######## packet_scheduler ########
**config.mk**
```make
export PLATFORM = sky130hd
export DESIGN_NAME = packet_scheduler
export DESIGN_NICKNAME = d
export VERILOG_FILES = /design/src/rtl/hdmi_pkg.sv /design/src/rtl/packet_scheduler_rr_arbiter.sv /design/src/rtl/packet_scheduler.sv
export SDC_FILE = /design/constraint.sdc
export NUM_CORES = 1
export LEC_CHECK = 0
export CORE_AREA = 2 2 483 485
export DETAILED_ROUTE_END_ITERATION = 8
export DIE_AREA = 0 0 485 487
export DONT_BUFFER_PORTS = 1
export GPL_ROUTABILITY_DRIVEN = 0
export GPL_TIMING_DRIVEN = 0
export PLACE_DENSITY_LB_ADDON = 0.25
export SLEW_MARGIN = 5
export SYNTH_ARGS = -nofsm -noshare
export SYNTH_HDL_FRONTEND = slang
export SYNTH_SLANG_ARGS = --single-unit
```
**constraint.sdc**
```tcl
create_clock -name clk_pixel -period 2.9 [get_ports clk_pixel]
set_input_delay 0.725 -clock clk_pixel [delete_from_list [all_inputs] [get_ports clk_pixel]]
set_output_delay 0.725 -clock clk_pixel [all_outputs]
set_load 0.05 [all_outputs]
```
**src/rtl/hdmi_pkg.sv**
```systemverilog
// ---------------------------------------------------------------------------
// hdmi_pkg
// Definitions shared by the HDMI data-island blocks.
//   - Widths of the packet header and subpackets.
//   - Length of a data-island packet slot, in pixels.
//   - InfoFrame / data-packet type codes (header byte 0).
//   - The null-packet header, and a bundle struct holding one packet.
// Contains no ports; blocks pull it in with import hdmi_pkg::*.
// ---------------------------------------------------------------------------
package hdmi_pkg;

    localparam int HDR_W      = 24;
    localparam int SUB_W      = 56;
    localparam int NUM_SUB    = 4;
    localparam int SLOT_LEN   = 32;
    localparam int SLOT_CNT_W = 5;

    // Packet type codes (header byte 0)
    localparam logic [7:0] PKT_NULL         = 8'h00;
    localparam logic [7:0] PKT_ACR          = 8'h01;
    localparam logic [7:0] PKT_AUDIO_SAMPLE = 8'h02;
    localparam logic [7:0] PKT_GCP          = 8'h03;
    localparam logic [7:0] PKT_AVI_IF       = 8'h82;
    localparam logic [7:0] PKT_SPD_IF       = 8'h83;
    localparam logic [7:0] PKT_AUDIO_IF     = 8'h84;

    // HB2/HB1 zero, HB0 = null type code; the whole header reads 24'h000000
    localparam logic [HDR_W-1:0] NULL_HEADER = {16'h0000, PKT_NULL};

    typedef logic [NUM_SUB-1:0][SUB_W-1:0] sub_bundle_t;

    typedef struct packed {
        logic [HDR_W-1:0] header;
        sub_bundle_t      sub;
    } pkt_bundle_t;

    function automatic pkt_bundle_t null_packet();
        pkt_bundle_t p;
        p.header = NULL_HEADER;
        p.sub    = '0;
        return p;
    endfunction

    // True on the last pixel of a packet slot
    function automatic logic is_last_pixel(input logic [SLOT_CNT_W-1:0] cnt);
        return cnt == SLOT_CNT_W'(SLOT_LEN - 1);
    endfunction

endpackage

```
**src/rtl/packet_scheduler_rr_arbiter.sv**
```systemverilog
// ---------------------------------------------------------------------------
// rr_arbiter
// Combinational round-robin selection among packet sources.
// The search starts at index ptr and walks upward, wrapping modulo NUM_SRC.
// With PACKET_SCHEDULER_AUDIO_PRIORITY_EN defined, source 0 wins outright
// whenever it is eligible, and it is skipped during the round-robin walk.
// Ports:
//   elig   in   NUM_SRC  eligible sources
//   ptr    in   IDX_W    round-robin start index
//   valid  out  1        some source is eligible
//   winner out  IDX_W    selected source index (0 when valid is low)
// ---------------------------------------------------------------------------
module rr_arbiter #(
    parameter int NUM_SRC = 4,
    parameter int IDX_W   = 2
) (
    input  logic [NUM_SRC-1:0] elig,
    input  logic [IDX_W-1:0]   ptr,
    output logic               valid,
    output logic [IDX_W-1:0]   winner
);

    logic [NUM_SRC-1:0] rr_elig;

    function automatic logic [IDX_W-1:0] wrap_idx(input logic [IDX_W-1:0] base, input int offs);
        return IDX_W'((int'(base) + offs) % NUM_SRC);
    endfunction

    always_comb begin
        rr_elig = elig;
`ifdef PACKET_SCHEDULER_AUDIO_PRIORITY_EN
        rr_elig[0] = 1'b0;
`endif
        valid  = 1'b0;
        winner = '0;
        // Walk from farthest to nearest so the nearest eligible index is
        // written last and wins, without needing an early exit.
        for (int k = NUM_SRC - 1; k >= 0; k--) begin
            if (rr_elig[wrap_idx(ptr, k)]) begin
                valid  = 1'b1;
                winner = wrap_idx(ptr, k);
            end
        end
`ifdef PACKET_SCHEDULER_AUDIO_PRIORITY_EN
        if (elig[0]) begin
            valid  = 1'b1;
            winner = '0;
        end
`endif
    end

endmodule

```
**src/rtl/packet_scheduler.sv**
```systemverilog
// ---------------------------------------------------------------------------
// packet_scheduler
// Picks which requester's packet goes into each 32-pixel data-island slot
// and holds that packet's header/subpackets steady for the packet assembler.
//
// Optional feature: define PACKET_SCHEDULER_AUDIO_PRIORITY_EN to give
// source 0 (audio samples) strict priority over the round-robin sources.
//
// Ports:
//   clk_pixel           in   1              pixel clock
//   reset               in   1              synchronous, active-high
//   data_island_period  in   1              high during packet slots
//   frame_start         in   1              one-cycle pulse per video frame
//   src_req             in   NUM_SRC        per-source packet request
//   src_header          in   NUM_SRC x 24   per-source header
//   src_sub             in   NUM_SRC x 4x56 per-source subpackets
//   src_grant           out  NUM_SRC        one-hot packet-committed pulse
//   header              out  24             header to assembler
//   sub                 out  4 x 56         subpackets to assembler
//   slot_counter        out  5              pixel position inside the slot
// ---------------------------------------------------------------------------
import hdmi_pkg::*;

module packet_scheduler #(
    parameter int NUM_SRC            = 4,
    parameter int ONCE_PER_FRAME_SRC = NUM_SRC - 1
) (
    input  logic                          clk_pixel,
    input  logic                          reset,
    input  logic                          data_island_period,
    input  logic                          frame_start,
    input  logic [NUM_SRC-1:0]            src_req,
    input  logic [NUM_SRC-1:0][23:0]      src_header,
    input  logic [NUM_SRC-1:0][3:0][55:0] src_sub,
    output logic [NUM_SRC-1:0]            src_grant,
    output logic [23:0]                   header,
    output logic [3:0][55:0]              sub,
    output logic [4:0]                    slot_counter
);

    localparam int               IDX_W    = $clog2(NUM_SRC);
    localparam logic [IDX_W-1:0] ONCE_IDX = IDX_W'(ONCE_PER_FRAME_SRC);
    localparam logic [IDX_W-1:0] LAST_IDX = IDX_W'(NUM_SRC - 1);

    logic [IDX_W-1:0]   ptr;
    logic [IDX_W-1:0]   ptr_next;
    logic [IDX_W-1:0]   held_src;
    logic               held_vld;
    logic [IDX_W-1:0]   win_src;
    logic               win_vld;
    logic               frame_pend;
    logic [NUM_SRC-1:0] elig;
    logic               reload;
    logic               commit;
    pkt_bundle_t        win_pkt;
    pkt_bundle_t        pkt_q;

    // The InfoFrame source may only go once per frame
    always_comb begin
        elig = src_req;
        elig[ONCE_PER_FRAME_SRC] = src_req[ONCE_PER_FRAME_SRC] & frame_pend;
    end

    rr_arbiter #(
        .NUM_SRC (NUM_SRC),
        .IDX_W   (IDX_W)
    ) u_arb (
        .elig   (elig),
        .ptr    (ptr),
        .valid  (win_vld),
        .winner (win_src)
    );

    always_comb begin
        win_pkt = null_packet();
        if (win_vld) begin
            win_pkt.header = src_header[win_src];
            win_pkt.sub    = src_sub[win_src];
        end
    end

    // Outside an island the bundle tracks the live winner every cycle; inside
    // it only changes on the last pixel, setting up the next slot.
    assign reload = !data_island_period || is_last_pixel(slot_counter);

    // The packet in hand is committed on the first pixel of its slot. The
    // grant follows the held bundle, not src_req, so a source that withdrew
    // after being loaded is still sent and granted.
    assign commit = !reset && data_island_period && (slot_counter == '0) && held_vld;

    always_comb begin
        src_grant = '0;
        if (commit) src_grant[held_src] = 1'b1;
    end

    assign ptr_next = (held_src == LAST_IDX) ? '0 : held_src + 1'b1;

    always_ff @(posedge clk_pixel) begin
        if (reset) begin
            slot_counter <= '0;
            pkt_q        <= null_packet();
            held_vld     <= 1'b0;
            held_src     <= '0;
            ptr          <= '0;
            frame_pend   <= 1'b0;
        end else begin
            if (data_island_period) slot_counter <= slot_counter + 1'b1;

            if (reload) begin
                pkt_q    <= win_pkt;
                held_vld <= win_vld;
                held_src <= win_src;
            end

            if (commit) begin
`ifdef PACKET_SCHEDULER_AUDIO_PRIORITY_EN
                // Audio wins by priority, so it must not disturb the rotation
                if (held_src != '0) ptr <= ptr_next;
`else
                ptr <= ptr_next;
`endif
            end

            // A new frame re-arms the InfoFrame even if it is granted this cycle
            if (frame_start)
                frame_pend <= 1'b1;
            else if (commit && held_src == ONCE_IDX)
                frame_pend <= 1'b0;
        end
    end

    assign header = pkt_q.header;
    assign sub    = pkt_q.sub;

endmodule

```
==> packet_scheduler/congestion.png <==
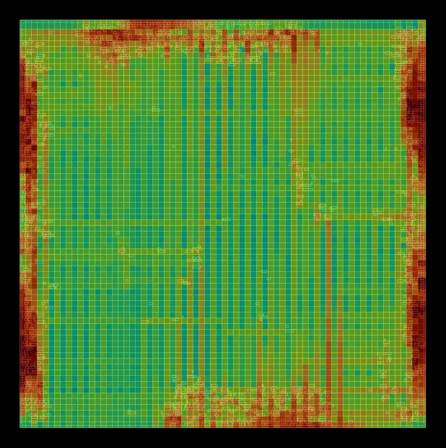
GRT Resource Usage Total: 14.2%
met2 GRT Util: 22.7%
GRT Max-Usage Layer: met2
met3 usage: 8.43%

==> packet_scheduler/layer_met4.png <==
Drawn at 1 px/um. Supply wires on this layer in grey.
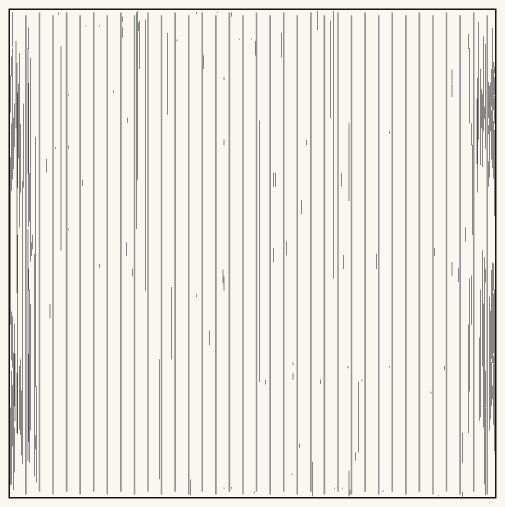
nets with wire on the layer: 148
share of all routed wire: 6.1%
main direction: vertical
longest straight run: 283 um
wire length on this layer: 10600 um

==> deck_impl_summary.md <==
Run Summary

Finish
  • Final non-filler cell total: 4663
  • Util after Layout: 8.95%
  • Non-clock buffers: 143
  • Clock buf count: 56
  • Fraction of layout cells with a size suffix above 1: 19.0%

Route
  • Met2 wire length: 79500 um
  • DR WL met3: 23700 um
  • Post-Route WL: 175000 um

Status
  • Status: completed

Synth
  • Yosys Chip Area: 0.0148 sq mm
  • Post-synth top cells: 500 x mux2i_1, 259 x dfxtp_1, 257 x nand2_1
  • Dominant comb cell: multiplexers
  • Simple-Gate Fraction of Synth Area: 7.54%
  • Dominant flop cell: dfxtp_1
  • Top cell area share: 35.0%

STA
  • RSZ-0062 raised after global routing: true
  • Fmax: 355 MHz

Critical path
  • Reg2reg setup slack: 130 ps
  • Crit path to: src_grant[3]
  • Reg2Reg Capture Point: sub[107]
  • Worst r2r path cells: 8
  • Crit path DAT: 2090 ps

Min path
  • Hold Crit Class: input port to flip-flop

CTS
  • Clk buf depth: 3
  • Cts bufs inserted: 40

Global routing
  • Largest net degree at the start of global routing: 15

Power and ir drop
  • Worst IR drop on VDD: 0.381 mV
[power groups by stage]
stage	combinational, W	clock (W)	sequential [W]
2_1_floorplan	0.00118	0	0.00514
3_3_place_gp	0.00190	0	0.00582
3_5_place_dp	0.00193	0	0.00581
4_1_cts	0.00200	0.00543	0.00574
5_1_grt	0.00208	0.00547	0.00573
6_report	0.00194	0.00515	0.00566
[sequential cells by signal, summed over array words and instances, names as in the netlist]
register and cells:
frame_pend 1, held_vld 1, sub 224, ptr 2, held_src 2, header 24, slot_counter 5

######## ssram_pipe ########
--- src/rtl/ssram_pipe.sv ---
// Simple dual-port synchronous SRAM: byte-lane writes, 1- or 2-stage read pipeline, registered outputs.
// Optional power-up clear sweep enabled by defining SSRAM_PIPE_CLEAR_EN.
module ssram_pipe #(
  parameter int Depth     = 512,
  parameter int Width     = 8,
  parameter int ByteW     = 8,
  parameter int RdLatency = 1,
  parameter int RdwNew    = 0,
  localparam int AW = (Depth > 1) ? $clog2(Depth) : 1,
  localparam int NB = Width / ByteW
) (
  input  logic             clk,
  input  logic             rst,
  input  logic             WrEn,
  input  logic [AW-1:0]    WrAddr,
  input  logic [Width-1:0] WrData,
  input  logic [NB-1:0]    WrBe,
  input  logic             RdEn,
  input  logic [AW-1:0]    RdAddr,
  output logic [Width-1:0] RdData,
  output logic             RdValid,
  output logic             Busy
);

  localparam logic [AW:0] DEPTH_W = (AW+1)'(Depth);

  logic [Width-1:0] mem [0:Depth-1];

  logic             busy_s;
  logic             clr_we_s;
  logic [AW-1:0]    clr_addr_s;
  logic             wr_ok_s;
  logic             rd_ok_s;
  logic             rd_in_range_s;
  logic             mem_we_s;
  logic [AW-1:0]    mem_addr_s;
  logic [Width-1:0] mem_wdata_s;
  logic [NB-1:0]    mem_be_s;
  logic [Width-1:0] rd_word_s;

  logic [RdLatency-1:0] pv_r;
  logic [Width-1:0]     pd_r [RdLatency];

  function automatic logic [Width-1:0] merge_lanes(
    input logic [Width-1:0] old_word,
    input logic [Width-1:0] new_word,
    input logic [NB-1:0]    be
  );
    logic [Width-1:0] res;
    res = old_word;
    for (int i = 0; i < NB; i++) begin
      if (be[i]) begin
        res[i*ByteW +: ByteW] = new_word[i*ByteW +: ByteW];
      end else begin
        res[i*ByteW +: ByteW] = old_word[i*ByteW +: ByteW];
      end
    end
    return res;
  endfunction

`ifdef SSRAM_PIPE_CLEAR_EN
  typedef enum logic {CLEAR = 1'b0, RUN = 1'b1} state_t;

  localparam logic [AW-1:0] LAST_ADDR = AW'(Depth - 1);

  state_t        state_r, state_nxt;
  logic [AW-1:0] clr_cnt_r, clr_cnt_nxt;

  // Sweep FSM state and counter register; reset always restarts the sweep at address 0.
  always_ff @(posedge clk) begin
    if (rst) begin
      state_r   <= CLEAR;
      clr_cnt_r <= {AW{1'b0}};
    end else begin
      state_r   <= state_nxt;
      clr_cnt_r <= clr_cnt_nxt;
    end
  end

  // Sweep FSM next-state: one zero word per CLEAR cycle, RUN after the last address.
  always_comb begin
    state_nxt   = state_r;
    clr_cnt_nxt = clr_cnt_r;
    clr_we_s    = 1'b0;
    case (state_r)
      CLEAR: begin
        clr_we_s = 1'b1;
        if (clr_cnt_r == LAST_ADDR) begin
          state_nxt   = RUN;
          clr_cnt_nxt = {AW{1'b0}};
        end else begin
          state_nxt   = CLEAR;
          clr_cnt_nxt = clr_cnt_r + AW'(1);
        end
      end
      RUN: begin
        state_nxt   = RUN;
        clr_cnt_nxt = clr_cnt_r;
      end
      default: begin
        state_nxt   = CLEAR;
        clr_cnt_nxt = {AW{1'b0}};
      end
    endcase
  end

  assign busy_s     = (state_r == CLEAR);
  assign clr_addr_s = clr_cnt_r;
`else
  assign busy_s     = 1'b0;
  assign clr_we_s   = 1'b0;
  assign clr_addr_s = {AW{1'b0}};
`endif

  assign Busy = busy_s;

  // Request qualification: out-of-range writes vanish, out-of-range reads still return a (zero) result.
  always_comb begin
    wr_ok_s       = 1'b0;
    rd_ok_s       = 1'b0;
    rd_in_range_s = ({1'b0, RdAddr} < DEPTH_W);
    if (rst || busy_s) begin
      wr_ok_s = 1'b0;
      rd_ok_s = 1'b0;
    end else begin
      wr_ok_s = WrEn && ({1'b0, WrAddr} < DEPTH_W);
      rd_ok_s = RdEn;
    end
  end

  // Single write port shared between the clear sweep and user writes.
  always_comb begin
    mem_we_s    = 1'b0;
    mem_addr_s  = WrAddr;
    mem_wdata_s = WrData;
    mem_be_s    = WrBe;
    if (rst) begin
      mem_we_s = 1'b0;
    end else if (clr_we_s) begin
      mem_we_s    = 1'b1;
      mem_addr_s  = clr_addr_s;
      mem_wdata_s = {Width{1'b0}};
      mem_be_s    = {NB{1'b1}};
    end else begin
      mem_we_s = wr_ok_s;
    end
  end

  // Memory array update, lane by lane; contents are not touched by reset.
  always_ff @(posedge clk) begin
    if (mem_we_s) begin
      for (int i = 0; i < NB; i++) begin
        if (mem_be_s[i]) begin
          mem[mem_addr_s][i*ByteW +: ByteW] <= mem_wdata_s[i*ByteW +: ByteW];
        end
      end
    end
  end

  // Array read with same-address read-during-write resolution.
  always_comb begin
    rd_word_s = {Width{1'b0}};
    if (!rd_in_range_s) begin
      rd_word_s = {Width{1'b0}};
    end else if ((RdwNew != 0) && wr_ok_s && (WrAddr == RdAddr)) begin
      rd_word_s = merge_lanes(mem[RdAddr], WrData, WrBe);
    end else begin
      rd_word_s = mem[RdAddr];
    end
  end

  // Read pipeline valid bits; flushed by reset so in-flight reads never surface.
  always_ff @(posedge clk) begin
    if (rst) begin
      pv_r <= {RdLatency{1'b0}};
    end else begin
      pv_r[0] <= rd_ok_s;
      for (int k = 1; k < RdLatency; k++) begin
        pv_r[k] <= pv_r[k-1];
      end
    end
  end

  // Read pipeline data; later stages are plain registers with no bypass.
  always_ff @(posedge clk) begin
    if (rd_ok_s) begin
      pd_r[0] <= rd_word_s;
    end
    for (int k = 1; k < RdLatency; k++) begin
      pd_r[k] <= pd_r[k-1];
    end
  end

  // Output register: data holds between results.
  always_ff @(posedge clk) begin
    if (rst) begin
      RdValid <= 1'b0;
      RdData  <= {Width{1'b0}};
    end else begin
      RdValid <= pv_r[RdLatency-1];
      if (pv_r[RdLatency-1]) begin
        RdData <= pd_r[RdLatency-1];
      end
    end
  end

endmodule

--- config.mk ---
export PLATFORM = sky130hd
export DESIGN_NAME = ssram_pipe
export DESIGN_NICKNAME = d
export VERILOG_FILES = /design/src/rtl/ssram_pipe.sv
export SDC_FILE = /design/constraint.sdc
export NUM_CORES = 2
export LEC_CHECK = 0
export CORE_ASPECT_RATIO = 0.6
export CORE_MARGIN = 2
export CORE_UTILIZATION = 60
export CTS_CLUSTER_SIZE = 25
export DETAILED_ROUTE_END_ITERATION = 8
export PLACE_DENSITY = 0.76
export SETUP_SLACK_MARGIN = 0.2
export SYNTH_ARGS = -nofsm -noshare
export SYNTH_HDL_FRONTEND = slang
export SYNTH_MEMORY_MAX_BITS = 65536
export SYNTH_SLANG_ARGS = --single-unit
--- constraint.sdc ---
create_clock -name clk -period 4 [get_ports clk]
set_clock_uncertainty 0.05 [all_clocks]
set_input_delay 0.6 -clock clk [delete_from_list [all_inputs] [get_ports clk]]
set_output_delay 0.6 -clock clk [all_outputs]
set_load 0.01 [all_outputs]
==> ssram_pipe/metal_density.png <==
34 x 20 tiles, from white (low) to dark blue (high), scaled to the fullest tile. Values are wire area over tile area, all layers added.
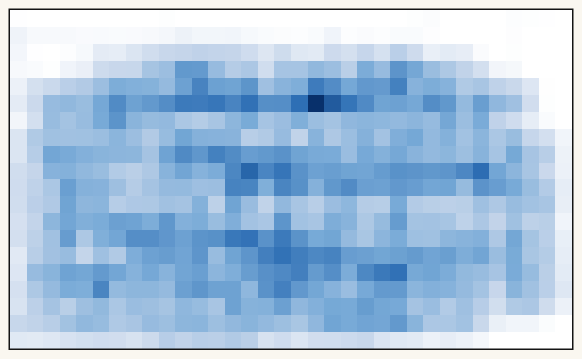
fullest tile: 0.82
tiles over half the peak: 25%
mean over tiles: 0.29
nearly empty tiles: 10%
emptiest ninth of the die: top right
GRT Resource Usage Total: 32.1%
Vias: 88.5k
Routed WL per cell: 34.3 um
Post-Route WL: 437000 um

==> ssram_pipe/congestion.png <==
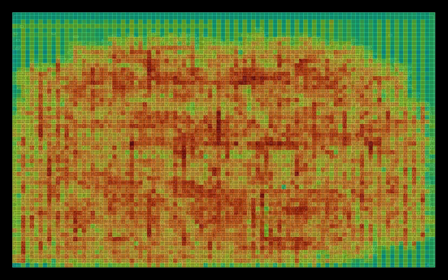
met3 usage: 13.7%
met1 Usage GRT: 48.8%
GRT Max-Usage Layer: met1
met2 GRT Util: 43.3%
Util after Layout: 68.8%

==> deck_impl_summary.md <==
Run Summary

Placed design
  • Gp weighted congestion: 0.972
  • Hpwl dp: 275000 um
  • Dpl cells: 12.1k

Finish
  • Filler cells: 15.9k
  • Dominant logic cell type in the layout: edfxtp_1
  • Fraction of area in multi-input gates: 18.8%
  • Clk cell area share: 6.05%

STA
  • Final Slew Violations: 2
  • Fmax: 269 MHz
  • RSZ-0062 raised after global routing: false
  • Setup TNS: 0 ps
  • Fin crit period: 3720 ps
  • Hold Worst Slack: 103 ps
  • Worst-margin pin slew: 1590 ps

Critical path
  • Setup crit end kind: flip-flop
  • CP Depth: 10
  • Worst r2r path cells: 7
  • Reg2reg setup slack: 640 ps
  • Reg2Reg Capture Point: pd_r[0][5]

CTS
  • Clock root buffer: clkbuf_16
  • Clk buf depth: 4

Power and ir drop
  • Clock group: 0.0336 W
  • Clock power frac: 39.2%
  • Sequential Power Share: 55.3%

Status
  • Status: finished, violations left
  • Failing checks: max-capacitance violations, max-slew violations

Synth
  • Main area contributors: edfxtp_1 77%, mux4_2 9.2%, mux2i_1 5.0%
  • MUX share of area: 14.2%
  • Largest area contributor in the netlist: edfxtp_1

Route
  • DRC violations left: 0

Job
  • Max_cap viols: 1

Global routing
  • Initial antenna violation count: 21
==> flip-flops by register name, summed over array words and instances, names as in the netlist <==
register / cells
mem: 4096
RdData: 8
pd_r: 8
RdValid: 1
pv_r: 1
==> metal layers <==
layer	part of all wire, %	track usage (%)
met2	42	43.3
met3	18	13.7
met1	37	48.8
met5	0.089	0.512
met4	2.6	7.30

######## fmdll_lock_ctrl ########
## src/rtl/fmdll_lock_ctrl.sv

```systemverilog
// fmdll_lock_ctrl
//   Closed-loop lock controller for the FMDLL. It compares the CLK_out edge count
//   measured over a CLK_exit window against the target (M+1)*win_len. It first
//   acquires the 10-bit DCDL code by binary search, then tracks in +/-1 steps and
//   raises lock after LOCK_HITS consecutive in-tolerance windows.
//   Single clock domain (CLK_exit), synchronous active-high reset.
module fmdll_lock_ctrl #(
  parameter int CODE_W    = 10,
  parameter int CNT_W     = 9,
  parameter int TOL       = 1,
  parameter int LOCK_HITS = 4,
  parameter int TIMEOUT   = 255
) (
  input  logic              CLK_exit,
  input  logic              rst,
  input  logic              en,
  input  logic [1:0]        M,
  input  logic [2:0]        N,
  output logic              win_start,
  input  logic              meas_valid,
  input  logic [CNT_W-1:0]  meas_cnt,
  output logic [CODE_W-1:0] dcdl_code,
  output logic              code_upd,
  output logic              lock,
  output logic              busy
);

  localparam int BIT_W = $clog2(CODE_W);
  localparam int HIT_W = $clog2(LOCK_HITS + 1);
  localparam int WIN_W = 7;  // win_len tops out at 8*8 = 64
  localparam int TMR_W = ($clog2(TIMEOUT + 1) > WIN_W) ? $clog2(TIMEOUT + 1) : WIN_W;
  localparam logic signed [CNT_W:0] TOL_S = (CNT_W + 1)'(TOL);

  typedef enum logic [2:0] {
    ST_IDLE,
    ST_SAR_MEAS,
    ST_SAR_EVAL,
    ST_TRK_MEAS,
    ST_TRK_EVAL
  } state_t;

  // Sub-phases of a measurement: window start pulse, window run, wait for result.
  typedef enum logic [1:0] {
    PH_START,
    PH_WIN,
    PH_WAIT
  } phase_t;

  // State registers
  state_t             r_state;
  phase_t             r_phase;
  logic [TMR_W-1:0]   r_timer;
  logic               r_en_d;
  logic [WIN_W-1:0]   r_win_len;
  logic [CNT_W-1:0]   r_target;
  logic [CNT_W-1:0]   r_meas;
  logic [CODE_W-1:0]  r_code;
  logic [BIT_W-1:0]   r_bit;
  logic [HIT_W-1:0]   r_hits;
  logic               r_lock;
  logic               r_code_upd;

  // Next-state values
  state_t             w_state_nxt;
  phase_t             w_phase_nxt;
  logic [TMR_W-1:0]   w_timer_nxt;
  logic [WIN_W-1:0]   w_win_len_nxt;
  logic [CNT_W-1:0]   w_target_nxt;
  logic [CNT_W-1:0]   w_meas_nxt;
  logic [CODE_W-1:0]  w_code_nxt;
  logic [BIT_W-1:0]   w_bit_nxt;
  logic [HIT_W-1:0]   w_hits_nxt;
  logic               w_lock_nxt;
  logic               w_force_upd;
  logic               w_code_upd_nxt;

  // Combinational helpers
  logic               w_en_rise;
  logic [3:0]         w_n_p1;
  logic [2:0]         w_m_p1;
  logic [WIN_W-1:0]   w_win_len_calc;
  logic [CNT_W-1:0]   w_target_calc;
  logic signed [CNT_W:0] w_err;

  assign w_en_rise      = en & ~r_en_d;
  assign w_n_p1         = {1'b0, N} + 4'd1;
  assign w_m_p1         = {1'b0, M} + 3'd1;
  assign w_win_len_calc = {w_n_p1, 3'b000};
  assign w_target_calc  = CNT_W'(w_win_len_calc) * CNT_W'(w_m_p1);
  assign w_err          = $signed({1'b0, r_meas}) - $signed({1'b0, r_target});

  assign dcdl_code = r_code;
  assign code_upd  = r_code_upd;
  assign lock      = r_lock;

  // Next-state, datapath and Moore outputs of the lock FSM.
  always_comb begin
    // NOTE: every signal written here gets a default first, so no path leaves it
    // unassigned and no latch is inferred.
    w_state_nxt   = r_state;
    w_phase_nxt   = r_phase;
    w_timer_nxt   = r_timer;
    w_win_len_nxt = r_win_len;
    w_target_nxt  = r_target;
    w_meas_nxt    = r_meas;
    w_code_nxt    = r_code;
    w_bit_nxt     = r_bit;
    w_hits_nxt    = r_hits;
    w_lock_nxt    = r_lock;
    w_force_upd   = 1'b0;
    win_start     = 1'b0;
    busy          = (r_state != ST_IDLE);

    if ((r_state != ST_IDLE) && !en) begin
      // Loop disabled: abandon any window (a late meas_valid is simply never
      // looked at from IDLE), drop lock, hold the code.
      w_state_nxt = ST_IDLE;
      w_phase_nxt = PH_START;
      w_timer_nxt = '0;
      w_hits_nxt  = '0;
      w_lock_nxt  = 1'b0;
    end else begin
      case (r_state)
        ST_IDLE: begin
          if (w_en_rise) begin
            w_win_len_nxt          = w_win_len_calc;
            w_target_nxt           = w_target_calc;
            w_code_nxt             = '0;
            w_code_nxt[CODE_W-1]   = 1'b1;
            w_bit_nxt              = BIT_W'(CODE_W - 1);
            w_force_upd            = 1'b1;
            w_hits_nxt             = '0;
            w_lock_nxt             = 1'b0;
            w_phase_nxt            = PH_START;
            w_timer_nxt            = '0;
            w_state_nxt            = ST_SAR_MEAS;
          end
        end

        ST_SAR_MEAS, ST_TRK_MEAS: begin
          case (r_phase)
            PH_START: begin
              win_start   = 1'b1;
              w_phase_nxt = PH_WIN;
              w_timer_nxt = '0;
            end
            PH_WIN: begin
              // The counter is still integrating; any meas_valid now is stale.
              if (r_timer == (TMR_W'(r_win_len) - TMR_W'(1))) begin
                w_phase_nxt = PH_WAIT;
                w_timer_nxt = '0;
              end else begin
                w_timer_nxt = r_timer + TMR_W'(1);
              end
            end
            PH_WAIT: begin
              if (meas_valid) begin
                w_meas_nxt  = meas_cnt;
                w_state_nxt = (r_state == ST_SAR_MEAS) ? ST_SAR_EVAL : ST_TRK_EVAL;
              end else if (r_timer == TMR_W'(TIMEOUT - 1)) begin
                // A silent counter means CLK_out is dead: treat as zero edges.
                w_meas_nxt  = '0;
                w_state_nxt = (r_state == ST_SAR_MEAS) ? ST_SAR_EVAL : ST_TRK_EVAL;
              end else begin
                w_timer_nxt = r_timer + TMR_W'(1);
              end
            end
            default: begin
              w_phase_nxt = PH_START;
            end
          endcase
        end

        ST_SAR_EVAL: begin
          // Too few edges means CLK_out is too slow: drop this delay bit.
          if (r_meas < r_target) begin
            w_code_nxt[r_bit] = 1'b0;
          end
          if (r_bit != '0) begin
            w_code_nxt[r_bit - BIT_W'(1)] = 1'b1;
            w_bit_nxt                     = r_bit - BIT_W'(1);
            w_state_nxt                   = ST_SAR_MEAS;
          end else begin
            w_state_nxt = ST_TRK_MEAS;
          end
          w_phase_nxt = PH_START;
          w_timer_nxt = '0;
        end

        ST_TRK_EVAL: begin
          if (w_err > TOL_S) begin
            // CLK_out too fast: add one step of delay.
            if (r_code != '1) begin
              w_code_nxt = r_code + CODE_W'(1);
            end
            w_hits_nxt = '0;
            w_lock_nxt = 1'b0;
          end else if (w_err < -TOL_S) begin
            // CLK_out too slow: remove one step of delay.
            if (r_code != '0) begin
              w_code_nxt = r_code - CODE_W'(1);
            end
            w_hits_nxt = '0;
            w_lock_nxt = 1'b0;
          end else begin
            if (r_hits != HIT_W'(LOCK_HITS)) begin
              w_hits_nxt = r_hits + HIT_W'(1);
            end
            if (w_hits_nxt == HIT_W'(LOCK_HITS)) begin
              w_lock_nxt = 1'b1;
            end
          end
          w_phase_nxt = PH_START;
          w_timer_nxt = '0;
          w_state_nxt = ST_TRK_MEAS;
        end

        default: begin
          w_state_nxt = ST_IDLE;
          w_phase_nxt = PH_START;
          w_timer_nxt = '0;
        end
      endcase
    end

    // The update strobe follows the code register, plus the forced load on start.
    w_code_upd_nxt = w_force_upd | (w_code_nxt != r_code);
  end

  // State register with synchronous reset; rst overrides every other input.
  always_ff @(posedge CLK_exit) begin
    // NOTE: sequential state uses non-blocking assignments so every register
    // samples the pre-edge values, independent of statement order.
    if (rst) begin
      r_state    <= ST_IDLE;
      r_phase    <= PH_START;
      r_timer    <= '0;
      r_en_d     <= 1'b0;
      r_win_len  <= '0;
      r_target   <= '0;
      r_meas     <= '0;
      r_code     <= '0;
      r_bit      <= '0;
      r_hits     <= '0;
      r_lock     <= 1'b0;
      r_code_upd <= 1'b0;
    end else begin
      r_state    <= w_state_nxt;
      r_phase    <= w_phase_nxt;
      r_timer    <= w_timer_nxt;
      r_en_d     <= en;
      r_win_len  <= w_win_len_nxt;
      r_target   <= w_target_nxt;
      r_meas     <= w_meas_nxt;
      r_code     <= w_code_nxt;
      r_bit      <= w_bit_nxt;
      r_hits     <= w_hits_nxt;
      r_lock     <= w_lock_nxt;
      r_code_upd <= w_code_upd_nxt;
    end
  end

endmodule

```

## config.mk

```make
export PLATFORM = sky130hd
export DESIGN_NAME = fmdll_lock_ctrl
export DESIGN_NICKNAME = d
export VERILOG_FILES = /design/src/rtl/fmdll_lock_ctrl.sv
export SDC_FILE = /design/constraint.sdc
export NUM_CORES = 1
export LEC_CHECK = 0
export CORE_UTILIZATION = 50
export DETAILED_ROUTE_END_ITERATION = 10
export GPL_TIMING_DRIVEN = 0
export PLACE_DENSITY = 0.7
export SLEW_MARGIN = 20
export SYNTH_ARGS = -nofsm -noshare
export SYNTH_HDL_FRONTEND = slang
export SYNTH_SLANG_ARGS = --single-unit
```

## constraint.sdc

```tcl
create_clock -name CLK_exit -period 4.35 [get_ports CLK_exit]
set_clock_uncertainty 0.15 [all_clocks]
set_input_delay 0.87 -clock CLK_exit [delete_from_list [all_inputs] [get_ports CLK_exit]]
set_output_delay 0.87 -clock CLK_exit [all_outputs]
set_load 0.02 [all_outputs]
```

==> fmdll_lock_ctrl/layer_met4.png <==
Drawn at 4 px/um. Supply wires on this layer in grey.
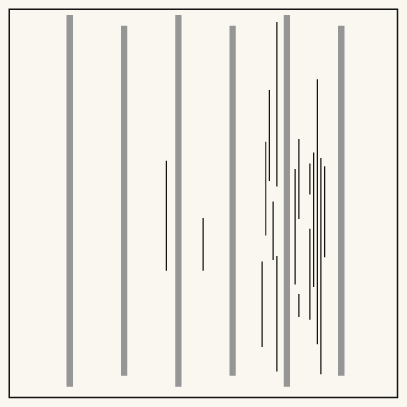
wire length on this layer: 450 um
main direction: vertical
longest straight run: 66.0 um
share of all routed wire: 3.4%
Post-Route WL: 13300 um
Vias: 4957

==> fmdll_lock_ctrl/logic_types.png <==
Drawn at 6 px/um.
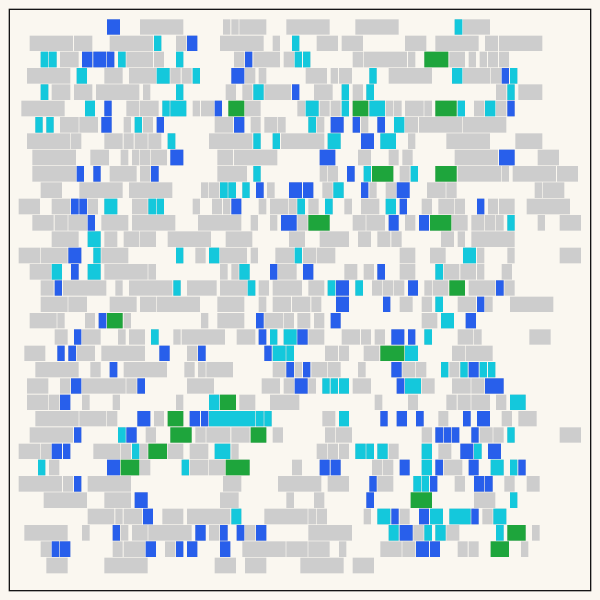
legend:
  NOR gates:
    colour: cyan
    cells: 116
    most_used: nor2_1
    where: spread over the die
  AND-OR and OR-AND gates:
    colour: green
    cells: 21
    most_used: a21o_1
  NAND gates:
    colour: blue
    cells: 127
    most_used: nand2_1
    where: spread over the die

==> fmdll_lock_ctrl/detail.png <==
Window x 33 to 63, y 14 to 44 um. Cells in grey, sequential cells in the stronger grey; small squares are vias.
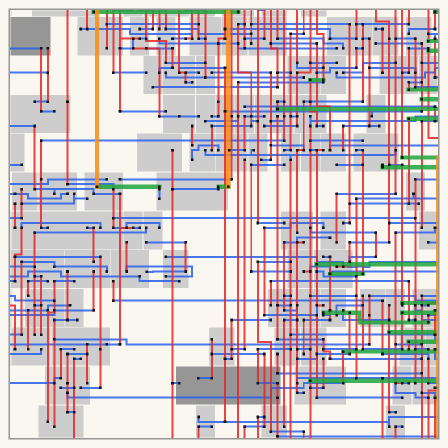
legend:
  metal 4:
    colour: orange
  metal 3:
    colour: green
  metal 2:
    colour: red
  metal 1:
    colour: blue
netlist names of flops here include: `dcdl_code` (1)
sequential cells in the window: 1
cells with their middle in the window: 71
most frequent: a21oi_1 (9), nor2_1 (7), nand2_1 (7)

[state kept, by name, indices dropped and copies added (netlist names)]
signal	flops
r_bit	4
r_state	3
r_timer	8
r_meas	9
r_win_len	4
r_hits	3
code_upd	1
r_en_d	1
lock	1
r_phase	2
dcdl_code	10
r_target	6
[final timing paths]
kind	startpoint	end	slack, ps	cells past startpoint
worst min register to register	r_meas[3]	r_meas[3]	310	2
worst max-delay path	r_meas[3]	code_upd	350	12
worst min-delay path	r_meas[3]	r_meas[3]	310	2
worst max register to register	r_meas[3]	code_upd	350	12
==> deck_impl_summary.md <==
Run Summary

Status
  • Status: completed

Power and ir drop
  • Max power group: registers

Finish
  • Area delta synth->final: 11.4%
  • Flop count: 52
  • # diodes: 0
  • Fraction of area in multi-input gates: 63.3%

Synth
  • Simple-Gate Fraction of Synth Area: 29.8%
  • Mapped Nets: 690

STA
  • Fin crit period: 4000 ps
  • Final Slew Violations: 0
  • Max-slew headroom: 31.8%

Floorplanning
  • Die extent in x: 96.7 um
  • Initial Util: 51.6%

Critical path
  • WP data required: 4380 ps
  • Worst path slowest cell: or4_1

CTS
  • Clk buf depth: 2

######## ready_valid_rr_arbiter ########
File: src/rtl/ready_valid_pkg.sv
`default_nettype none
// ============================================================================
//  Module  : ready_valid_pkg
//  Brief   : Shared constants and width helpers for the ready/valid arbiter
//  Revision: 1.0  initial release
// ============================================================================
package ready_valid_pkg;

  localparam int N_DEF      = 4;
  localparam int DATA_W_DEF = 5;

  // Ceiling log2; clog2(1) = 0. Bounded loop keeps it usable in constant context.
  function automatic int clog2(input int value);
    int r;
    r = 0;
    for (int i = 0; i < 31; i++) begin
      if ((32'd1 << i) < value) r = i + 1;
    end
    return r;
  endfunction

  // Index width for an N-way selector; never narrower than one bit.
  function automatic int idx_width(input int n);
    return (n <= 2) ? 1 : clog2(n);
  endfunction

  localparam int IDX_W = idx_width(N_DEF);

endpackage
`default_nettype wire

File: src/rtl/ready_valid_rr_arbiter_pick.sv
`default_nettype none
// ============================================================================
//  Module  : rr_pick
//  Brief   : Combinational round-robin selector. Keeps the previous winner
//            when hold is set, otherwise scans last+1, last+2, ... mod N.
//  Revision: 1.0  initial release
// ============================================================================
module rr_pick
  import ready_valid_pkg::*;
#(
  parameter  int N     = N_DEF,
  localparam int SEL_W = idx_width(N)
) (
  input  logic [N-1:0]     req_i,
  input  logic [SEL_W-1:0] last_i,
  input  logic             hold_i,
  output logic [SEL_W-1:0] grant_o,
  output logic             none_o
);

  // Rotated priority scan starting just after the previous winner
  always_comb begin
    logic found;
    int   idx;
    grant_o = last_i;
    none_o  = ~|req_i;
    found   = hold_i;
    idx     = 0;
    for (int k = 1; k <= N; k++) begin
      // last_i < 2N and k <= N, so two conditional subtracts give the mod-N wrap
      idx = int'(last_i) + k;
      if (idx >= N) idx = idx - N;
      if (idx >= N) idx = idx - N;
      if (!found && req_i[idx]) begin
        grant_o = SEL_W'(idx);
        found   = 1'b1;
      end
    end
  end

endmodule
`default_nettype wire

File: src/rtl/ready_valid_rr_arbiter.sv
`default_nettype none
// ============================================================================
//  Module  : ready_valid_rr_arbiter
//  Brief   : N-way ready/valid round-robin arbiter with bounded bursts and a
//            one-entry registered output stage (latency 1, full throughput).
//  Revision: 1.0  initial release
// ============================================================================
module ready_valid_rr_arbiter
  import ready_valid_pkg::*;
#(
  parameter  int N         = N_DEF,
  parameter  int DATA_W    = DATA_W_DEF,
  parameter  int MAX_BURST = 2,
  localparam int SEL_W     = idx_width(N)
) (
  input  logic                CLK,
  input  logic                ASYNCRESETN,
  input  logic [N*DATA_W-1:0] I_data,
  input  logic [N-1:0]        I_valid,
  output logic [N-1:0]        I_ready,
  output logic [DATA_W-1:0]   O_data,
  output logic                O_valid,
  input  logic                O_ready,
  output logic [SEL_W-1:0]    O_src
);

  localparam int BURST_W = clog2(MAX_BURST + 1);

  logic [SEL_W-1:0]   last_q,  last_d;
  logic [BURST_W-1:0] burst_q, burst_d;
  logic [DATA_W-1:0]  data_q,  data_d;
  logic [SEL_W-1:0]   src_q,   src_d;
  logic               valid_q, valid_d;

  logic               space;
  logic               hold;
  logic               none;
  logic               accept;
  logic [SEL_W-1:0]   grant;
  logic [DATA_W-1:0]  grant_data;

  // The output slot is free if empty or if its beat leaves this cycle
  assign space = !valid_q || O_ready;
  // Stay on the previous winner mid-burst while it keeps requesting
  assign hold  = I_valid[last_q] && (burst_q != '0) && (burst_q < BURST_W'(MAX_BURST));

  rr_pick #(
    .N (N)
  ) u_pick (
    .req_i   (I_valid),
    .last_i  (last_q),
    .hold_i  (hold),
    .grant_o (grant),
    .none_o  (none)
  );

  // One-hot ready decode, forced low while reset is asserted
  always_comb begin
    I_ready = '0;
    for (int i = 0; i < N; i++) begin
      I_ready[i] = ASYNCRESETN && space && !none && (grant == SEL_W'(i));
    end
  end

  assign accept     = |(I_valid & I_ready);
  assign grant_data = I_data[int'(grant)*DATA_W +: DATA_W];

  // Next-state: load on accept, drain on sink ready, end a burst on an idle slot
  always_comb begin
    last_d  = last_q;
    burst_d = burst_q;
    data_d  = data_q;
    src_d   = src_q;
    valid_d = valid_q;
    if (accept) begin
      data_d  = grant_data;
      src_d   = grant;
      valid_d = 1'b1;
      last_d  = grant;
      // A wrapped lone requester is not a hold, so its count restarts at 1
      burst_d = hold ? burst_q + BURST_W'(1) : BURST_W'(1);
    end else begin
      if (O_ready) valid_d = 1'b0;
      if (space)   burst_d = '0;
    end
  end

  // State registers with immediate reset; the in-flight beat is discarded
  always_ff @(posedge CLK or negedge ASYNCRESETN) begin
    if (!ASYNCRESETN) begin
      last_q  <= SEL_W'(N - 1);
      burst_q <= '0;
      data_q  <= '0;
      src_q   <= '0;
      valid_q <= 1'b0;
    end else begin
      last_q  <= last_d;
      burst_q <= burst_d;
      data_q  <= data_d;
      src_q   <= src_d;
      valid_q <= valid_d;
    end
  end

  assign O_data  = data_q;
  assign O_src   = src_q;
  assign O_valid = valid_q;

endmodule
`default_nettype wire

File: config.mk
export PLATFORM = sky130hd
export DESIGN_NAME = ready_valid_rr_arbiter
export DESIGN_NICKNAME = d
export VERILOG_FILES = /design/src/rtl/ready_valid_pkg.sv /design/src/rtl/ready_valid_rr_arbiter_pick.sv /design/src/rtl/ready_valid_rr_arbiter.sv
export SDC_FILE = /design/constraint.sdc
export NUM_CORES = 1
export LEC_CHECK = 0
export CORE_UTILIZATION = 47
export DETAILED_ROUTE_END_ITERATION = 10
export PLACE_DENSITY = 0.94
export REMOVE_ABC_BUFFERS = 1
export SLEW_MARGIN = 40
export SYNTH_ARGS = -nofsm -noshare
export SYNTH_HDL_FRONTEND = slang
export SYNTH_SLANG_ARGS = --single-unit
File: constraint.sdc
create_clock -name CLK -period 7.9 [get_ports CLK]
set_input_delay 2.37 -clock CLK [delete_from_list [all_inputs] [get_ports CLK]]
set_output_delay 2.37 -clock CLK [all_outputs]
set_load 0.01 [all_outputs]
==> deck_impl_summary.md <==
Run Summary

Route
  • Met1 WL: 1120 um

Floorplanning
  • Total die area: 0.00246 sq mm
  • Core area: 0.00204 sq mm

Finish
  • Nets: 182
  • Area delta synth->final: 36.5%

Min path
  • Hold EP: O_src[0]

Status
  • Status: completed

Critical path
  • Critical path origin: I_valid[1]
  • CP Cell Sequence: clkdlybuf4s50_1 > mux2_4 > and3_4 > o32a_1 > nor2_2 > a21oi_2 > buf_4 > nor3_1 > clkdlybuf4s50_1
  • Worst path slowest cell: clkdlybuf4s50_1
  • WP data required: 5530 ps

Global routing
  • Largest net degree at the start of global routing: 20
  • Global-route wire length before repair: 4550 um

Power and ir drop
  • Sw Pwr: 0.000175 W

Synth
  • Simple-Gate Fraction of Synth Area: 26.9%
stage by stage:
stage	std cells	hold slack, ps	worst slack [ps]	power [W]
6_report	180	513	516	0.000436
5_1_grt	180	534	372	0.000467
4_1_cts	180	513	536	0.000437
3_5_place_dp	176	496	569	0.000386
3_3_place_gp	176	479	668	0.000374
2_1_floorplan	108	521	1730	0.000281
cell type report:
| type | instances | area share, % |
|---|---|---|
| Multi-Input combinational cell | 93 | 45.9 |
| Timing Repair Buffer | 41 | 27.7 |
| Sequential cell | 12 | 20.8 |
| Clock buffer | 4 | 2.50 |
| Tap cell | 27 | 2.32 |
| Inverter | 3 | 0.775 |
==> ready_valid_rr_arbiter/clk_routes.png <==
Drawn at 8 px/um.
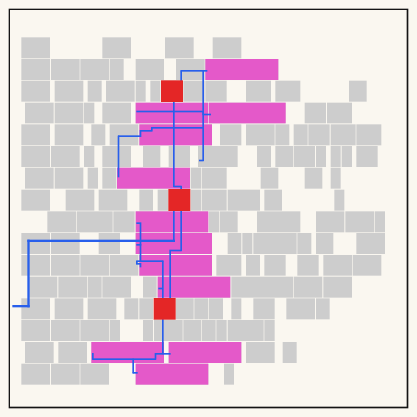
legend:
  flip-flops:
    colour: magenta
    count: 12
  clock wires:
    colour: blue
    length: 144 um
  clock drivers:
    colour: red
    count: 3
routed clock nets: 4
clk latency late pin: 270 ps
clk_skew: 4.27 ps
Clock power frac: 10.8%
Clock group: 0.0000471 W

==> ready_valid_rr_arbiter/logic_types.png <==
Drawn at 12 px/um.
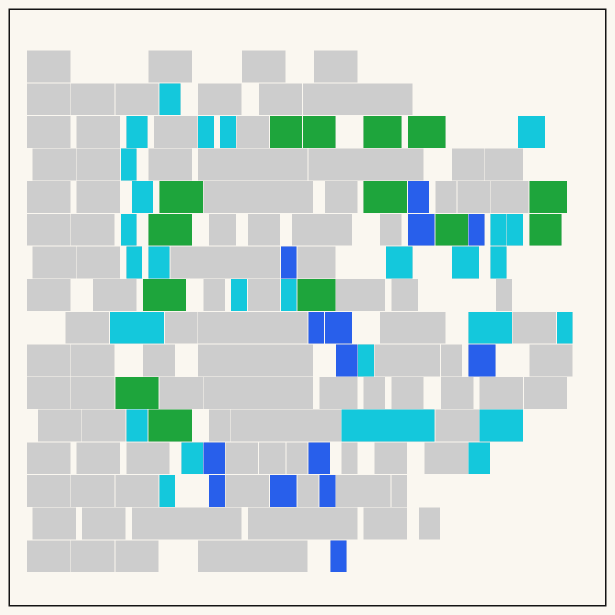
legend:
  NAND gates:
    colour: blue
    cells: 14
    most_used: nand2_1
  AND-OR and OR-AND gates:
    colour: green
    cells: 14
    most_used: a221o_1
  NOR gates:
    colour: cyan
    cells: 27
    most_used: nor2_1
fraction of area in multi-input gates: 45.9%
dominant logic cell type in the layout: clkdlybuf4s50_1
final non-filler cell total: 180


######## uart_rx_fifo_ctrl ########
==> uart_rx_fifo_ctrl/congestion.png <==
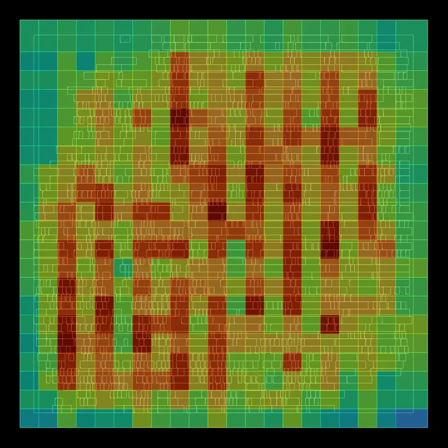
==> uart_rx_fifo_ctrl/layer_met4.png <==
Drawn at 3 px/um. Supply wires on this layer in grey.
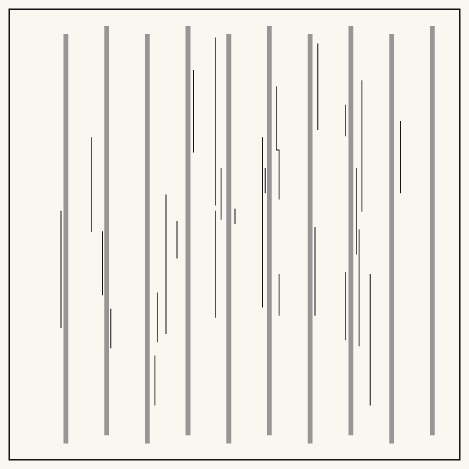
[src/rtl/uart_pkg.sv]
// Shared encodings for the UART receive path: FSM states, parity codes and
// the layout of one receive-FIFO entry.
package uart_pkg;

    typedef enum logic [2:0] {
        ST_IDLE   = 3'd0,
        ST_START  = 3'd1,
        ST_DATA   = 3'd2,
        ST_PARITY = 3'd3,
        ST_STOP1  = 3'd4,
        ST_STOP2  = 3'd5,
        ST_PUSH   = 3'd6
    } state_t;

    localparam logic [1:0] PAR_NONE = 2'b00;
    localparam logic [1:0] PAR_EVEN = 2'b01;
    localparam logic [1:0] PAR_ODD  = 2'b10;

    localparam int DATA_LEN_BASE = 5;

    localparam int ENTRY_W  = 10;
    localparam int FERR_BIT = 8;
    localparam int PERR_BIT = 9;

    function automatic logic maj3(input logic a, input logic b, input logic c);
        return (a & b) | (a & c) | (b & c);
    endfunction

endpackage

[src/rtl/uart_sync_fifo.sv]
// Single-clock show-ahead FIFO: the head entry is presented on dout whenever
// the FIFO is non-empty. A push into a full FIFO is taken only alongside a pop.
module uart_sync_fifo #(
    parameter int WIDTH = 10,
    parameter int DEPTH = 16
) (
    input  logic                     clk,
    input  logic                     rst_n,
    input  logic                     push,
    input  logic [WIDTH-1:0]         din,
    input  logic                     pop,
    output logic [WIDTH-1:0]         dout,
    output logic                     empty,
    output logic                     full,
    output logic [$clog2(DEPTH):0]   level
);
    localparam int AW = $clog2(DEPTH);
    localparam logic [AW:0] LVL_FULL = (AW+1)'(DEPTH);

    logic [WIDTH-1:0] mem [DEPTH];
    logic [AW-1:0]    wr_ptr;
    logic [AW-1:0]    rd_ptr;
    logic             do_push;
    logic             do_pop;

    assign empty   = (level == '0);
    assign full    = (level == LVL_FULL);
    assign do_pop  = pop && !empty;
    assign do_push = push && (!full || do_pop);
    assign dout    = mem[rd_ptr];

    always_ff @(posedge clk or negedge rst_n) begin
        if (!rst_n) begin
            wr_ptr <= '0;
            rd_ptr <= '0;
            level  <= '0;
        end else begin
            if (do_push) wr_ptr <= wr_ptr + 1'b1;
            if (do_pop)  rd_ptr <= rd_ptr + 1'b1;
            case ({do_push, do_pop})
                2'b10:   level <= level + 1'b1;
                2'b01:   level <= level - 1'b1;
                default: level <= level;
            endcase
        end
    end

    always_ff @(posedge clk) begin
        if (do_push) mem[wr_ptr] <= din;
    end

endmodule

[src/rtl/uart_rx_fifo_ctrl.sv]
// UART receiver with runtime frame format, 3-sample majority voting, break and
// idle-timeout detection, feeding a show-ahead FIFO of bytes plus error flags.
module uart_rx_fifo_ctrl
    import uart_pkg::*;
#(
    parameter int FIFO_DEPTH = 16,
    parameter int TO_BITS    = 32
) (
    input  logic                          mclk,
    input  logic                          reset,
    input  logic                          rxd,
    input  logic [15:0]                   baud_div,
    input  logic [1:0]                    data_len,
    input  logic [1:0]                    parity_sel,
    input  logic                          stop_sel,
    input  logic                          ren,
    output logic [7:0]                    rdata,
    output logic                          rd_frame_err,
    output logic                          rd_parity_err,
    output logic                          rvalid,
    output logic [$clog2(FIFO_DEPTH):0]   fifo_level,
    output logic                          overrun,
    input  logic                          ov_clr,
    output logic                          brk,
    output logic                          rx_timeout,
    output logic [2:0]                    debug_state
);
    localparam logic [7:0] TO_LAST = 8'(TO_BITS - 1);
    localparam logic [7:0] TO_MAX  = 8'(TO_BITS);

    state_t               state;
    logic [2:0]           sync;
    logic                 rxs, rxs_d, start_edge;
    logic [15:0]          cnt, mid, to_cyc;
    logic [7:0]           to_bits;
    logic                 samp_lo, samp_mid, voted, vote_now, bit_end;
    logic [2:0]           bit_idx, last_idx;
    logic [7:0]           shreg;
    logic                 par_bit, stop1_bit, stop_bad;
    logic                 par_en, par_exp, par_err;
    logic                 push_req, fifo_empty, fifo_full;
    logic [ENTRY_W-1:0]   fifo_din, fifo_dout;

    function automatic logic is_break(input logic [7:0] d, input logic pen,
                                      input logic pb, input logic s1);
        return (d == 8'h00) && (!pen || !pb) && !s1;
    endfunction

    assign rxs        = sync[2];
    assign start_edge = rxs_d && !rxs;
    assign mid        = {1'b0, baud_div[15:1]};
    assign voted      = maj3(samp_lo, samp_mid, rxs);
    assign vote_now   = (cnt == mid + 16'd1);
    assign bit_end    = (cnt >= baud_div);
    assign last_idx   = {1'b0, data_len} + 3'(DATA_LEN_BASE - 1);
    assign par_en     = (parity_sel == PAR_EVEN) || (parity_sel == PAR_ODD);
    assign par_exp    = (parity_sel == PAR_ODD) ? ~^shreg : ^shreg;
    assign par_err    = par_en && (par_bit != par_exp);
    assign push_req   = (state == ST_PUSH);
    assign fifo_din   = {par_err, stop_bad, shreg};
    assign debug_state = state;

    always_ff @(posedge mclk or negedge reset) begin
        if (!reset) begin
            sync  <= 3'b111;
            rxs_d <= 1'b1;
        end else begin
            sync  <= {sync[1:0], rxd};
            rxs_d <= sync[2];
        end
    end

    always_ff @(posedge mclk or negedge reset) begin
        if (!reset) begin
            state   <= ST_IDLE;
            cnt     <= '0;
            bit_idx <= '0;
            brk     <= 1'b0;
        end else begin
            brk <= 1'b0;
            if (state == ST_IDLE && start_edge) cnt <= '0;
            else if (bit_end)                   cnt <= '0;
            else                                cnt <= cnt + 16'd1;
            case (state)
                ST_IDLE:   if (start_edge) state <= ST_START;
                ST_START: begin
                    if (vote_now && voted) state <= ST_IDLE;
                    else if (bit_end) begin
                        state   <= ST_DATA;
                        bit_idx <= '0;
                    end
                end
                ST_DATA: begin
                    if (bit_end) begin
                        if (bit_idx == last_idx) state <= par_en ? ST_PARITY : ST_STOP1;
                        else                     bit_idx <= bit_idx + 3'd1;
                    end
                end
                ST_PARITY: if (bit_end) state <= ST_STOP1;
                // Stop bits finish at the vote, so a start bit right behind is not missed.
                ST_STOP1: begin
                    if (vote_now) begin
                        if (stop_sel) state <= ST_STOP2;
                        else begin
                            state <= ST_PUSH;
                            brk   <= is_break(shreg, par_en, par_bit, voted);
                        end
                    end
                end
                ST_STOP2: begin
                    if (vote_now) begin
                        state <= ST_PUSH;
                        brk   <= is_break(shreg, par_en, par_bit, stop1_bit);
                    end
                end
                default: state <= ST_IDLE;
            endcase
        end
    end

    always_ff @(posedge mclk) begin
        if (cnt == mid - 16'd1) samp_lo  <= rxs;
        if (cnt == mid)         samp_mid <= rxs;
        if (state == ST_IDLE && start_edge) begin
            shreg    <= '0;
            stop_bad <= 1'b0;
        end
        if (vote_now) begin
            case (state)
                ST_DATA:   shreg[bit_idx] <= voted;
                ST_PARITY: par_bit <= voted;
                ST_STOP1: begin
                    stop1_bit <= voted;
                    if (!voted) stop_bad <= 1'b1;
                end
                ST_STOP2:  if (!voted) stop_bad <= 1'b1;
                default: ;
            endcase
        end
    end

    uart_sync_fifo #(.WIDTH(ENTRY_W), .DEPTH(FIFO_DEPTH)) u_fifo (
        .clk   (mclk),
        .rst_n (reset),
        .push  (push_req),
        .din   (fifo_din),
        .pop   (ren),
        .dout  (fifo_dout),
        .empty (fifo_empty),
        .full  (fifo_full),
        .level (fifo_level)
    );

    assign rvalid        = !fifo_empty;
    assign rdata         = fifo_empty ? 8'h00 : fifo_dout[7:0];
    assign rd_frame_err  = !fifo_empty && fifo_dout[FERR_BIT];
    assign rd_parity_err = !fifo_empty && fifo_dout[PERR_BIT];

    always_ff @(posedge mclk or negedge reset) begin
        if (!reset)                             overrun <= 1'b0;
        else if (push_req && fifo_full && !ren) overrun <= 1'b1;
        else if (ov_clr)                        overrun <= 1'b0;
    end

    // Idle timer runs in whole bit periods measured from when the line went quiet with data waiting.
    always_ff @(posedge mclk or negedge reset) begin
        if (!reset) begin
            to_cyc     <= '0;
            to_bits    <= '0;
            rx_timeout <= 1'b0;
        end else if (start_edge || (ren && rvalid) || fifo_empty) begin
            to_cyc     <= '0;
            to_bits    <= '0;
            rx_timeout <= 1'b0;
        end else if (state == ST_IDLE && rxs) begin
            if (to_cyc >= baud_div) begin
                to_cyc <= '0;
                if (to_bits != TO_MAX)  to_bits    <= to_bits + 8'd1;
                if (to_bits == TO_LAST) rx_timeout <= 1'b1;
            end else begin
                to_cyc <= to_cyc + 16'd1;
            end
        end
    end

endmodule
[config.mk]
export PLATFORM = sky130hd
export DESIGN_NAME = uart_rx_fifo_ctrl
export DESIGN_NICKNAME = d
export VERILOG_FILES = /design/src/rtl/uart_pkg.sv /design/src/rtl/uart_sync_fifo.sv /design/src/rtl/uart_rx_fifo_ctrl.sv
export SDC_FILE = /design/constraint.sdc
export NUM_CORES = 1
export LEC_CHECK = 0
export ABC_AREA = 1
export CAP_MARGIN = 20
export CORE_MARGIN = 5
export CORE_UTILIZATION = 65
export DETAILED_ROUTE_END_ITERATION = 16
export PLACE_DENSITY = 0.82
export SLEW_MARGIN = 20
export SYNTH_ARGS = -nofsm -noshare
export SYNTH_HDL_FRONTEND = slang
export SYNTH_HIERARCHICAL = 1
export SYNTH_SLANG_ARGS = --single-unit
[constraint.sdc]
create_clock -name mclk -period 5.1 [get_ports mclk]
set_input_delay 0.765 -clock mclk [delete_from_list [all_inputs] [get_ports mclk]]
set_output_delay 0.765 -clock mclk [all_outputs]
set_load 0.02 [all_outputs]
==> deck_impl_summary.md <==
Run Summary

Status
  • Status: completed

Global routing
  • Number of global-route vias before repair: 9392
  • Total grt overflow: 0

Placed design
  • Worst slack, placed: 1450 ps

Power and ir drop
  • Cell internal pwr: 0.00419 W
  • Clock power frac: 28.0%

Min path
  • Hold depth: 0
  • Hold_sp: sync[0]

Floorplanning
  • Rows: 51
  • Initial Util: 65.6%

Finish
  • Post-route cell area: 0.0141 sq mm
  • Flop count: 239
  • Comb_multi_in: 927
  • Area delta synth->final: 11.0%
  • Top Layout Cells: 211 x nand2_1, 200 x nor2_1, 164 x edfxtp_1

STA
  • Max-slew headroom: 25.2%
  • Clk_skew: 10.8 ps

Job
  • Max_cap viols: 0
  • Tool warnings: 31

Synth
  • Simple-Gate Fraction of Synth Area: 21.2%
  • Yosys adder share: 5.29%
  • Post-synth ARST share: 27.6%

Route
  • Initial drt markers: 762
Notes on uart_rx_fifo_ctrl/congestion.png above:
met3 usage: 3.03%
met1 Usage GRT: 32.0%

Notes on uart_rx_fifo_ctrl/layer_met4.png above:
main direction: vertical
nets with wire on the layer: 20
Vias: 9634
Post-Route WL: 28500 um

-- through the flow --
stage	hold slack, ps	instances
3_5_place_dp	349	1626
6_report	362	1670
2_1_floorplan	345	1353
4_1_cts	364	1670
5_1_grt	366	1670
3_3_place_gp	347	1626
-- metal layers --
layer	global-route usage, %	vias up	wire (um)
li1	-	4678	-
met1	32.0	4587	11500
met2	46.1	310	14800
met3	3.03	59	1450
met4	8.78	0	720
met5	0	-	0
-- critical path, stage by stage (launching register included) --
cell and delay, ps:
dfrtp_1 950, inv_1 640, o211ai_1 300, nand3_1 130, nand2_1 110, inv_1 40
nor2_1 80, clkdlybuf4s50_1 610

######## wb_port_arbiter ########
==> wb_port_arbiter/logic_types.png <==
Drawn at 6 px/um.
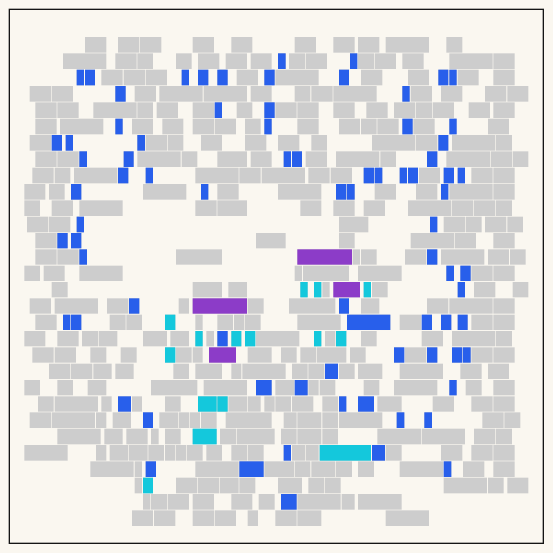
==> wb_port_arbiter/detail.png <==
Window x 29 to 59, y 12 to 42 um. Cells in grey, sequential cells in the stronger grey; small squares are vias.
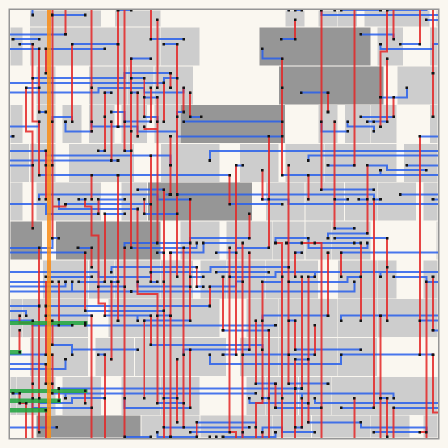
## src/rtl/wb_port_arbiter.sv

```systemverilog
// Shares the register-file write port among pipeline, LSU late-return and MDU writebacks.
// One registered stage (grant at edge N -> rf_* valid after edge N); losers see ready low and hold.
module wb_port_arbiter #(
    parameter int XLEN       = 32,
    parameter int REGW       = 5,
    parameter int STARVE_MAX = 4
) (
    input  logic            clk,
    input  logic            rst_n,
    input  logic            pipe_valid,
    input  logic [REGW-1:0] pipe_rd,
    input  logic [XLEN-1:0] pipe_data,
    output logic            pipe_ready,
    input  logic            lsu_valid,
    input  logic [REGW-1:0] lsu_rd,
    input  logic [XLEN-1:0] lsu_data,
    output logic            lsu_ready,
    input  logic            mdu_valid,
    input  logic [REGW-1:0] mdu_rd,
    input  logic [XLEN-1:0] mdu_data,
    output logic            mdu_ready,
    output logic            rf_we,
    output logic [REGW-1:0] rf_waddr,
    output logic [XLEN-1:0] rf_wdata,
    output logic            lsu_starved,
    output logic            mdu_starved
);

    localparam logic [3:0] LP_SMAX = 4'(STARVE_MAX);

    logic [3:0]      r_lsu_cnt;
    logic [3:0]      r_mdu_cnt;
    logic [3:0]      w_lsu_cnt_nxt;
    logic [3:0]      w_mdu_cnt_nxt;
    logic            w_lsu_starved;
    logic            w_mdu_starved;
    logic            w_gnt_pipe;
    logic            w_gnt_lsu;
    logic            w_gnt_mdu;
    logic            w_gnt_any;
    logic [REGW-1:0] w_sel_rd;
    logic [XLEN-1:0] w_sel_data;
    logic            r_rf_we;
    logic [REGW-1:0] r_rf_waddr;
    logic [XLEN-1:0] r_rf_wdata;

    assign w_lsu_starved = (r_lsu_cnt == LP_SMAX);
    assign w_mdu_starved = (r_mdu_cnt == LP_SMAX);

    // Starved requesters jump the queue (lsu first); otherwise fixed pipe > lsu > mdu.
    always_comb begin
        w_gnt_pipe = 1'b0;
        w_gnt_lsu  = 1'b0;
        w_gnt_mdu  = 1'b0;
        if (rst_n) begin
            if (lsu_valid && w_lsu_starved)      w_gnt_lsu  = 1'b1;
            else if (mdu_valid && w_mdu_starved) w_gnt_mdu  = 1'b1;
            else if (pipe_valid)                 w_gnt_pipe = 1'b1;
            else if (lsu_valid)                  w_gnt_lsu  = 1'b1;
            else if (mdu_valid)                  w_gnt_mdu  = 1'b1;
        end
    end

    assign w_gnt_any = w_gnt_pipe | w_gnt_lsu | w_gnt_mdu;

    always_comb begin
        w_sel_rd   = pipe_rd;
        w_sel_data = pipe_data;
        if (w_gnt_lsu) begin
            w_sel_rd   = lsu_rd;
            w_sel_data = lsu_data;
        end else if (w_gnt_mdu) begin
            w_sel_rd   = mdu_rd;
            w_sel_data = mdu_data;
        end
    end

    // A saturated counter holds so a still-blocked starved mdu wins next cycle.
    always_comb begin
        w_lsu_cnt_nxt = '0;
        w_mdu_cnt_nxt = '0;
        if (lsu_valid && !w_gnt_lsu)
            w_lsu_cnt_nxt = w_lsu_starved ? r_lsu_cnt : r_lsu_cnt + 4'd1;
        if (mdu_valid && !w_gnt_mdu)
            w_mdu_cnt_nxt = w_mdu_starved ? r_mdu_cnt : r_mdu_cnt + 4'd1;
    end

    always_ff @(posedge clk) begin
        if (!rst_n) begin
            r_lsu_cnt  <= '0;
            r_mdu_cnt  <= '0;
            r_rf_we    <= 1'b0;
            r_rf_waddr <= '0;
            r_rf_wdata <= '0;
        end else begin
            r_lsu_cnt <= w_lsu_cnt_nxt;
            r_mdu_cnt <= w_mdu_cnt_nxt;
            r_rf_we   <= w_gnt_any && (w_sel_rd != '0);
            if (w_gnt_any) begin
                r_rf_waddr <= w_sel_rd;
                r_rf_wdata <= w_sel_data;
            end
        end
    end

    assign pipe_ready  = w_gnt_pipe;
    assign lsu_ready   = w_gnt_lsu;
    assign mdu_ready   = w_gnt_mdu;
    assign rf_we       = r_rf_we;
    assign rf_waddr    = r_rf_waddr;
    assign rf_wdata    = r_rf_wdata;
    assign lsu_starved = w_lsu_starved;
    assign mdu_starved = w_mdu_starved;

endmodule

```

## config.mk

```make
export PLATFORM = sky130hd
export DESIGN_NAME = wb_port_arbiter
export DESIGN_NICKNAME = d
export VERILOG_FILES = /design/src/rtl/wb_port_arbiter.sv
export SDC_FILE = /design/constraint.sdc
export NUM_CORES = 1
export LEC_CHECK = 0
export CORE_MARGIN = 2
export CORE_UTILIZATION = 32
export CTS_CLUSTER_DIAMETER = 30
export CTS_CLUSTER_SIZE = 28
export DETAILED_ROUTE_END_ITERATION = 10
export MAX_ROUTING_LAYER = met4
export PLACE_DENSITY = 0.77
export SYNTH_ARGS = -nofsm -noshare
export SYNTH_HDL_FRONTEND = slang
export SYNTH_SLANG_ARGS = --single-unit
```

## constraint.sdc

```tcl
create_clock -name clk -period 2 [get_ports clk]
set_input_delay 0.6 -clock clk [delete_from_list [all_inputs] [get_ports clk]]
set_output_delay 0.6 -clock clk [all_outputs]
set_load 0.05 [all_outputs]
```

==> deck_impl_summary.md <==
Run Summary

Global routing
  • Met1 Usage GRT: 23.7%
  • Initial antenna violation count: 0

Status
  • Status: finished, violations left
  • Failing checks: negative setup slack

Critical path
  • Critical path origin: r_lsu_cnt[1]
  • Cell family with most CP delay: flip-flops
  • Worst path slowest cell: dfxtp_2
  • CP bufs+invs: 3

Finish
  • Clk cell area share: 2.20%
  • # diodes: 0
  • Flop area: 926 sq um
  • Non-clock buffers: 200
  • Post-route cell area: 0.00432 sq mm

CTS
  • Clk latency late pin: 290 ps

STA
  • Final setup violating endpoints: 4
  • Final worst slack: -218 ps
  • Worst-margin pin slew: 356 ps
  • Fmax: 451 MHz

Power and ir drop
  • Sw Pwr: 0.000785 W
  • Clock power frac: 24.5%
  • Sequential power: 0.00102 W
  • Sw frac: 32.1%

Floorplanning
  • Rows: 30
  • Tapcells: 96
  • Core area: 0.00687 sq mm
  • Die extent in x: 88.8 um
  • Total die area: 0.00788 sq mm

Synth
  • Number of flops mapped to enable cells by yosys: 0
  • Syn Inst Count: 252
  • Post-synthesis cell type count: 39
  • Yosys adder share: 2.18%
  • MUX share of area: 0%

Route
  • Initial drt markers: 184
  • Drt pass-1 iters: 6

Placed design
  • Worst slack, placed: -400 ps
About wb_port_arbiter/logic_types.png:
legend:
  adder and majority cells:
    colour: purple
    cells: 4
    where: middle
  NAND gates:
    colour: blue
    cells: 79
    most_used: nand3_1
    where: spread over the die
  NOR gates:
    colour: cyan
    cells: 15
    most_used: nor3_1
fraction of area in multi-input gates: 29.1%
dominant logic cell type in the layout: clkdlybuf4s50_1
final non-filler cell total: 536

About wb_port_arbiter/detail.png:
legend:
  metal 2:
    colour: red
  metal 1:
    colour: blue
  metal 4:
    colour: orange
  metal 3:
    colour: green
sequential cells in the window: 6
most frequent: buf_4 (19), dfxtp_1 (5)
netlist names of flops here include: `r_lsu_cnt` (2), `r_mdu_cnt` (2)
cells with their middle in the window: 74

per-layer routing:
layer,share of wire (%),up-vias
met5,0,-
met4,1.0,0
met3,7.2,6
met2,52,121
met1,40,1329
li1,-,1354
metrics by stage:
step | setup TNS (ps) | total power, W | std cells | util, % | hold slack, ps
after floorplan | -348 | 0.00144 | 252 | - | 418
after global placement | -12750 | 0.00184 | 514 | 59.3 | 429
after detailed placement | -13570 | 0.00185 | 514 | 59.3 | 431
after CTS | -654 | 0.00246 | 532 | 62.2 | 486
after global routing | -1020 | 0.00254 | 536 | 62.9 | 512
final | -628 | 0.00244 | 536 | 62.9 | 483

######## avaliador_ativos ########
==> avaliador_ativos/logic_types.png <==
Drawn at 4 px/um.
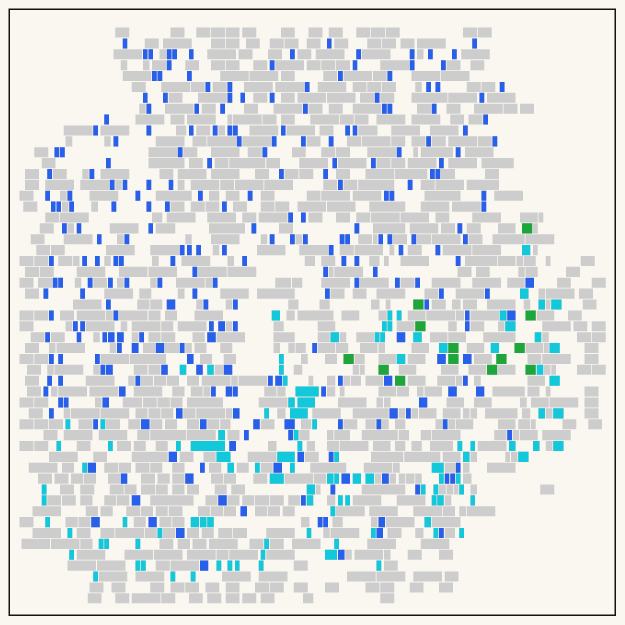
==> avaliador_ativos/metal_density.png <==
Drawn at 2 px/um. 30 x 30 tiles, from white (low) to dark blue (high), scaled to the fullest tile. Values are wire area over tile area, all layers added.
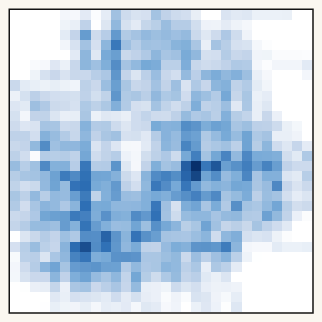
`config.mk`:
```
export PLATFORM = sky130hd
export DESIGN_NAME = avaliador_ativos
export DESIGN_NICKNAME = d
export VERILOG_FILES = /design/src/rtl/avaliador_ativos.sv
export SDC_FILE = /design/constraint.sdc
export NUM_CORES = 1
export LEC_CHECK = 0
export ABC_CLOCK_PERIOD_IN_PS = 11200
export CAP_MARGIN = 20
export CELL_PAD_IN_SITES_DETAIL_PLACEMENT = 0
export CELL_PAD_IN_SITES_GLOBAL_PLACEMENT = 1
export CORE_MARGIN = 2
export CORE_UTILIZATION = 43
export DETAILED_ROUTE_END_ITERATION = 8
export PLACE_DENSITY = 0.9
export SLEW_MARGIN = 25
export SYNTH_ARGS = -nofsm -noshare
export SYNTH_HDL_FRONTEND = slang
export SYNTH_SLANG_ARGS = --single-unit
```
`constraint.sdc`:
```
create_clock -name clk -period 11.2 [get_ports clk]
set_clock_uncertainty 0.2 [all_clocks]
set_input_delay 1.12 -clock clk [delete_from_list [all_inputs] [get_ports clk]]
set_output_delay 1.12 -clock clk [all_outputs]
set_load 0.005 [all_outputs]
```
`src/rtl/avaliador_ativos.sv`:
```
// Active-node table for a shortest-path search: keeps NUM_NA candidate nodes, applies
// distance relaxations and, on request, approves every node whose distance is within the threshold.
module avaliador_ativos #(
   parameter int ADDR_WIDTH      = 10,
   parameter int DISTANCIA_WIDTH = 6,
   parameter int CUSTO_WIDTH     = 4,
   parameter int NUM_NA          = 4
) (
   input  logic                            clk,
   input  logic                            rst_n,
   input  logic                            lvv_atualizar_in,
   input  logic [ADDR_WIDTH-1:0]           lvv_endereco_in,
   input  logic [DISTANCIA_WIDTH-1:0]      lvv_distancia_in,
   input  logic [ADDR_WIDTH-1:0]           lvv_anterior_in,
   input  logic [CUSTO_WIDTH-1:0]          lvv_menor_vizinho_in,
   input  logic                            lvv_desativar_in,
   input  logic [ADDR_WIDTH-1:0]           lvv_desativar_addr_in,
   input  logic                            cme_avaliar_in,
   output logic                            aa_ocupado_out,
   output logic                            aa_pronto_out,
   output logic [NUM_NA-1:0]               aa_aprovado_out,
   output logic [ADDR_WIDTH*NUM_NA-1:0]      aa_endereco_out,
   output logic [ADDR_WIDTH*NUM_NA-1:0]      aa_anterior_data_out,
   output logic [DISTANCIA_WIDTH*NUM_NA-1:0] aa_distancia_out,
   output logic                            aa_vazio_out,
   output logic                            aa_cheio_out,
   output logic                            aa_overflow_out
);

   localparam int SW   = (NUM_NA > 1) ? $clog2(NUM_NA) : 1;
   localparam int SUMW = DISTANCIA_WIDTH + 1;

   typedef enum logic [2:0] {IDLE, DESATIVAR, ATUALIZAR, LIMIAR, MARCAR, PRONTO} estado_t;

   estado_t                    estado_q, estado_d;
   logic [NUM_NA-1:0]          valid_q, valid_d;
   logic [ADDR_WIDTH-1:0]      endereco_q [NUM_NA];
   logic [ADDR_WIDTH-1:0]      endereco_d [NUM_NA];
   logic [DISTANCIA_WIDTH-1:0] distancia_q [NUM_NA];
   logic [DISTANCIA_WIDTH-1:0] distancia_d [NUM_NA];
   logic [ADDR_WIDTH-1:0]      anterior_q [NUM_NA];
   logic [ADDR_WIDTH-1:0]      anterior_d [NUM_NA];
   logic [CUSTO_WIDTH-1:0]     menor_vizinho_q [NUM_NA];
   logic [CUSTO_WIDTH-1:0]     menor_vizinho_d [NUM_NA];
   logic [NUM_NA-1:0]          aprovado_q, aprovado_d;
   logic                       pendente_q, pendente_d;
   logic                       atualizar_pend_q, atualizar_pend_d;
   logic [ADDR_WIDTH-1:0]      upd_endereco_q, upd_endereco_d;
   logic [DISTANCIA_WIDTH-1:0] upd_distancia_q, upd_distancia_d;
   logic [ADDR_WIDTH-1:0]      upd_anterior_q, upd_anterior_d;
   logic [CUSTO_WIDTH-1:0]     upd_menor_vizinho_q, upd_menor_vizinho_d;
   logic [ADDR_WIDTH-1:0]      desat_addr_q, desat_addr_d;
   logic [SW-1:0]              scan_q, scan_d;
   logic [SUMW-1:0]            limiar_q, limiar_d;
   logic                       ocupado_q, ocupado_d;
   logic                       pronto_q, pronto_d;
   logic                       vazio_q, vazio_d;
   logic                       cheio_q, cheio_d;
   logic                       overflow_q, overflow_d;

   logic                       desat_hit, upd_hit, livre_hit;
   logic [SW-1:0]              desat_idx, upd_idx, livre_idx;
   logic [SUMW-1:0]            soma;

   // One extra bit so distance + smallest outgoing cost can never wrap.
   assign soma = {1'b0, distancia_q[scan_q]} + SUMW'(menor_vizinho_q[scan_q]);

   // Descending scan so the lowest matching / free index wins.
   always_comb begin
      desat_hit = 1'b0;
      desat_idx = '0;
      upd_hit   = 1'b0;
      upd_idx   = '0;
      livre_hit = 1'b0;
      livre_idx = '0;
      for (int i = NUM_NA - 1; i >= 0; i--) begin
         if (valid_q[i] && endereco_q[i] == desat_addr_q) begin
            desat_hit = 1'b1;
            desat_idx = SW'(i);
         end
         if (valid_q[i] && endereco_q[i] == upd_endereco_q) begin
            upd_hit = 1'b1;
            upd_idx = SW'(i);
         end
         if (!valid_q[i]) begin
            livre_hit = 1'b1;
            livre_idx = SW'(i);
         end
      end
   end

   always_comb begin
      estado_d            = estado_q;
      valid_d             = valid_q;
      endereco_d          = endereco_q;
      distancia_d         = distancia_q;
      anterior_d          = anterior_q;
      menor_vizinho_d     = menor_vizinho_q;
      aprovado_d          = aprovado_q;
      pendente_d          = pendente_q | cme_avaliar_in;
      atualizar_pend_d    = atualizar_pend_q;
      upd_endereco_d      = upd_endereco_q;
      upd_distancia_d     = upd_distancia_q;
      upd_anterior_d      = upd_anterior_q;
      upd_menor_vizinho_d = upd_menor_vizinho_q;
      desat_addr_d        = desat_addr_q;
      scan_d              = scan_q;
      limiar_d            = limiar_q;
      pronto_d            = 1'b0;
      overflow_d          = overflow_q;

      case (estado_q)
         IDLE: begin
            if (lvv_desativar_in || lvv_atualizar_in) begin
               atualizar_pend_d    = lvv_atualizar_in;
               upd_endereco_d      = lvv_endereco_in;
               upd_distancia_d     = lvv_distancia_in;
               upd_anterior_d      = lvv_anterior_in;
               upd_menor_vizinho_d = lvv_menor_vizinho_in;
               desat_addr_d        = lvv_desativar_addr_in;
               estado_d            = lvv_desativar_in ? DESATIVAR : ATUALIZAR;
            end else if (pendente_q) begin
               pendente_d = cme_avaliar_in;
               scan_d     = '0;
               limiar_d   = '1;
               estado_d   = LIMIAR;
            end
         end
         DESATIVAR: begin
            if (desat_hit) begin
               valid_d[desat_idx]    = 1'b0;
               aprovado_d[desat_idx] = 1'b0;
            end
            estado_d = atualizar_pend_q ? ATUALIZAR : IDLE;
         end
         ATUALIZAR: begin
            if (upd_hit) begin
               if (upd_distancia_q < distancia_q[upd_idx]) begin
                  distancia_d[upd_idx]     = upd_distancia_q;
                  anterior_d[upd_idx]      = upd_anterior_q;
                  menor_vizinho_d[upd_idx] = upd_menor_vizinho_q;
               end
            end else if (livre_hit) begin
               valid_d[livre_idx]         = 1'b1;
               endereco_d[livre_idx]      = upd_endereco_q;
               distancia_d[livre_idx]     = upd_distancia_q;
               anterior_d[livre_idx]      = upd_anterior_q;
               menor_vizinho_d[livre_idx] = upd_menor_vizinho_q;
            end else begin
               overflow_d = 1'b1;
            end
            estado_d = IDLE;
         end
         LIMIAR: begin
            if (valid_q[scan_q] && soma < limiar_q) begin
               limiar_d = soma;
            end
            if (scan_q == SW'(NUM_NA - 1)) begin
               estado_d = MARCAR;
            end else begin
               scan_d = scan_q + SW'(1);
            end
         end
         MARCAR: begin
            for (int i = 0; i < NUM_NA; i++) begin
               aprovado_d[i] = valid_q[i] && ({1'b0, distancia_q[i]} <= limiar_q);
            end
            pronto_d = 1'b1;
            estado_d = PRONTO;
         end
         PRONTO: begin
            estado_d = IDLE;
         end
         default: begin
            estado_d = IDLE;
         end
      endcase

      ocupado_d = (estado_d != IDLE);
      vazio_d   = ~|valid_d;
      cheio_d   = &valid_d;
   end

   always_ff @(posedge clk) begin
      if (!rst_n) begin
         estado_q            <= IDLE;
         valid_q             <= '0;
         for (int i = 0; i < NUM_NA; i++) begin
            endereco_q[i]      <= '0;
            distancia_q[i]     <= '0;
            anterior_q[i]      <= '0;
            menor_vizinho_q[i] <= '0;
         end
         aprovado_q          <= '0;
         pendente_q          <= 1'b0;
         atualizar_pend_q    <= 1'b0;
         upd_endereco_q      <= '0;
         upd_distancia_q     <= '0;
         upd_anterior_q      <= '0;
         upd_menor_vizinho_q <= '0;
         desat_addr_q        <= '0;
         scan_q              <= '0;
         limiar_q            <= '1;
         ocupado_q           <= 1'b0;
         pronto_q            <= 1'b0;
         vazio_q             <= 1'b1;
         cheio_q             <= 1'b0;
         overflow_q          <= 1'b0;
      end else begin
         estado_q            <= estado_d;
         valid_q             <= valid_d;
         endereco_q          <= endereco_d;
         distancia_q         <= distancia_d;
         anterior_q          <= anterior_d;
         menor_vizinho_q     <= menor_vizinho_d;
         aprovado_q          <= aprovado_d;
         pendente_q          <= pendente_d;
         atualizar_pend_q    <= atualizar_pend_d;
         upd_endereco_q      <= upd_endereco_d;
         upd_distancia_q     <= upd_distancia_d;
         upd_anterior_q      <= upd_anterior_d;
         upd_menor_vizinho_q <= upd_menor_vizinho_d;
         desat_addr_q        <= desat_addr_d;
         scan_q              <= scan_d;
         limiar_q            <= limiar_d;
         ocupado_q           <= ocupado_d;
         pronto_q            <= pronto_d;
         vazio_q             <= vazio_d;
         cheio_q             <= cheio_d;
         overflow_q          <= overflow_d;
      end
   end

   assign aa_ocupado_out  = ocupado_q;
   assign aa_pronto_out   = pronto_q;
   assign aa_aprovado_out = aprovado_q;
   assign aa_vazio_out    = vazio_q;
   assign aa_cheio_out    = cheio_q;
   assign aa_overflow_out = overflow_q;

   for (genvar g = 0; g < NUM_NA; g++) begin : g_pack
      assign aa_endereco_out[ADDR_WIDTH*g +: ADDR_WIDTH]           = endereco_q[g];
      assign aa_anterior_data_out[ADDR_WIDTH*g +: ADDR_WIDTH]      = anterior_q[g];
      assign aa_distancia_out[DISTANCIA_WIDTH*g +: DISTANCIA_WIDTH] = distancia_q[g];
   end

endmodule

```
==> deck_impl_summary.md <==
Run Summary

Finish
  • Fraction of layout cells with a size suffix above 1: 5.60%
  • Comb_multi_in: 772
  • Post-route cell area: 0.0116 sq mm
  • Signal inverters: 20
  • Non-clock buffers: 167
  • Nets: 1251
  • Final non-clock buffer share: 14.2%

CTS
  • Post-cts sizing count: 0
  • Htree depth: 4

Synth
  • Simple-Gate Fraction of Synth Area: 18.8%
  • MUX share of area: 14.5%
  • Main area contributors: dfxtp_1 40%, mux2i_1 12%, nand2_1 8.5%
  • Post-synth top cells: 211 x nand2_1, 187 x dfxtp_1, 110 x mux2i_1
  • Ys Warns: 0
  • Dominant comb cell: simple AND/OR/NAND/NOR gates
  • Flops after synth: 187
  • Yosys Chip Area: 0.00931 sq mm
  • Post-Synth AOI/OAI Area: 8.45%
  • Dominant flop cell: dfxtp_1

Critical path
  • CP Cell Sequence: xnor2_1 > nand4_1 > nor3_1 > or3_1 > and2_0 > nor2_1 > or3_1 > ha_1 > a21o_1 > a21oi_1 > nor2b_1 > a2111oi_0 > o21ai_1 > a2bb2oi_2 > a311oi_4 > buf_4 > mux2i_1
  • Worst path slowest cell: dfxtp_1
  • Setup crit end kind: flip-flop
  • Reg2Reg Capture Point: aa_distancia_out[0]

Min path
  • Hold Crit Class: flip-flop to flip-flop
  • Hold EP: upd_anterior_q[5]

Floorplanning
  • Rows: 53
  • # IOs: 158
  • Core area: 0.0212 sq mm
  • Die extent in x: 151 um
  • Tapcells: 275
  • Total die area: 0.0228 sq mm

Status
  • Status: completed

STA
  • Hold Worst Slack: 257 ps
  • Worst-margin pin slew: 1070 ps
  • Max-slew headroom: 28.1%

Route
  • Vias/cell: 5.41

Placed design
  • I/O Buffers: 157
  • Gp weighted congestion: 0.936
  • Dpl cells: 1421

Job
  • Max_cap viols: 0

Global routing
  • Initial antenna violation count: 0
Notes on avaliador_ativos/logic_types.png above:
legend:
  NAND gates:
    colour: blue
    cells: 262
    most_used: nand2_1
  NOR gates:
    colour: cyan
    cells: 109
    most_used: nor2_1
  AND-OR and OR-AND gates:
    colour: green
    cells: 13
    most_used: o21a_1
    where: right middle
fraction of area in multi-input gates: 44.8%
dominant logic cell type in the layout: nand2_1

Notes on avaliador_ativos/metal_density.png above:
densest ninth of the die: middle
fullest tile: 0.66
tiles over half the peak: 14%
mean over tiles: 0.18
nearly empty tiles: 15%
Post-Route WL: 26800 um
Vias: 7863
Routed WL per cell: 18.4 um
GRT Resource Usage Total: 23.6%

-- report_power, final --
| part | total (W) | switching (W) | leakage, nW | internal (W) |
|---|---|---|---|---|
| Sequential | 0.000717 | 0.0000338 | 1.52 | 0.000683 |
| Combinational | 0.000160 | 0.0000880 | 2.57 | 0.0000721 |
| Clock | 0.000622 | 0.000271 | 0.286 | 0.000352 |
-- routing by layer --
| layer | share of wire, % | track usage [%] |
|---|---|---|
| met1 | 46 | 32.1 |
| met2 | 47 | 38.3 |
| met3 | 4.8 | 4.34 |
| met4 | 2.1 | 7.38 |
| met5 | 0 | 0 |

######## win_kernel_xform_pipe ########
==> win_kernel_xform_pipe/layer_met4.png <==
Drawn at 1.5 px/um. Supply wires on this layer in grey.
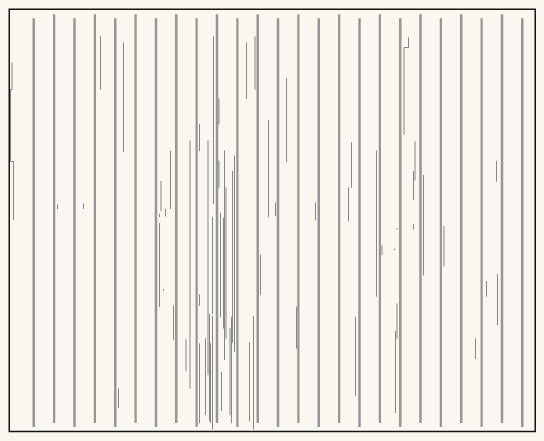
==> win_kernel_xform_pipe/detail.png <==
Window x 160 to 190, y 69 to 99 um. Cells in grey, sequential cells in the stronger grey; small squares are vias.
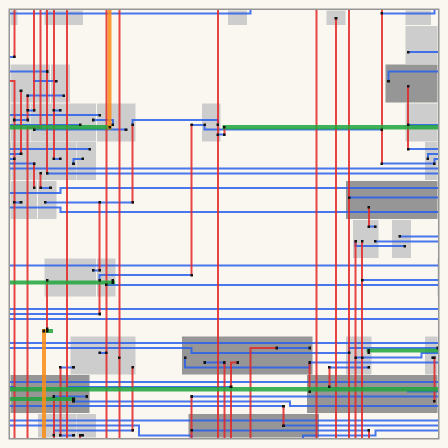
==> win_kernel_xform_pipe/congestion.png <==
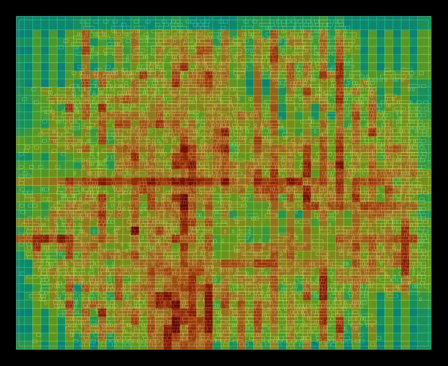
--- config.mk ---
export PLATFORM = sky130hd
export DESIGN_NAME = win_kernel_xform_pipe
export DESIGN_NICKNAME = d
export VERILOG_FILES = /design/src/rtl/win_kernel_xform_pipe_pkg.sv /design/src/rtl/win_kernel_xform_pipe_xform_1d.sv /design/src/rtl/win_kernel_xform_pipe.sv
export SDC_FILE = /design/constraint.sdc
export NUM_CORES = 2
export LEC_CHECK = 0
export CAP_MARGIN = 0
export CORE_ASPECT_RATIO = 0.8
export CORE_MARGIN = 2
export CORE_UTILIZATION = 35
export DETAILED_ROUTE_END_ITERATION = 10
export PLACE_DENSITY = 0.58
export RECOVER_POWER = 25
export SYNTH_ARGS = -nofsm -noshare
export SYNTH_HDL_FRONTEND = slang
export SYNTH_SLANG_ARGS = --single-unit
export TNS_END_PERCENT = 10
--- constraint.sdc ---
create_clock -name clk -period 4.58 [get_ports clk]
set_clock_uncertainty 0.1 [all_clocks]
set_input_delay 0.916 -clock clk [delete_from_list [all_inputs] [get_ports clk]]
set_output_delay 0.916 -clock clk [all_outputs]
set_load 0.01 [all_outputs]
--- src/rtl/win_kernel_xform_pipe_pkg.sv ---
// ---------------------------------------------------------------------------
// win_pkg: shared constants and types for the Winograd F(2x2,3x3) kernel
// transform pipeline (win_kernel_xform_pipe and win_xform_1d).
//   WIN_M / WIN_R / WIN_T : output tile, kernel and transformed tile sizes
//   MODE_WIDE / MODE_NARROW : per-transaction precision select
//   win_kernel_t / win_tile_t : element arrays at the default element width
//   stg_state_e : occupancy state of one pipeline stage
// Optional feature macro: WIN_XFORM_SAT_EN (saturating arithmetic).
// ---------------------------------------------------------------------------
package win_pkg;

  localparam int WIN_M = 2;
  localparam int WIN_R = 3;
  localparam int WIN_T = 4;

  localparam logic MODE_WIDE   = 1'b0;
  localparam logic MODE_NARROW = 1'b1;

  localparam int WIN_DATA_W = 16;

  typedef logic [WIN_DATA_W-1:0] win_elem_t;
  typedef win_elem_t win_kernel_t [WIN_R][WIN_R];
  typedef win_elem_t win_tile_t   [WIN_T][WIN_T];

  typedef enum logic {
    STG_EMPTY = 1'b0,
    STG_FULL  = 1'b1
  } stg_state_e;

endpackage

--- src/rtl/win_kernel_xform_pipe_xform_1d.sv ---
// ---------------------------------------------------------------------------
// win_xform_1d: combinational 3->4 transform by the rows of
// G = [1 0 0; .5 .5 .5; .5 -.5 .5; 0 0 1] for one element set.
//   mode_i          : 0 = one DATA_W lane, 1 = two independent DATA_W/2 lanes
//   x0_i..x2_i      : input elements (two's complement per lane)
//   y0_o..y3_o      : y0 = x0, y1 = (x0+x1+x2)/2, y2 = (x0-x1+x2)/2, y3 = x2
//   sat_o           : (WIN_XFORM_SAT_EN only) some lane of y1/y2 clamped
// Halving floors (arithmetic shift). Results are clamped with
// WIN_XFORM_SAT_EN and wrapped to lane width otherwise.
// ---------------------------------------------------------------------------
module win_xform_1d
  import win_pkg::*;
#(
  parameter int DATA_W = 16
) (
  input  logic              mode_i,
  input  logic [DATA_W-1:0] x0_i,
  input  logic [DATA_W-1:0] x1_i,
  input  logic [DATA_W-1:0] x2_i,
  output logic [DATA_W-1:0] y0_o,
  output logic [DATA_W-1:0] y1_o,
  output logic [DATA_W-1:0] y2_o,
  output logic [DATA_W-1:0] y3_o
`ifdef WIN_XFORM_SAT_EN
  ,
  output logic              sat_o
`endif
);

  localparam int HW = DATA_W / 2;

  // Guard bits above lane width for the three-term sums. Without clamping
  // the top guard bit cannot influence the wrapped result, so only one is kept.
`ifdef WIN_XFORM_SAT_EN
  localparam int GX = 2;
`else
  localparam int GX = 1;
`endif

  // Lane 0: full-width lane (mode 0). Lanes 1/2: low/high half (mode 1).
  // All three are always computed; mode selects which ones reach the outputs.
  for (genvar k = 0; k < 3; k++) begin : g_lane
    localparam int LW  = (k == 0) ? DATA_W : HW;
    localparam int OFF = (k == 2) ? HW : 0;

    logic [LW-1:0]    a, b, c;
    logic [LW+GX-1:0] sp, sm;
    logic [LW+GX-2:0] hp, hm;
    logic [LW-1:0]    rp, rm;

    assign a = x0_i[OFF +: LW];
    assign b = x1_i[OFF +: LW];
    assign c = x2_i[OFF +: LW];

    assign sp = {{GX{a[LW-1]}}, a} + {{GX{b[LW-1]}}, b} + {{GX{c[LW-1]}}, c};
    assign sm = {{GX{a[LW-1]}}, a} - {{GX{b[LW-1]}}, b} + {{GX{c[LW-1]}}, c};

    // Dropping bit 0 of a two's-complement sum is a floor division by 2.
    assign hp = sp[LW+GX-1:1];
    assign hm = sm[LW+GX-1:1];

`ifdef WIN_XFORM_SAT_EN
    logic ovf_p, ovf_m;
    logic ovf;
    // hp/hm carry one bit above the lane; overflow when it disagrees with the lane sign.
    assign ovf_p = hp[LW] ^ hp[LW-1];
    assign ovf_m = hm[LW] ^ hm[LW-1];
    assign ovf   = ovf_p | ovf_m;
    assign rp = ovf_p ? (hp[LW] ? {1'b1, {(LW-1){1'b0}}} : {1'b0, {(LW-1){1'b1}}})
                      : hp[LW-1:0];
    assign rm = ovf_m ? (hm[LW] ? {1'b1, {(LW-1){1'b0}}} : {1'b0, {(LW-1){1'b1}}})
                      : hm[LW-1:0];
`else
    assign rp = hp;
    assign rm = hm;
`endif
  end

  assign y0_o = x0_i;
  assign y3_o = x2_i;
  assign y1_o = (mode_i == MODE_NARROW) ? {g_lane[2].rp, g_lane[1].rp} : g_lane[0].rp;
  assign y2_o = (mode_i == MODE_NARROW) ? {g_lane[2].rm, g_lane[1].rm} : g_lane[0].rm;

`ifdef WIN_XFORM_SAT_EN
  assign sat_o = (mode_i == MODE_NARROW) ? (g_lane[1].ovf | g_lane[2].ovf) : g_lane[0].ovf;
`endif

endmodule

--- src/rtl/win_kernel_xform_pipe.sv ---
// ---------------------------------------------------------------------------
// win_kernel_xform_pipe: two-stage pipelined Winograd F(2x2,3x3) kernel
// transform U = G * g * G^T.
//   clk, rst_n            : clock (rising edge), asynchronous active-low reset
//   in_valid/in_ready     : kernel handshake; in_mode, in_kernel (3x3) payload
//   out_valid/out_ready   : tile handshake; out_mode, out_u (4x4) payload
//   sat_flag              : (WIN_XFORM_SAT_EN only) a lane of the tile clamped
// Stage 1 holds B = G*g (4x3, three column transforms); stage 2 holds
// U = B*G^T (4x4, four row transforms) and drives the outputs directly.
// Optional feature macro: WIN_XFORM_SAT_EN.
//
// Handshake: a transfer happens on a cycle where valid & ready are both 1.
// A source holds valid and payload stable until it transfers; ready never
// depends on the same-side valid. Stage 1 advances when stage 2 can take
// its tile, so accept, S1->S2 move and drain can all occur in one cycle.
// ---------------------------------------------------------------------------
module win_kernel_xform_pipe
  import win_pkg::*;
#(
  parameter int DATA_W = 16
) (
  input  logic                         clk,
  input  logic                         rst_n,
  input  logic                         in_valid,
  output logic                         in_ready,
  input  logic                         in_mode,
  input  logic [WIN_R*WIN_R*DATA_W-1:0] in_kernel,
  output logic                         out_valid,
  input  logic                         out_ready,
  output logic                         out_mode,
  output logic [WIN_T*WIN_T*DATA_W-1:0] out_u
`ifdef WIN_XFORM_SAT_EN
  ,
  output logic                         sat_flag
`endif
);

  localparam int BW = WIN_T * WIN_R * DATA_W;
  localparam int UW = WIN_T * WIN_T * DATA_W;

  stg_state_e    s1_st_q, s2_st_q;
  logic          s1_mode_q, s2_mode_q;
  logic [BW-1:0] s1_b_q, b_d;
  logic [UW-1:0] s2_u_q, u_d;
  logic          s1_v, s2_v, s2_rdy;
  logic          load1, load2, unload2;

  assign s1_v    = (s1_st_q == STG_FULL);
  assign s2_v    = (s2_st_q == STG_FULL);
  assign s2_rdy  = !s2_v || out_ready;
  assign in_ready = !s1_v || s2_rdy;
  assign load1   = in_valid && in_ready;
  assign load2   = s1_v && s2_rdy;
  assign unload2 = s2_v && out_ready;

`ifdef WIN_XFORM_SAT_EN
  logic [WIN_R-1:0] col_sat;
  logic [WIN_T-1:0] row_sat;
  logic             s1_sat_q, s2_sat_q;
`endif

  // Stage 1: B[.][c] = G * g[.][c]
  for (genvar c = 0; c < WIN_R; c++) begin : g_col
    win_xform_1d #(.DATA_W(DATA_W)) u_col (
      .mode_i (in_mode),
      .x0_i   (in_kernel[(0*WIN_R+c)*DATA_W +: DATA_W]),
      .x1_i   (in_kernel[(1*WIN_R+c)*DATA_W +: DATA_W]),
      .x2_i   (in_kernel[(2*WIN_R+c)*DATA_W +: DATA_W]),
      .y0_o   (b_d[(0*WIN_R+c)*DATA_W +: DATA_W]),
      .y1_o   (b_d[(1*WIN_R+c)*DATA_W +: DATA_W]),
      .y2_o   (b_d[(2*WIN_R+c)*DATA_W +: DATA_W]),
      .y3_o   (b_d[(3*WIN_R+c)*DATA_W +: DATA_W])
`ifdef WIN_XFORM_SAT_EN
      ,
      .sat_o  (col_sat[c])
`endif
    );
  end

  // Stage 2: U[i][.] = B[i][.] * G^T, i.e. the same 3->4 transform per row
  for (genvar i = 0; i < WIN_T; i++) begin : g_row
    win_xform_1d #(.DATA_W(DATA_W)) u_row (
      .mode_i (s1_mode_q),
      .x0_i   (s1_b_q[(i*WIN_R+0)*DATA_W +: DATA_W]),
      .x1_i   (s1_b_q[(i*WIN_R+1)*DATA_W +: DATA_W]),
      .x2_i   (s1_b_q[(i*WIN_R+2)*DATA_W +: DATA_W]),
      .y0_o   (u_d[(i*WIN_T+0)*DATA_W +: DATA_W]),
      .y1_o   (u_d[(i*WIN_T+1)*DATA_W +: DATA_W]),
      .y2_o   (u_d[(i*WIN_T+2)*DATA_W +: DATA_W]),
      .y3_o   (u_d[(i*WIN_T+3)*DATA_W +: DATA_W])
`ifdef WIN_XFORM_SAT_EN
      ,
      .sat_o  (row_sat[i])
`endif
    );
  end

  // Stage 1 occupancy and payload
  always_ff @(posedge clk or negedge rst_n) begin
    if (!rst_n) begin
      s1_st_q   <= STG_EMPTY;
      s1_mode_q <= MODE_WIDE;
      s1_b_q    <= '0;
`ifdef WIN_XFORM_SAT_EN
      s1_sat_q  <= 1'b0;
`endif
    end else begin
      case (s1_st_q)
        STG_EMPTY: if (load1) s1_st_q <= STG_FULL;
        STG_FULL:  if (!load1 && load2) s1_st_q <= STG_EMPTY;
      endcase
      if (load1) begin
        s1_mode_q <= in_mode;
        s1_b_q    <= b_d;
`ifdef WIN_XFORM_SAT_EN
        s1_sat_q  <= |col_sat;
`endif
      end
    end
  end

  // Stage 2 occupancy and payload; payload only changes on load, so the
  // outputs hold steady while stalled.
  always_ff @(posedge clk or negedge rst_n) begin
    if (!rst_n) begin
      s2_st_q   <= STG_EMPTY;
      s2_mode_q <= MODE_WIDE;
      s2_u_q    <= '0;
`ifdef WIN_XFORM_SAT_EN
      s2_sat_q  <= 1'b0;
`endif
    end else begin
      case (s2_st_q)
        STG_EMPTY: if (load2) s2_st_q <= STG_FULL;
        STG_FULL:  if (!load2 && unload2) s2_st_q <= STG_EMPTY;
      endcase
      if (load2) begin
        s2_mode_q <= s1_mode_q;
        s2_u_q    <= u_d;
`ifdef WIN_XFORM_SAT_EN
        s2_sat_q  <= s1_sat_q | (|row_sat);
`endif
      end
    end
  end

  assign out_valid = s2_v;
  assign out_mode  = s2_mode_q;
  assign out_u     = s2_u_q;
`ifdef WIN_XFORM_SAT_EN
  assign sat_flag  = s2_sat_q;
`endif

endmodule

==> deck_impl_summary.md <==
Run Summary

CTS
  • Clk sinks: 452
  • Clk latency late pin: 640 ps
  • Clk slew on worst S/H paths: 60 ps
  • Clk buf depth: 3
  • Clock root buffer: clkbuf_16

Job
  • Max_cap viols: 1

Finish
  • Dominant logic cell type in the layout: inv_1
  • Filler cells: 9439
  • Final non-clock buffer share: 12.0%
  • Fraction of area in multi-input gates: 46.2%
  • Fraction of layout cells with a size suffix above 1: 5.27%
  • Top Layout Cells: 688 x inv_1, 549 x nand2_1, 487 x o21ai_0
  • Nets: 4824
  • Fraction of area in registers: 27.4%

STA
  • Hold Vio Cnt, Final: 0
  • Final Slew Violations: 54
  • Final setup violating endpoints: 0
  • Fin crit period: 4140 ps
  • Setup TNS: 0 ps

Critical path
  • Critical path origin: in_kernel[113]
  • Crit Path Category: input port to flip-flop
  • WP data required: 4990 ps
  • Peak per-stage delay on the critical path: 650 ps

Route
  • Post-Route WL: 118000 um
  • Vias: 27.1k
  • Post-route ant nets: 0

Floorplanning
  • Core area: 0.0948 sq mm
  • Height of the die: 280 um
  • # IOs: 408

Synth
  • Mapped Area: 0.0334 sq mm

Global routing
  • Initial antenna violation count: 20
  • GRT Max-Usage Layer: met2
  • Met2 GRT Util: 35.6%

Placed design
  • I/O Buffers: 407

Status
  • Failing checks: max-capacitance violations, max-slew violations
  • Status: finished, violations left

Min path
  • Hold depth: 2
Notes on win_kernel_xform_pipe/layer_met4.png above:
longest straight run: 165 um
share of all routed wire: 2.6%

Notes on win_kernel_xform_pipe/detail.png above:
legend:
  metal 4:
    colour: orange
  metal 2:
    colour: red
  metal 1:
    colour: blue
  metal 3:
    colour: green
cells with their middle in the window: 22
sequential cells in the window: 5
most frequent: inv_1 (6), dfrtp_1 (5)
netlist names of flops here include: `s1_b_q` (5)

Notes on win_kernel_xform_pipe/congestion.png above:
Util after Layout: 43.6%
met3 usage: 5.77%
Routed WL per cell: 21.5 um
GRT Resource Usage Total: 24.0%
met1 Usage GRT: 34.8%

==> flip-flops by register name, summed over array words and instances, names as in the netlist <==
name	count
out_valid	1
out_u	256
s1_b_q	192
s1_st_q	1
out_mode	1
s1_mode_q	1
==> metal layers <==
layer / vias up / routed length (um)
met5: - / 115
met4: 18 / 3010
met3: 148 / 8660
met2: 712 / 49900
met1: 13203 / 55900
li1: 13033 / -

######## disp_mux ########
==> disp_mux/detail.png <==
Window x 28 to 58, y 11 to 41 um. Cells in grey, sequential cells in the stronger grey; small squares are vias.
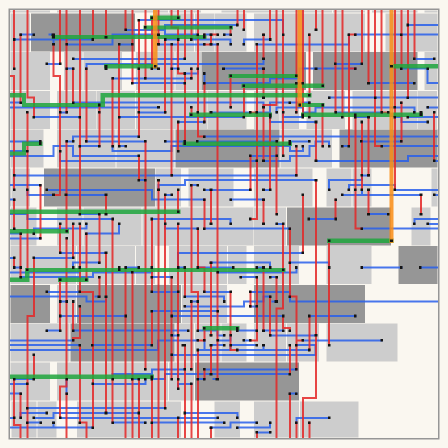
File: src/rtl/disp_mux.sv
// Four-digit seven-segment scan driver with per-frame input capture.
// Define DISP_MUX_BLANK_EN to add BLANK_CYCLES of dead time per digit.
module disp_mux #(
  parameter int REFRESH_MAX  = 50000 - 1,
  parameter int BLANK_CYCLES = 1000
) (
  input  logic       clk,
  input  logic       reset,
  input  logic [7:0] dig_0,
  input  logic [7:0] dig_1,
  input  logic [7:0] dig_2,
  input  logic [7:0] dig_3,
  output logic [3:0] an,
  output logic [7:0] sseg,
  output logic       frame_start
);

  typedef enum logic [1:0] {
    S_LOAD,
`ifdef DISP_MUX_BLANK_EN
    S_BLANK,
`endif
    S_SHOW
  } state_t;

  localparam logic [23:0] RMAX = 24'(REFRESH_MAX);
  localparam logic [23:0] BMAX = 24'(BLANK_CYCLES - 1);

  state_t      state, state_n;
  logic [1:0]  idx, idx_n;
  logic [23:0] cnt, cnt_n;
  logic        run;
  logic        cap;
  logic [7:0]  sh_0, sh_1, sh_2, sh_3;
  logic [7:0]  sel;
  logic [3:0]  an_n;
  logic [7:0]  sseg_n;
  logic        fs_n;

`ifndef DISP_MUX_BLANK_EN
  logic unused_bmax;
  assign unused_bmax = ^BMAX;
`endif

  // run is low only in the first cycle after reset, which idles in S_LOAD
  always_comb begin
    state_n = state;
    idx_n   = idx;
    cnt_n   = cnt + 24'd1;
    cap     = 1'b0;
    unique case (state)
      S_LOAD: begin
        cnt_n = '0;
        if (run) begin
          cap     = (idx == 2'd0);
          state_n = S_SHOW;
        end
      end
      S_SHOW: begin
        if (cnt == RMAX) begin
          cnt_n = '0;
`ifdef DISP_MUX_BLANK_EN
          state_n = S_BLANK;
`else
          state_n = S_LOAD;
          idx_n   = idx + 2'd1;
`endif
        end
      end
`ifdef DISP_MUX_BLANK_EN
      S_BLANK: begin
        if (cnt == BMAX) begin
          cnt_n   = '0;
          state_n = S_LOAD;
          idx_n   = idx + 2'd1;
        end
      end
`endif
      default: begin
        cnt_n   = '0;
        state_n = S_LOAD;
        idx_n   = 2'd0;
      end
    endcase
  end

  // Segment source bypasses the shadows on the capture edge
  always_comb begin
    sel = 8'hFF;
    unique case (idx_n)
      2'd0: sel = cap ? dig_0 : sh_0;
      2'd1: sel = cap ? dig_1 : sh_1;
      2'd2: sel = cap ? dig_2 : sh_2;
      2'd3: sel = cap ? dig_3 : sh_3;
      default: sel = 8'hFF;
    endcase
  end

  always_comb begin
    an_n   = 4'hF;
    sseg_n = 8'hFF;
    fs_n   = 1'b0;
    if (state_n == S_SHOW) begin
      an_n   = ~(4'b0001 << idx_n);
      sseg_n = sel;
    end
    if (state_n == S_LOAD && idx_n == 2'd0)
      fs_n = 1'b1;
  end

  always_ff @(posedge clk) begin
    if (reset) begin
      state       <= S_LOAD;
      idx         <= 2'd0;
      cnt         <= '0;
      run         <= 1'b0;
      sh_0        <= 8'hFF;
      sh_1        <= 8'hFF;
      sh_2        <= 8'hFF;
      sh_3        <= 8'hFF;
      an          <= 4'hF;
      sseg        <= 8'hFF;
      frame_start <= 1'b0;
    end else begin
      state       <= state_n;
      idx         <= idx_n;
      cnt         <= cnt_n;
      run         <= 1'b1;
      an          <= an_n;
      sseg        <= sseg_n;
      frame_start <= fs_n;
      if (cap) begin
        sh_0 <= dig_0;
        sh_1 <= dig_1;
        sh_2 <= dig_2;
        sh_3 <= dig_3;
      end
    end
  end

endmodule

File: config.mk
export PLATFORM = sky130hd
export DESIGN_NAME = disp_mux
export DESIGN_NICKNAME = d
export VERILOG_FILES = /design/src/rtl/disp_mux.sv
export SDC_FILE = /design/constraint.sdc
export NUM_CORES = 1
export LEC_CHECK = 0
export CAP_MARGIN = 20
export CORE_MARGIN = 3
export CORE_UTILIZATION = 48
export DETAILED_ROUTE_END_ITERATION = 16
export GPL_TIMING_DRIVEN = 0
export PLACE_DENSITY_LB_ADDON = 0.25
export SETUP_SLACK_MARGIN = 0.02
export SYNTH_ARGS = -nofsm -noshare
export SYNTH_HDL_FRONTEND = slang
export SYNTH_SLANG_ARGS = --single-unit
File: constraint.sdc
create_clock -name clk -period 2 [get_ports clk]
set_input_delay 0.4 -clock clk [delete_from_list [all_inputs] [get_ports clk]]
set_output_delay 0.4 -clock clk [all_outputs]
set_load 0.02 [all_outputs]
==> deck_impl_summary.md <==
Run Summary

Finish
  • Combinational Area: 0.00194 sq mm
  • Nets: 471
  • Post-route cell area: 0.00468 sq mm
  • Final non-clock buffer share: 18.2%
  • Clk cell area share: 5.13%
  • Fraction of area in multi-input gates: 41.5%

STA
  • Fin crit period: 2240 ps
  • Final setup violating endpoints: 36
  • Final worst slack: -240 ps

Status
  • Status: finished, violations left
  • Failing checks: negative setup slack

Route
  • Initial drt markers: 295

Power and ir drop
  • Sw Pwr: 0.000748 W
  • Total power per unit cell area: 693 mW/mm^2
  • Clock power frac: 43.3%
  • Sequential Power Share: 47.1%

Critical path
  • Crit Path Category: flip-flop to flip-flop
  • Reg2Reg Capture Point: sseg[1]
  • Worst path slowest cell: or4_1

Synth
  • Number of flops mapped to enable cells by yosys: 0
  • Dominant comb cell: simple AND/OR/NAND/NOR gates
  • Mapped Nets: 388
  • Ys Warns: 0

Floorplanning
  • Total die area: 0.00751 sq mm
  • Rows: 28

CTS
  • Clk latency late pin: 360 ps
  • Htree depth: 3
  • Hold buffer count at CTS: 0

Job
  • Max_cap viols: 0

Min path
  • Hold_sp: cnt[0]
Notes on disp_mux/detail.png above:
legend:
  metal 1:
    colour: blue
  metal 3:
    colour: green
  metal 2:
    colour: red
  metal 4:
    colour: orange
sequential cells in the window: 11
netlist names of flops here include: `cnt` (5), `sh_1` (4)
cells with their middle in the window: 71
most frequent: dfxtp_1 (9), nand2_1 (8), buf_4 (7)

## flip-flops by register name, summed over array words and instances, names as in the netlist
| signal | flops |
|---|---|
| sseg | 8 |
| sh_2 | 8 |
| idx | 2 |
| sh_3 | 8 |
| an | 4 |
| run | 1 |
| state | 2 |
| frame_start | 1 |
| sh_0 | 8 |
| sh_1 | 8 |
| cnt | 24 |
## worst max-delay path: cells and delay by family, from the launching register on
family,cells,cell delay (ps)
AND-OR/OR-AND,3,680
AND/OR/NAND/NOR,1,530
flip-flops,1,400
adder cells (fa/ha/maj),1,310
buffers and inverters,2,230

######## rr_req_queue ########
==> rr_req_queue/layer_met4.png <==
Drawn at 4 px/um. Supply wires on this layer in grey.
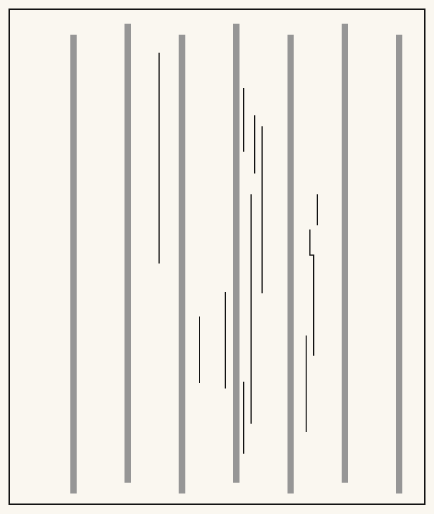
==> rr_req_queue/metal_density.png <==
Drawn at 3 px/um. 21 x 25 tiles, from white (low) to dark blue (high), scaled to the fullest tile. Values are wire area over tile area, all layers added.
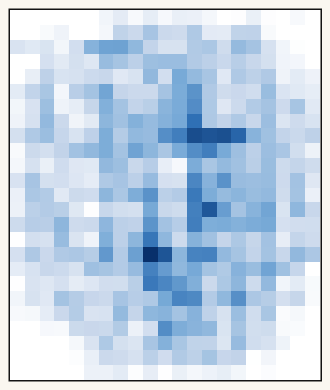
==> rr_req_queue/detail.png <==
Window x 37 to 67, y 22 to 52 um. Cells in grey, sequential cells in the stronger grey; small squares are vias.
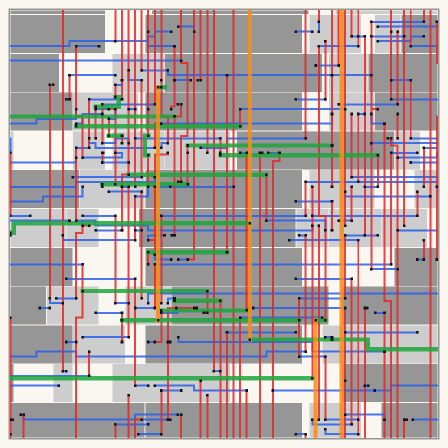
### src/rtl/rr_arb_pkg.sv
// -----------------------------------------------------------------------------
// rr_arb_pkg
//   Types, constants and helpers shared by the 4-way round-robin arbiter and
//   its request-queue front end (rr_req_queue).
//   - NUM_CH / CH_W  : channel count and channel-index width (fixed at 4 / 2)
//   - ch_mask_t      : one bit per channel (req / grant vectors)
//   - ch_idx_t       : binary channel index
//   - onehot_to_idx  : one-hot mask to binary index (OR of set positions)
//   - is_onehot      : 1 when exactly one bit of the mask is set
// -----------------------------------------------------------------------------
package rr_arb_pkg;

  localparam int NUM_CH = 4;
  localparam int CH_W   = 2;

  typedef logic [NUM_CH-1:0] ch_mask_t;
  typedef logic [CH_W-1:0]   ch_idx_t;

  // Only meaningful for a one-hot mask; callers qualify it with is_onehot().
  function automatic ch_idx_t onehot_to_idx(input ch_mask_t mask);
    ch_idx_t idx;
    idx = {CH_W{1'b0}};
    for (int i = 0; i < NUM_CH; i++) begin
      if (mask[i]) begin
        idx = idx | ch_idx_t'(i);
      end else begin
        idx = idx;
      end
    end
    return idx;
  endfunction

  function automatic bit is_onehot(input ch_mask_t mask);
    return (mask != {NUM_CH{1'b0}}) &&
           ((mask & (mask - ch_mask_t'(1'b1))) == {NUM_CH{1'b0}});
  endfunction

endpackage

### src/rtl/rr_chan_fifo.sv
// -----------------------------------------------------------------------------
// rr_chan_fifo
//   Single-clock synchronous FIFO with registered occupancy count. Push into a
//   full FIFO and pop from an empty FIFO are ignored, so full/empty always
//   refer to the occupancy before the current edge.
//   Ports:
//     clk, rst_an  clock, asynchronous active-low reset (empties the FIFO)
//     push, wdata  write request and payload
//     pop          read request (advances the head)
//     rdata        current head entry (valid while !empty)
//     full, empty  occupancy flags, decoded from the registered count
// -----------------------------------------------------------------------------
module rr_chan_fifo #(
  parameter int DATA_W = 8,
  parameter int DEPTH  = 4
) (
  input  logic              clk,
  input  logic              rst_an,
  input  logic              push,
  input  logic [DATA_W-1:0] wdata,
  input  logic              pop,
  output logic [DATA_W-1:0] rdata,
  output logic              full,
  output logic              empty
);

  localparam int PTR_W = $clog2(DEPTH);
  localparam int CNT_W = PTR_W + 1;
  localparam logic [CNT_W-1:0] DEPTH_C = CNT_W'(DEPTH);

  logic [DATA_W-1:0] r_mem [DEPTH];
  logic [PTR_W-1:0]  r_wr_ptr;
  logic [PTR_W-1:0]  r_rd_ptr;
  logic [CNT_W-1:0]  r_count;
  logic              w_push;
  logic              w_pop;

  assign w_push = push & ~full;
  assign w_pop  = pop & ~empty;
  assign full   = (r_count == DEPTH_C);
  assign empty  = (r_count == {CNT_W{1'b0}});
  assign rdata  = r_mem[r_rd_ptr];

  // Pointer and occupancy update; pointers wrap naturally at DEPTH.
  always_ff @(posedge clk or negedge rst_an) begin
    if (!rst_an) begin
      r_wr_ptr <= {PTR_W{1'b0}};
      r_rd_ptr <= {PTR_W{1'b0}};
      r_count  <= {CNT_W{1'b0}};
    end else begin
      if (w_push) begin
        r_wr_ptr <= r_wr_ptr + PTR_W'(1'b1);
      end
      if (w_pop) begin
        r_rd_ptr <= r_rd_ptr + PTR_W'(1'b1);
      end
      case ({w_push, w_pop})
        2'b10:   r_count <= r_count + CNT_W'(1'b1);
        2'b01:   r_count <= r_count - CNT_W'(1'b1);
        default: r_count <= r_count;
      endcase
    end
  end

  // Storage array; contents are don't-care while empty, so it needs no reset.
  always_ff @(posedge clk) begin
    if (w_push) begin
      r_mem[r_wr_ptr] <= wdata;
    end
  end

endmodule

### src/rtl/rr_req_queue.sv
// -----------------------------------------------------------------------------
// rr_req_queue
//   Front end for the 4-way round-robin arbiter. Buffers payloads from four
//   producer channels in per-channel FIFOs, presents "channel non-empty" as the
//   arbiter request vector, and on each legal one-hot grant pops that channel's
//   head onto a single registered output.
//   Ports:
//     clk, rst_an  clock, asynchronous active-low reset
//     in_valid     per-channel push request
//     in_ready     per-channel "FIFO not full" (registered occupancy only)
//     in_data      channel i payload at [i*DATA_W +: DATA_W]
//     req          to arbiter; req[i] = FIFO i non-empty
//     grant        from arbiter; one-hot or zero
//     out_valid    one-cycle pulse per pop
//     out_ch       channel index of the popped payload (held between pops)
//     out_data     popped payload (held between pops)
//     err          sticky protocol error
//   Build option RRQ_PROTOCOL_CHECK_EN: when defined, err latches on any
//   non-one-hot non-zero grant or a grant to an empty channel, and clears only
//   on reset. When undefined, err is tied low and no check logic exists.
// -----------------------------------------------------------------------------
module rr_req_queue
  import rr_arb_pkg::*;
#(
  parameter int DATA_W = 8,
  parameter int DEPTH  = 4
) (
  input  logic                     clk,
  input  logic                     rst_an,
  input  logic [NUM_CH-1:0]        in_valid,
  output logic [NUM_CH-1:0]        in_ready,
  input  logic [NUM_CH*DATA_W-1:0] in_data,
  output logic [NUM_CH-1:0]        req,
  input  logic [NUM_CH-1:0]        grant,
  output logic                     out_valid,
  output logic [CH_W-1:0]          out_ch,
  output logic [DATA_W-1:0]        out_data,
  output logic                     err
);

  ch_mask_t          w_full;
  ch_mask_t          w_empty;
  ch_mask_t          w_push;
  ch_mask_t          w_pop;
  logic              w_pop_any;
  ch_idx_t           w_grant_idx;
  logic [DATA_W-1:0] w_rdata [NUM_CH];

  logic              r_out_valid;
  ch_idx_t           r_out_ch;
  logic [DATA_W-1:0] r_out_data;

  // A full FIFO rejects a push even if it pops in the same cycle.
  assign w_push   = in_valid & ~w_full;
  assign in_ready = ~w_full;
  assign req      = ~w_empty;

  for (genvar g = 0; g < NUM_CH; g++) begin : g_ch
    rr_chan_fifo #(
      .DATA_W (DATA_W),
      .DEPTH  (DEPTH)
    ) u_fifo (
      .clk    (clk),
      .rst_an (rst_an),
      .push   (w_push[g]),
      .wdata  (in_data[g*DATA_W +: DATA_W]),
      .pop    (w_pop[g]),
      .rdata  (w_rdata[g]),
      .full   (w_full[g]),
      .empty  (w_empty[g])
    );
  end

  // Grant decode: only a one-hot grant onto a non-empty channel pops.
  always_comb begin
    w_grant_idx = onehot_to_idx(grant);
    w_pop       = {NUM_CH{1'b0}};
    w_pop_any   = 1'b0;
    if (is_onehot(grant) && ((grant & ~w_empty) != {NUM_CH{1'b0}})) begin
      w_pop     = grant;
      w_pop_any = 1'b1;
    end else begin
      w_pop     = {NUM_CH{1'b0}};
      w_pop_any = 1'b0;
    end
  end

  // Output register: pulse valid on a pop, hold channel/data otherwise.
  always_ff @(posedge clk or negedge rst_an) begin
    if (!rst_an) begin
      r_out_valid <= 1'b0;
      r_out_ch    <= {CH_W{1'b0}};
      r_out_data  <= {DATA_W{1'b0}};
    end else if (w_pop_any) begin
      r_out_valid <= 1'b1;
      r_out_ch    <= w_grant_idx;
      r_out_data  <= w_rdata[w_grant_idx];
    end else begin
      r_out_valid <= 1'b0;
    end
  end

  assign out_valid = r_out_valid;
  assign out_ch    = r_out_ch;
  assign out_data  = r_out_data;

`ifdef RRQ_PROTOCOL_CHECK_EN
  logic w_proto_bad;
  logic r_err;

  // Protocol violation: multi-hot grant, or any grant bit on an empty channel.
  always_comb begin
    w_proto_bad = 1'b0;
    if (grant != {NUM_CH{1'b0}}) begin
      w_proto_bad = !is_onehot(grant) || ((grant & w_empty) != {NUM_CH{1'b0}});
    end else begin
      w_proto_bad = 1'b0;
    end
  end

  // Sticky error flag, cleared only by reset.
  always_ff @(posedge clk or negedge rst_an) begin
    if (!rst_an) begin
      r_err <= 1'b0;
    end else begin
      r_err <= r_err | w_proto_bad;
    end
  end

  assign err = r_err;
`else
  assign err = 1'b0;
`endif

endmodule

### config.mk
export PLATFORM = sky130hd
export DESIGN_NAME = rr_req_queue
export DESIGN_NICKNAME = d
export VERILOG_FILES = /design/src/rtl/rr_arb_pkg.sv /design/src/rtl/rr_chan_fifo.sv /design/src/rtl/rr_req_queue.sv
export SDC_FILE = /design/constraint.sdc
export NUM_CORES = 1
export LEC_CHECK = 0
export CORE_ASPECT_RATIO = 1.2
export CORE_MARGIN = 2
export CORE_UTILIZATION = 60
export DETAILED_ROUTE_END_ITERATION = 8
export GPL_ROUTABILITY_DRIVEN = 0
export PLACE_DENSITY = 0.78
export SKIP_LAST_GASP = 1
export SYNTH_ARGS = -nofsm -noshare
export SYNTH_HDL_FRONTEND = slang
export SYNTH_SLANG_ARGS = --single-unit
### constraint.sdc
create_clock -name clk -period 4.75 [get_ports clk]
set_input_delay 0.475 -clock clk [delete_from_list [all_inputs] [get_ports clk]]
set_output_delay 0.475 -clock clk [all_outputs]
set_load 0.02 [all_outputs]
==> deck_impl_summary.md <==
Run Summary

Critical path
  • Worst path slowest cell: clkdlybuf4s50_1
  • Crit Path Category: input port to flip-flop
  • Crit path DAT: 3250 ps

Synth
  • Yosys stat cell total: 438
  • Dominant comb cell: multiplexers

Job
  • Tool warnings: 38

STA
  • Worst-margin pin slew: 952 ps
  • Fmax: 344 MHz
  • Hold Vio Cnt, Final: 0

Finish
  • Fraction of layout cells with a size suffix above 1: 9.63%
  • Clk cell area share: 7.06%
  • Biggest register: g_ch.u_fifo.r_mem

Global routing
  • Met1 Usage GRT: 29.7%
  • Number of global-route vias before repair: 3882

Placed design
  • Worst slack, placed: 1440 ps

Floorplanning
  • Tapcells: 157

Route
  • Post-route ant nets: 0

Status
  • Status: completed
Notes on rr_req_queue/layer_met4.png above:
nets with wire on the layer: 8
main direction: vertical
wire length on this layer: 302 um
longest straight run: 57.1 um
Vias: 3913
Post-Route WL: 13600 um

Notes on rr_req_queue/metal_density.png above:
emptiest ninth of the die: bottom left
densest ninth of the die: middle
tiles over half the peak: 9.1%
mean over tiles: 0.17
GRT Resource Usage Total: 22.9%
Routed WL per cell: 20.4 um

Notes on rr_req_queue/detail.png above:
legend:
  metal 4:
    colour: orange
  metal 2:
    colour: red
  metal 3:
    colour: green
  metal 1:
    colour: blue
cells with their middle in the window: 39
most frequent: edfxtp_1 (14), mux2i_1 (7), o22ai_2 (4)
sequential cells in the window: 15
netlist names of flops here include: `g_ch.u_fifo.r_mem` (14), `out_data` (1)

==> per-stage QoR <==
stage	hold slack (ps)	utilization, %
5_1_grt	254	72.3
3_3_place_gp	499	67.2
3_5_place_dp	500	67.2
6_report	192	72.3
4_1_cts	221	72.3
2_1_floorplan	179	-
==> routing by layer <==
| metal | share of wire (%) | vias to the layer above |
|---|---|---|
| li1 | - | 1782 |
| met1 | 41 | 1955 |
| met2 | 50 | 150 |
| met3 | 6.4 | 26 |
| met4 | 2.2 | 0 |
| met5 | 0 | - |

######## mem_access_stage ########
==> mem_access_stage/io_placement.png <==
Drawn at 1.5 px/um. Pins as bars across the die edge, other pins in grey.
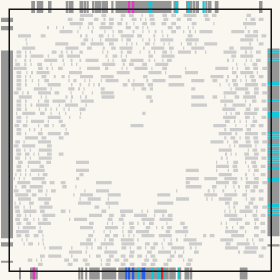
==> mem_access_stage/metal_density.png <==
Drawn at 2 px/um. 35 x 35 tiles, from white (low) to dark blue (high), scaled to the fullest tile. Values are wire area over tile area, all layers added.
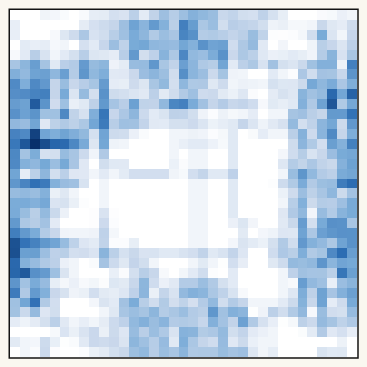
<file path="config.mk">
export PLATFORM = sky130hd
export DESIGN_NAME = mem_access_stage
export DESIGN_NICKNAME = d
export VERILOG_FILES = /design/src/rtl/mem_access_stage.sv
export SDC_FILE = /design/constraint.sdc
export NUM_CORES = 1
export LEC_CHECK = 0
export ABC_AREA = 1
export CAP_MARGIN = 20
export CELL_PAD_IN_SITES_DETAIL_PLACEMENT = 2
export CELL_PAD_IN_SITES_GLOBAL_PLACEMENT = 2
export CORE_MARGIN = 2
export CORE_UTILIZATION = 20
export DETAILED_ROUTE_END_ITERATION = 10
export PLACE_DENSITY = 0.83
export SYNTH_ARGS = -nofsm -noshare
export SYNTH_HDL_FRONTEND = slang
export SYNTH_SLANG_ARGS = --single-unit
</file>
<file path="constraint.sdc">
create_clock -name clk -period 6.65 [get_ports clk]
set_clock_uncertainty 0.05 [all_clocks]
set_input_delay 1.6625 -clock clk [delete_from_list [all_inputs] [get_ports clk]]
set_output_delay 1.6625 -clock clk [all_outputs]
set_load 0.005 [all_outputs]
</file>
<file path="src/rtl/mem_access_stage.sv">
// MEM stage of the 5-stage MIPS pipeline: data-memory req/ack access with stall,
// MEM/WB register, branch resolution and MEM-stage forwarding outputs.
module mem_access_stage #(
    parameter int unsigned TIMEOUT = 16,
    parameter int unsigned CNT_W   = 5
) (
    input  logic        clk,
    input  logic        rst,
    input  logic [1:0]  in_wb,
    input  logic [2:0]  in_mem,
    input  logic [31:0] in_pc_jump,
    input  logic [31:0] in_alu_result,
    input  logic        in_alu_zero,
    input  logic [31:0] in_reg_b,
    input  logic [4:0]  in_rd,
    output logic        dmem_req,
    output logic        dmem_we,
    output logic [31:0] dmem_addr,
    output logic [31:0] dmem_wdata,
    input  logic [31:0] dmem_rdata,
    input  logic        dmem_ack,
    output logic        stall,
    output logic        pc_src,
    output logic [31:0] pc_branch,
    output logic [4:0]  fwd_rd,
    output logic        fwd_reg_wr,
    output logic [31:0] fwd_alu_result,
    output logic [1:0]  out_wb,
    output logic [31:0] out_read_data,
    output logic [31:0] out_alu_result,
    output logic [4:0]  out_rd,
    output logic        misalign_err,
    output logic        bus_err
);

    localparam logic [0:0] IDLE   = 1'b0;
    localparam logic [0:0] ACCESS = 1'b1;

    logic [0:0]       state, stateNext;
    logic [CNT_W-1:0] waitCnt, waitCntNext;
    logic             access, misaligned, timeoutHit;
    logic             reqNext, weNext, misNext, busErrNext;
    logic [31:0]      addrNext, wdataNext, readNext, aluNext;
    logic [1:0]       wbNext;
    logic [4:0]       rdNext;

    assign access     = in_mem[1] | in_mem[0];
    assign misaligned = access & (in_alu_result[1:0] != 2'b00);
    assign timeoutHit = (state == ACCESS) & ~dmem_ack & (waitCnt == CNT_W'(TIMEOUT - 1));

    // Forwarding and branch outputs follow the EX/MEM register directly
    assign pc_src         = in_mem[2] & in_alu_zero;
    assign pc_branch      = in_pc_jump;
    assign fwd_rd         = in_rd;
    assign fwd_reg_wr     = in_wb[1] & ~misaligned;
    assign fwd_alu_result = in_alu_result;
    assign stall          = (state == IDLE) ? (access & ~misaligned) : (~dmem_ack & ~timeoutHit);

    always_ff @(posedge clk or posedge rst) begin
        if (rst) begin
            state          <= IDLE;
            waitCnt        <= '0;
            dmem_req       <= 1'b0;
            dmem_we        <= 1'b0;
            dmem_addr      <= '0;
            dmem_wdata     <= '0;
            out_wb         <= 2'b00;
            out_read_data  <= '0;
            out_alu_result <= '0;
            out_rd         <= '0;
            misalign_err   <= 1'b0;
            bus_err        <= 1'b0;
        end else begin
            state          <= stateNext;
            waitCnt        <= waitCntNext;
            dmem_req       <= reqNext;
            dmem_we        <= weNext;
            dmem_addr      <= addrNext;
            dmem_wdata     <= wdataNext;
            out_wb         <= wbNext;
            out_read_data  <= readNext;
            out_alu_result <= aluNext;
            out_rd         <= rdNext;
            misalign_err   <= misNext;
            bus_err        <= busErrNext;
        end
    end

    // Next-state and registered-output logic; MEM/WB defaults to a bubble
    always_comb begin
        stateNext   = state;
        waitCntNext = waitCnt;
        reqNext     = dmem_req;
        weNext      = dmem_we;
        addrNext    = dmem_addr;
        wdataNext   = dmem_wdata;
        wbNext      = 2'b00;
        readNext    = '0;
        aluNext     = '0;
        rdNext      = '0;
        misNext     = 1'b0;
        busErrNext  = bus_err;
        case (state)
            IDLE: begin
                if (misaligned) begin
                    misNext = 1'b1;
                    aluNext = in_alu_result;
                    rdNext  = in_rd;
                end else if (access) begin
                    stateNext   = ACCESS;
                    waitCntNext = '0;
                    reqNext     = 1'b1;
                    weNext      = in_mem[0];
                    addrNext    = {in_alu_result[31:2], 2'b00};
                    wdataNext   = in_reg_b;
                end else begin
                    wbNext  = in_wb;
                    aluNext = in_alu_result;
                    rdNext  = in_rd;
                end
            end
            ACCESS: begin
                if (dmem_ack) begin
                    stateNext = IDLE;
                    reqNext   = 1'b0;
                    wbNext    = in_wb;
                    readNext  = dmem_we ? 32'd0 : dmem_rdata;
                    aluNext   = in_alu_result;
                    rdNext    = in_rd;
                end else if (timeoutHit) begin
                    stateNext  = IDLE;
                    reqNext    = 1'b0;
                    busErrNext = 1'b1;
                    aluNext    = in_alu_result;
                    rdNext     = in_rd;
                end else begin
                    waitCntNext = waitCnt + CNT_W'(1);
                end
            end
            default: stateNext = IDLE;
        endcase
    end

endmodule

</file>
==> deck_impl_summary.md <==
Run Summary

Global routing
  • Met1 Usage GRT: 14.1%

Synth
  • Post-synth top cells: 143 x dfrtp_1, 117 x nand2_1, 83 x inv_1
  • Synth Area per Inst: 9.60 sq um
  • Yosys adder share: 0.435%
  • Simple-Gate Fraction of Synth Area: 16.9%

Critical path
  • Reg2reg setup slack: 4190 ps
  • Crit Path Category: input port to output pin
  • Worst path slowest cell: clkdlybuf4s50_1

Floorplanning
  • Initial Util: 20.2%

Status
  • Status: completed

Power and ir drop
  • Lkg Pwr: 4.37 nW

CTS
  • Clock root buffer: clkbuf_16
  • Clk sinks: 143

Route
  • Vias/cell: 3.86
  • Drt pass-1 iters: 4
  • DRC violations left: 0

Min path
  • Hold_sp: dmem_wdata[30]

Finish
  • Clk cell area share: 6.98%

STA
  • Fin crit share: 76.6%
Notes on mem_access_stage/io_placement.png above:
legend:
  `stall`:
    colour: red
    pins: 1
    direction: output
    edge: bottom
  `in_mem`:
    colour: magenta
    pins: 3
    direction: input
    edge: 2 top, 1 bottom
  `fwd_rd`:
    colour: blue
    pins: 5
    direction: output
    edge: bottom
  `in_alu_result`:
    colour: cyan
    pins: 32
    direction: input
    edge: 21 right, 6 bottom, 5 top

Notes on mem_access_stage/metal_density.png above:
tiles over half the peak: 12%
fullest tile: 0.43
mean over tiles: 0.10
nearly empty tiles: 19%
emptiest ninth of the die: middle
densest ninth of the die: top middle

layer usage:
layer,share of wire (%),vias up
li1,-,2148
met1,37,2317
met2,53,203
met3,8.5,11
met4,1.1,0
met5,0,-
per-stage QoR:
step                      util (%)  total power (W)  hold WS (ps)  instances
after CTS                     32.0          0.00286           427       1213
final                         32.0          0.00280           426       1213
after global routing          32.0          0.00296           451       1213
after floorplan                  -          0.00133           415        600
after global placement        29.7          0.00174           404       1181
after detailed placement      29.8          0.00177           413       1182

######## serial_mag_comp ########
===== config.mk =====
export PLATFORM = sky130hd
export DESIGN_NAME = serial_mag_comp
export DESIGN_NICKNAME = d
export VERILOG_FILES = /design/src/rtl/serial_mag_comp.sv
export SDC_FILE = /design/constraint.sdc
export NUM_CORES = 1
export LEC_CHECK = 0
export CAP_MARGIN = 20
export CORE_MARGIN = 3
export CORE_UTILIZATION = 55
export DETAILED_ROUTE_END_ITERATION = 10
export HOLD_SLACK_MARGIN = 0.15
export PLACE_DENSITY = 0.92
export SKIP_CTS_REPAIR_TIMING = 1
export SYNTH_ARGS = -nofsm -noshare
export SYNTH_HDL_FRONTEND = slang
export SYNTH_SLANG_ARGS = --single-unit

===== constraint.sdc =====
create_clock -name clk -period 8.5 [get_ports clk]
set_input_delay 2.55 -clock clk [delete_from_list [all_inputs] [get_ports clk]]
set_output_delay 2.55 -clock clk [all_outputs]
set_load 0.02 [all_outputs]

===== src/rtl/serial_mag_comp.sv =====
// serial_mag_comp: bit-serial cascadable unsigned magnitude comparator.
//
// An operand set (a, b, in) is accepted in IDLE with a valid/ready handshake.
// The pair is then scanned one bit per cycle, MSB first, in SCAN. The result is
// presented in DONE until the downstream stage consumes it.
//
// Ports:
//   clk        clock, rising edge active
//   rst_n      asynchronous active-low reset
//   in_valid   upstream offers a, b, in
//   in_ready   high only in IDLE
//   a, b       unsigned operands, WIDTH bits
//   in         cascade result from the more-significant stage (100 gt, 010 eq, 001 lt)
//   out        comparison result in the same encoding; 000 when out_valid is low
//                or when the captured in was not one-hot
//   out_valid  out holds a final result
//   out_ready  downstream consumes out (only looked at in DONE)
//
// Build option:
//   SERIAL_MAG_COMP_EARLY_EXIT_EN  leave SCAN as soon as the running result is
//                                  decided, instead of always scanning WIDTH bits.
module serial_mag_comp #(
  parameter int unsigned WIDTH = 4
) (
  input  logic             clk,
  input  logic             rst_n,
  input  logic             in_valid,
  output logic             in_ready,
  input  logic [WIDTH-1:0] a,
  input  logic [WIDTH-1:0] b,
  input  logic [2:0]       in,
  output logic [2:0]       out,
  output logic             out_valid,
  input  logic             out_ready
);

  localparam int unsigned IW = (WIDTH > 1) ? $clog2(WIDTH) : 1;
  localparam logic [IW-1:0] IdxTop = IW'(WIDTH - 1);

  localparam logic [2:0] ResGt = 3'b100;
  localparam logic [2:0] ResEq = 3'b010;
  localparam logic [2:0] ResLt = 3'b001;

  typedef enum logic [1:0] {
    StIdle,
    StScan,
    StDone
  } state_e;

  state_e           state_q;
  logic [WIDTH-1:0] a_q;
  logic [WIDTH-1:0] b_q;
  logic [2:0]       res_q;
  logic [IW-1:0]    idx_q;
  logic [IW-1:0]    cyc_q;
  logic             err_q;
  logic [2:0]       out_q;
  logic             out_valid_q;

  logic       bit_a;
  logic       bit_b;
  logic [2:0] res_step;
  logic       scan_last;
  logic       in_onehot;

  // Running result after examining the current bit pair. Once the result has
  // left 010 (decided here or seeded by the cascade) it is frozen.
  always_comb begin
    bit_a    = a_q[idx_q];
    bit_b    = b_q[idx_q];
    res_step = res_q;
    if (res_q == ResEq) begin
      if (bit_a && !bit_b) begin
        res_step = ResGt;
      end else if (!bit_a && bit_b) begin
        res_step = ResLt;
      end
    end
`ifdef SERIAL_MAG_COMP_EARLY_EXIT_EN
    scan_last = (cyc_q == IdxTop) || (res_step != ResEq);
`else
    scan_last = (cyc_q == IdxTop);
`endif
  end

  assign in_onehot = (in == ResGt) || (in == ResEq) || (in == ResLt);

  assign in_ready  = (state_q == StIdle);
  assign out       = out_q;
  assign out_valid = out_valid_q;

  always_ff @(posedge clk or negedge rst_n) begin
    if (!rst_n) begin
      state_q     <= StIdle;
      a_q         <= '0;
      b_q         <= '0;
      res_q       <= ResEq;
      idx_q       <= IdxTop;
      cyc_q       <= '0;
      err_q       <= 1'b0;
      out_q       <= 3'b000;
      out_valid_q <= 1'b0;
    end else begin
      unique case (state_q)
        StIdle: begin
          if (in_valid) begin
            a_q     <= a;
            b_q     <= b;
            res_q   <= in;
            err_q   <= !in_onehot;
            idx_q   <= IdxTop;
            cyc_q   <= '0;
            state_q <= StScan;
          end
        end
        StScan: begin
          res_q <= res_step;
          idx_q <= idx_q - 1'b1;
          cyc_q <= cyc_q + 1'b1;
          if (scan_last) begin
            state_q <= StDone;
          end
        end
        StDone: begin
          // First DONE cycle publishes the result; out_valid rises one edge
          // after the last scanned bit.
          if (!out_valid_q) begin
            out_valid_q <= 1'b1;
            out_q       <= err_q ? 3'b000 : res_q;
          end else if (out_ready) begin
            out_valid_q <= 1'b0;
            out_q       <= 3'b000;
            res_q       <= ResEq;
            idx_q       <= IdxTop;
            state_q     <= StIdle;
          end
        end
        default: begin
          state_q <= StIdle;
        end
      endcase
    end
  end

endmodule


==> serial_mag_comp/clk_routes.png <==
Drawn at 8 px/um.
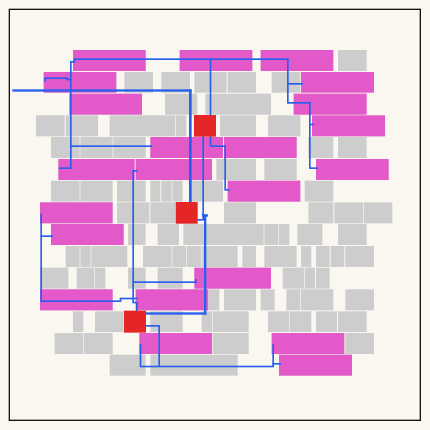
legend:
  clock drivers:
    colour: red
    count: 3
  clock wires:
    colour: blue
    length: 252 um
  flip-flops:
    colour: magenta
    count: 22
flops lie: spread over the die

==> serial_mag_comp/detail.png <==
Window x 11 to 41, y 0 to 30 um. Cells in grey, sequential cells in the stronger grey; small squares are vias.
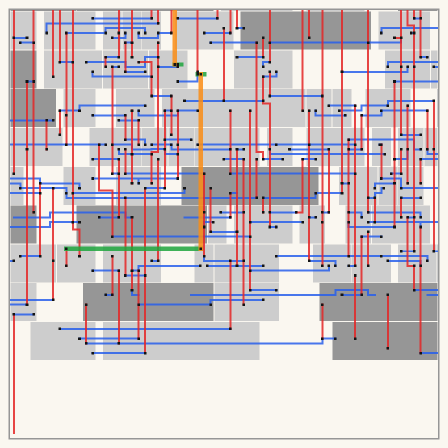
legend:
  metal 3:
    colour: green
  metal 1:
    colour: blue
  metal 4:
    colour: orange
  metal 2:
    colour: red
sequential cells in the window: 6
cells with their middle in the window: 56
netlist names of flops here include: `res_q` (2), `state_q` (2)

==> deck_impl_summary.md <==
Run Summary

Status
  • Status: completed

Finish
  • Area delta synth->final: 24.1%
  • Non-clock buffers: 19
  • Util after Layout: 76.6%
  • Fraction of area in registers: 39.8%
  • Top Layout Cells: 19 x dfrtp_1, 19 x clkdlybuf4s50_1, 12 x mux2_2

Critical path
  • CP Depth: 3
  • WP data required: 5950 ps
  • Critical path origin: state_q[1]

Power and ir drop
  • Power Total: 0.000531 W
  • Lkg Pwr: 0.600 nW
  • Combinational group share of total power: 48.9%
  • Sequential power: 0.000193 W

Synth
  • Flops after synth: 22
  • Yosys stat cell total: 87
  • Top cell area share: 42.3%

Route
  • DRC violations left: 0

Floorplanning
  • # IOs: 20
  • Core area: 0.00182 sq mm

STA
  • Max-slew headroom: 36.8%

CTS
  • CTS tree: yes
==> serial_mag_comp/metal_density.png <==
Drawn at 8 px/um. 10 x 10 tiles, from white (low) to dark blue (high), scaled to the fullest tile. Values are wire area over tile area, all layers added.
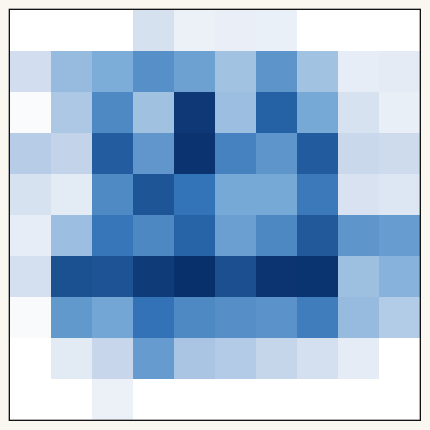
fullest tile: 0.31
mean over tiles: 0.12
densest ninth of the die: middle
nearly empty tiles: 17%
tiles over half the peak: 42%
GRT Resource Usage Total: 18.3%
Routed WL per cell: 15.0 um
Vias: 749

metal layers:
layer / up-vias / track usage [%]
met5: - / 0
met4: 0 / 8.07
met3: 4 / 3.79
met2: 16 / 32.0
met1: 365 / 21.6
li1: 364 / -
worst register-to-register path: stages, from the launching register on:
cell       delay, ps
dfstp_2          610
mux4_2           510
ha_1             300
or4b_4           550
a2111oi_4        440
mux2_1           360
state kept, by name, summed over array words and instances (netlist names):
name,flops
out,3
b_q,4
out_valid,1
a_q,4
cyc_q,2
res_q,3
idx_q,2
state_q,2
err_q,1

######## fetch_queue ########
### config.mk
export PLATFORM = sky130hd
export DESIGN_NAME = fetch_queue
export DESIGN_NICKNAME = d
export VERILOG_FILES = /design/src/rtl/polaris_pkg.sv /design/src/rtl/fetch_fifo.sv /design/src/rtl/fetch_queue.sv
export SDC_FILE = /design/constraint.sdc
export NUM_CORES = 1
export LEC_CHECK = 0
export ABC_AREA = 1
export CORE_AREA = 2 2 234 236
export CTS_BUF_LIST = sky130_fd_sc_hd__clkbuf_8 sky130_fd_sc_hd__clkbuf_16
export DETAILED_ROUTE_END_ITERATION = 10
export DIE_AREA = 0 0 236 238
export SLEW_MARGIN = 20
export SYNTH_ARGS = -nofsm -noshare
export SYNTH_HDL_FRONTEND = slang
export SYNTH_SLANG_ARGS = --single-unit
export TNS_END_PERCENT = 20
### constraint.sdc
create_clock -name clk_i -period 15.9 [get_ports clk_i]
set_clock_uncertainty 0.15 [all_clocks]
set_input_delay 3.18 -clock clk_i [delete_from_list [all_inputs] [get_ports clk_i]]
set_output_delay 3.18 -clock clk_i [all_outputs]
set_load 0.1 [all_outputs]
### src/rtl/polaris_pkg.sv
// Shared constants and types for the Polaris fetch path.
package polaris_pkg;

    // ADDI x0, x0, 0 -- the canonical RISC-V no-op.
    localparam logic [31:0] NOP_INSN         = 32'h0000_0013;
    // Byte address FFFF_FFFF_FFFF_FF00, stored as [63:2].
    localparam logic [61:0] RESET_PC_DEFAULT = 62'h3FFF_FFFF_FFFF_FFC0;

    // size_o encodings.
    localparam logic [1:0] SIZE_NONE = 2'b00;
    localparam logic [1:0] SIZE_HALF = 2'b10;
    localparam logic [1:0] SIZE_WORD = 2'b11;

    // External bus master states.
    typedef enum logic [1:0] {
        StIdle,
        StBeat,
        StDrain
    } bus_state_e;

endpackage

### src/rtl/fetch_fifo.sv
// Prefetch queue: DEPTH-entry synchronous FIFO of {pc, insn}; flush beats push.
module fetch_fifo #(
    parameter int unsigned DEPTH = 2,
    parameter int unsigned WIDTH = 94
) (
    input  logic                         clk_i,
    input  logic                         reset_ni,
    input  logic                         push_i,
    input  logic                         pop_i,
    input  logic                         flush_i,
    input  logic [WIDTH-1:0]             data_i,
    output logic                         full_o,
    output logic                         empty_o,
    output logic [$clog2(DEPTH+1)-1:0]   count_o,
    output logic [WIDTH-1:0]             head_o
);

    localparam int unsigned PtrW = (DEPTH > 1) ? $clog2(DEPTH) : 1;
    localparam int unsigned CntW = $clog2(DEPTH + 1);

    logic [WIDTH-1:0] mem_q [DEPTH];
    logic [PtrW-1:0]  wr_q, rd_q;
    logic [CntW-1:0]  cnt_q;
    logic             do_push;

    function automatic logic [PtrW-1:0] next_ptr(input logic [PtrW-1:0] ptr);
        return (ptr == PtrW'(DEPTH - 1)) ? '0 : ptr + 1'b1;
    endfunction

    assign do_push = push_i & ~flush_i;

    // Pointer and occupancy bookkeeping; flush empties the queue outright.
    always_ff @(posedge clk_i or negedge reset_ni) begin
        if (!reset_ni) begin
            wr_q  <= '0;
            rd_q  <= '0;
            cnt_q <= '0;
        end else if (flush_i) begin
            wr_q  <= '0;
            rd_q  <= '0;
            cnt_q <= '0;
        end else begin
            if (do_push) wr_q <= next_ptr(wr_q);
            if (pop_i)   rd_q <= next_ptr(rd_q);
            if (do_push && !pop_i)      cnt_q <= cnt_q + 1'b1;
            else if (!do_push && pop_i) cnt_q <= cnt_q - 1'b1;
        end
    end

    // Entry storage needs no reset; occupancy decides what is valid.
    always_ff @(posedge clk_i) begin
        if (do_push) mem_q[wr_q] <= data_i;
    end

    assign full_o  = (cnt_q == CntW'(DEPTH));
    assign empty_o = (cnt_q == '0);
    assign count_o = cnt_q;
    assign head_o  = mem_q[rd_q];

endmodule

### src/rtl/fetch_queue.sv
// Polaris instruction fetcher: multi-beat bus master feeding a prefetch queue into IR.
module fetch_queue
    import polaris_pkg::*;
#(
    parameter int unsigned BUS_W    = 16,
    parameter int unsigned DEPTH    = 2,
    parameter logic [61:0] RESET_PC = RESET_PC_DEFAULT
) (
    input  logic             clk_i,
    input  logic             reset_ni,
    input  logic [BUS_W-1:0] dat_i,
    input  logic             ack_i,
    output logic [63:0]      adr_o,
    output logic [1:0]       size_o,
    output logic             vpa_o,
    input  logic [61:0]      csr_mtvec_i,
    input  logic             redirect_i,
    input  logic [61:0]      redirect_pc_i,
    input  logic             defined_i,
    input  logic             pause_i,
    output logic [31:0]      ir_o,
    output logic [61:0]      cpc_o,
    output logic             mpie_mie_o,
    output logic             mie_0_o,
    output logic             mcause_2_o,
    output logic             mepc_cpc_o
);

    localparam int unsigned BEATS     = 32 / BUS_W;
    localparam int unsigned CntW      = $clog2(DEPTH + 1);
    localparam logic [63:0] BeatBytes = 64'(BUS_W / 8);
    localparam logic [1:0]  BusSize   = (BUS_W == 16) ? SIZE_HALF : SIZE_WORD;

    bus_state_e        state_q, state_d;
    logic [61:0]       npc_q, npc_d;
    logic              beat_q, beat_d;
    logic [31:0]       asm_q, asm_d, asm_merge;
    logic [63:0]       hold_adr_q, hold_adr_d, beat_adr;
    logic [31:0]       ir_q, ir_d;
    logic [61:0]       cpc_q, cpc_d;

    logic              trap, flush, pop, push, last_beat, room_after;
    logic              fifo_full, fifo_empty;
    logic [CntW-1:0]   fifo_count;
    logic [93:0]       fifo_head;

    fetch_fifo #(
        .DEPTH (DEPTH),
        .WIDTH (94)
    ) u_fifo (
        .clk_i    (clk_i),
        .reset_ni (reset_ni),
        .push_i   (push),
        .pop_i    (pop),
        .flush_i  (flush),
        .data_i   ({npc_q, asm_merge}),
        .full_o   (fifo_full),
        .empty_o  (fifo_empty),
        .count_o  (fifo_count),
        .head_o   (fifo_head)
    );

    // Trap beats redirect beats dispatch; a flush also suppresses the pop.
    always_comb begin
        trap      = ~defined_i & ~pause_i;
        flush     = trap | redirect_i;
        pop       = ~pause_i & defined_i & ~fifo_empty & ~flush;
        beat_adr  = {npc_q, 2'b00} + 64'(beat_q) * BeatBytes;
        last_beat = (32'(beat_q) == BEATS - 1);
        asm_merge = asm_q;
        asm_merge[32'(beat_q) * BUS_W +: BUS_W] = dat_i;
        // Occupancy after the push this cycle, net of a same-cycle pop.
        room_after = (pop ? 32'(fifo_count) : 32'(fifo_count) + 32'd1) < DEPTH;
    end

    // Bus FSM next state, beat sequencing and NPC update.
    always_comb begin
        state_d    = state_q;
        npc_d      = npc_q;
        beat_d     = beat_q;
        asm_d      = asm_q;
        hold_adr_d = hold_adr_q;
        push       = 1'b0;
        case (state_q)
            StIdle: begin
                if (!fifo_full && !flush) state_d = StBeat;
            end
            StBeat: begin
                if (ack_i) begin
                    asm_d = asm_merge;
                    if (flush) begin
                        state_d = StIdle;
                        beat_d  = 1'b0;
                    end else if (!last_beat) begin
                        beat_d = beat_q + 1'b1;
                    end else begin
                        push    = 1'b1;
                        npc_d   = npc_q + 62'd1;
                        beat_d  = 1'b0;
                        state_d = room_after ? StBeat : StIdle;
                    end
                end else if (flush) begin
                    // A beat cannot be aborted: freeze its address until ack.
                    state_d    = StDrain;
                    hold_adr_d = beat_adr;
                    beat_d     = 1'b0;
                end
            end
            StDrain: begin
                if (ack_i) state_d = StIdle;
            end
            default: state_d = StIdle;
        endcase
        if (trap)            npc_d = csr_mtvec_i;
        else if (redirect_i) npc_d = redirect_pc_i;
    end

    // IR / CPC next state.
    always_comb begin
        ir_d  = ir_q;
        cpc_d = cpc_q;
        if (trap) begin
            ir_d = NOP_INSN;
        end else if (pop) begin
            ir_d  = fifo_head[31:0];
            cpc_d = fifo_head[93:32];
        end
    end

    // Bus outputs decoded from the FSM state.
    always_comb begin
        adr_o  = '0;
        size_o = SIZE_NONE;
        vpa_o  = 1'b0;
        case (state_q)
            StBeat: begin
                adr_o  = beat_adr;
                size_o = BusSize;
                vpa_o  = 1'b1;
            end
            StDrain: begin
                adr_o  = hold_adr_q;
                size_o = BusSize;
                vpa_o  = 1'b1;
            end
            default: ;
        endcase
    end

    // State registers; reset abandons any beat in flight.
    always_ff @(posedge clk_i or negedge reset_ni) begin
        if (!reset_ni) begin
            state_q    <= StIdle;
            npc_q      <= RESET_PC;
            beat_q     <= 1'b0;
            asm_q      <= '0;
            hold_adr_q <= '0;
            ir_q       <= NOP_INSN;
            cpc_q      <= RESET_PC;
        end else begin
            state_q    <= state_d;
            npc_q      <= npc_d;
            beat_q     <= beat_d;
            asm_q      <= asm_d;
            hold_adr_q <= hold_adr_d;
            ir_q       <= ir_d;
            cpc_q      <= cpc_d;
        end
    end

    assign ir_o       = ir_q;
    assign cpc_o      = cpc_q;
    assign mpie_mie_o = trap;
    assign mie_0_o    = trap;
    assign mcause_2_o = trap;
    assign mepc_cpc_o = trap;

endmodule

==> deck_impl_summary.md <==
Run Summary

Critical path
  • Critical path origin: pause_i
  • RR Startpoint: state_q[1]
  • Setup crit end kind: output pin

Power and ir drop
  • Cell internal pwr: 0.00277 W
  • Combinational group share of total power: 45.0%

Synth
  • Top cell area share: 27.2%
  • Post-Synth XOR/XNOR Area: 0.970%
  • Number of flops mapped to enable cells by yosys: 188
  • Simple-Gate Fraction of Synth Area: 21.8%

Finish
  • Top Layout Cells: 722 x nand2_1, 306 x clkdlybuf4s50_1, 293 x nor2_1
  • Util after Layout: 48.5%
  • Area delta synth->final: 25.0%
  • Fraction of layout cells with a size suffix above 1: 9.48%

Min path
  • Hold EP: hold_adr_q[44]
  • Hold Crit Class: flip-flop to flip-flop

CTS
  • Clk buf depth: 3
  • Cts bufs inserted: 49
  • Clk slew on worst S/H paths: 60 ps

Global routing
  • GRT Resource Usage Total: 24.4%
  • GRT Max-Usage Layer: met2

Route
  • DR WL met3: 4430 um
  • Post-route ant nets: 0
  • Drt pass-1 iters: 6

Floorplanning
  • Rows: 85
  • Die extent in x: 236 um

Status
  • Status: completed

STA
  • RSZ-0062 raised after global routing: false
==> cell type report <==
| cell class | instances | area, sq um |
|---|---|---|
| Inverter | 146 | 551 |
| Sequential cell | 446 | 12200 |
| Tap cell | 696 | 871 |
| Clock inverter | 40 | 309 |
| Multi-Input combinational cell | 1627 | 7470 |
| Timing Repair Buffer | 327 | 3250 |
| Fill cell | 5014 | 27500 |
| Clock buffer | 52 | 1270 |
==> sequential cells by signal, summed over array words and instances (netlist names), 2 cells and up <==
signal          cells
asm_q              32
cpc_o              62
hold_adr_q         63
ir_o               32
npc_q              62
state_q             2
u_fifo.count_o      2
u_fifo.mem_q      188
==> fetch_queue/metal_density.png <==
Drawn at 1.5 px/um. 24 x 24 tiles, from white (low) to dark blue (high), scaled to the fullest tile. Values are wire area over tile area, all layers added.
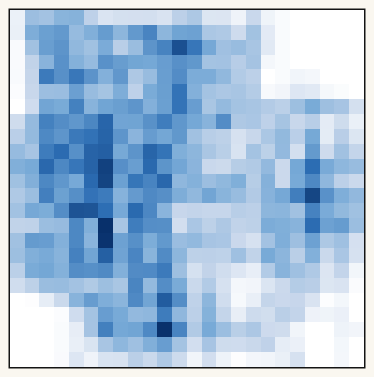
mean over tiles: 0.20
tiles over half the peak: 28%
nearly empty tiles: 9.4%
densest ninth of the die: left middle
fullest tile: 0.54

==> fetch_queue/layer_met4.png <==
Drawn at 2 px/um. Supply wires on this layer in grey.
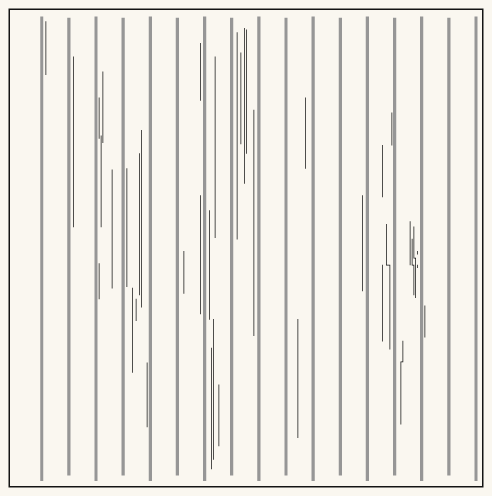
longest straight run: 113 um
nets with wire on the layer: 28


######## hero_burst_rx ########
==> hero_burst_rx/logic_types.png <==
Drawn at 1.5 px/um.
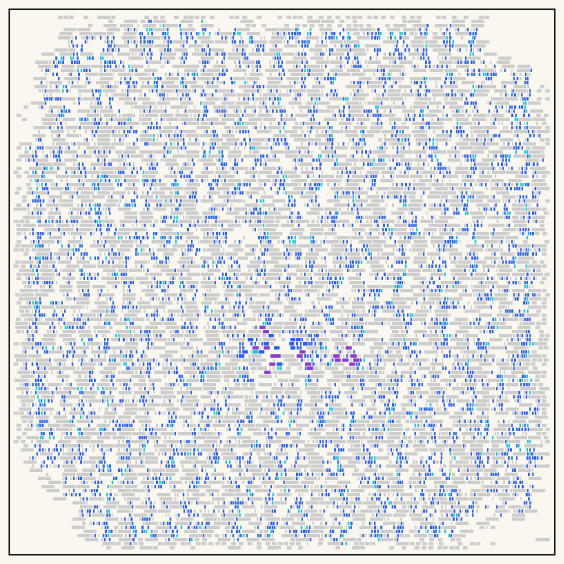
==> hero_burst_rx/detail.png <==
Window x 166 to 196, y 94 to 124 um. Cells in grey, sequential cells in the stronger grey; small squares are vias.
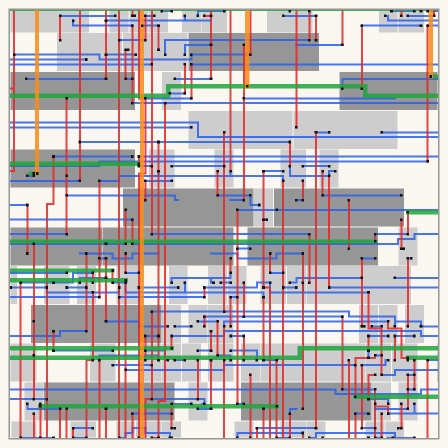
==> hero_burst_rx/metal_density.png <==
Drawn at 1 px/um. 36 x 36 tiles, from white (low) to dark blue (high), scaled to the fullest tile. Values are wire area over tile area, all layers added.
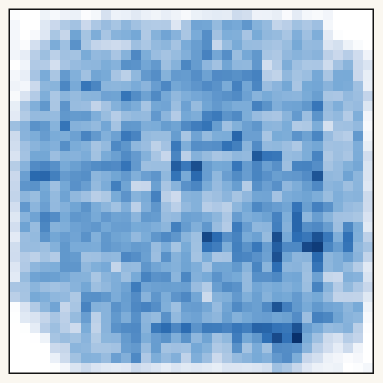
<file path="config.mk">
export PLATFORM = sky130hd
export DESIGN_NAME = hero_burst_rx
export DESIGN_NICKNAME = d
export VERILOG_FILES = /design/src/rtl/hero_burst_rx.sv
export SDC_FILE = /design/constraint.sdc
export NUM_CORES = 2
export LEC_CHECK = 0
export ABC_AREA = 1
export CAP_MARGIN = 0
export CORE_MARGIN = 2
export CORE_UTILIZATION = 55
export DETAILED_ROUTE_END_ITERATION = 8
export PLACE_DENSITY_LB_ADDON = 0.08
export RECOVER_POWER = 50
export SKIP_CTS_REPAIR_TIMING = 1
export SYNTH_ARGS = -nofsm -noshare
export SYNTH_HDL_FRONTEND = slang
export SYNTH_HIERARCHICAL = 1
export SYNTH_SLANG_ARGS = --single-unit
</file>
<file path="constraint.sdc">
create_clock -name clk -period 5.2 [get_ports clk]
set_input_delay 1.3 -clock clk [delete_from_list [all_inputs] [get_ports clk]]
set_output_delay 1.3 -clock clk [all_outputs]
set_load 0.01 [all_outputs]
</file>
<file path="src/rtl/hero_burst_rx.sv">
// Receive end of the hero write bus: assembles VALID beats into bursts closed by DONE
// and queues completed bursts in a first-word fall-through FIFO with a valid/ready head.

module hero_burst_rx_chk #(
  parameter int DEPTH = 4,
  parameter int CW    = 3
) (
  input logic          clk,
  input logic          rst_n,
  input logic          push,
  input logic [CW-1:0] count
);

  a_no_push_when_full: assert property (@(posedge clk) disable iff (!rst_n)
    !(push && (count == CW'(DEPTH))));

endmodule

module hero_burst_rx #(
  parameter int HERO_WIDTH = 32,
  parameter int MAX_BEATS  = 8,
  parameter int DEPTH      = 4
) (
  input  logic                              clk,
  input  logic                              rst_n,
  input  logic [1:0]                        hero_cycle,
  input  logic [HERO_WIDTH-1:0]             hero_data,
  output logic                              hero_stall,
  output logic                              burst_valid,
  input  logic                              burst_ready,
  output logic [MAX_BEATS*HERO_WIDTH-1:0]   burst_data,
  output logic [$clog2(MAX_BEATS+1)-1:0]    burst_len,
  output logic                              burst_err,
  output logic                              proto_err
);

  localparam int LW = $clog2(MAX_BEATS + 1);
  localparam int BW = MAX_BEATS * HERO_WIDTH;
  localparam int PW = $clog2(DEPTH);
  localparam int CW = PW + 1;

  localparam logic [1:0] CYC_IDLE  = 2'd0;
  localparam logic [1:0] CYC_VALID = 2'd1;
  localparam logic [1:0] CYC_DONE  = 2'd2;
  localparam logic [1:0] CYC_RSV   = 2'd3;

  typedef enum logic [1:0] {
    S_IDLE    = 2'd0,
    S_COLLECT = 2'd1,
    S_DISCARD = 2'd2
  } state_e;

  state_e          state_r, state_nxt_s;
  logic [BW-1:0]   buf_r, buf_nxt_s;
  logic [LW-1:0]   cnt_r, cnt_nxt_s;
  logic            push_s;
  logic [LW-1:0]   push_len_s;
  logic            push_err_s;
  logic            perr_s;
  logic            take_s;

  logic [BW-1:0]   mem_data_r [DEPTH];
  logic [LW-1:0]   mem_len_r  [DEPTH];
  logic            mem_err_r  [DEPTH];
  logic [PW-1:0]   wptr_r, rptr_r, rptr_nxt_s;
  logic [CW-1:0]   count_r, count_nxt_s;
  logic            pop_s;

  logic            stall_r;
  logic            perr_r;
  logic            valid_r;
  logic [BW-1:0]   head_data_r, head_data_nxt_s;
  logic [LW-1:0]   head_len_r, head_len_nxt_s;
  logic            head_err_r, head_err_nxt_s;

  // Only cycles seen while not stalled are consumed; the transmitter holds the rest.
  assign take_s = !stall_r;
  assign pop_s  = valid_r & burst_ready;

  // Burst assembly: next state, buffer update and FIFO push request.
  always_comb begin
    state_nxt_s = state_r;
    buf_nxt_s   = buf_r;
    cnt_nxt_s   = cnt_r;
    push_s      = 1'b0;
    push_len_s  = cnt_r;
    push_err_s  = 1'b0;
    perr_s      = 1'b0;
    if (take_s) begin
      case (state_r)
        S_IDLE: begin
          case (hero_cycle)
            CYC_VALID: begin
              buf_nxt_s   = BW'(hero_data);
              cnt_nxt_s   = LW'(1);
              state_nxt_s = S_COLLECT;
            end
            CYC_DONE: perr_s = 1'b1;
            CYC_RSV:  perr_s = 1'b1;
            default:  perr_s = 1'b0;
          endcase
        end
        S_COLLECT: begin
          case (hero_cycle)
            CYC_VALID: begin
              if (cnt_r < LW'(MAX_BEATS)) begin
                for (int i = 0; i < MAX_BEATS; i++) begin
                  if (cnt_r == LW'(i)) begin
                    buf_nxt_s[i*HERO_WIDTH +: HERO_WIDTH] = hero_data;
                  end else begin
                    buf_nxt_s[i*HERO_WIDTH +: HERO_WIDTH] = buf_r[i*HERO_WIDTH +: HERO_WIDTH];
                  end
                end
                cnt_nxt_s = cnt_r + LW'(1);
              end else begin
                state_nxt_s = S_DISCARD;
              end
            end
            CYC_DONE: begin
              push_s      = 1'b1;
              push_len_s  = cnt_r;
              push_err_s  = 1'b0;
              buf_nxt_s   = {BW{1'b0}};
              cnt_nxt_s   = {LW{1'b0}};
              state_nxt_s = S_IDLE;
            end
            CYC_RSV: perr_s = 1'b1;
            default: perr_s = 1'b0;
          endcase
        end
        S_DISCARD: begin
          case (hero_cycle)
            CYC_DONE: begin
              push_s      = 1'b1;
              push_len_s  = LW'(MAX_BEATS);
              push_err_s  = 1'b1;
              buf_nxt_s   = {BW{1'b0}};
              cnt_nxt_s   = {LW{1'b0}};
              state_nxt_s = S_IDLE;
            end
            CYC_RSV: perr_s = 1'b1;
            default: perr_s = 1'b0;
          endcase
        end
        default: begin
          state_nxt_s = S_IDLE;
          buf_nxt_s   = {BW{1'b0}};
          cnt_nxt_s   = {LW{1'b0}};
        end
      endcase
    end else begin
      perr_s = 1'b0;
    end
  end

  // Assembly state, buffer and beat count.
  always_ff @(posedge clk or negedge rst_n) begin
    if (!rst_n) begin
      state_r <= S_IDLE;
      buf_r   <= {BW{1'b0}};
      cnt_r   <= {LW{1'b0}};
    end else begin
      state_r <= state_nxt_s;
      buf_r   <= buf_nxt_s;
      cnt_r   <= cnt_nxt_s;
    end
  end

  // FIFO bookkeeping and the head entry that becomes visible after the edge.
  always_comb begin
    count_nxt_s     = count_r + CW'(push_s) - CW'(pop_s);
    rptr_nxt_s      = rptr_r;
    head_data_nxt_s = {BW{1'b0}};
    head_len_nxt_s  = {LW{1'b0}};
    head_err_nxt_s  = 1'b0;
    if (pop_s) begin
      rptr_nxt_s = rptr_r + PW'(1);
    end else begin
      rptr_nxt_s = rptr_r;
    end
    // A push landing on the new read slot must bypass storage to keep fall-through.
    if (count_nxt_s == {CW{1'b0}}) begin
      head_data_nxt_s = {BW{1'b0}};
      head_len_nxt_s  = {LW{1'b0}};
      head_err_nxt_s  = 1'b0;
    end else if (push_s && (wptr_r == rptr_nxt_s)) begin
      head_data_nxt_s = buf_r;
      head_len_nxt_s  = push_len_s;
      head_err_nxt_s  = push_err_s;
    end else begin
      head_data_nxt_s = mem_data_r[rptr_nxt_s];
      head_len_nxt_s  = mem_len_r[rptr_nxt_s];
      head_err_nxt_s  = mem_err_r[rptr_nxt_s];
    end
  end

  // FIFO storage and pointers.
  always_ff @(posedge clk or negedge rst_n) begin
    if (!rst_n) begin
      for (int i = 0; i < DEPTH; i++) begin
        mem_data_r[i] <= {BW{1'b0}};
        mem_len_r[i]  <= {LW{1'b0}};
        mem_err_r[i]  <= 1'b0;
      end
      wptr_r  <= {PW{1'b0}};
      rptr_r  <= {PW{1'b0}};
      count_r <= {CW{1'b0}};
    end else begin
      if (push_s) begin
        mem_data_r[wptr_r] <= buf_r;
        mem_len_r[wptr_r]  <= push_len_s;
        mem_err_r[wptr_r]  <= push_err_s;
        wptr_r             <= wptr_r + PW'(1);
      end
      rptr_r  <= rptr_nxt_s;
      count_r <= count_nxt_s;
    end
  end

  // Registered outputs: stall, protocol pulse and the presented head entry.
  always_ff @(posedge clk or negedge rst_n) begin
    if (!rst_n) begin
      stall_r     <= 1'b0;
      perr_r      <= 1'b0;
      valid_r     <= 1'b0;
      head_data_r <= {BW{1'b0}};
      head_len_r  <= {LW{1'b0}};
      head_err_r  <= 1'b0;
    end else begin
      stall_r     <= (count_nxt_s == CW'(DEPTH));
      perr_r      <= perr_s;
      valid_r     <= (count_nxt_s != {CW{1'b0}});
      head_data_r <= head_data_nxt_s;
      head_len_r  <= head_len_nxt_s;
      head_err_r  <= head_err_nxt_s;
    end
  end

  assign hero_stall  = stall_r;
  assign proto_err   = perr_r;
  assign burst_valid = valid_r;
  assign burst_data  = head_data_r;
  assign burst_len   = head_len_r;
  assign burst_err   = head_err_r;

  hero_burst_rx_chk #(.DEPTH(DEPTH), .CW(CW)) u_chk (
    .clk   (clk),
    .rst_n (rst_n),
    .push  (push_s),
    .count (count_r)
  );

endmodule

</file>
==> deck_impl_summary.md <==
Run Summary

CTS
  • Clk buf depth: 3
  • Clk slew on worst S/H paths: 60 ps

Route
  • Vias: 58.8k
  • Met2 wire length: 94400 um
  • Routed WL per cell: 19.0 um
  • Met1 WL: 89600 um
  • DRC violations left: 0
  • Post-Route WL: 208000 um

Power and ir drop
  • Sequential power: 0.0195 W
  • Max power group: combinational logic
  • Lkg Pwr: 40.4 nW
  • Sw frac: 41.6%

Finish
  • Combinational Area: 0.0241 sq mm
  • Biggest register: mem_data_r
  • Signal inverters: 1328
  • Non-clock buffers: 451
  • Biggest Area Class: flip-flops and latches

STA
  • Hold Vio Cnt, Final: 0
  • Final Slew Violations: 936
  • Clk_skew: 18.7 ps
  • Fmax: 232 MHz

Floorplanning
  • Initial Util: 55.5%
  • Total die area: 0.131 sq mm
  • Height of the die: 363 um
  • Die extent in x: 363 um

Synth
  • Number of flops mapped to enable cells by yosys: 0
  • Post-synth ARST share: 100%
  • Yosys Chip Area: 0.0707 sq mm
  • Synth Area per Inst: 7.76 sq um
  • Simple-Gate Fraction of Synth Area: 24.3%
  • Syn Inst Count: 9112
  • Mapped Nets: 9167
  • Main area contributors: dfrtp_1 56%, nand2_1 16%, o21ai_0 9.2%
  • MUX share of area: 0.0637%
  • Most frequent cell after synthesis: nand2_1

Min path
  • Hold Crit Class: input port to asynchronous set/reset pin

Critical path
  • Max FO, Critical Path: 140
  • Reg2Reg Capture Point: burst_data[222]
  • Worst Setup Start Kind: input port
  • WP data required: 5850 ps

Job
  • Max_cap viols: 11

Placed design
  • Dpl cells: 10.7k

Global routing
  • Total grt overflow: 0

Status
  • Failing checks: max-capacitance violations, max-slew violations
  • Status: finished, violations left
## Picture notes: hero_burst_rx/logic_types.png
legend:
  NOR gates:
    colour: cyan
    cells: 531
    most_used: nor2_1
    where: spread over the die
  NAND gates:
    colour: blue
    cells: 3773
    most_used: nand2_1
    where: spread over the die
  adder and majority cells:
    colour: purple
    cells: 18
    most_used: ha_1
fraction of area in multi-input gates: 29.8%
dominant logic cell type in the layout: nand2_1
final non-filler cell total: 11.0k

## Picture notes: hero_burst_rx/detail.png
legend:
  metal 3:
    colour: green
  metal 1:
    colour: blue
  metal 2:
    colour: red
  metal 4:
    colour: orange
cells with their middle in the window: 61
most frequent: nand2_1 (16), inv_1 (12), dfrtp_1 (12)
sequential cells in the window: 12
netlist names of flops here include: `mem_data_r` (7), `count_r` (2)

## Picture notes: hero_burst_rx/metal_density.png
tiles over half the peak: 37%
nearly empty tiles: 3.6%
mean over tiles: 0.26
fullest tile: 0.61

how the worst max path moves through the flow:
| stage | to | slack [ps] | start | cells past startpoint |
|---|---|---|---|---|
| 4_1_cts | burst_data[24] | 1550 | hero_cycle[1] | 13 |
| 6_report | mem_data_r[350] | 880 | hero_cycle[1] | 8 |
| 5_1_grt | mem_data_r[353] | 750 | hero_cycle[1] | 8 |
| 2_1_floorplan | burst_data[160] | 1710 | hero_cycle[0] | 14 |
| 3_3_place_gp | burst_data[195] | 800 | hero_cycle[1] | 13 |
| 3_5_place_dp | burst_data[194] | 730 | hero_cycle[1] | 13 |

######## calc_scheduler ########
==> calc_scheduler/clk_routes.png <==
Drawn at 4 px/um.
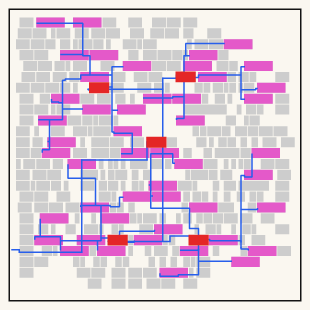
==> calc_scheduler/logic_types.png <==
Drawn at 8 px/um.
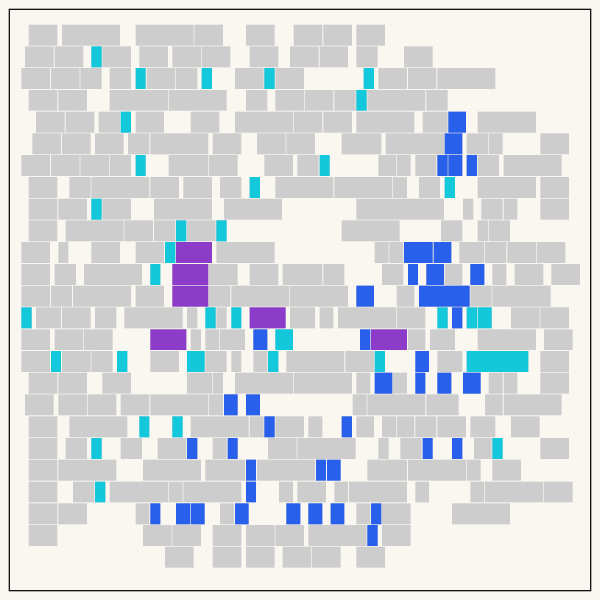
`config.mk`:
```
export PLATFORM = sky130hd
export DESIGN_NAME = calc_scheduler
export DESIGN_NICKNAME = d
export VERILOG_FILES = /design/src/rtl/calc_scheduler_pkg.sv /design/src/rtl/calc_scheduler_rr_arb2.sv /design/src/rtl/calc_scheduler.sv
export SDC_FILE = /design/constraint.sdc
export NUM_CORES = 1
export LEC_CHECK = 0
export CAP_MARGIN = 10
export CORE_UTILIZATION = 45
export DETAILED_ROUTE_END_ITERATION = 8
export PLACE_DENSITY = 0.85
export SETUP_SLACK_MARGIN = 0.05
export SKIP_LAST_GASP = 1
export SLEW_MARGIN = 0
export SYNTH_ARGS = -nofsm -noshare
export SYNTH_HDL_FRONTEND = slang
export SYNTH_SLANG_ARGS = --single-unit
```
`constraint.sdc`:
```
create_clock -name clk -period 3.7 [get_ports clk]
set_input_delay 0.74 -clock clk [delete_from_list [all_inputs] [get_ports clk]]
set_output_delay 0.74 -clock clk [all_outputs]
set_load 0.02 [all_outputs]
```
`src/rtl/calc_scheduler_pkg.sv`:
```
// Shared types and constants for the calculator scheduler.
// Data width, MODO encodings and scheduler FSM states.
package calc_scheduler_pkg;

    localparam int CALC_DATA_W = 8;

    localparam logic [1:0] MODO_0 = 2'b00;
    localparam logic [1:0] MODO_1 = 2'b01;
    localparam logic [1:0] MODO_2 = 2'b10;
    localparam logic [1:0] MODO_3 = 2'b11;

    typedef enum logic [1:0] {
        IDLE  = 2'd0,
        ISSUE = 2'd1,
        WAIT  = 2'd2,
        RESP  = 2'd3
    } state_t;

endpackage

```
`src/rtl/calc_scheduler_rr_arb2.sv`:
```
// rr_arb2: combinational 2-way round-robin grant.
// Ports: req[1:0], ptr (preferred on tie) -> gnt[1:0] one-hot, gnt_id.
module rr_arb2 (
    input  logic [1:0] req,
    input  logic       ptr,
    output logic [1:0] gnt,
    output logic       gnt_id
);

    always_comb begin
        gnt = req;
        if (req == 2'b11)
            gnt = ptr ? 2'b10 : 2'b01;
    end

    assign gnt_id = gnt[1];

endmodule

```
`src/rtl/calc_scheduler.sv`:
```
// calc_scheduler: shares one Calculadora between two requesters.
// Ports: clk/rst, req_* (2 requesters, valid/ready), calc_* (calculator),
//   rsp_* (tagged response, valid/ready), op_count (saturating).
module calc_scheduler
    import calc_scheduler_pkg::*;
#(
    parameter int DATA_W   = CALC_DATA_W,
    parameter int CALC_LAT = 1,
    parameter int CNT_W    = 16
) (
    input  logic              clk,
    input  logic              rst,
    input  logic [1:0]        req_valid,
    output logic [1:0]        req_ready,
    input  logic [1:0]        req_modo0,
    input  logic [DATA_W-1:0] req_a0,
    input  logic [DATA_W-1:0] req_b0,
    input  logic [1:0]        req_modo1,
    input  logic [DATA_W-1:0] req_a1,
    input  logic [DATA_W-1:0] req_b1,
    output logic              calc_en,
    output logic [1:0]        calc_modo,
    output logic [DATA_W-1:0] calc_a,
    output logic [DATA_W-1:0] calc_b,
    input  logic [DATA_W-1:0] calc_c,
    output logic              rsp_valid,
    input  logic              rsp_ready,
    output logic              rsp_id,
    output logic [DATA_W-1:0] rsp_data,
    output logic [CNT_W-1:0]  op_count
);

    localparam int CW = $clog2(CALC_LAT + 1);

    state_t        state, state_nxt;
    logic          ptr;
    logic [1:0]    gnt;
    logic          gnt_id;
    logic          id_q;
    logic [CW-1:0] cnt;
    logic          take;

    rr_arb2 u_arb (
        .req    (req_valid),
        .ptr    (ptr),
        .gnt    (gnt),
        .gnt_id (gnt_id)
    );

    // gnt is only ever set for a valid requester, so any grant is a transfer
    assign take = (state == IDLE) && (|gnt);

    always_comb begin
        state_nxt = state;
        req_ready = 2'b00;
        calc_en   = 1'b0;
        rsp_valid = 1'b0;
        unique case (state)
            IDLE: begin
                req_ready = gnt;
                if (|gnt)
                    state_nxt = ISSUE;
            end
            ISSUE: begin
                calc_en   = 1'b1;
                state_nxt = WAIT;
            end
            WAIT: begin
                if (cnt == CW'(1))
                    state_nxt = RESP;
            end
            RESP: begin
                rsp_valid = 1'b1;
                if (rsp_ready)
                    state_nxt = IDLE;
            end
            default: state_nxt = IDLE;
        endcase
    end

    // The calc_* registers double as the operand latch: loaded on the
    // transfer edge, driven during ISSUE and held afterwards.
    always_ff @(posedge clk) begin
        if (rst) begin
            state     <= IDLE;
            ptr       <= 1'b0;
            id_q      <= 1'b0;
            cnt       <= '0;
            calc_modo <= '0;
            calc_a    <= '0;
            calc_b    <= '0;
            rsp_id    <= 1'b0;
            rsp_data  <= '0;
            op_count  <= '0;
        end else begin
            state <= state_nxt;
            if (take) begin
                calc_modo <= gnt_id ? req_modo1 : req_modo0;
                calc_a    <= gnt_id ? req_a1 : req_a0;
                calc_b    <= gnt_id ? req_b1 : req_b0;
                id_q      <= gnt_id;
            end
            if (state == ISSUE)
                cnt <= CW'(CALC_LAT);
            if (state == WAIT) begin
                cnt <= cnt - 1'b1;
                // cnt==1 is exactly CALC_LAT cycles after the calc_en cycle
                if (cnt == CW'(1)) begin
                    rsp_data <= calc_c;
                    rsp_id   <= id_q;
                end
            end
            if (state == RESP && rsp_ready) begin
                if (op_count != '1)
                    op_count <= op_count + 1'b1;
                ptr <= ~rsp_id;
            end
        end
    end

endmodule

```
==> deck_impl_summary.md <==
Run Summary

Route
  • Vias: 2190

STA
  • Final setup violating endpoints: 0

Power and ir drop
  • Lkg Pwr: 1.24 nW
  • Power Total: 0.00169 W
  • Sw Pwr: 0.000574 W
  • Sequential power: 0.000679 W
  • Power Combinational: 0.000646 W

Synth
  • Largest area contributor in the netlist: dfxtp_1
  • Syn Inst Count: 252
  • MUX share of area: 8.95%

Status
  • Status: completed

Critical path
  • Max FO, Critical Path: 2
  • Worst r2r path cells: 5
  • Reg2Reg Capture Point: op_count[15]
  • Critical path origin: req_valid[0]

Floorplanning
  • Die extent in x: 72.5 um
  • Initial Util: 47.0%
  • Rows: 25
  • Tapcells: 67

Finish
  • Clock buf count: 6
  • Area delta synth->final: 49.8%

CTS
  • Clk slew on worst S/H paths: 80 ps
  • CTS tree: yes

Min path
  • Hold Crit Class: flip-flop to flip-flop
Notes on calc_scheduler/clk_routes.png above:
legend:
  flip-flops:
    colour: magenta
    count: 48
  clock drivers:
    colour: red
    count: 5
  clock wires:
    colour: blue
    length: 547 um
flops lie: spread over the die
routed clock nets: 6

Notes on calc_scheduler/logic_types.png above:
legend:
  NAND gates:
    colour: blue
    cells: 41
    most_used: nand2_1
  adder and majority cells:
    colour: purple
    cells: 6
    most_used: ha_1
  NOR gates:
    colour: cyan
    cells: 34
    most_used: nor2_1
fraction of area in multi-input gates: 35.6%
dominant logic cell type in the layout: clkdlybuf4s50_1
final non-filler cell total: 412

-- flip-flops by register name, summed over array words and instances (netlist names) --
register   cells
op_count      16
calc_a         8
calc_b         8
rsp_data       8
calc_modo      2
state          2
cnt            1
id_q           1
ptr            1
rsp_id         1
-- layer usage --
metal | vias up | wire length [um]
li1 | 1110 | -
met1 | 992 | 2180
met2 | 82 | 2490
met3 | 6 | 513
met4 | 0 | 63
met5 | - | 0
-- worst max-delay path: cells and delay by family --
family,cells,cell delay (ps)
buf+inv,3,1200
compound gates,1,220

######## pulse_train_tx ########
==> pulse_train_tx/clk_routes.png <==
Drawn at 8 px/um.
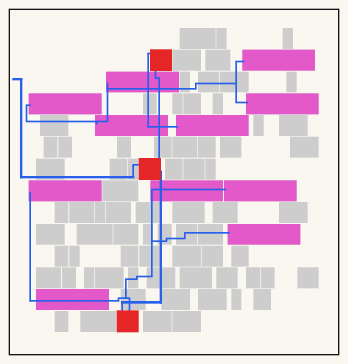
==> pulse_train_tx/metal_density.png <==
Drawn at 8 px/um. 8 x 9 tiles, from white (low) to dark blue (high), scaled to the fullest tile. Values are wire area over tile area, all layers added.
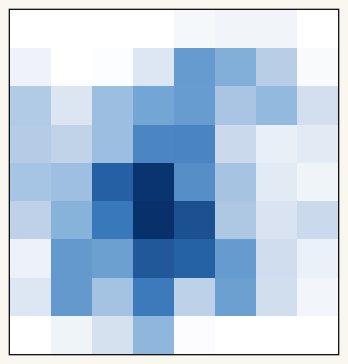
## config.mk

```make
export PLATFORM = sky130hd
export DESIGN_NAME = pulse_train_tx
export DESIGN_NICKNAME = d
export VERILOG_FILES = /design/src/rtl/pulse_if_pkg.sv /design/src/rtl/gap_counter.sv /design/src/rtl/pulse_train_tx.sv
export SDC_FILE = /design/constraint.sdc
export NUM_CORES = 1
export LEC_CHECK = 0
export CORE_AREA = 2 2 39 41
export DETAILED_ROUTE_END_ITERATION = 6
export DIE_AREA = 0 0 41 43
export GPL_ROUTABILITY_DRIVEN = 0
export MAX_ROUTING_LAYER = met4
export PLACE_DENSITY = 0.77
export SLEW_MARGIN = 25
export SYNTH_ARGS = -nofsm -noshare
export SYNTH_HDL_FRONTEND = slang
export SYNTH_HIERARCHICAL = 1
export SYNTH_SLANG_ARGS = --single-unit
```

## constraint.sdc

```tcl
create_clock -name clk -period 2.1 [get_ports clk]
set_clock_uncertainty 0.15 [all_clocks]
set_input_delay 0.63 -clock clk [delete_from_list [all_inputs] [get_ports clk]]
set_output_delay 0.63 -clock clk [all_outputs]
set_load 0.02 [all_outputs]
```

## src/rtl/pulse_if_pkg.sv

```systemverilog
// Constants and state encoding shared by the pulse-train transmitter and the
// pulse-counting detector on the other end of the single-bit `x` line.
package pulse_if_pkg;

    localparam int DEF_WIDTH = 4;
    localparam int DEF_GAP   = 2;

    typedef enum logic [1:0] {
        IDLE = 2'd0,
        HIGH = 2'd1,
        LOW  = 2'd2,
        DONE = 2'd3
    } state_t;

endpackage

```

## src/rtl/gap_counter.sv

```systemverilog
// Down-counter that times the low gap between pulses; loading sets it to
// GAP-1 so that the LOW state spans exactly GAP cycles ending at zero.
module gap_counter #(
    parameter int GAP = 2
) (
    input  logic clk,
    input  logic reset,
    input  logic load,
    input  logic en,
    output logic zero
);

    localparam int CW = $clog2(GAP + 1);

    logic [CW-1:0] cnt_reg;

    always_ff @(posedge clk or posedge reset) begin
        if (reset) begin
            cnt_reg <= '0;
        end else if (load) begin
            cnt_reg <= CW'(GAP - 1);
        end else if (en && (cnt_reg != '0)) begin
            cnt_reg <= cnt_reg - CW'(1);
        end
    end

    assign zero = (cnt_reg == '0);

endmodule

```

## src/rtl/pulse_train_tx.sv

```systemverilog
// Emits `value` one-cycle pulses on x separated by GAP low cycles, then a
// one-cycle z strobe. All outputs come straight from flops.
module pulse_train_tx
    import pulse_if_pkg::*;
#(
    parameter int WIDTH = DEF_WIDTH,
    parameter int GAP   = DEF_GAP
) (
    input  logic             clk,
    input  logic             reset,
    input  logic             start,
    input  logic [WIDTH-1:0] value,
    output logic             x,
    output logic             busy,
    output logic [WIDTH-1:0] remaining,
    output logic             z
);

    state_t           state_reg;
    state_t           state_next;
    logic [WIDTH-1:0] remaining_reg;
    logic             x_reg;
    logic             x_next;
    logic             busy_reg;
    logic             busy_next;
    logic             z_reg;
    logic             z_next;
    logic             gap_load;
    logic             gap_en;
    logic             gap_zero;

    gap_counter #(
        .GAP (GAP)
    ) u_gap (
        .clk   (clk),
        .reset (reset),
        .load  (gap_load),
        .en    (gap_en),
        .zero  (gap_zero)
    );

    assign gap_load = (state_reg == HIGH);
    assign gap_en   = (state_reg == LOW);

    // State and output registers; outputs track the state being entered so
    // they line up with state_reg without any decode after the flops.
    always_ff @(posedge clk or posedge reset) begin
        if (reset) begin
            state_reg <= IDLE;
            x_reg     <= 1'b0;
            busy_reg  <= 1'b0;
            z_reg     <= 1'b0;
        end else begin
            state_reg <= state_next;
            x_reg     <= x_next;
            busy_reg  <= busy_next;
            z_reg     <= z_next;
        end
    end

    // Count is latched on acceptance and only decremented in HIGH, where it
    // is at least 1, so it cannot wrap and reads 0 throughout DONE.
    always_ff @(posedge clk or posedge reset) begin
        if (reset) begin
            remaining_reg <= '0;
        end else if ((state_reg == IDLE) && start) begin
            remaining_reg <= value;
        end else if (state_reg == HIGH) begin
            remaining_reg <= remaining_reg - WIDTH'(1);
        end
    end

    always_comb begin
        state_next = state_reg;
        unique case (state_reg)
            IDLE: begin
                if (start) begin
                    state_next = (value == '0) ? DONE : HIGH;
                end
            end
            HIGH: begin
                state_next = (remaining_reg == WIDTH'(1)) ? DONE : LOW;
            end
            LOW: begin
                if (gap_zero) begin
                    state_next = HIGH;
                end
            end
            DONE: begin
                state_next = IDLE;
            end
            default: begin
                state_next = IDLE;
            end
        endcase
    end

    always_comb begin
        x_next    = (state_next == HIGH);
        busy_next = (state_next != IDLE);
        z_next    = (state_next == DONE);
    end

    assign x         = x_reg;
    assign busy      = busy_reg;
    assign z         = z_reg;
    assign remaining = remaining_reg;

endmodule

```

==> deck_impl_summary.md <==
Run Summary

Finish
  • Max reg flops: 4
  • Flop area: 275 sq um
  • Clock buf count: 4
  • Util after Layout: 61.4%
  • Biggest Area Class: multi-input combinational cells
  • Fraction of area in registers: 32.4%
  • Signal inverters: 9

Status
  • Status: completed

Synth
  • Dominant flop cell: dfrtp_1
  • Mapped Area: 646 sq um
  • Mapped Nets: 78
  • Yosys adder share: 5.81%
  • Simple-Gate Fraction of Synth Area: 23.3%
  • Largest area contributor in the netlist: dfrtp_1

Placed design
  • Dpl cells: 99
  • DP Area: 822 sq um

Global routing
  • Met3 usage: 3.14%
  • Number of global-route vias before repair: 509
  • GRT Resource Usage Total: 19.9%

Power and ir drop
  • Max power group: combinational logic
  • Combinational group share of total power: 54.7%
  • Sw Pwr: 0.000486 W
  • Cell internal pwr: 0.000697 W

Floorplanning
  • Tapcells: 16
  • Total die area: 0.00176 sq mm

Min path
  • Hold Crit Class: input port to asynchronous set/reset pin

Critical path
  • Setup crit end kind: output pin
  • CP Cell Sequence: clkdlybuf4s50_1
  • Crit Path Category: flip-flop to output pin

CTS
  • Hold buffer count at CTS: 0

STA
  • Worst-margin pin slew: 360 ps
  • Hold Worst Slack: 390 ps

Route
  • Initial drt markers: 11
  • Met1 WL: 635 um
About pulse_train_tx/clk_routes.png:
legend:
  clock wires:
    colour: blue
    length: 190 um
  flip-flops:
    colour: magenta
    count: 11
  clock drivers:
    colour: red
    count: 3
routed clock nets: 4
clk latency late pin: 280 ps
Clock group: 0.000151 W
Clock power frac: 12.8%

About pulse_train_tx/metal_density.png:
densest ninth of the die: middle
mean over tiles: 0.12
fullest tile: 0.38
emptiest ninth of the die: top left
tiles over half the peak: 26%
nearly empty tiles: 17%

[synth_stat cells, drive strengths merged, types with 2 or more instances]
master,instances
or3,2
nor2b,2
a2bb2oi,2
ha,3
inv,9
a21oi,5
o21ai,5
nand2b,3
nor2,4
dfrtp,11
clkbuf,3
[how the worst max path moves through the flow]
stage | start | to | slack, ps | cells after the start
2_1_floorplan | value[3] | z | 230 | 3
3_3_place_gp | value[3] | z | -210 | 4
3_5_place_dp | value[3] | z | -210 | 4
4_1_cts | remaining[0] | remaining[0] | 20 | 1
5_1_grt | remaining[1] | remaining[1] | 10 | 1
6_report | remaining[1] | remaining[1] | 50 | 1

######## uart_tx_sched ########
**src/rtl/uart_pkg.sv**
```systemverilog
// Shared types and width helpers for the UART transmit scheduler.
package uart_pkg;

   typedef enum logic [1:0] {
      StIdle,
      StFire,
      StWait,
      StHold
   } state_e;

   // Index width for an n-entry vector; never narrower than one bit.
   function automatic int unsigned idx_w(input int unsigned n);
      return (n > 1) ? $clog2(n) : 1;
   endfunction

endpackage

```
**src/rtl/rr_arbiter.sv**
```systemverilog
// Combinational round-robin arbiter: grants the first request after ptr_i, wrapping at N.
module rr_arbiter #(
   parameter int unsigned N  = 4,
   parameter int unsigned IW = 2
) (
   input  logic [IW-1:0] ptr_i,
   input  logic [N-1:0]  req_i,
   output logic [N-1:0]  gnt_o,
   output logic [IW-1:0] idx_o
);

   always_comb begin
      int unsigned j;
      logic        found;
      gnt_o = '0;
      idx_o = '0;
      found = 1'b0;
      j     = 0;
      for (int unsigned off = 1; off <= N; off++) begin
         j = (32'(ptr_i) + off) % N;
         if (!found && (|(req_i & (N'(1) << j)))) begin
            found = 1'b1;
            gnt_o = N'(1) << j;
            idx_o = IW'(j);
         end
      end
   end

endmodule

```
**src/rtl/uart_tx_sched.sv**
```systemverilog
// Shares one UART transmitter between N packet requesters; round-robin, grant held per packet.
module uart_tx_sched
   import uart_pkg::*;
#(
   parameter int unsigned N         = 4,
   parameter int unsigned W         = 8,
   parameter int unsigned MaxBurst  = 16,
   parameter int unsigned HoldTicks = 1024
) (
   input  logic                  CLK,
   input  logic                  RSTN,
   input  logic [N-1:0]          REQ_VALID,
   input  logic [N*W-1:0]        REQ_DATA,
   input  logic [N-1:0]          REQ_LAST,
   output logic [N-1:0]          REQ_READY,
   output logic [W-1:0]          TX_IN,
   output logic                  TX_OE,
   input  logic                  TX_RDY,
   output logic [idx_w(N)-1:0]   GRANT,
   output logic                  BUSY
);

   localparam int unsigned IW = idx_w(N);
   localparam int unsigned CW = $clog2(MaxBurst + 1);
   localparam int unsigned HW = $clog2(HoldTicks + 1);

   state_e        state_q;
   logic [IW-1:0] grant_q;
   logic [IW-1:0] ptr_q;
   logic [CW-1:0] cnt_q;
   logic [HW-1:0] hold_q;
   logic          last_q;
   logic [W-1:0]  tx_in_q;
   logic          tx_oe_q;

   logic [N-1:0]  arb_gnt;
   logic [IW-1:0] arb_idx;
   logic [IW-1:0] acc_idx;
   logic [N-1:0]  own_mask;
   logic          accept;
   logic [W-1:0]  acc_data;
   logic          acc_last;

   rr_arbiter #(
      .N  (N),
      .IW (IW)
   ) u_arb (
      .ptr_i (ptr_q),
      .req_i (REQ_VALID),
      .gnt_o (arb_gnt),
      .idx_o (arb_idx)
   );

   assign own_mask = N'(1) << grant_q;

   // Only IDLE (fresh arbitration) and HOLD (owner continues its packet) may take a byte.
   always_comb begin
      REQ_READY = '0;
      acc_idx   = grant_q;
      unique case (state_q)
         StIdle: begin
            if (TX_RDY) begin
               REQ_READY = arb_gnt;
               acc_idx   = arb_idx;
            end
         end
         StHold:  REQ_READY = REQ_VALID & own_mask;
         default: ;
      endcase
   end

   assign accept   = |REQ_READY;
   assign acc_data = REQ_DATA[32'(acc_idx) * W +: W];
   assign acc_last = |(REQ_LAST & (N'(1) << acc_idx));

   always_ff @(posedge CLK or negedge RSTN) begin
      if (!RSTN) begin
         state_q <= StIdle;
         grant_q <= '0;
         ptr_q   <= IW'(N - 1);
         cnt_q   <= '0;
         hold_q  <= '0;
         last_q  <= 1'b0;
         tx_in_q <= '0;
         tx_oe_q <= 1'b0;
      end else begin
         tx_oe_q <= 1'b0;
         if (accept) begin
            tx_in_q <= acc_data;
            tx_oe_q <= 1'b1;
            last_q  <= acc_last;
         end
         unique case (state_q)
            StIdle: begin
               if (accept) begin
                  grant_q <= arb_idx;
                  cnt_q   <= CW'(1);
                  state_q <= StFire;
               end
            end
            StFire: state_q <= StWait;
            StWait: begin
               if (TX_RDY) begin
                  if (last_q || (cnt_q == CW'(MaxBurst))) begin
                     ptr_q   <= grant_q;
                     cnt_q   <= '0;
                     state_q <= StIdle;
                  end else begin
                     hold_q  <= '0;
                     state_q <= StHold;
                  end
               end
            end
            StHold: begin
               if (accept) begin
                  cnt_q   <= cnt_q + 1'b1;
                  state_q <= StFire;
               end else begin
                  hold_q <= hold_q + 1'b1;
                  if (hold_q == HW'(HoldTicks - 1)) begin
                     ptr_q   <= grant_q;
                     cnt_q   <= '0;
                     state_q <= StIdle;
                  end
               end
            end
            default: state_q <= StIdle;
         endcase
      end
   end

   assign TX_IN = tx_in_q;
   assign TX_OE = tx_oe_q;
   assign GRANT = grant_q;
   assign BUSY  = (state_q != StIdle);

endmodule

```
**config.mk**
```make
export PLATFORM = sky130hd
export DESIGN_NAME = uart_tx_sched
export DESIGN_NICKNAME = d
export VERILOG_FILES = /design/src/rtl/uart_pkg.sv /design/src/rtl/rr_arbiter.sv /design/src/rtl/uart_tx_sched.sv
export SDC_FILE = /design/constraint.sdc
export NUM_CORES = 1
export LEC_CHECK = 0
export CAP_MARGIN = 20
export CORE_ASPECT_RATIO = 1.5
export CORE_MARGIN = 2
export CORE_UTILIZATION = 48
export CTS_BUF_LIST = sky130_fd_sc_hd__clkbuf_4 sky130_fd_sc_hd__clkbuf_8
export CTS_CLUSTER_SIZE = 28
export DETAILED_ROUTE_END_ITERATION = 10
export PLACE_DENSITY = 0.8
export SKIP_CTS_REPAIR_TIMING = 1
export SLEW_MARGIN = 20
export SYNTH_ARGS = -nofsm -noshare
export SYNTH_HDL_FRONTEND = slang
export SYNTH_HIERARCHICAL = 1
export SYNTH_SLANG_ARGS = --single-unit
```
**constraint.sdc**
```tcl
create_clock -name CLK -period 3.5 [get_ports CLK]
set_input_delay 1.05 -clock CLK [delete_from_list [all_inputs] [get_ports CLK]]
set_output_delay 1.05 -clock CLK [all_outputs]
set_load 0.005 [all_outputs]
```
==> uart_tx_sched/layer_met4.png <==
Drawn at 4 px/um. Supply wires on this layer in grey.
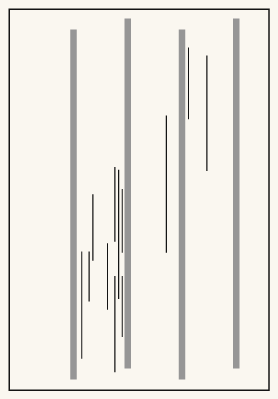
longest straight run: 34.0 um
share of all routed wire: 3.1%
wire length on this layer: 256 um

==> deck_impl_summary.md <==
Run Summary

Synth
  • Syn Inst Count: 285
  • Yosys stat cell total: 285
  • Yosys Chip Area: 0.00264 sq mm
  • Post-Synth AOI/OAI Area: 22.4%
  • Largest area contributor in the netlist: dfrtp_1
  • Simple-Gate Fraction of Synth Area: 21.7%
  • Ys Warns: 6

Power and ir drop
  • Clock power frac: 9.5%
  • Power Total: 0.00378 W
  • Max power group: combinational logic
  • Sw Pwr: 0.00163 W
  • Sequential Power Share: 16.7%

CTS
  • Htree depth: 2
  • CTS tree: yes
  • Clk latency late pin: 290 ps

Floorplanning
  • Rows: 33
  • Die extent in x: 64.6 um

STA
  • Final Slew Violations: 0
  • Setup TNS: -4080 ps
  • Hold Worst Slack: 490 ps
  • Clk_skew: 7.38 ps
  • Final worst slack: -515 ps
  • Final setup violating endpoints: 24

Global routing
  • Total grt overflow: 0
  • Initial antenna violation count: 0
  • Number of global-route vias before repair: 2678

Finish
  • Non-clock buffers: 118
  • Top Layout Cells: 50 x clkdlybuf4s50_1, 49 x buf_4, 41 x nand2_1
  • Signal inverters: 16

Status
  • Failing checks: negative setup slack
  • Status: finished, violations left

Critical path
  • Peak per-stage delay on the critical path: 350 ps
  • Crit Path Category: input port to output pin
  • RR Startpoint: ptr_q[0]
  • Crit path DAT: 2960 ps

Placed design
  • Hpwl dp: 5520 um
  • DP Area: 0.00358 sq mm
stage by stage:
stage / worst slack (ps) / util, %
final: -515 / 75.5
after floorplan: -56.3 / -
after global routing: -534 / 75.5
after detailed placement: -1140 / 66.2
after CTS: -1150 / 68.3
after global placement: -1080 / 66.2
metal layers:
metal / track usage, % / part of all wire, % / up-vias
met5: 0 / 0 / -
met4: 9.40 / 3.1 / 0
met3: 4.77 / 5.6 / 26
met2: 45.4 / 54 / 126
met1: 25.4 / 37 / 1357
li1: - / - / 1291

######## mem_port_arbiter ########
File: src/rtl/mem_port_arbiter.sv
// mem_port_arbiter
//   Shares one backing-memory port between the instruction-fetch side (read-only)
//   and the data side (load/store). One transaction at a time over a req/ack
//   handshake. Data side wins ties, but a streak limit forces a fetch grant after
//   D_STREAK_MAX consecutive data grants that each found a fetch waiting. A
//   transaction that sees no mem_ack for TIMEOUT_CYCLES cycles completes with
//   zero data and a bus_err pulse (TIMEOUT_CYCLES = 0 disables the timeout).
//
// Ports
//   clk, reset_n                  clock, asynchronous active-low reset
//   i_req/i_addr                  fetch request (held until i_done)
//   i_rdata/i_done/i_stall        fetch word, completion pulse, stall
//   d_req/d_we/d_addr/d_wdata     data request (held until d_done)
//   d_rdata/d_done/d_stall        load data, completion pulse, stall
//   mem_req/mem_we/mem_addr/
//   mem_wdata                     registered memory request, stable through BUSY
//   mem_rdata/mem_ack             memory read data, one-cycle completion
//   bus_err                       timeout pulse, coincident with done
//   owner                         debug: 00 none, 01 fetch, 10 data
module mem_port_arbiter #(
  parameter int ADDR_W         = 64,
  parameter int DATA_W         = 64,
  parameter int TIMEOUT_CYCLES = 64,
  parameter int D_STREAK_MAX   = 4
) (
  input  logic                clk,
  input  logic                reset_n,
  input  logic                i_req,
  input  logic [ADDR_W-1:0]   i_addr,
  output logic [DATA_W/2-1:0] i_rdata,
  output logic                i_done,
  output logic                i_stall,
  input  logic                d_req,
  input  logic                d_we,
  input  logic [ADDR_W-1:0]   d_addr,
  input  logic [DATA_W-1:0]   d_wdata,
  output logic [DATA_W-1:0]   d_rdata,
  output logic                d_done,
  output logic                d_stall,
  output logic                mem_req,
  output logic                mem_we,
  output logic [ADDR_W-1:0]   mem_addr,
  output logic [DATA_W-1:0]   mem_wdata,
  input  logic [DATA_W-1:0]   mem_rdata,
  input  logic                mem_ack,
  output logic                bus_err,
  output logic [1:0]          owner
);

  localparam int FW = DATA_W / 2;
  localparam int SW = (D_STREAK_MAX < 1) ? 1 : $clog2(D_STREAK_MAX + 1);
  localparam int TW = (TIMEOUT_CYCLES < 2) ? 1 : $clog2(TIMEOUT_CYCLES);
  localparam bit TO_EN = (TIMEOUT_CYCLES != 0);
  localparam logic [SW-1:0] STREAK_LIM = SW'(D_STREAK_MAX);
  localparam logic [TW-1:0] TO_LAST = TW'((TIMEOUT_CYCLES == 0) ? 0 : TIMEOUT_CYCLES - 1);

  typedef enum logic [1:0] {IDLE, BUSY_I, BUSY_D, RESP} state_t;

  state_t        state, state_n;
  logic [SW-1:0] streak;
  logic [TW-1:0] tcnt;
  logic          fetch_hi;
  logic          grant_i, grant_d, take_ack, expire;

  // Byte-offset bits below the word/doubleword boundary are not used.
  logic unused_addr_bits;
  assign unused_addr_bits = ^{i_addr[1:0], d_addr[2:0]};

  assign i_stall = i_req & ~i_done;
  assign d_stall = d_req & ~d_done;

  always_ff @(posedge clk or negedge reset_n) begin
    if (!reset_n) state <= IDLE;
    else          state <= state_n;
  end

  always_comb begin
    state_n  = state;
    grant_i  = 1'b0;
    grant_d  = 1'b0;
    take_ack = 1'b0;
    expire   = 1'b0;
    case (state)
      IDLE: begin
        // Data wins unless fetch is waiting and the data streak is exhausted.
        if (d_req && !(i_req && streak == STREAK_LIM)) begin
          grant_d = 1'b1;
          state_n = BUSY_D;
        end else if (i_req) begin
          grant_i = 1'b1;
          state_n = BUSY_I;
        end
      end
      BUSY_I, BUSY_D: begin
        // Ack in the expiry cycle takes precedence over the timeout.
        if (mem_ack) begin
          take_ack = 1'b1;
          state_n  = RESP;
        end else if (TO_EN && tcnt == TO_LAST) begin
          expire  = 1'b1;
          state_n = RESP;
        end
      end
      RESP:    state_n = IDLE;
      default: state_n = IDLE;
    endcase
  end

  always_ff @(posedge clk or negedge reset_n) begin
    if (!reset_n) begin
      streak    <= '0;
      tcnt      <= '0;
      fetch_hi  <= 1'b0;
      mem_req   <= 1'b0;
      mem_we    <= 1'b0;
      mem_addr  <= '0;
      mem_wdata <= '0;
      owner     <= 2'b00;
      i_done    <= 1'b0;
      d_done    <= 1'b0;
      bus_err   <= 1'b0;
      i_rdata   <= '0;
      d_rdata   <= '0;
    end else begin
      i_done  <= 1'b0;
      d_done  <= 1'b0;
      bus_err <= 1'b0;

      if (grant_d) begin
        mem_req   <= 1'b1;
        mem_we    <= d_we;
        mem_addr  <= {d_addr[ADDR_W-1:3], 3'b000};
        mem_wdata <= d_wdata;
        owner     <= 2'b10;
        tcnt      <= '0;
        if (i_req) streak <= (streak == STREAK_LIM) ? streak : streak + 1'b1;
        else       streak <= '0;
      end

      if (grant_i) begin
        mem_req   <= 1'b1;
        mem_we    <= 1'b0;
        mem_addr  <= {i_addr[ADDR_W-1:3], 3'b000};
        mem_wdata <= '0;
        fetch_hi  <= i_addr[2];
        owner     <= 2'b01;
        tcnt      <= '0;
        streak    <= '0;
      end

      if ((state == BUSY_I || state == BUSY_D) && !take_ack && !expire)
        tcnt <= tcnt + 1'b1;

      if (take_ack || expire) begin
        mem_req <= 1'b0;
        bus_err <= expire;
        if (state == BUSY_I) begin
          i_done  <= 1'b1;
          i_rdata <= expire ? '0 : (fetch_hi ? mem_rdata[DATA_W-1:FW] : mem_rdata[FW-1:0]);
        end else begin
          d_done  <= 1'b1;
          d_rdata <= expire ? '0 : mem_rdata;
        end
      end

      if (state == RESP) owner <= 2'b00;
    end
  end

endmodule
File: config.mk
export PLATFORM = sky130hd
export DESIGN_NAME = mem_port_arbiter
export DESIGN_NICKNAME = d
export VERILOG_FILES = /design/src/rtl/mem_port_arbiter.sv
export SDC_FILE = /design/constraint.sdc
export NUM_CORES = 1
export LEC_CHECK = 0
export ABC_AREA = 1
export CORE_AREA = 2 2 190 192
export CTS_CLUSTER_DIAMETER = 200
export CTS_CLUSTER_SIZE = 28
export DETAILED_ROUTE_END_ITERATION = 10
export DIE_AREA = 0 0 192 194
export GPL_TIMING_DRIVEN = 1
export PLACE_DENSITY = 0.7
export SYNTH_ARGS = -nofsm -noshare
export SYNTH_HDL_FRONTEND = slang
export SYNTH_SLANG_ARGS = --single-unit
File: constraint.sdc
create_clock -name clk -period 3.8 [get_ports clk]
set_clock_uncertainty 0.1 [all_clocks]
set_input_delay 0.57 -clock clk [delete_from_list [all_inputs] [get_ports clk]]
set_output_delay 0.57 -clock clk [all_outputs]
set_load 0.1 [all_outputs]
==> deck_impl_summary.md <==
Run Summary

Status
  • Status: completed

Synth
  • Post-Synth AOI/OAI Area: 2.27%
  • Largest area contributor in the netlist: dfrtp_1
  • Flops after synth: 240
  • Yosys adder share: 0.723%

Route
  • Routed WL per cell: 17.6 um
  • Initial drt markers: 417
  • Drt pass-1 iters: 5
  • Post-route ant nets: 0

Job
  • Tool warnings: 36

Critical path
  • Worst path slowest cell: clkdlybuf4s50_1
  • CP bufs+invs: 1
  • Worst r2r path cells: 6
  • Crit path to: i_rdata[19]
  • Crit path DAT: 2120 ps

CTS
  • Setup Fix Bufs, Post-CTS: 0
  • Clk buf depth: 3
  • Htree depth: 1

Floorplanning
  • Total die area: 0.0372 sq mm
  • Tapcells: 461
  • # IOs: 495

Finish
  • Clk cell area share: 2.17%
  • Fraction of layout cells with a size suffix above 1: 3.20%
  • Biggest Area Class: flip-flops and latches
  • Area delta synth->final: 53.5%

Global routing
  • Global-route wire length before repair: 57400 um
  • Largest net degree at the start of global routing: 101
  • Total grt overflow: 0

STA
  • Final setup violating endpoints: 0
  • Fin crit period: 2790 ps
## logic make-up (layout without fill, tap and decap cells)
group	Yosys count	after routing
buffers and inverters	139	573
DFF	240	240
AOI/OAI and AO/OA	45	45
other	1	3
xor gates and xnor gates	1	1
and+or+nand+nor	821	821
adders and majority gates	6	6
## routing by layer
layer	up-vias	track usage (%)	share of wire [%]
li1	4848	-	-
met2	403	34.5	49
met3	40	7.31	11
met5	-	0	0
met1	4862	21.6	37
met4	0	5.74	2.7
==> mem_port_arbiter/metal_density.png <==
Drawn at 2 px/um. 38 x 39 tiles, from white (low) to dark blue (high), scaled to the fullest tile. Values are wire area over tile area, all layers added.
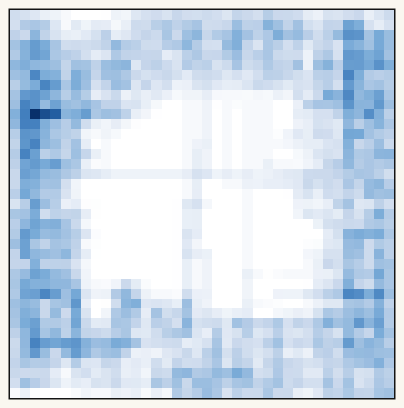
mean over tiles: 0.17
nearly empty tiles: 18%
fullest tile: 0.80
tiles over half the peak: 5.5%

==> mem_port_arbiter/congestion.png <==
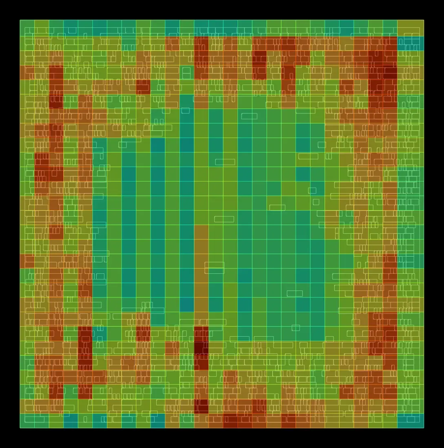
met2 GRT Util: 34.5%
Util after Layout: 45.2%
met1 Usage GRT: 21.6%
met3 usage: 7.31%


######## polaris_bus_arbiter ########
==> polaris_bus_arbiter/congestion.png <==
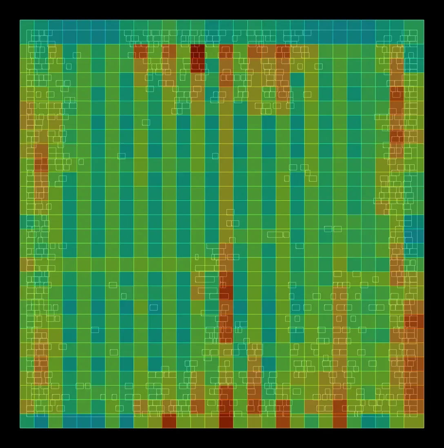
==> polaris_bus_arbiter/clk_routes.png <==
Drawn at 2 px/um.
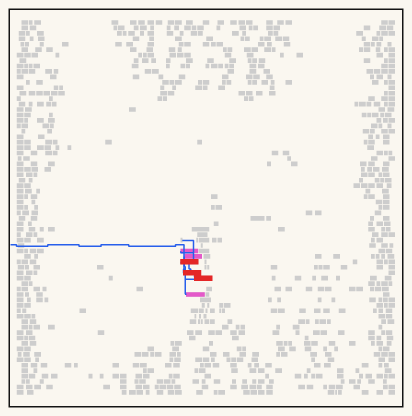
--- src/rtl/polaris_bus_arbiter.sv ---
// Two-master (fetch/data) round-robin arbiter onto one memory bus; grant is registered (1 cycle), ack/data are combinational.
// Backpressure: a master holds its request until acked; optional watchdog under POLARIS_ARB_TIMEOUT_EN.
module polaris_bus_arbiter #(
    parameter int AW      = 64,
    parameter int DW      = 64,
    parameter int TIMEOUT = 255
) (
    input  logic          clk_i,
    input  logic          reset_i,
    input  logic [AW-1:0] iadr_i,
    input  logic [1:0]    isiz_i,
    output logic          iack_o,
    output logic [31:0]   idat_o,
    input  logic [AW-1:0] dadr_i,
    input  logic [DW-1:0] ddat_i,
    input  logic [1:0]    dsiz_i,
    input  logic          dsigned_i,
    input  logic          dwe_i,
    input  logic          dcyc_i,
    input  logic          dstb_i,
    output logic          dack_o,
    output logic [DW-1:0] ddat_o,
    output logic [AW-1:0] madr_o,
    output logic [DW-1:0] mdat_o,
    input  logic [DW-1:0] mdat_i,
    output logic [1:0]    msiz_o,
    output logic          msigned_o,
    output logic          mwe_o,
    output logic          mcyc_o,
    output logic          mstb_o,
    input  logic          mack_i,
    output logic          timeout_o
);

    typedef enum logic [1:0] {
        IDLE  = 2'd0,
        GNT_I = 2'd1,
        GNT_D = 2'd2
    } state_e;

    state_e state_q, state_d;
    logic   last_grant_q, last_grant_d;   // 0 = I served last, 1 = D served last
    logic   ireq, dreq, granted_req;
    logic   tmo_fire;

    assign ireq = (isiz_i != 2'b00);
    assign dreq = dcyc_i & dstb_i;

    always_comb begin
        granted_req = 1'b0;
        case (state_q)
            GNT_I:   granted_req = ireq;
            GNT_D:   granted_req = dreq;
            default: granted_req = 1'b0;
        endcase
    end

`ifdef POLARIS_ARB_TIMEOUT_EN
    localparam int CW_RAW = $clog2(TIMEOUT + 1);
    localparam int CW     = (CW_RAW < 8) ? 8 : ((CW_RAW > 16) ? 16 : CW_RAW);
    localparam logic [CW-1:0] TO_LAST = CW'(TIMEOUT - 1);

    logic [CW-1:0] cnt_q, cnt_d;

    // Counter saturates at TO_LAST so a grant stalled with strobe low cannot wrap and re-fire.
    always_comb begin
        cnt_d = cnt_q;
        if (state_q == IDLE) begin
            cnt_d = '0;
        end else if (!mack_i && (cnt_q != TO_LAST)) begin
            cnt_d = cnt_q + CW'(1);
        end
    end

    always_ff @(posedge clk_i or negedge reset_i) begin
        if (!reset_i) begin
            cnt_q <= '0;
        end else begin
            cnt_q <= cnt_d;
        end
    end

    assign tmo_fire = (cnt_q == TO_LAST) && granted_req && !mack_i;
`else
    assign tmo_fire = 1'b0;
`endif

    always_comb begin
        madr_o    = '0;
        mdat_o    = '0;
        msiz_o    = 2'b00;
        msigned_o = 1'b0;
        mwe_o     = 1'b0;
        mcyc_o    = 1'b0;
        mstb_o    = 1'b0;
        iack_o    = 1'b0;
        dack_o    = 1'b0;
        timeout_o = 1'b0;
        idat_o    = reset_i ? mdat_i[31:0] : 32'd0;
        ddat_o    = reset_i ? mdat_i : '0;
        case (state_q)
            GNT_I: begin
                madr_o = iadr_i;
                msiz_o = isiz_i;
                mcyc_o = ireq;
                mstb_o = ireq;
                iack_o = mack_i & ireq;
            end
            GNT_D: begin
                madr_o    = dadr_i;
                mdat_o    = ddat_i;
                msiz_o    = dsiz_i;
                msigned_o = dsigned_i;
                mwe_o     = dwe_i;
                mcyc_o    = dcyc_i;
                mstb_o    = dstb_i;
                dack_o    = mack_i & dreq;
            end
            default: ;
        endcase
        // Watchdog: release the bus and hand the stalled master a zero-data ack.
        if (tmo_fire) begin
            madr_o    = '0;
            mdat_o    = '0;
            msiz_o    = 2'b00;
            msigned_o = 1'b0;
            mwe_o     = 1'b0;
            mcyc_o    = 1'b0;
            mstb_o    = 1'b0;
            timeout_o = 1'b1;
            if (state_q == GNT_I) begin
                iack_o = 1'b1;
                idat_o = 32'd0;
            end else begin
                dack_o = 1'b1;
                ddat_o = '0;
            end
        end
    end

    always_comb begin
        state_d      = state_q;
        last_grant_d = last_grant_q;
        case (state_q)
            IDLE: begin
                if (ireq && (!dreq || last_grant_q)) begin
                    state_d = GNT_I;
                end else if (dreq) begin
                    state_d = GNT_D;
                end
            end
            GNT_I: begin
                if ((mack_i && ireq) || tmo_fire) begin
                    state_d      = IDLE;
                    last_grant_d = 1'b0;
                end else if (!ireq) begin
                    state_d = IDLE;
                end
            end
            GNT_D: begin
                if ((mack_i && dreq) || tmo_fire) begin
                    state_d      = IDLE;
                    last_grant_d = 1'b1;
                end else if (!dcyc_i) begin
                    state_d = IDLE;
                end
            end
            default: state_d = IDLE;
        endcase
    end

    always_ff @(posedge clk_i or negedge reset_i) begin
        if (!reset_i) begin
            state_q      <= IDLE;
            last_grant_q <= 1'b1;
        end else begin
            state_q      <= state_d;
            last_grant_q <= last_grant_d;
        end
    end

endmodule

--- config.mk ---
export PLATFORM = sky130hd
export DESIGN_NAME = polaris_bus_arbiter
export DESIGN_NICKNAME = d
export VERILOG_FILES = /design/src/rtl/polaris_bus_arbiter.sv
export SDC_FILE = /design/constraint.sdc
export NUM_CORES = 1
export LEC_CHECK = 0
export ABC_CLOCK_PERIOD_IN_PS = 4500
export CAP_MARGIN = 0
export CORE_AREA = 3 3 193 195
export DETAILED_ROUTE_END_ITERATION = 8
export DIE_AREA = 0 0 196 198
export PLACE_DENSITY = 0.4
export SLEW_MARGIN = 40
export SYNTH_ARGS = -nofsm -noshare
export SYNTH_HDL_FRONTEND = slang
export SYNTH_SLANG_ARGS = --single-unit
export TNS_END_PERCENT = 100
--- constraint.sdc ---
create_clock -name clk_i -period 4.5 [get_ports clk_i]
set_clock_uncertainty 0.2 [all_clocks]
set_input_delay 0.45 -clock clk_i [delete_from_list [all_inputs] [get_ports clk_i]]
set_output_delay 0.45 -clock clk_i [all_outputs]
set_load 0.005 [all_outputs]
==> deck_impl_summary.md <==
Run Summary

Finish
  • Post-route cell area: 0.00772 sq mm
  • Nets: 1074

Synth
  • Top cell area share: 33.9%
  • Yosys Chip Area: 0.00242 sq mm
  • Post-synth top cells: 131 x and2_1, 66 x a22oi_1, 66 x nor2b_1
  • Mapped Nets: 634
  • Post-Synth AOI/OAI Area: 23.3%
  • Most frequent cell after synthesis: and2_1
  • Post-Synth XOR/XNOR Area: 0%

STA
  • RSZ-0062 raised after global routing: false

Placed design
  • Dpl cells: 1260

Status
  • Status: completed

Route
  • Top sig layer: met5
  • Initial drt markers: 74
  • Met1 WL: 6710 um

Power and ir drop
  • Worst IR drop on VDD: 0.268 mV
  • Lkg Pwr: 2.64 nW

Critical path
  • Worst Setup Start Kind: flip-flop
  • RR Startpoint: state_q[0]

Global routing
  • GRT Max-Usage Layer: met2

Floorplanning
  • # IOs: 500
Notes on polaris_bus_arbiter/congestion.png above:
GRT Resource Usage Total: 10.0%
met1 Usage GRT: 8.57%
Routed WL per cell: 17.2 um
met2 GRT Util: 21.6%

Notes on polaris_bus_arbiter/clk_routes.png above:
legend:
  clock drivers:
    colour: red
    count: 3
  flip-flops:
    colour: magenta
    count: 3
  clock wires:
    colour: blue
    length: 173 um
routed clock nets: 4

-- critical path, cell delays in order, from the launching register on --
cell and delay (ps):
dfrtp_1 360, inv_1 100, ha_2 700, buf_4 340
nor2b_1 180, clkdlybuf4s50_1 600
-- cell type report --
cell class / instances / area, sq um
fill: 3929 / 27900
timing repair buffer: 504 / 5040
multi-input combinational: 288 / 1930
tap: 461 / 577
clock buffer: 4 / 78.8
sequential: 3 / 76.3
inverter: 4 / 15.0
-- flip-flops by register name (all words and copies together) (netlist names) --
name          count
last_grant_q      1
state_q           2

######## intr_ctrl ########
==> intr_ctrl/clk_routes.png <==
Drawn at 6 px/um.
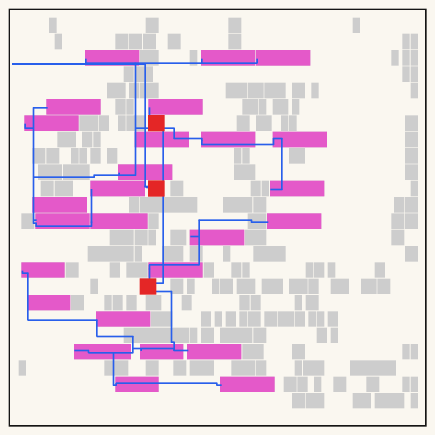
==> intr_ctrl/detail.png <==
Window x 20 to 50, y 6 to 36 um. Cells in grey, sequential cells in the stronger grey; small squares are vias.
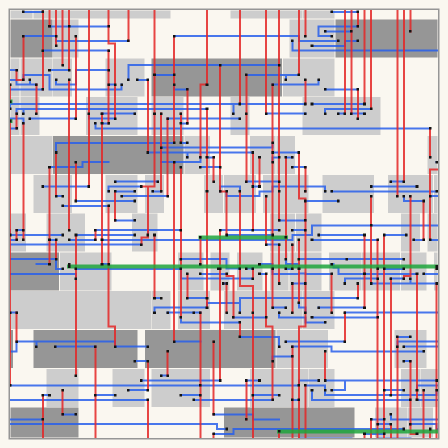
--- src/rtl/intr_ctrl.sv ---
// Four-source interrupt controller: edge-detects sources into PEND, arbitrates the lowest
// enabled pending source onto intr0 (timer) or intr1 (others) and holds it through service.
module intr_ctrl #(
    parameter logic [31:0] BASE_ADDR = 32'hFFFF_FF00,
    parameter logic [31:0] VEC0      = 32'h0000_0008,
    parameter logic [31:0] VEC1      = 32'h0000_0010
) (
    input  logic        clock,
    input  logic        resetn,
    input  logic [3:0]  irq_src,
    input  logic [31:0] cpu_pc,
    input  logic [31:0] m_addr,
    input  logic [31:0] d_t_mem,
    input  logic        wmem,
    input  logic        rmem,
    output logic        intr0,
    output logic        intr1,
    output logic        irq_sel,
    output logic [31:0] irq_rdata
);

    typedef enum logic [1:0] {
        StIdle    = 2'd0,
        StAssert  = 2'd1,
        StService = 2'd2
    } state_e;

    state_e      state_q, state_d;
    logic [3:0]  prev_q;
    logic [3:0]  pend_q, pend_d;
    logic [3:0]  mask_q, mask_d;
    logic [7:0]  ovf_q, ovf_d;
    logic [1:0]  cause_q, cause_d;
    logic        intr0_q, intr0_d;
    logic        intr1_q, intr1_d;

    logic        wr_en;
    logic        wr_pend, wr_mask, wr_eoi;
    logic [3:0]  rise;
    logic [3:0]  pend_eff;
    logic [3:0]  avail;
    logic [1:0]  grant_idx;
    logic [31:0] vec_addr;
    logic        unused_bits;

    assign unused_bits = ^d_t_mem[31:4];

    assign irq_sel = (m_addr[31:4] == BASE_ADDR[31:4]);
    assign wr_en   = irq_sel & wmem;
    assign wr_pend = wr_en & (m_addr[3:0] == 4'h0);
    assign wr_mask = wr_en & (m_addr[3:0] == 4'h4);
    assign wr_eoi  = wr_en & (m_addr[3:0] == 4'hC);

    assign rise = irq_src & ~prev_q;

    // W1C applied before the new edges so a simultaneous edge keeps the bit set.
    assign pend_eff = (pend_q & ~(wr_pend ? d_t_mem[3:0] : 4'b0000)) | rise;
    assign avail    = pend_eff & mask_q;

    always_comb begin
        grant_idx = 2'd0;
        for (int i = 3; i >= 0; i--) begin
            if (avail[i]) begin
                grant_idx = i[1:0];
            end
        end
    end

    assign vec_addr = (cause_q == 2'd0) ? VEC0 : VEC1;

    always_comb begin
        state_d = state_q;
        pend_d  = pend_eff;
        mask_d  = wr_mask ? d_t_mem[3:0] : mask_q;
        ovf_d   = ovf_q;
        cause_d = cause_q;
        intr0_d = intr0_q;
        intr1_d = intr1_q;

        if (|(rise & pend_q) && (ovf_q != 8'hFF)) begin
            ovf_d = ovf_q + 8'd1;
        end

        unique case (state_q)
            StIdle: begin
                if (|avail) begin
                    cause_d           = grant_idx;
                    pend_d[grant_idx] = 1'b0;
                    intr0_d           = (grant_idx == 2'd0);
                    intr1_d           = (grant_idx != 2'd0);
                    state_d           = StAssert;
                end
            end
            StAssert: begin
                if (cpu_pc == vec_addr) begin
                    intr0_d = 1'b0;
                    intr1_d = 1'b0;
                    state_d = StService;
                end
            end
            StService: begin
                if (wr_eoi) begin
                    state_d = StIdle;
                end
            end
            default: begin
                intr0_d = 1'b0;
                intr1_d = 1'b0;
                state_d = StIdle;
            end
        endcase
    end

    // No reset: clocking during reset tracks irq_src, so sources held high across reset
    // do not register as edges once reset is released.
    always_ff @(posedge clock) begin
        prev_q <= irq_src;
    end

    always_ff @(posedge clock or negedge resetn) begin
        if (!resetn) begin
            state_q <= StIdle;
            pend_q  <= 4'b0000;
            mask_q  <= 4'b0011;
            ovf_q   <= 8'd0;
            cause_q <= 2'd0;
            intr0_q <= 1'b0;
            intr1_q <= 1'b0;
        end else begin
            state_q <= state_d;
            pend_q  <= pend_d;
            mask_q  <= mask_d;
            ovf_q   <= ovf_d;
            cause_q <= cause_d;
            intr0_q <= intr0_d;
            intr1_q <= intr1_d;
        end
    end

    assign intr0 = intr0_q;
    assign intr1 = intr1_q;

    always_comb begin
        irq_rdata = 32'd0;
        if (irq_sel && rmem) begin
            case (m_addr[3:0])
                4'h0:    irq_rdata = {28'd0, pend_q};
                4'h4:    irq_rdata = {28'd0, mask_q};
                4'h8:    irq_rdata = {16'd0, ovf_q, 2'b00, state_q, 2'b00, cause_q};
                default: irq_rdata = 32'd0;
            endcase
        end
    end

endmodule

--- config.mk ---
export PLATFORM = sky130hd
export DESIGN_NAME = intr_ctrl
export DESIGN_NICKNAME = d
export VERILOG_FILES = /design/src/rtl/intr_ctrl.sv
export SDC_FILE = /design/constraint.sdc
export NUM_CORES = 1
export LEC_CHECK = 0
export CAP_MARGIN = 20
export CORE_UTILIZATION = 40
export CTS_BUF_LIST = sky130_fd_sc_hd__clkbuf_4
export CTS_CLUSTER_SIZE = 40
export DETAILED_ROUTE_END_ITERATION = 8
export DONT_BUFFER_PORTS = 1
export PLACE_DENSITY = 0.51
export SYNTH_ARGS = -nofsm -noshare
export SYNTH_HDL_FRONTEND = slang
export SYNTH_SLANG_ARGS = --single-unit
--- constraint.sdc ---
create_clock -name clock -period 4.1 [get_ports clock]
set_clock_uncertainty 0.2 [all_clocks]
set_input_delay 0.82 -clock clock [delete_from_list [all_inputs] [get_ports clock]]
set_output_delay 0.82 -clock clock [all_outputs]
set_load 0.005 [all_outputs]
==> deck_impl_summary.md <==
Run Summary

Power and ir drop
  • Combinational group share of total power: 16.3%
  • Power Total: 0.000621 W

Floorplanning
  • Tapcells: 52
  • Core area: 0.00435 sq mm

Synth
  • Top cell area share: 27.7%
  • Post-synthesis cell type count: 50
  • Number of flops mapped to enable cells by yosys: 0
  • Yosys stat cell total: 200
  • Main area contributors: dfrtp_1 28%, buf_4 7.9%, dfxtp_1 4.4%
  • Post-Synth AOI/OAI Area: 14.7%

STA
  • Max-slew headroom: 37.8%
  • Final worst slack: 465 ps
  • Fin crit share: 88.7%
  • Hold Worst Slack: 96.9 ps

Critical path
  • Reg2reg setup slack: 2200 ps
  • Crit Path Category: input port to output pin

CTS
  • Clk slew on worst S/H paths: 160 ps
  • Clk buf depth: 2
  • Clk sinks: 26

Status
  • Status: completed

Finish
  • Signal inverters: 9
  • Fraction of area in registers: 34.4%
  • Biggest Area Class: multi-input combinational cells
  • Fraction of area in multi-input gates: 56.9%

Global routing
  • Largest net degree at the start of global routing: 21
  • Met3 usage: 1.89%
  • Met2 GRT Util: 30.4%
  • Initial antenna violation count: 0

Route
  • Post-Route WL: 4240 um

Placed design
  • Hpwl dp: 3480 um
## Picture notes: intr_ctrl/clk_routes.png
legend:
  clock wires:
    colour: blue
    length: 348 um
  flip-flops:
    colour: magenta
    count: 26
  clock drivers:
    colour: red
    count: 3
routed clock nets: 4
Clock power frac: 29.1%
clk latency late pin: 330 ps

## Picture notes: intr_ctrl/detail.png
legend:
  metal 1:
    colour: blue
  metal 2:
    colour: red
  metal 3:
    colour: green
netlist names of flops here include: `mask_q` (2), `pend_q` (2), `prev_q` (2)
sequential cells in the window: 7
most frequent: nand2_1 (6), o21ai_0 (5), dfrtp_1 (5)
cells with their middle in the window: 61

worst paths after layout:
check | start | endpoint | depth (start not counted)
setup reg to reg | cause_q[0] | intr0 | 6
hold reg to reg | ovf_q[6] | ovf_q[6] | 1
max in group asynchronous | resetn | cause_q[1] | 1
hold / removal | resetn | mask_q[0] | 0
min in group clock | ovf_q[6] | ovf_q[6] | 1
setup / recovery | m_addr[5] | irq_rdata[12] | 6
state kept, by name, indices dropped and copies added (netlist names):
signal and count:
pend_q 4, intr0 1, ovf_q 8, state_q 2
mask_q 4, intr1 1, prev_q 4, cause_q 2


==> notes/layouts.md <==
Pictures saved along the way, in no particular order.

Logic cells by family.
image #1
Drawn at 3 px/um.
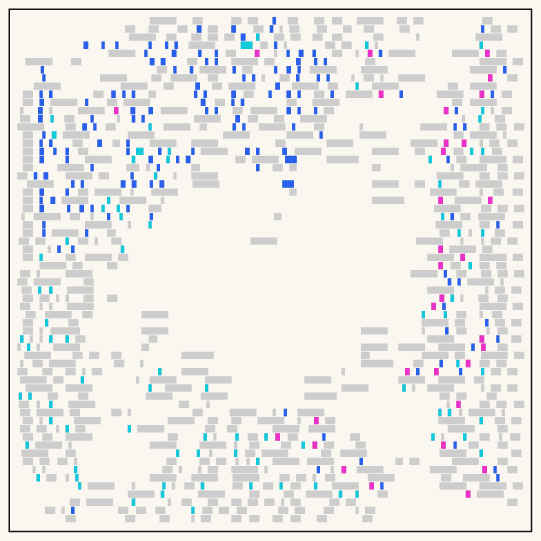
image #2
Drawn at 6 px/um.
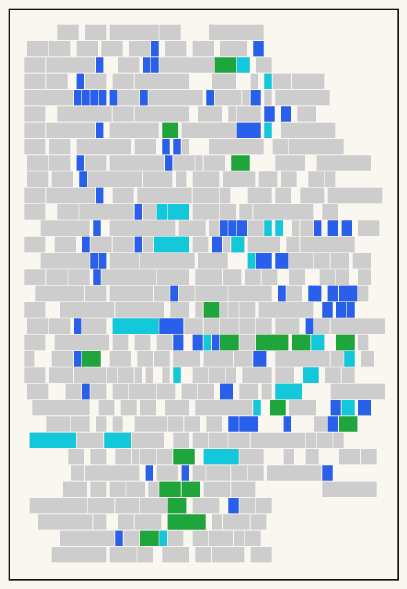
image #3
Drawn at 4 px/um.
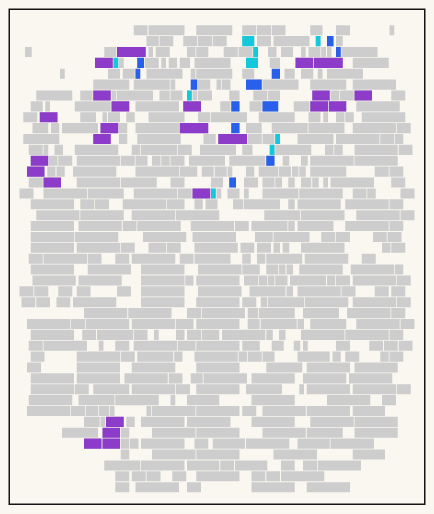
image #4
Drawn at 4 px/um.
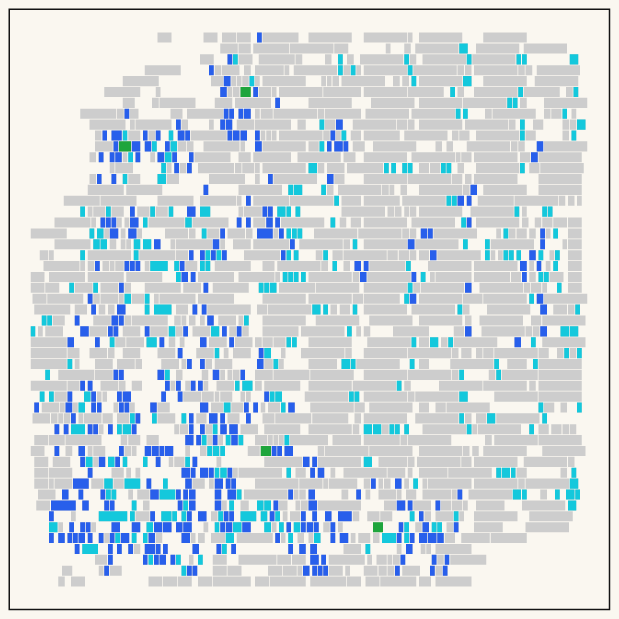
image #5
Drawn at 8 px/um.
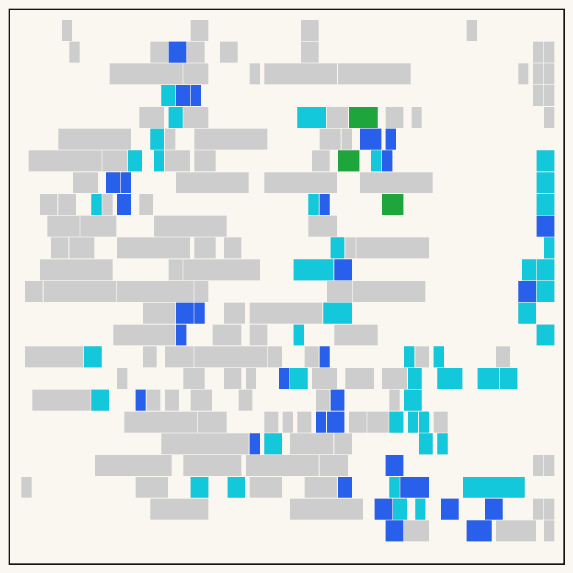
image #6
Drawn at 1.5 px/um.
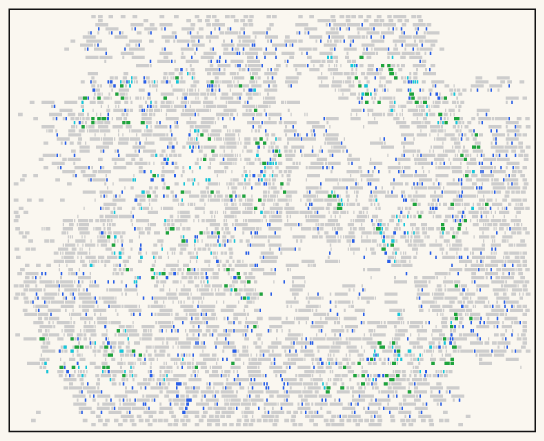
For intr_ctrl, see image #5.
For rr_req_queue, see image #3.
For mem_access_stage, see image #1.
For uart_tx_sched, see image #2.
For win_kernel_xform_pipe, see image #6.
For uart_rx_fifo_ctrl, see image #4.

Key to image #1:
legend:
  NOR gates:
    colour: cyan
    cells: 83
    most_used: nor2_1
    where: spread over the die
  inverting AOI/OAI gates:
    colour: magenta
    cells: 32
    most_used: o21ai_1
  NAND gates:
    colour: blue
    cells: 157
    most_used: nand2_1


==> gallery <==
Logic cells by family.
Plate I
Drawn at 12 px/um.
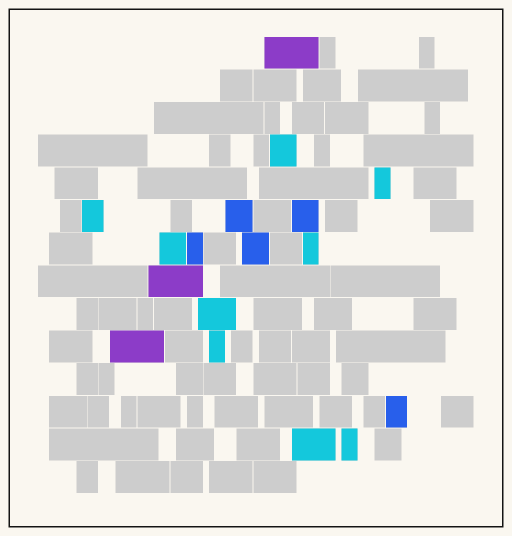
Plate II
Drawn at 12 px/um.
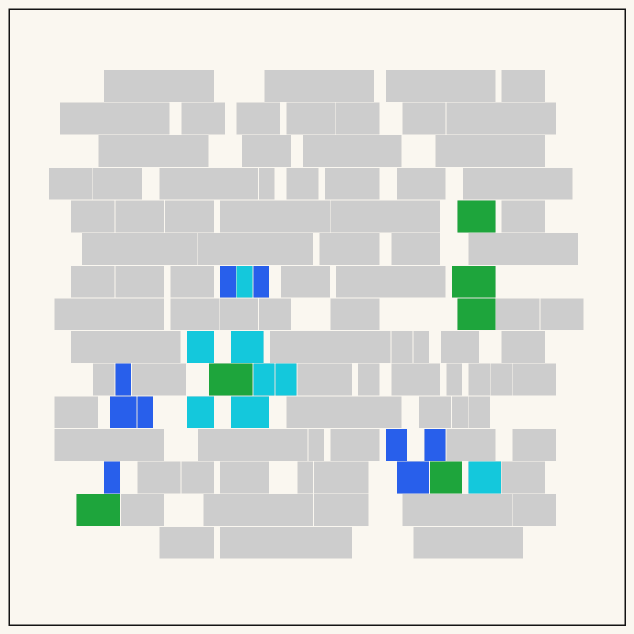
Plate III
Drawn at 2 px/um.
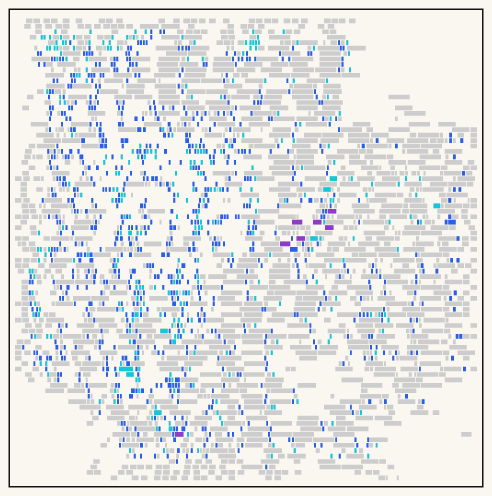
Plate IV
Drawn at 3 px/um.
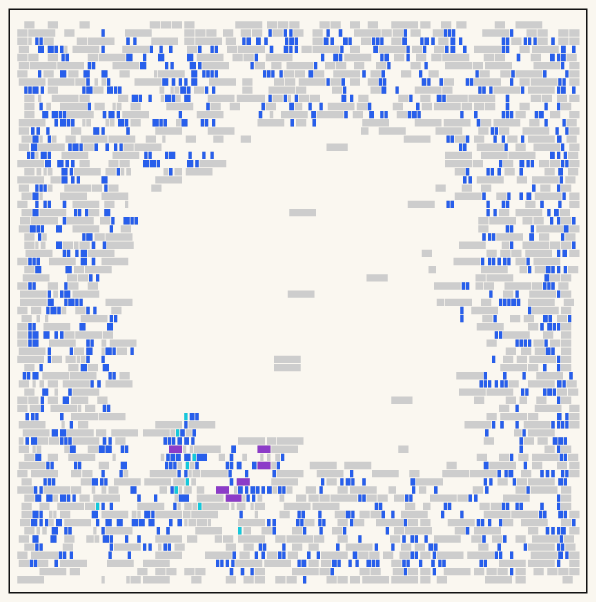
Plate V
Drawn at 3 px/um.
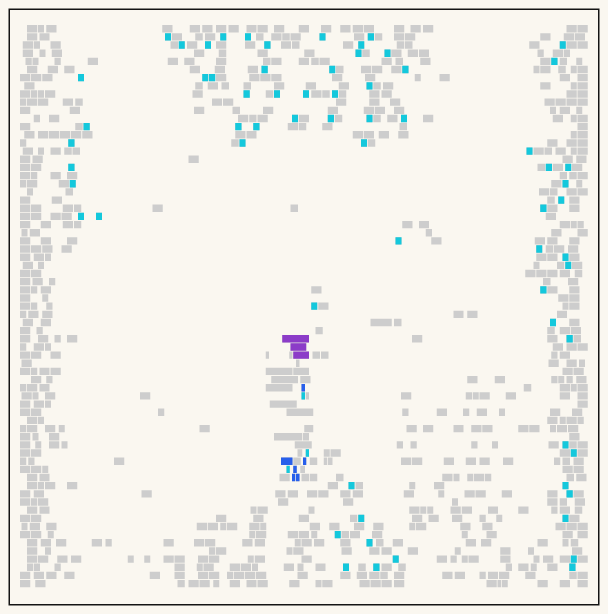
Plate VI
Drawn at 6 px/um.
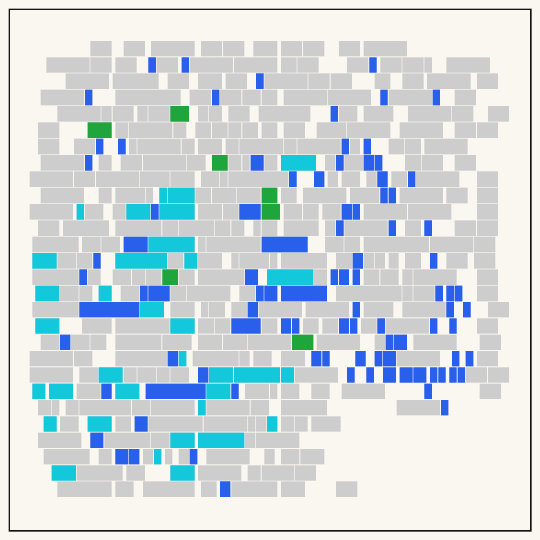
Plate III -> fetch_queue
Plate V -> polaris_bus_arbiter
Plate I -> pulse_train_tx
Plate VI -> disp_mux
Plate IV -> mem_port_arbiter
Plate II -> serial_mag_comp

Power is estimated from default activity; no workload was simulated.
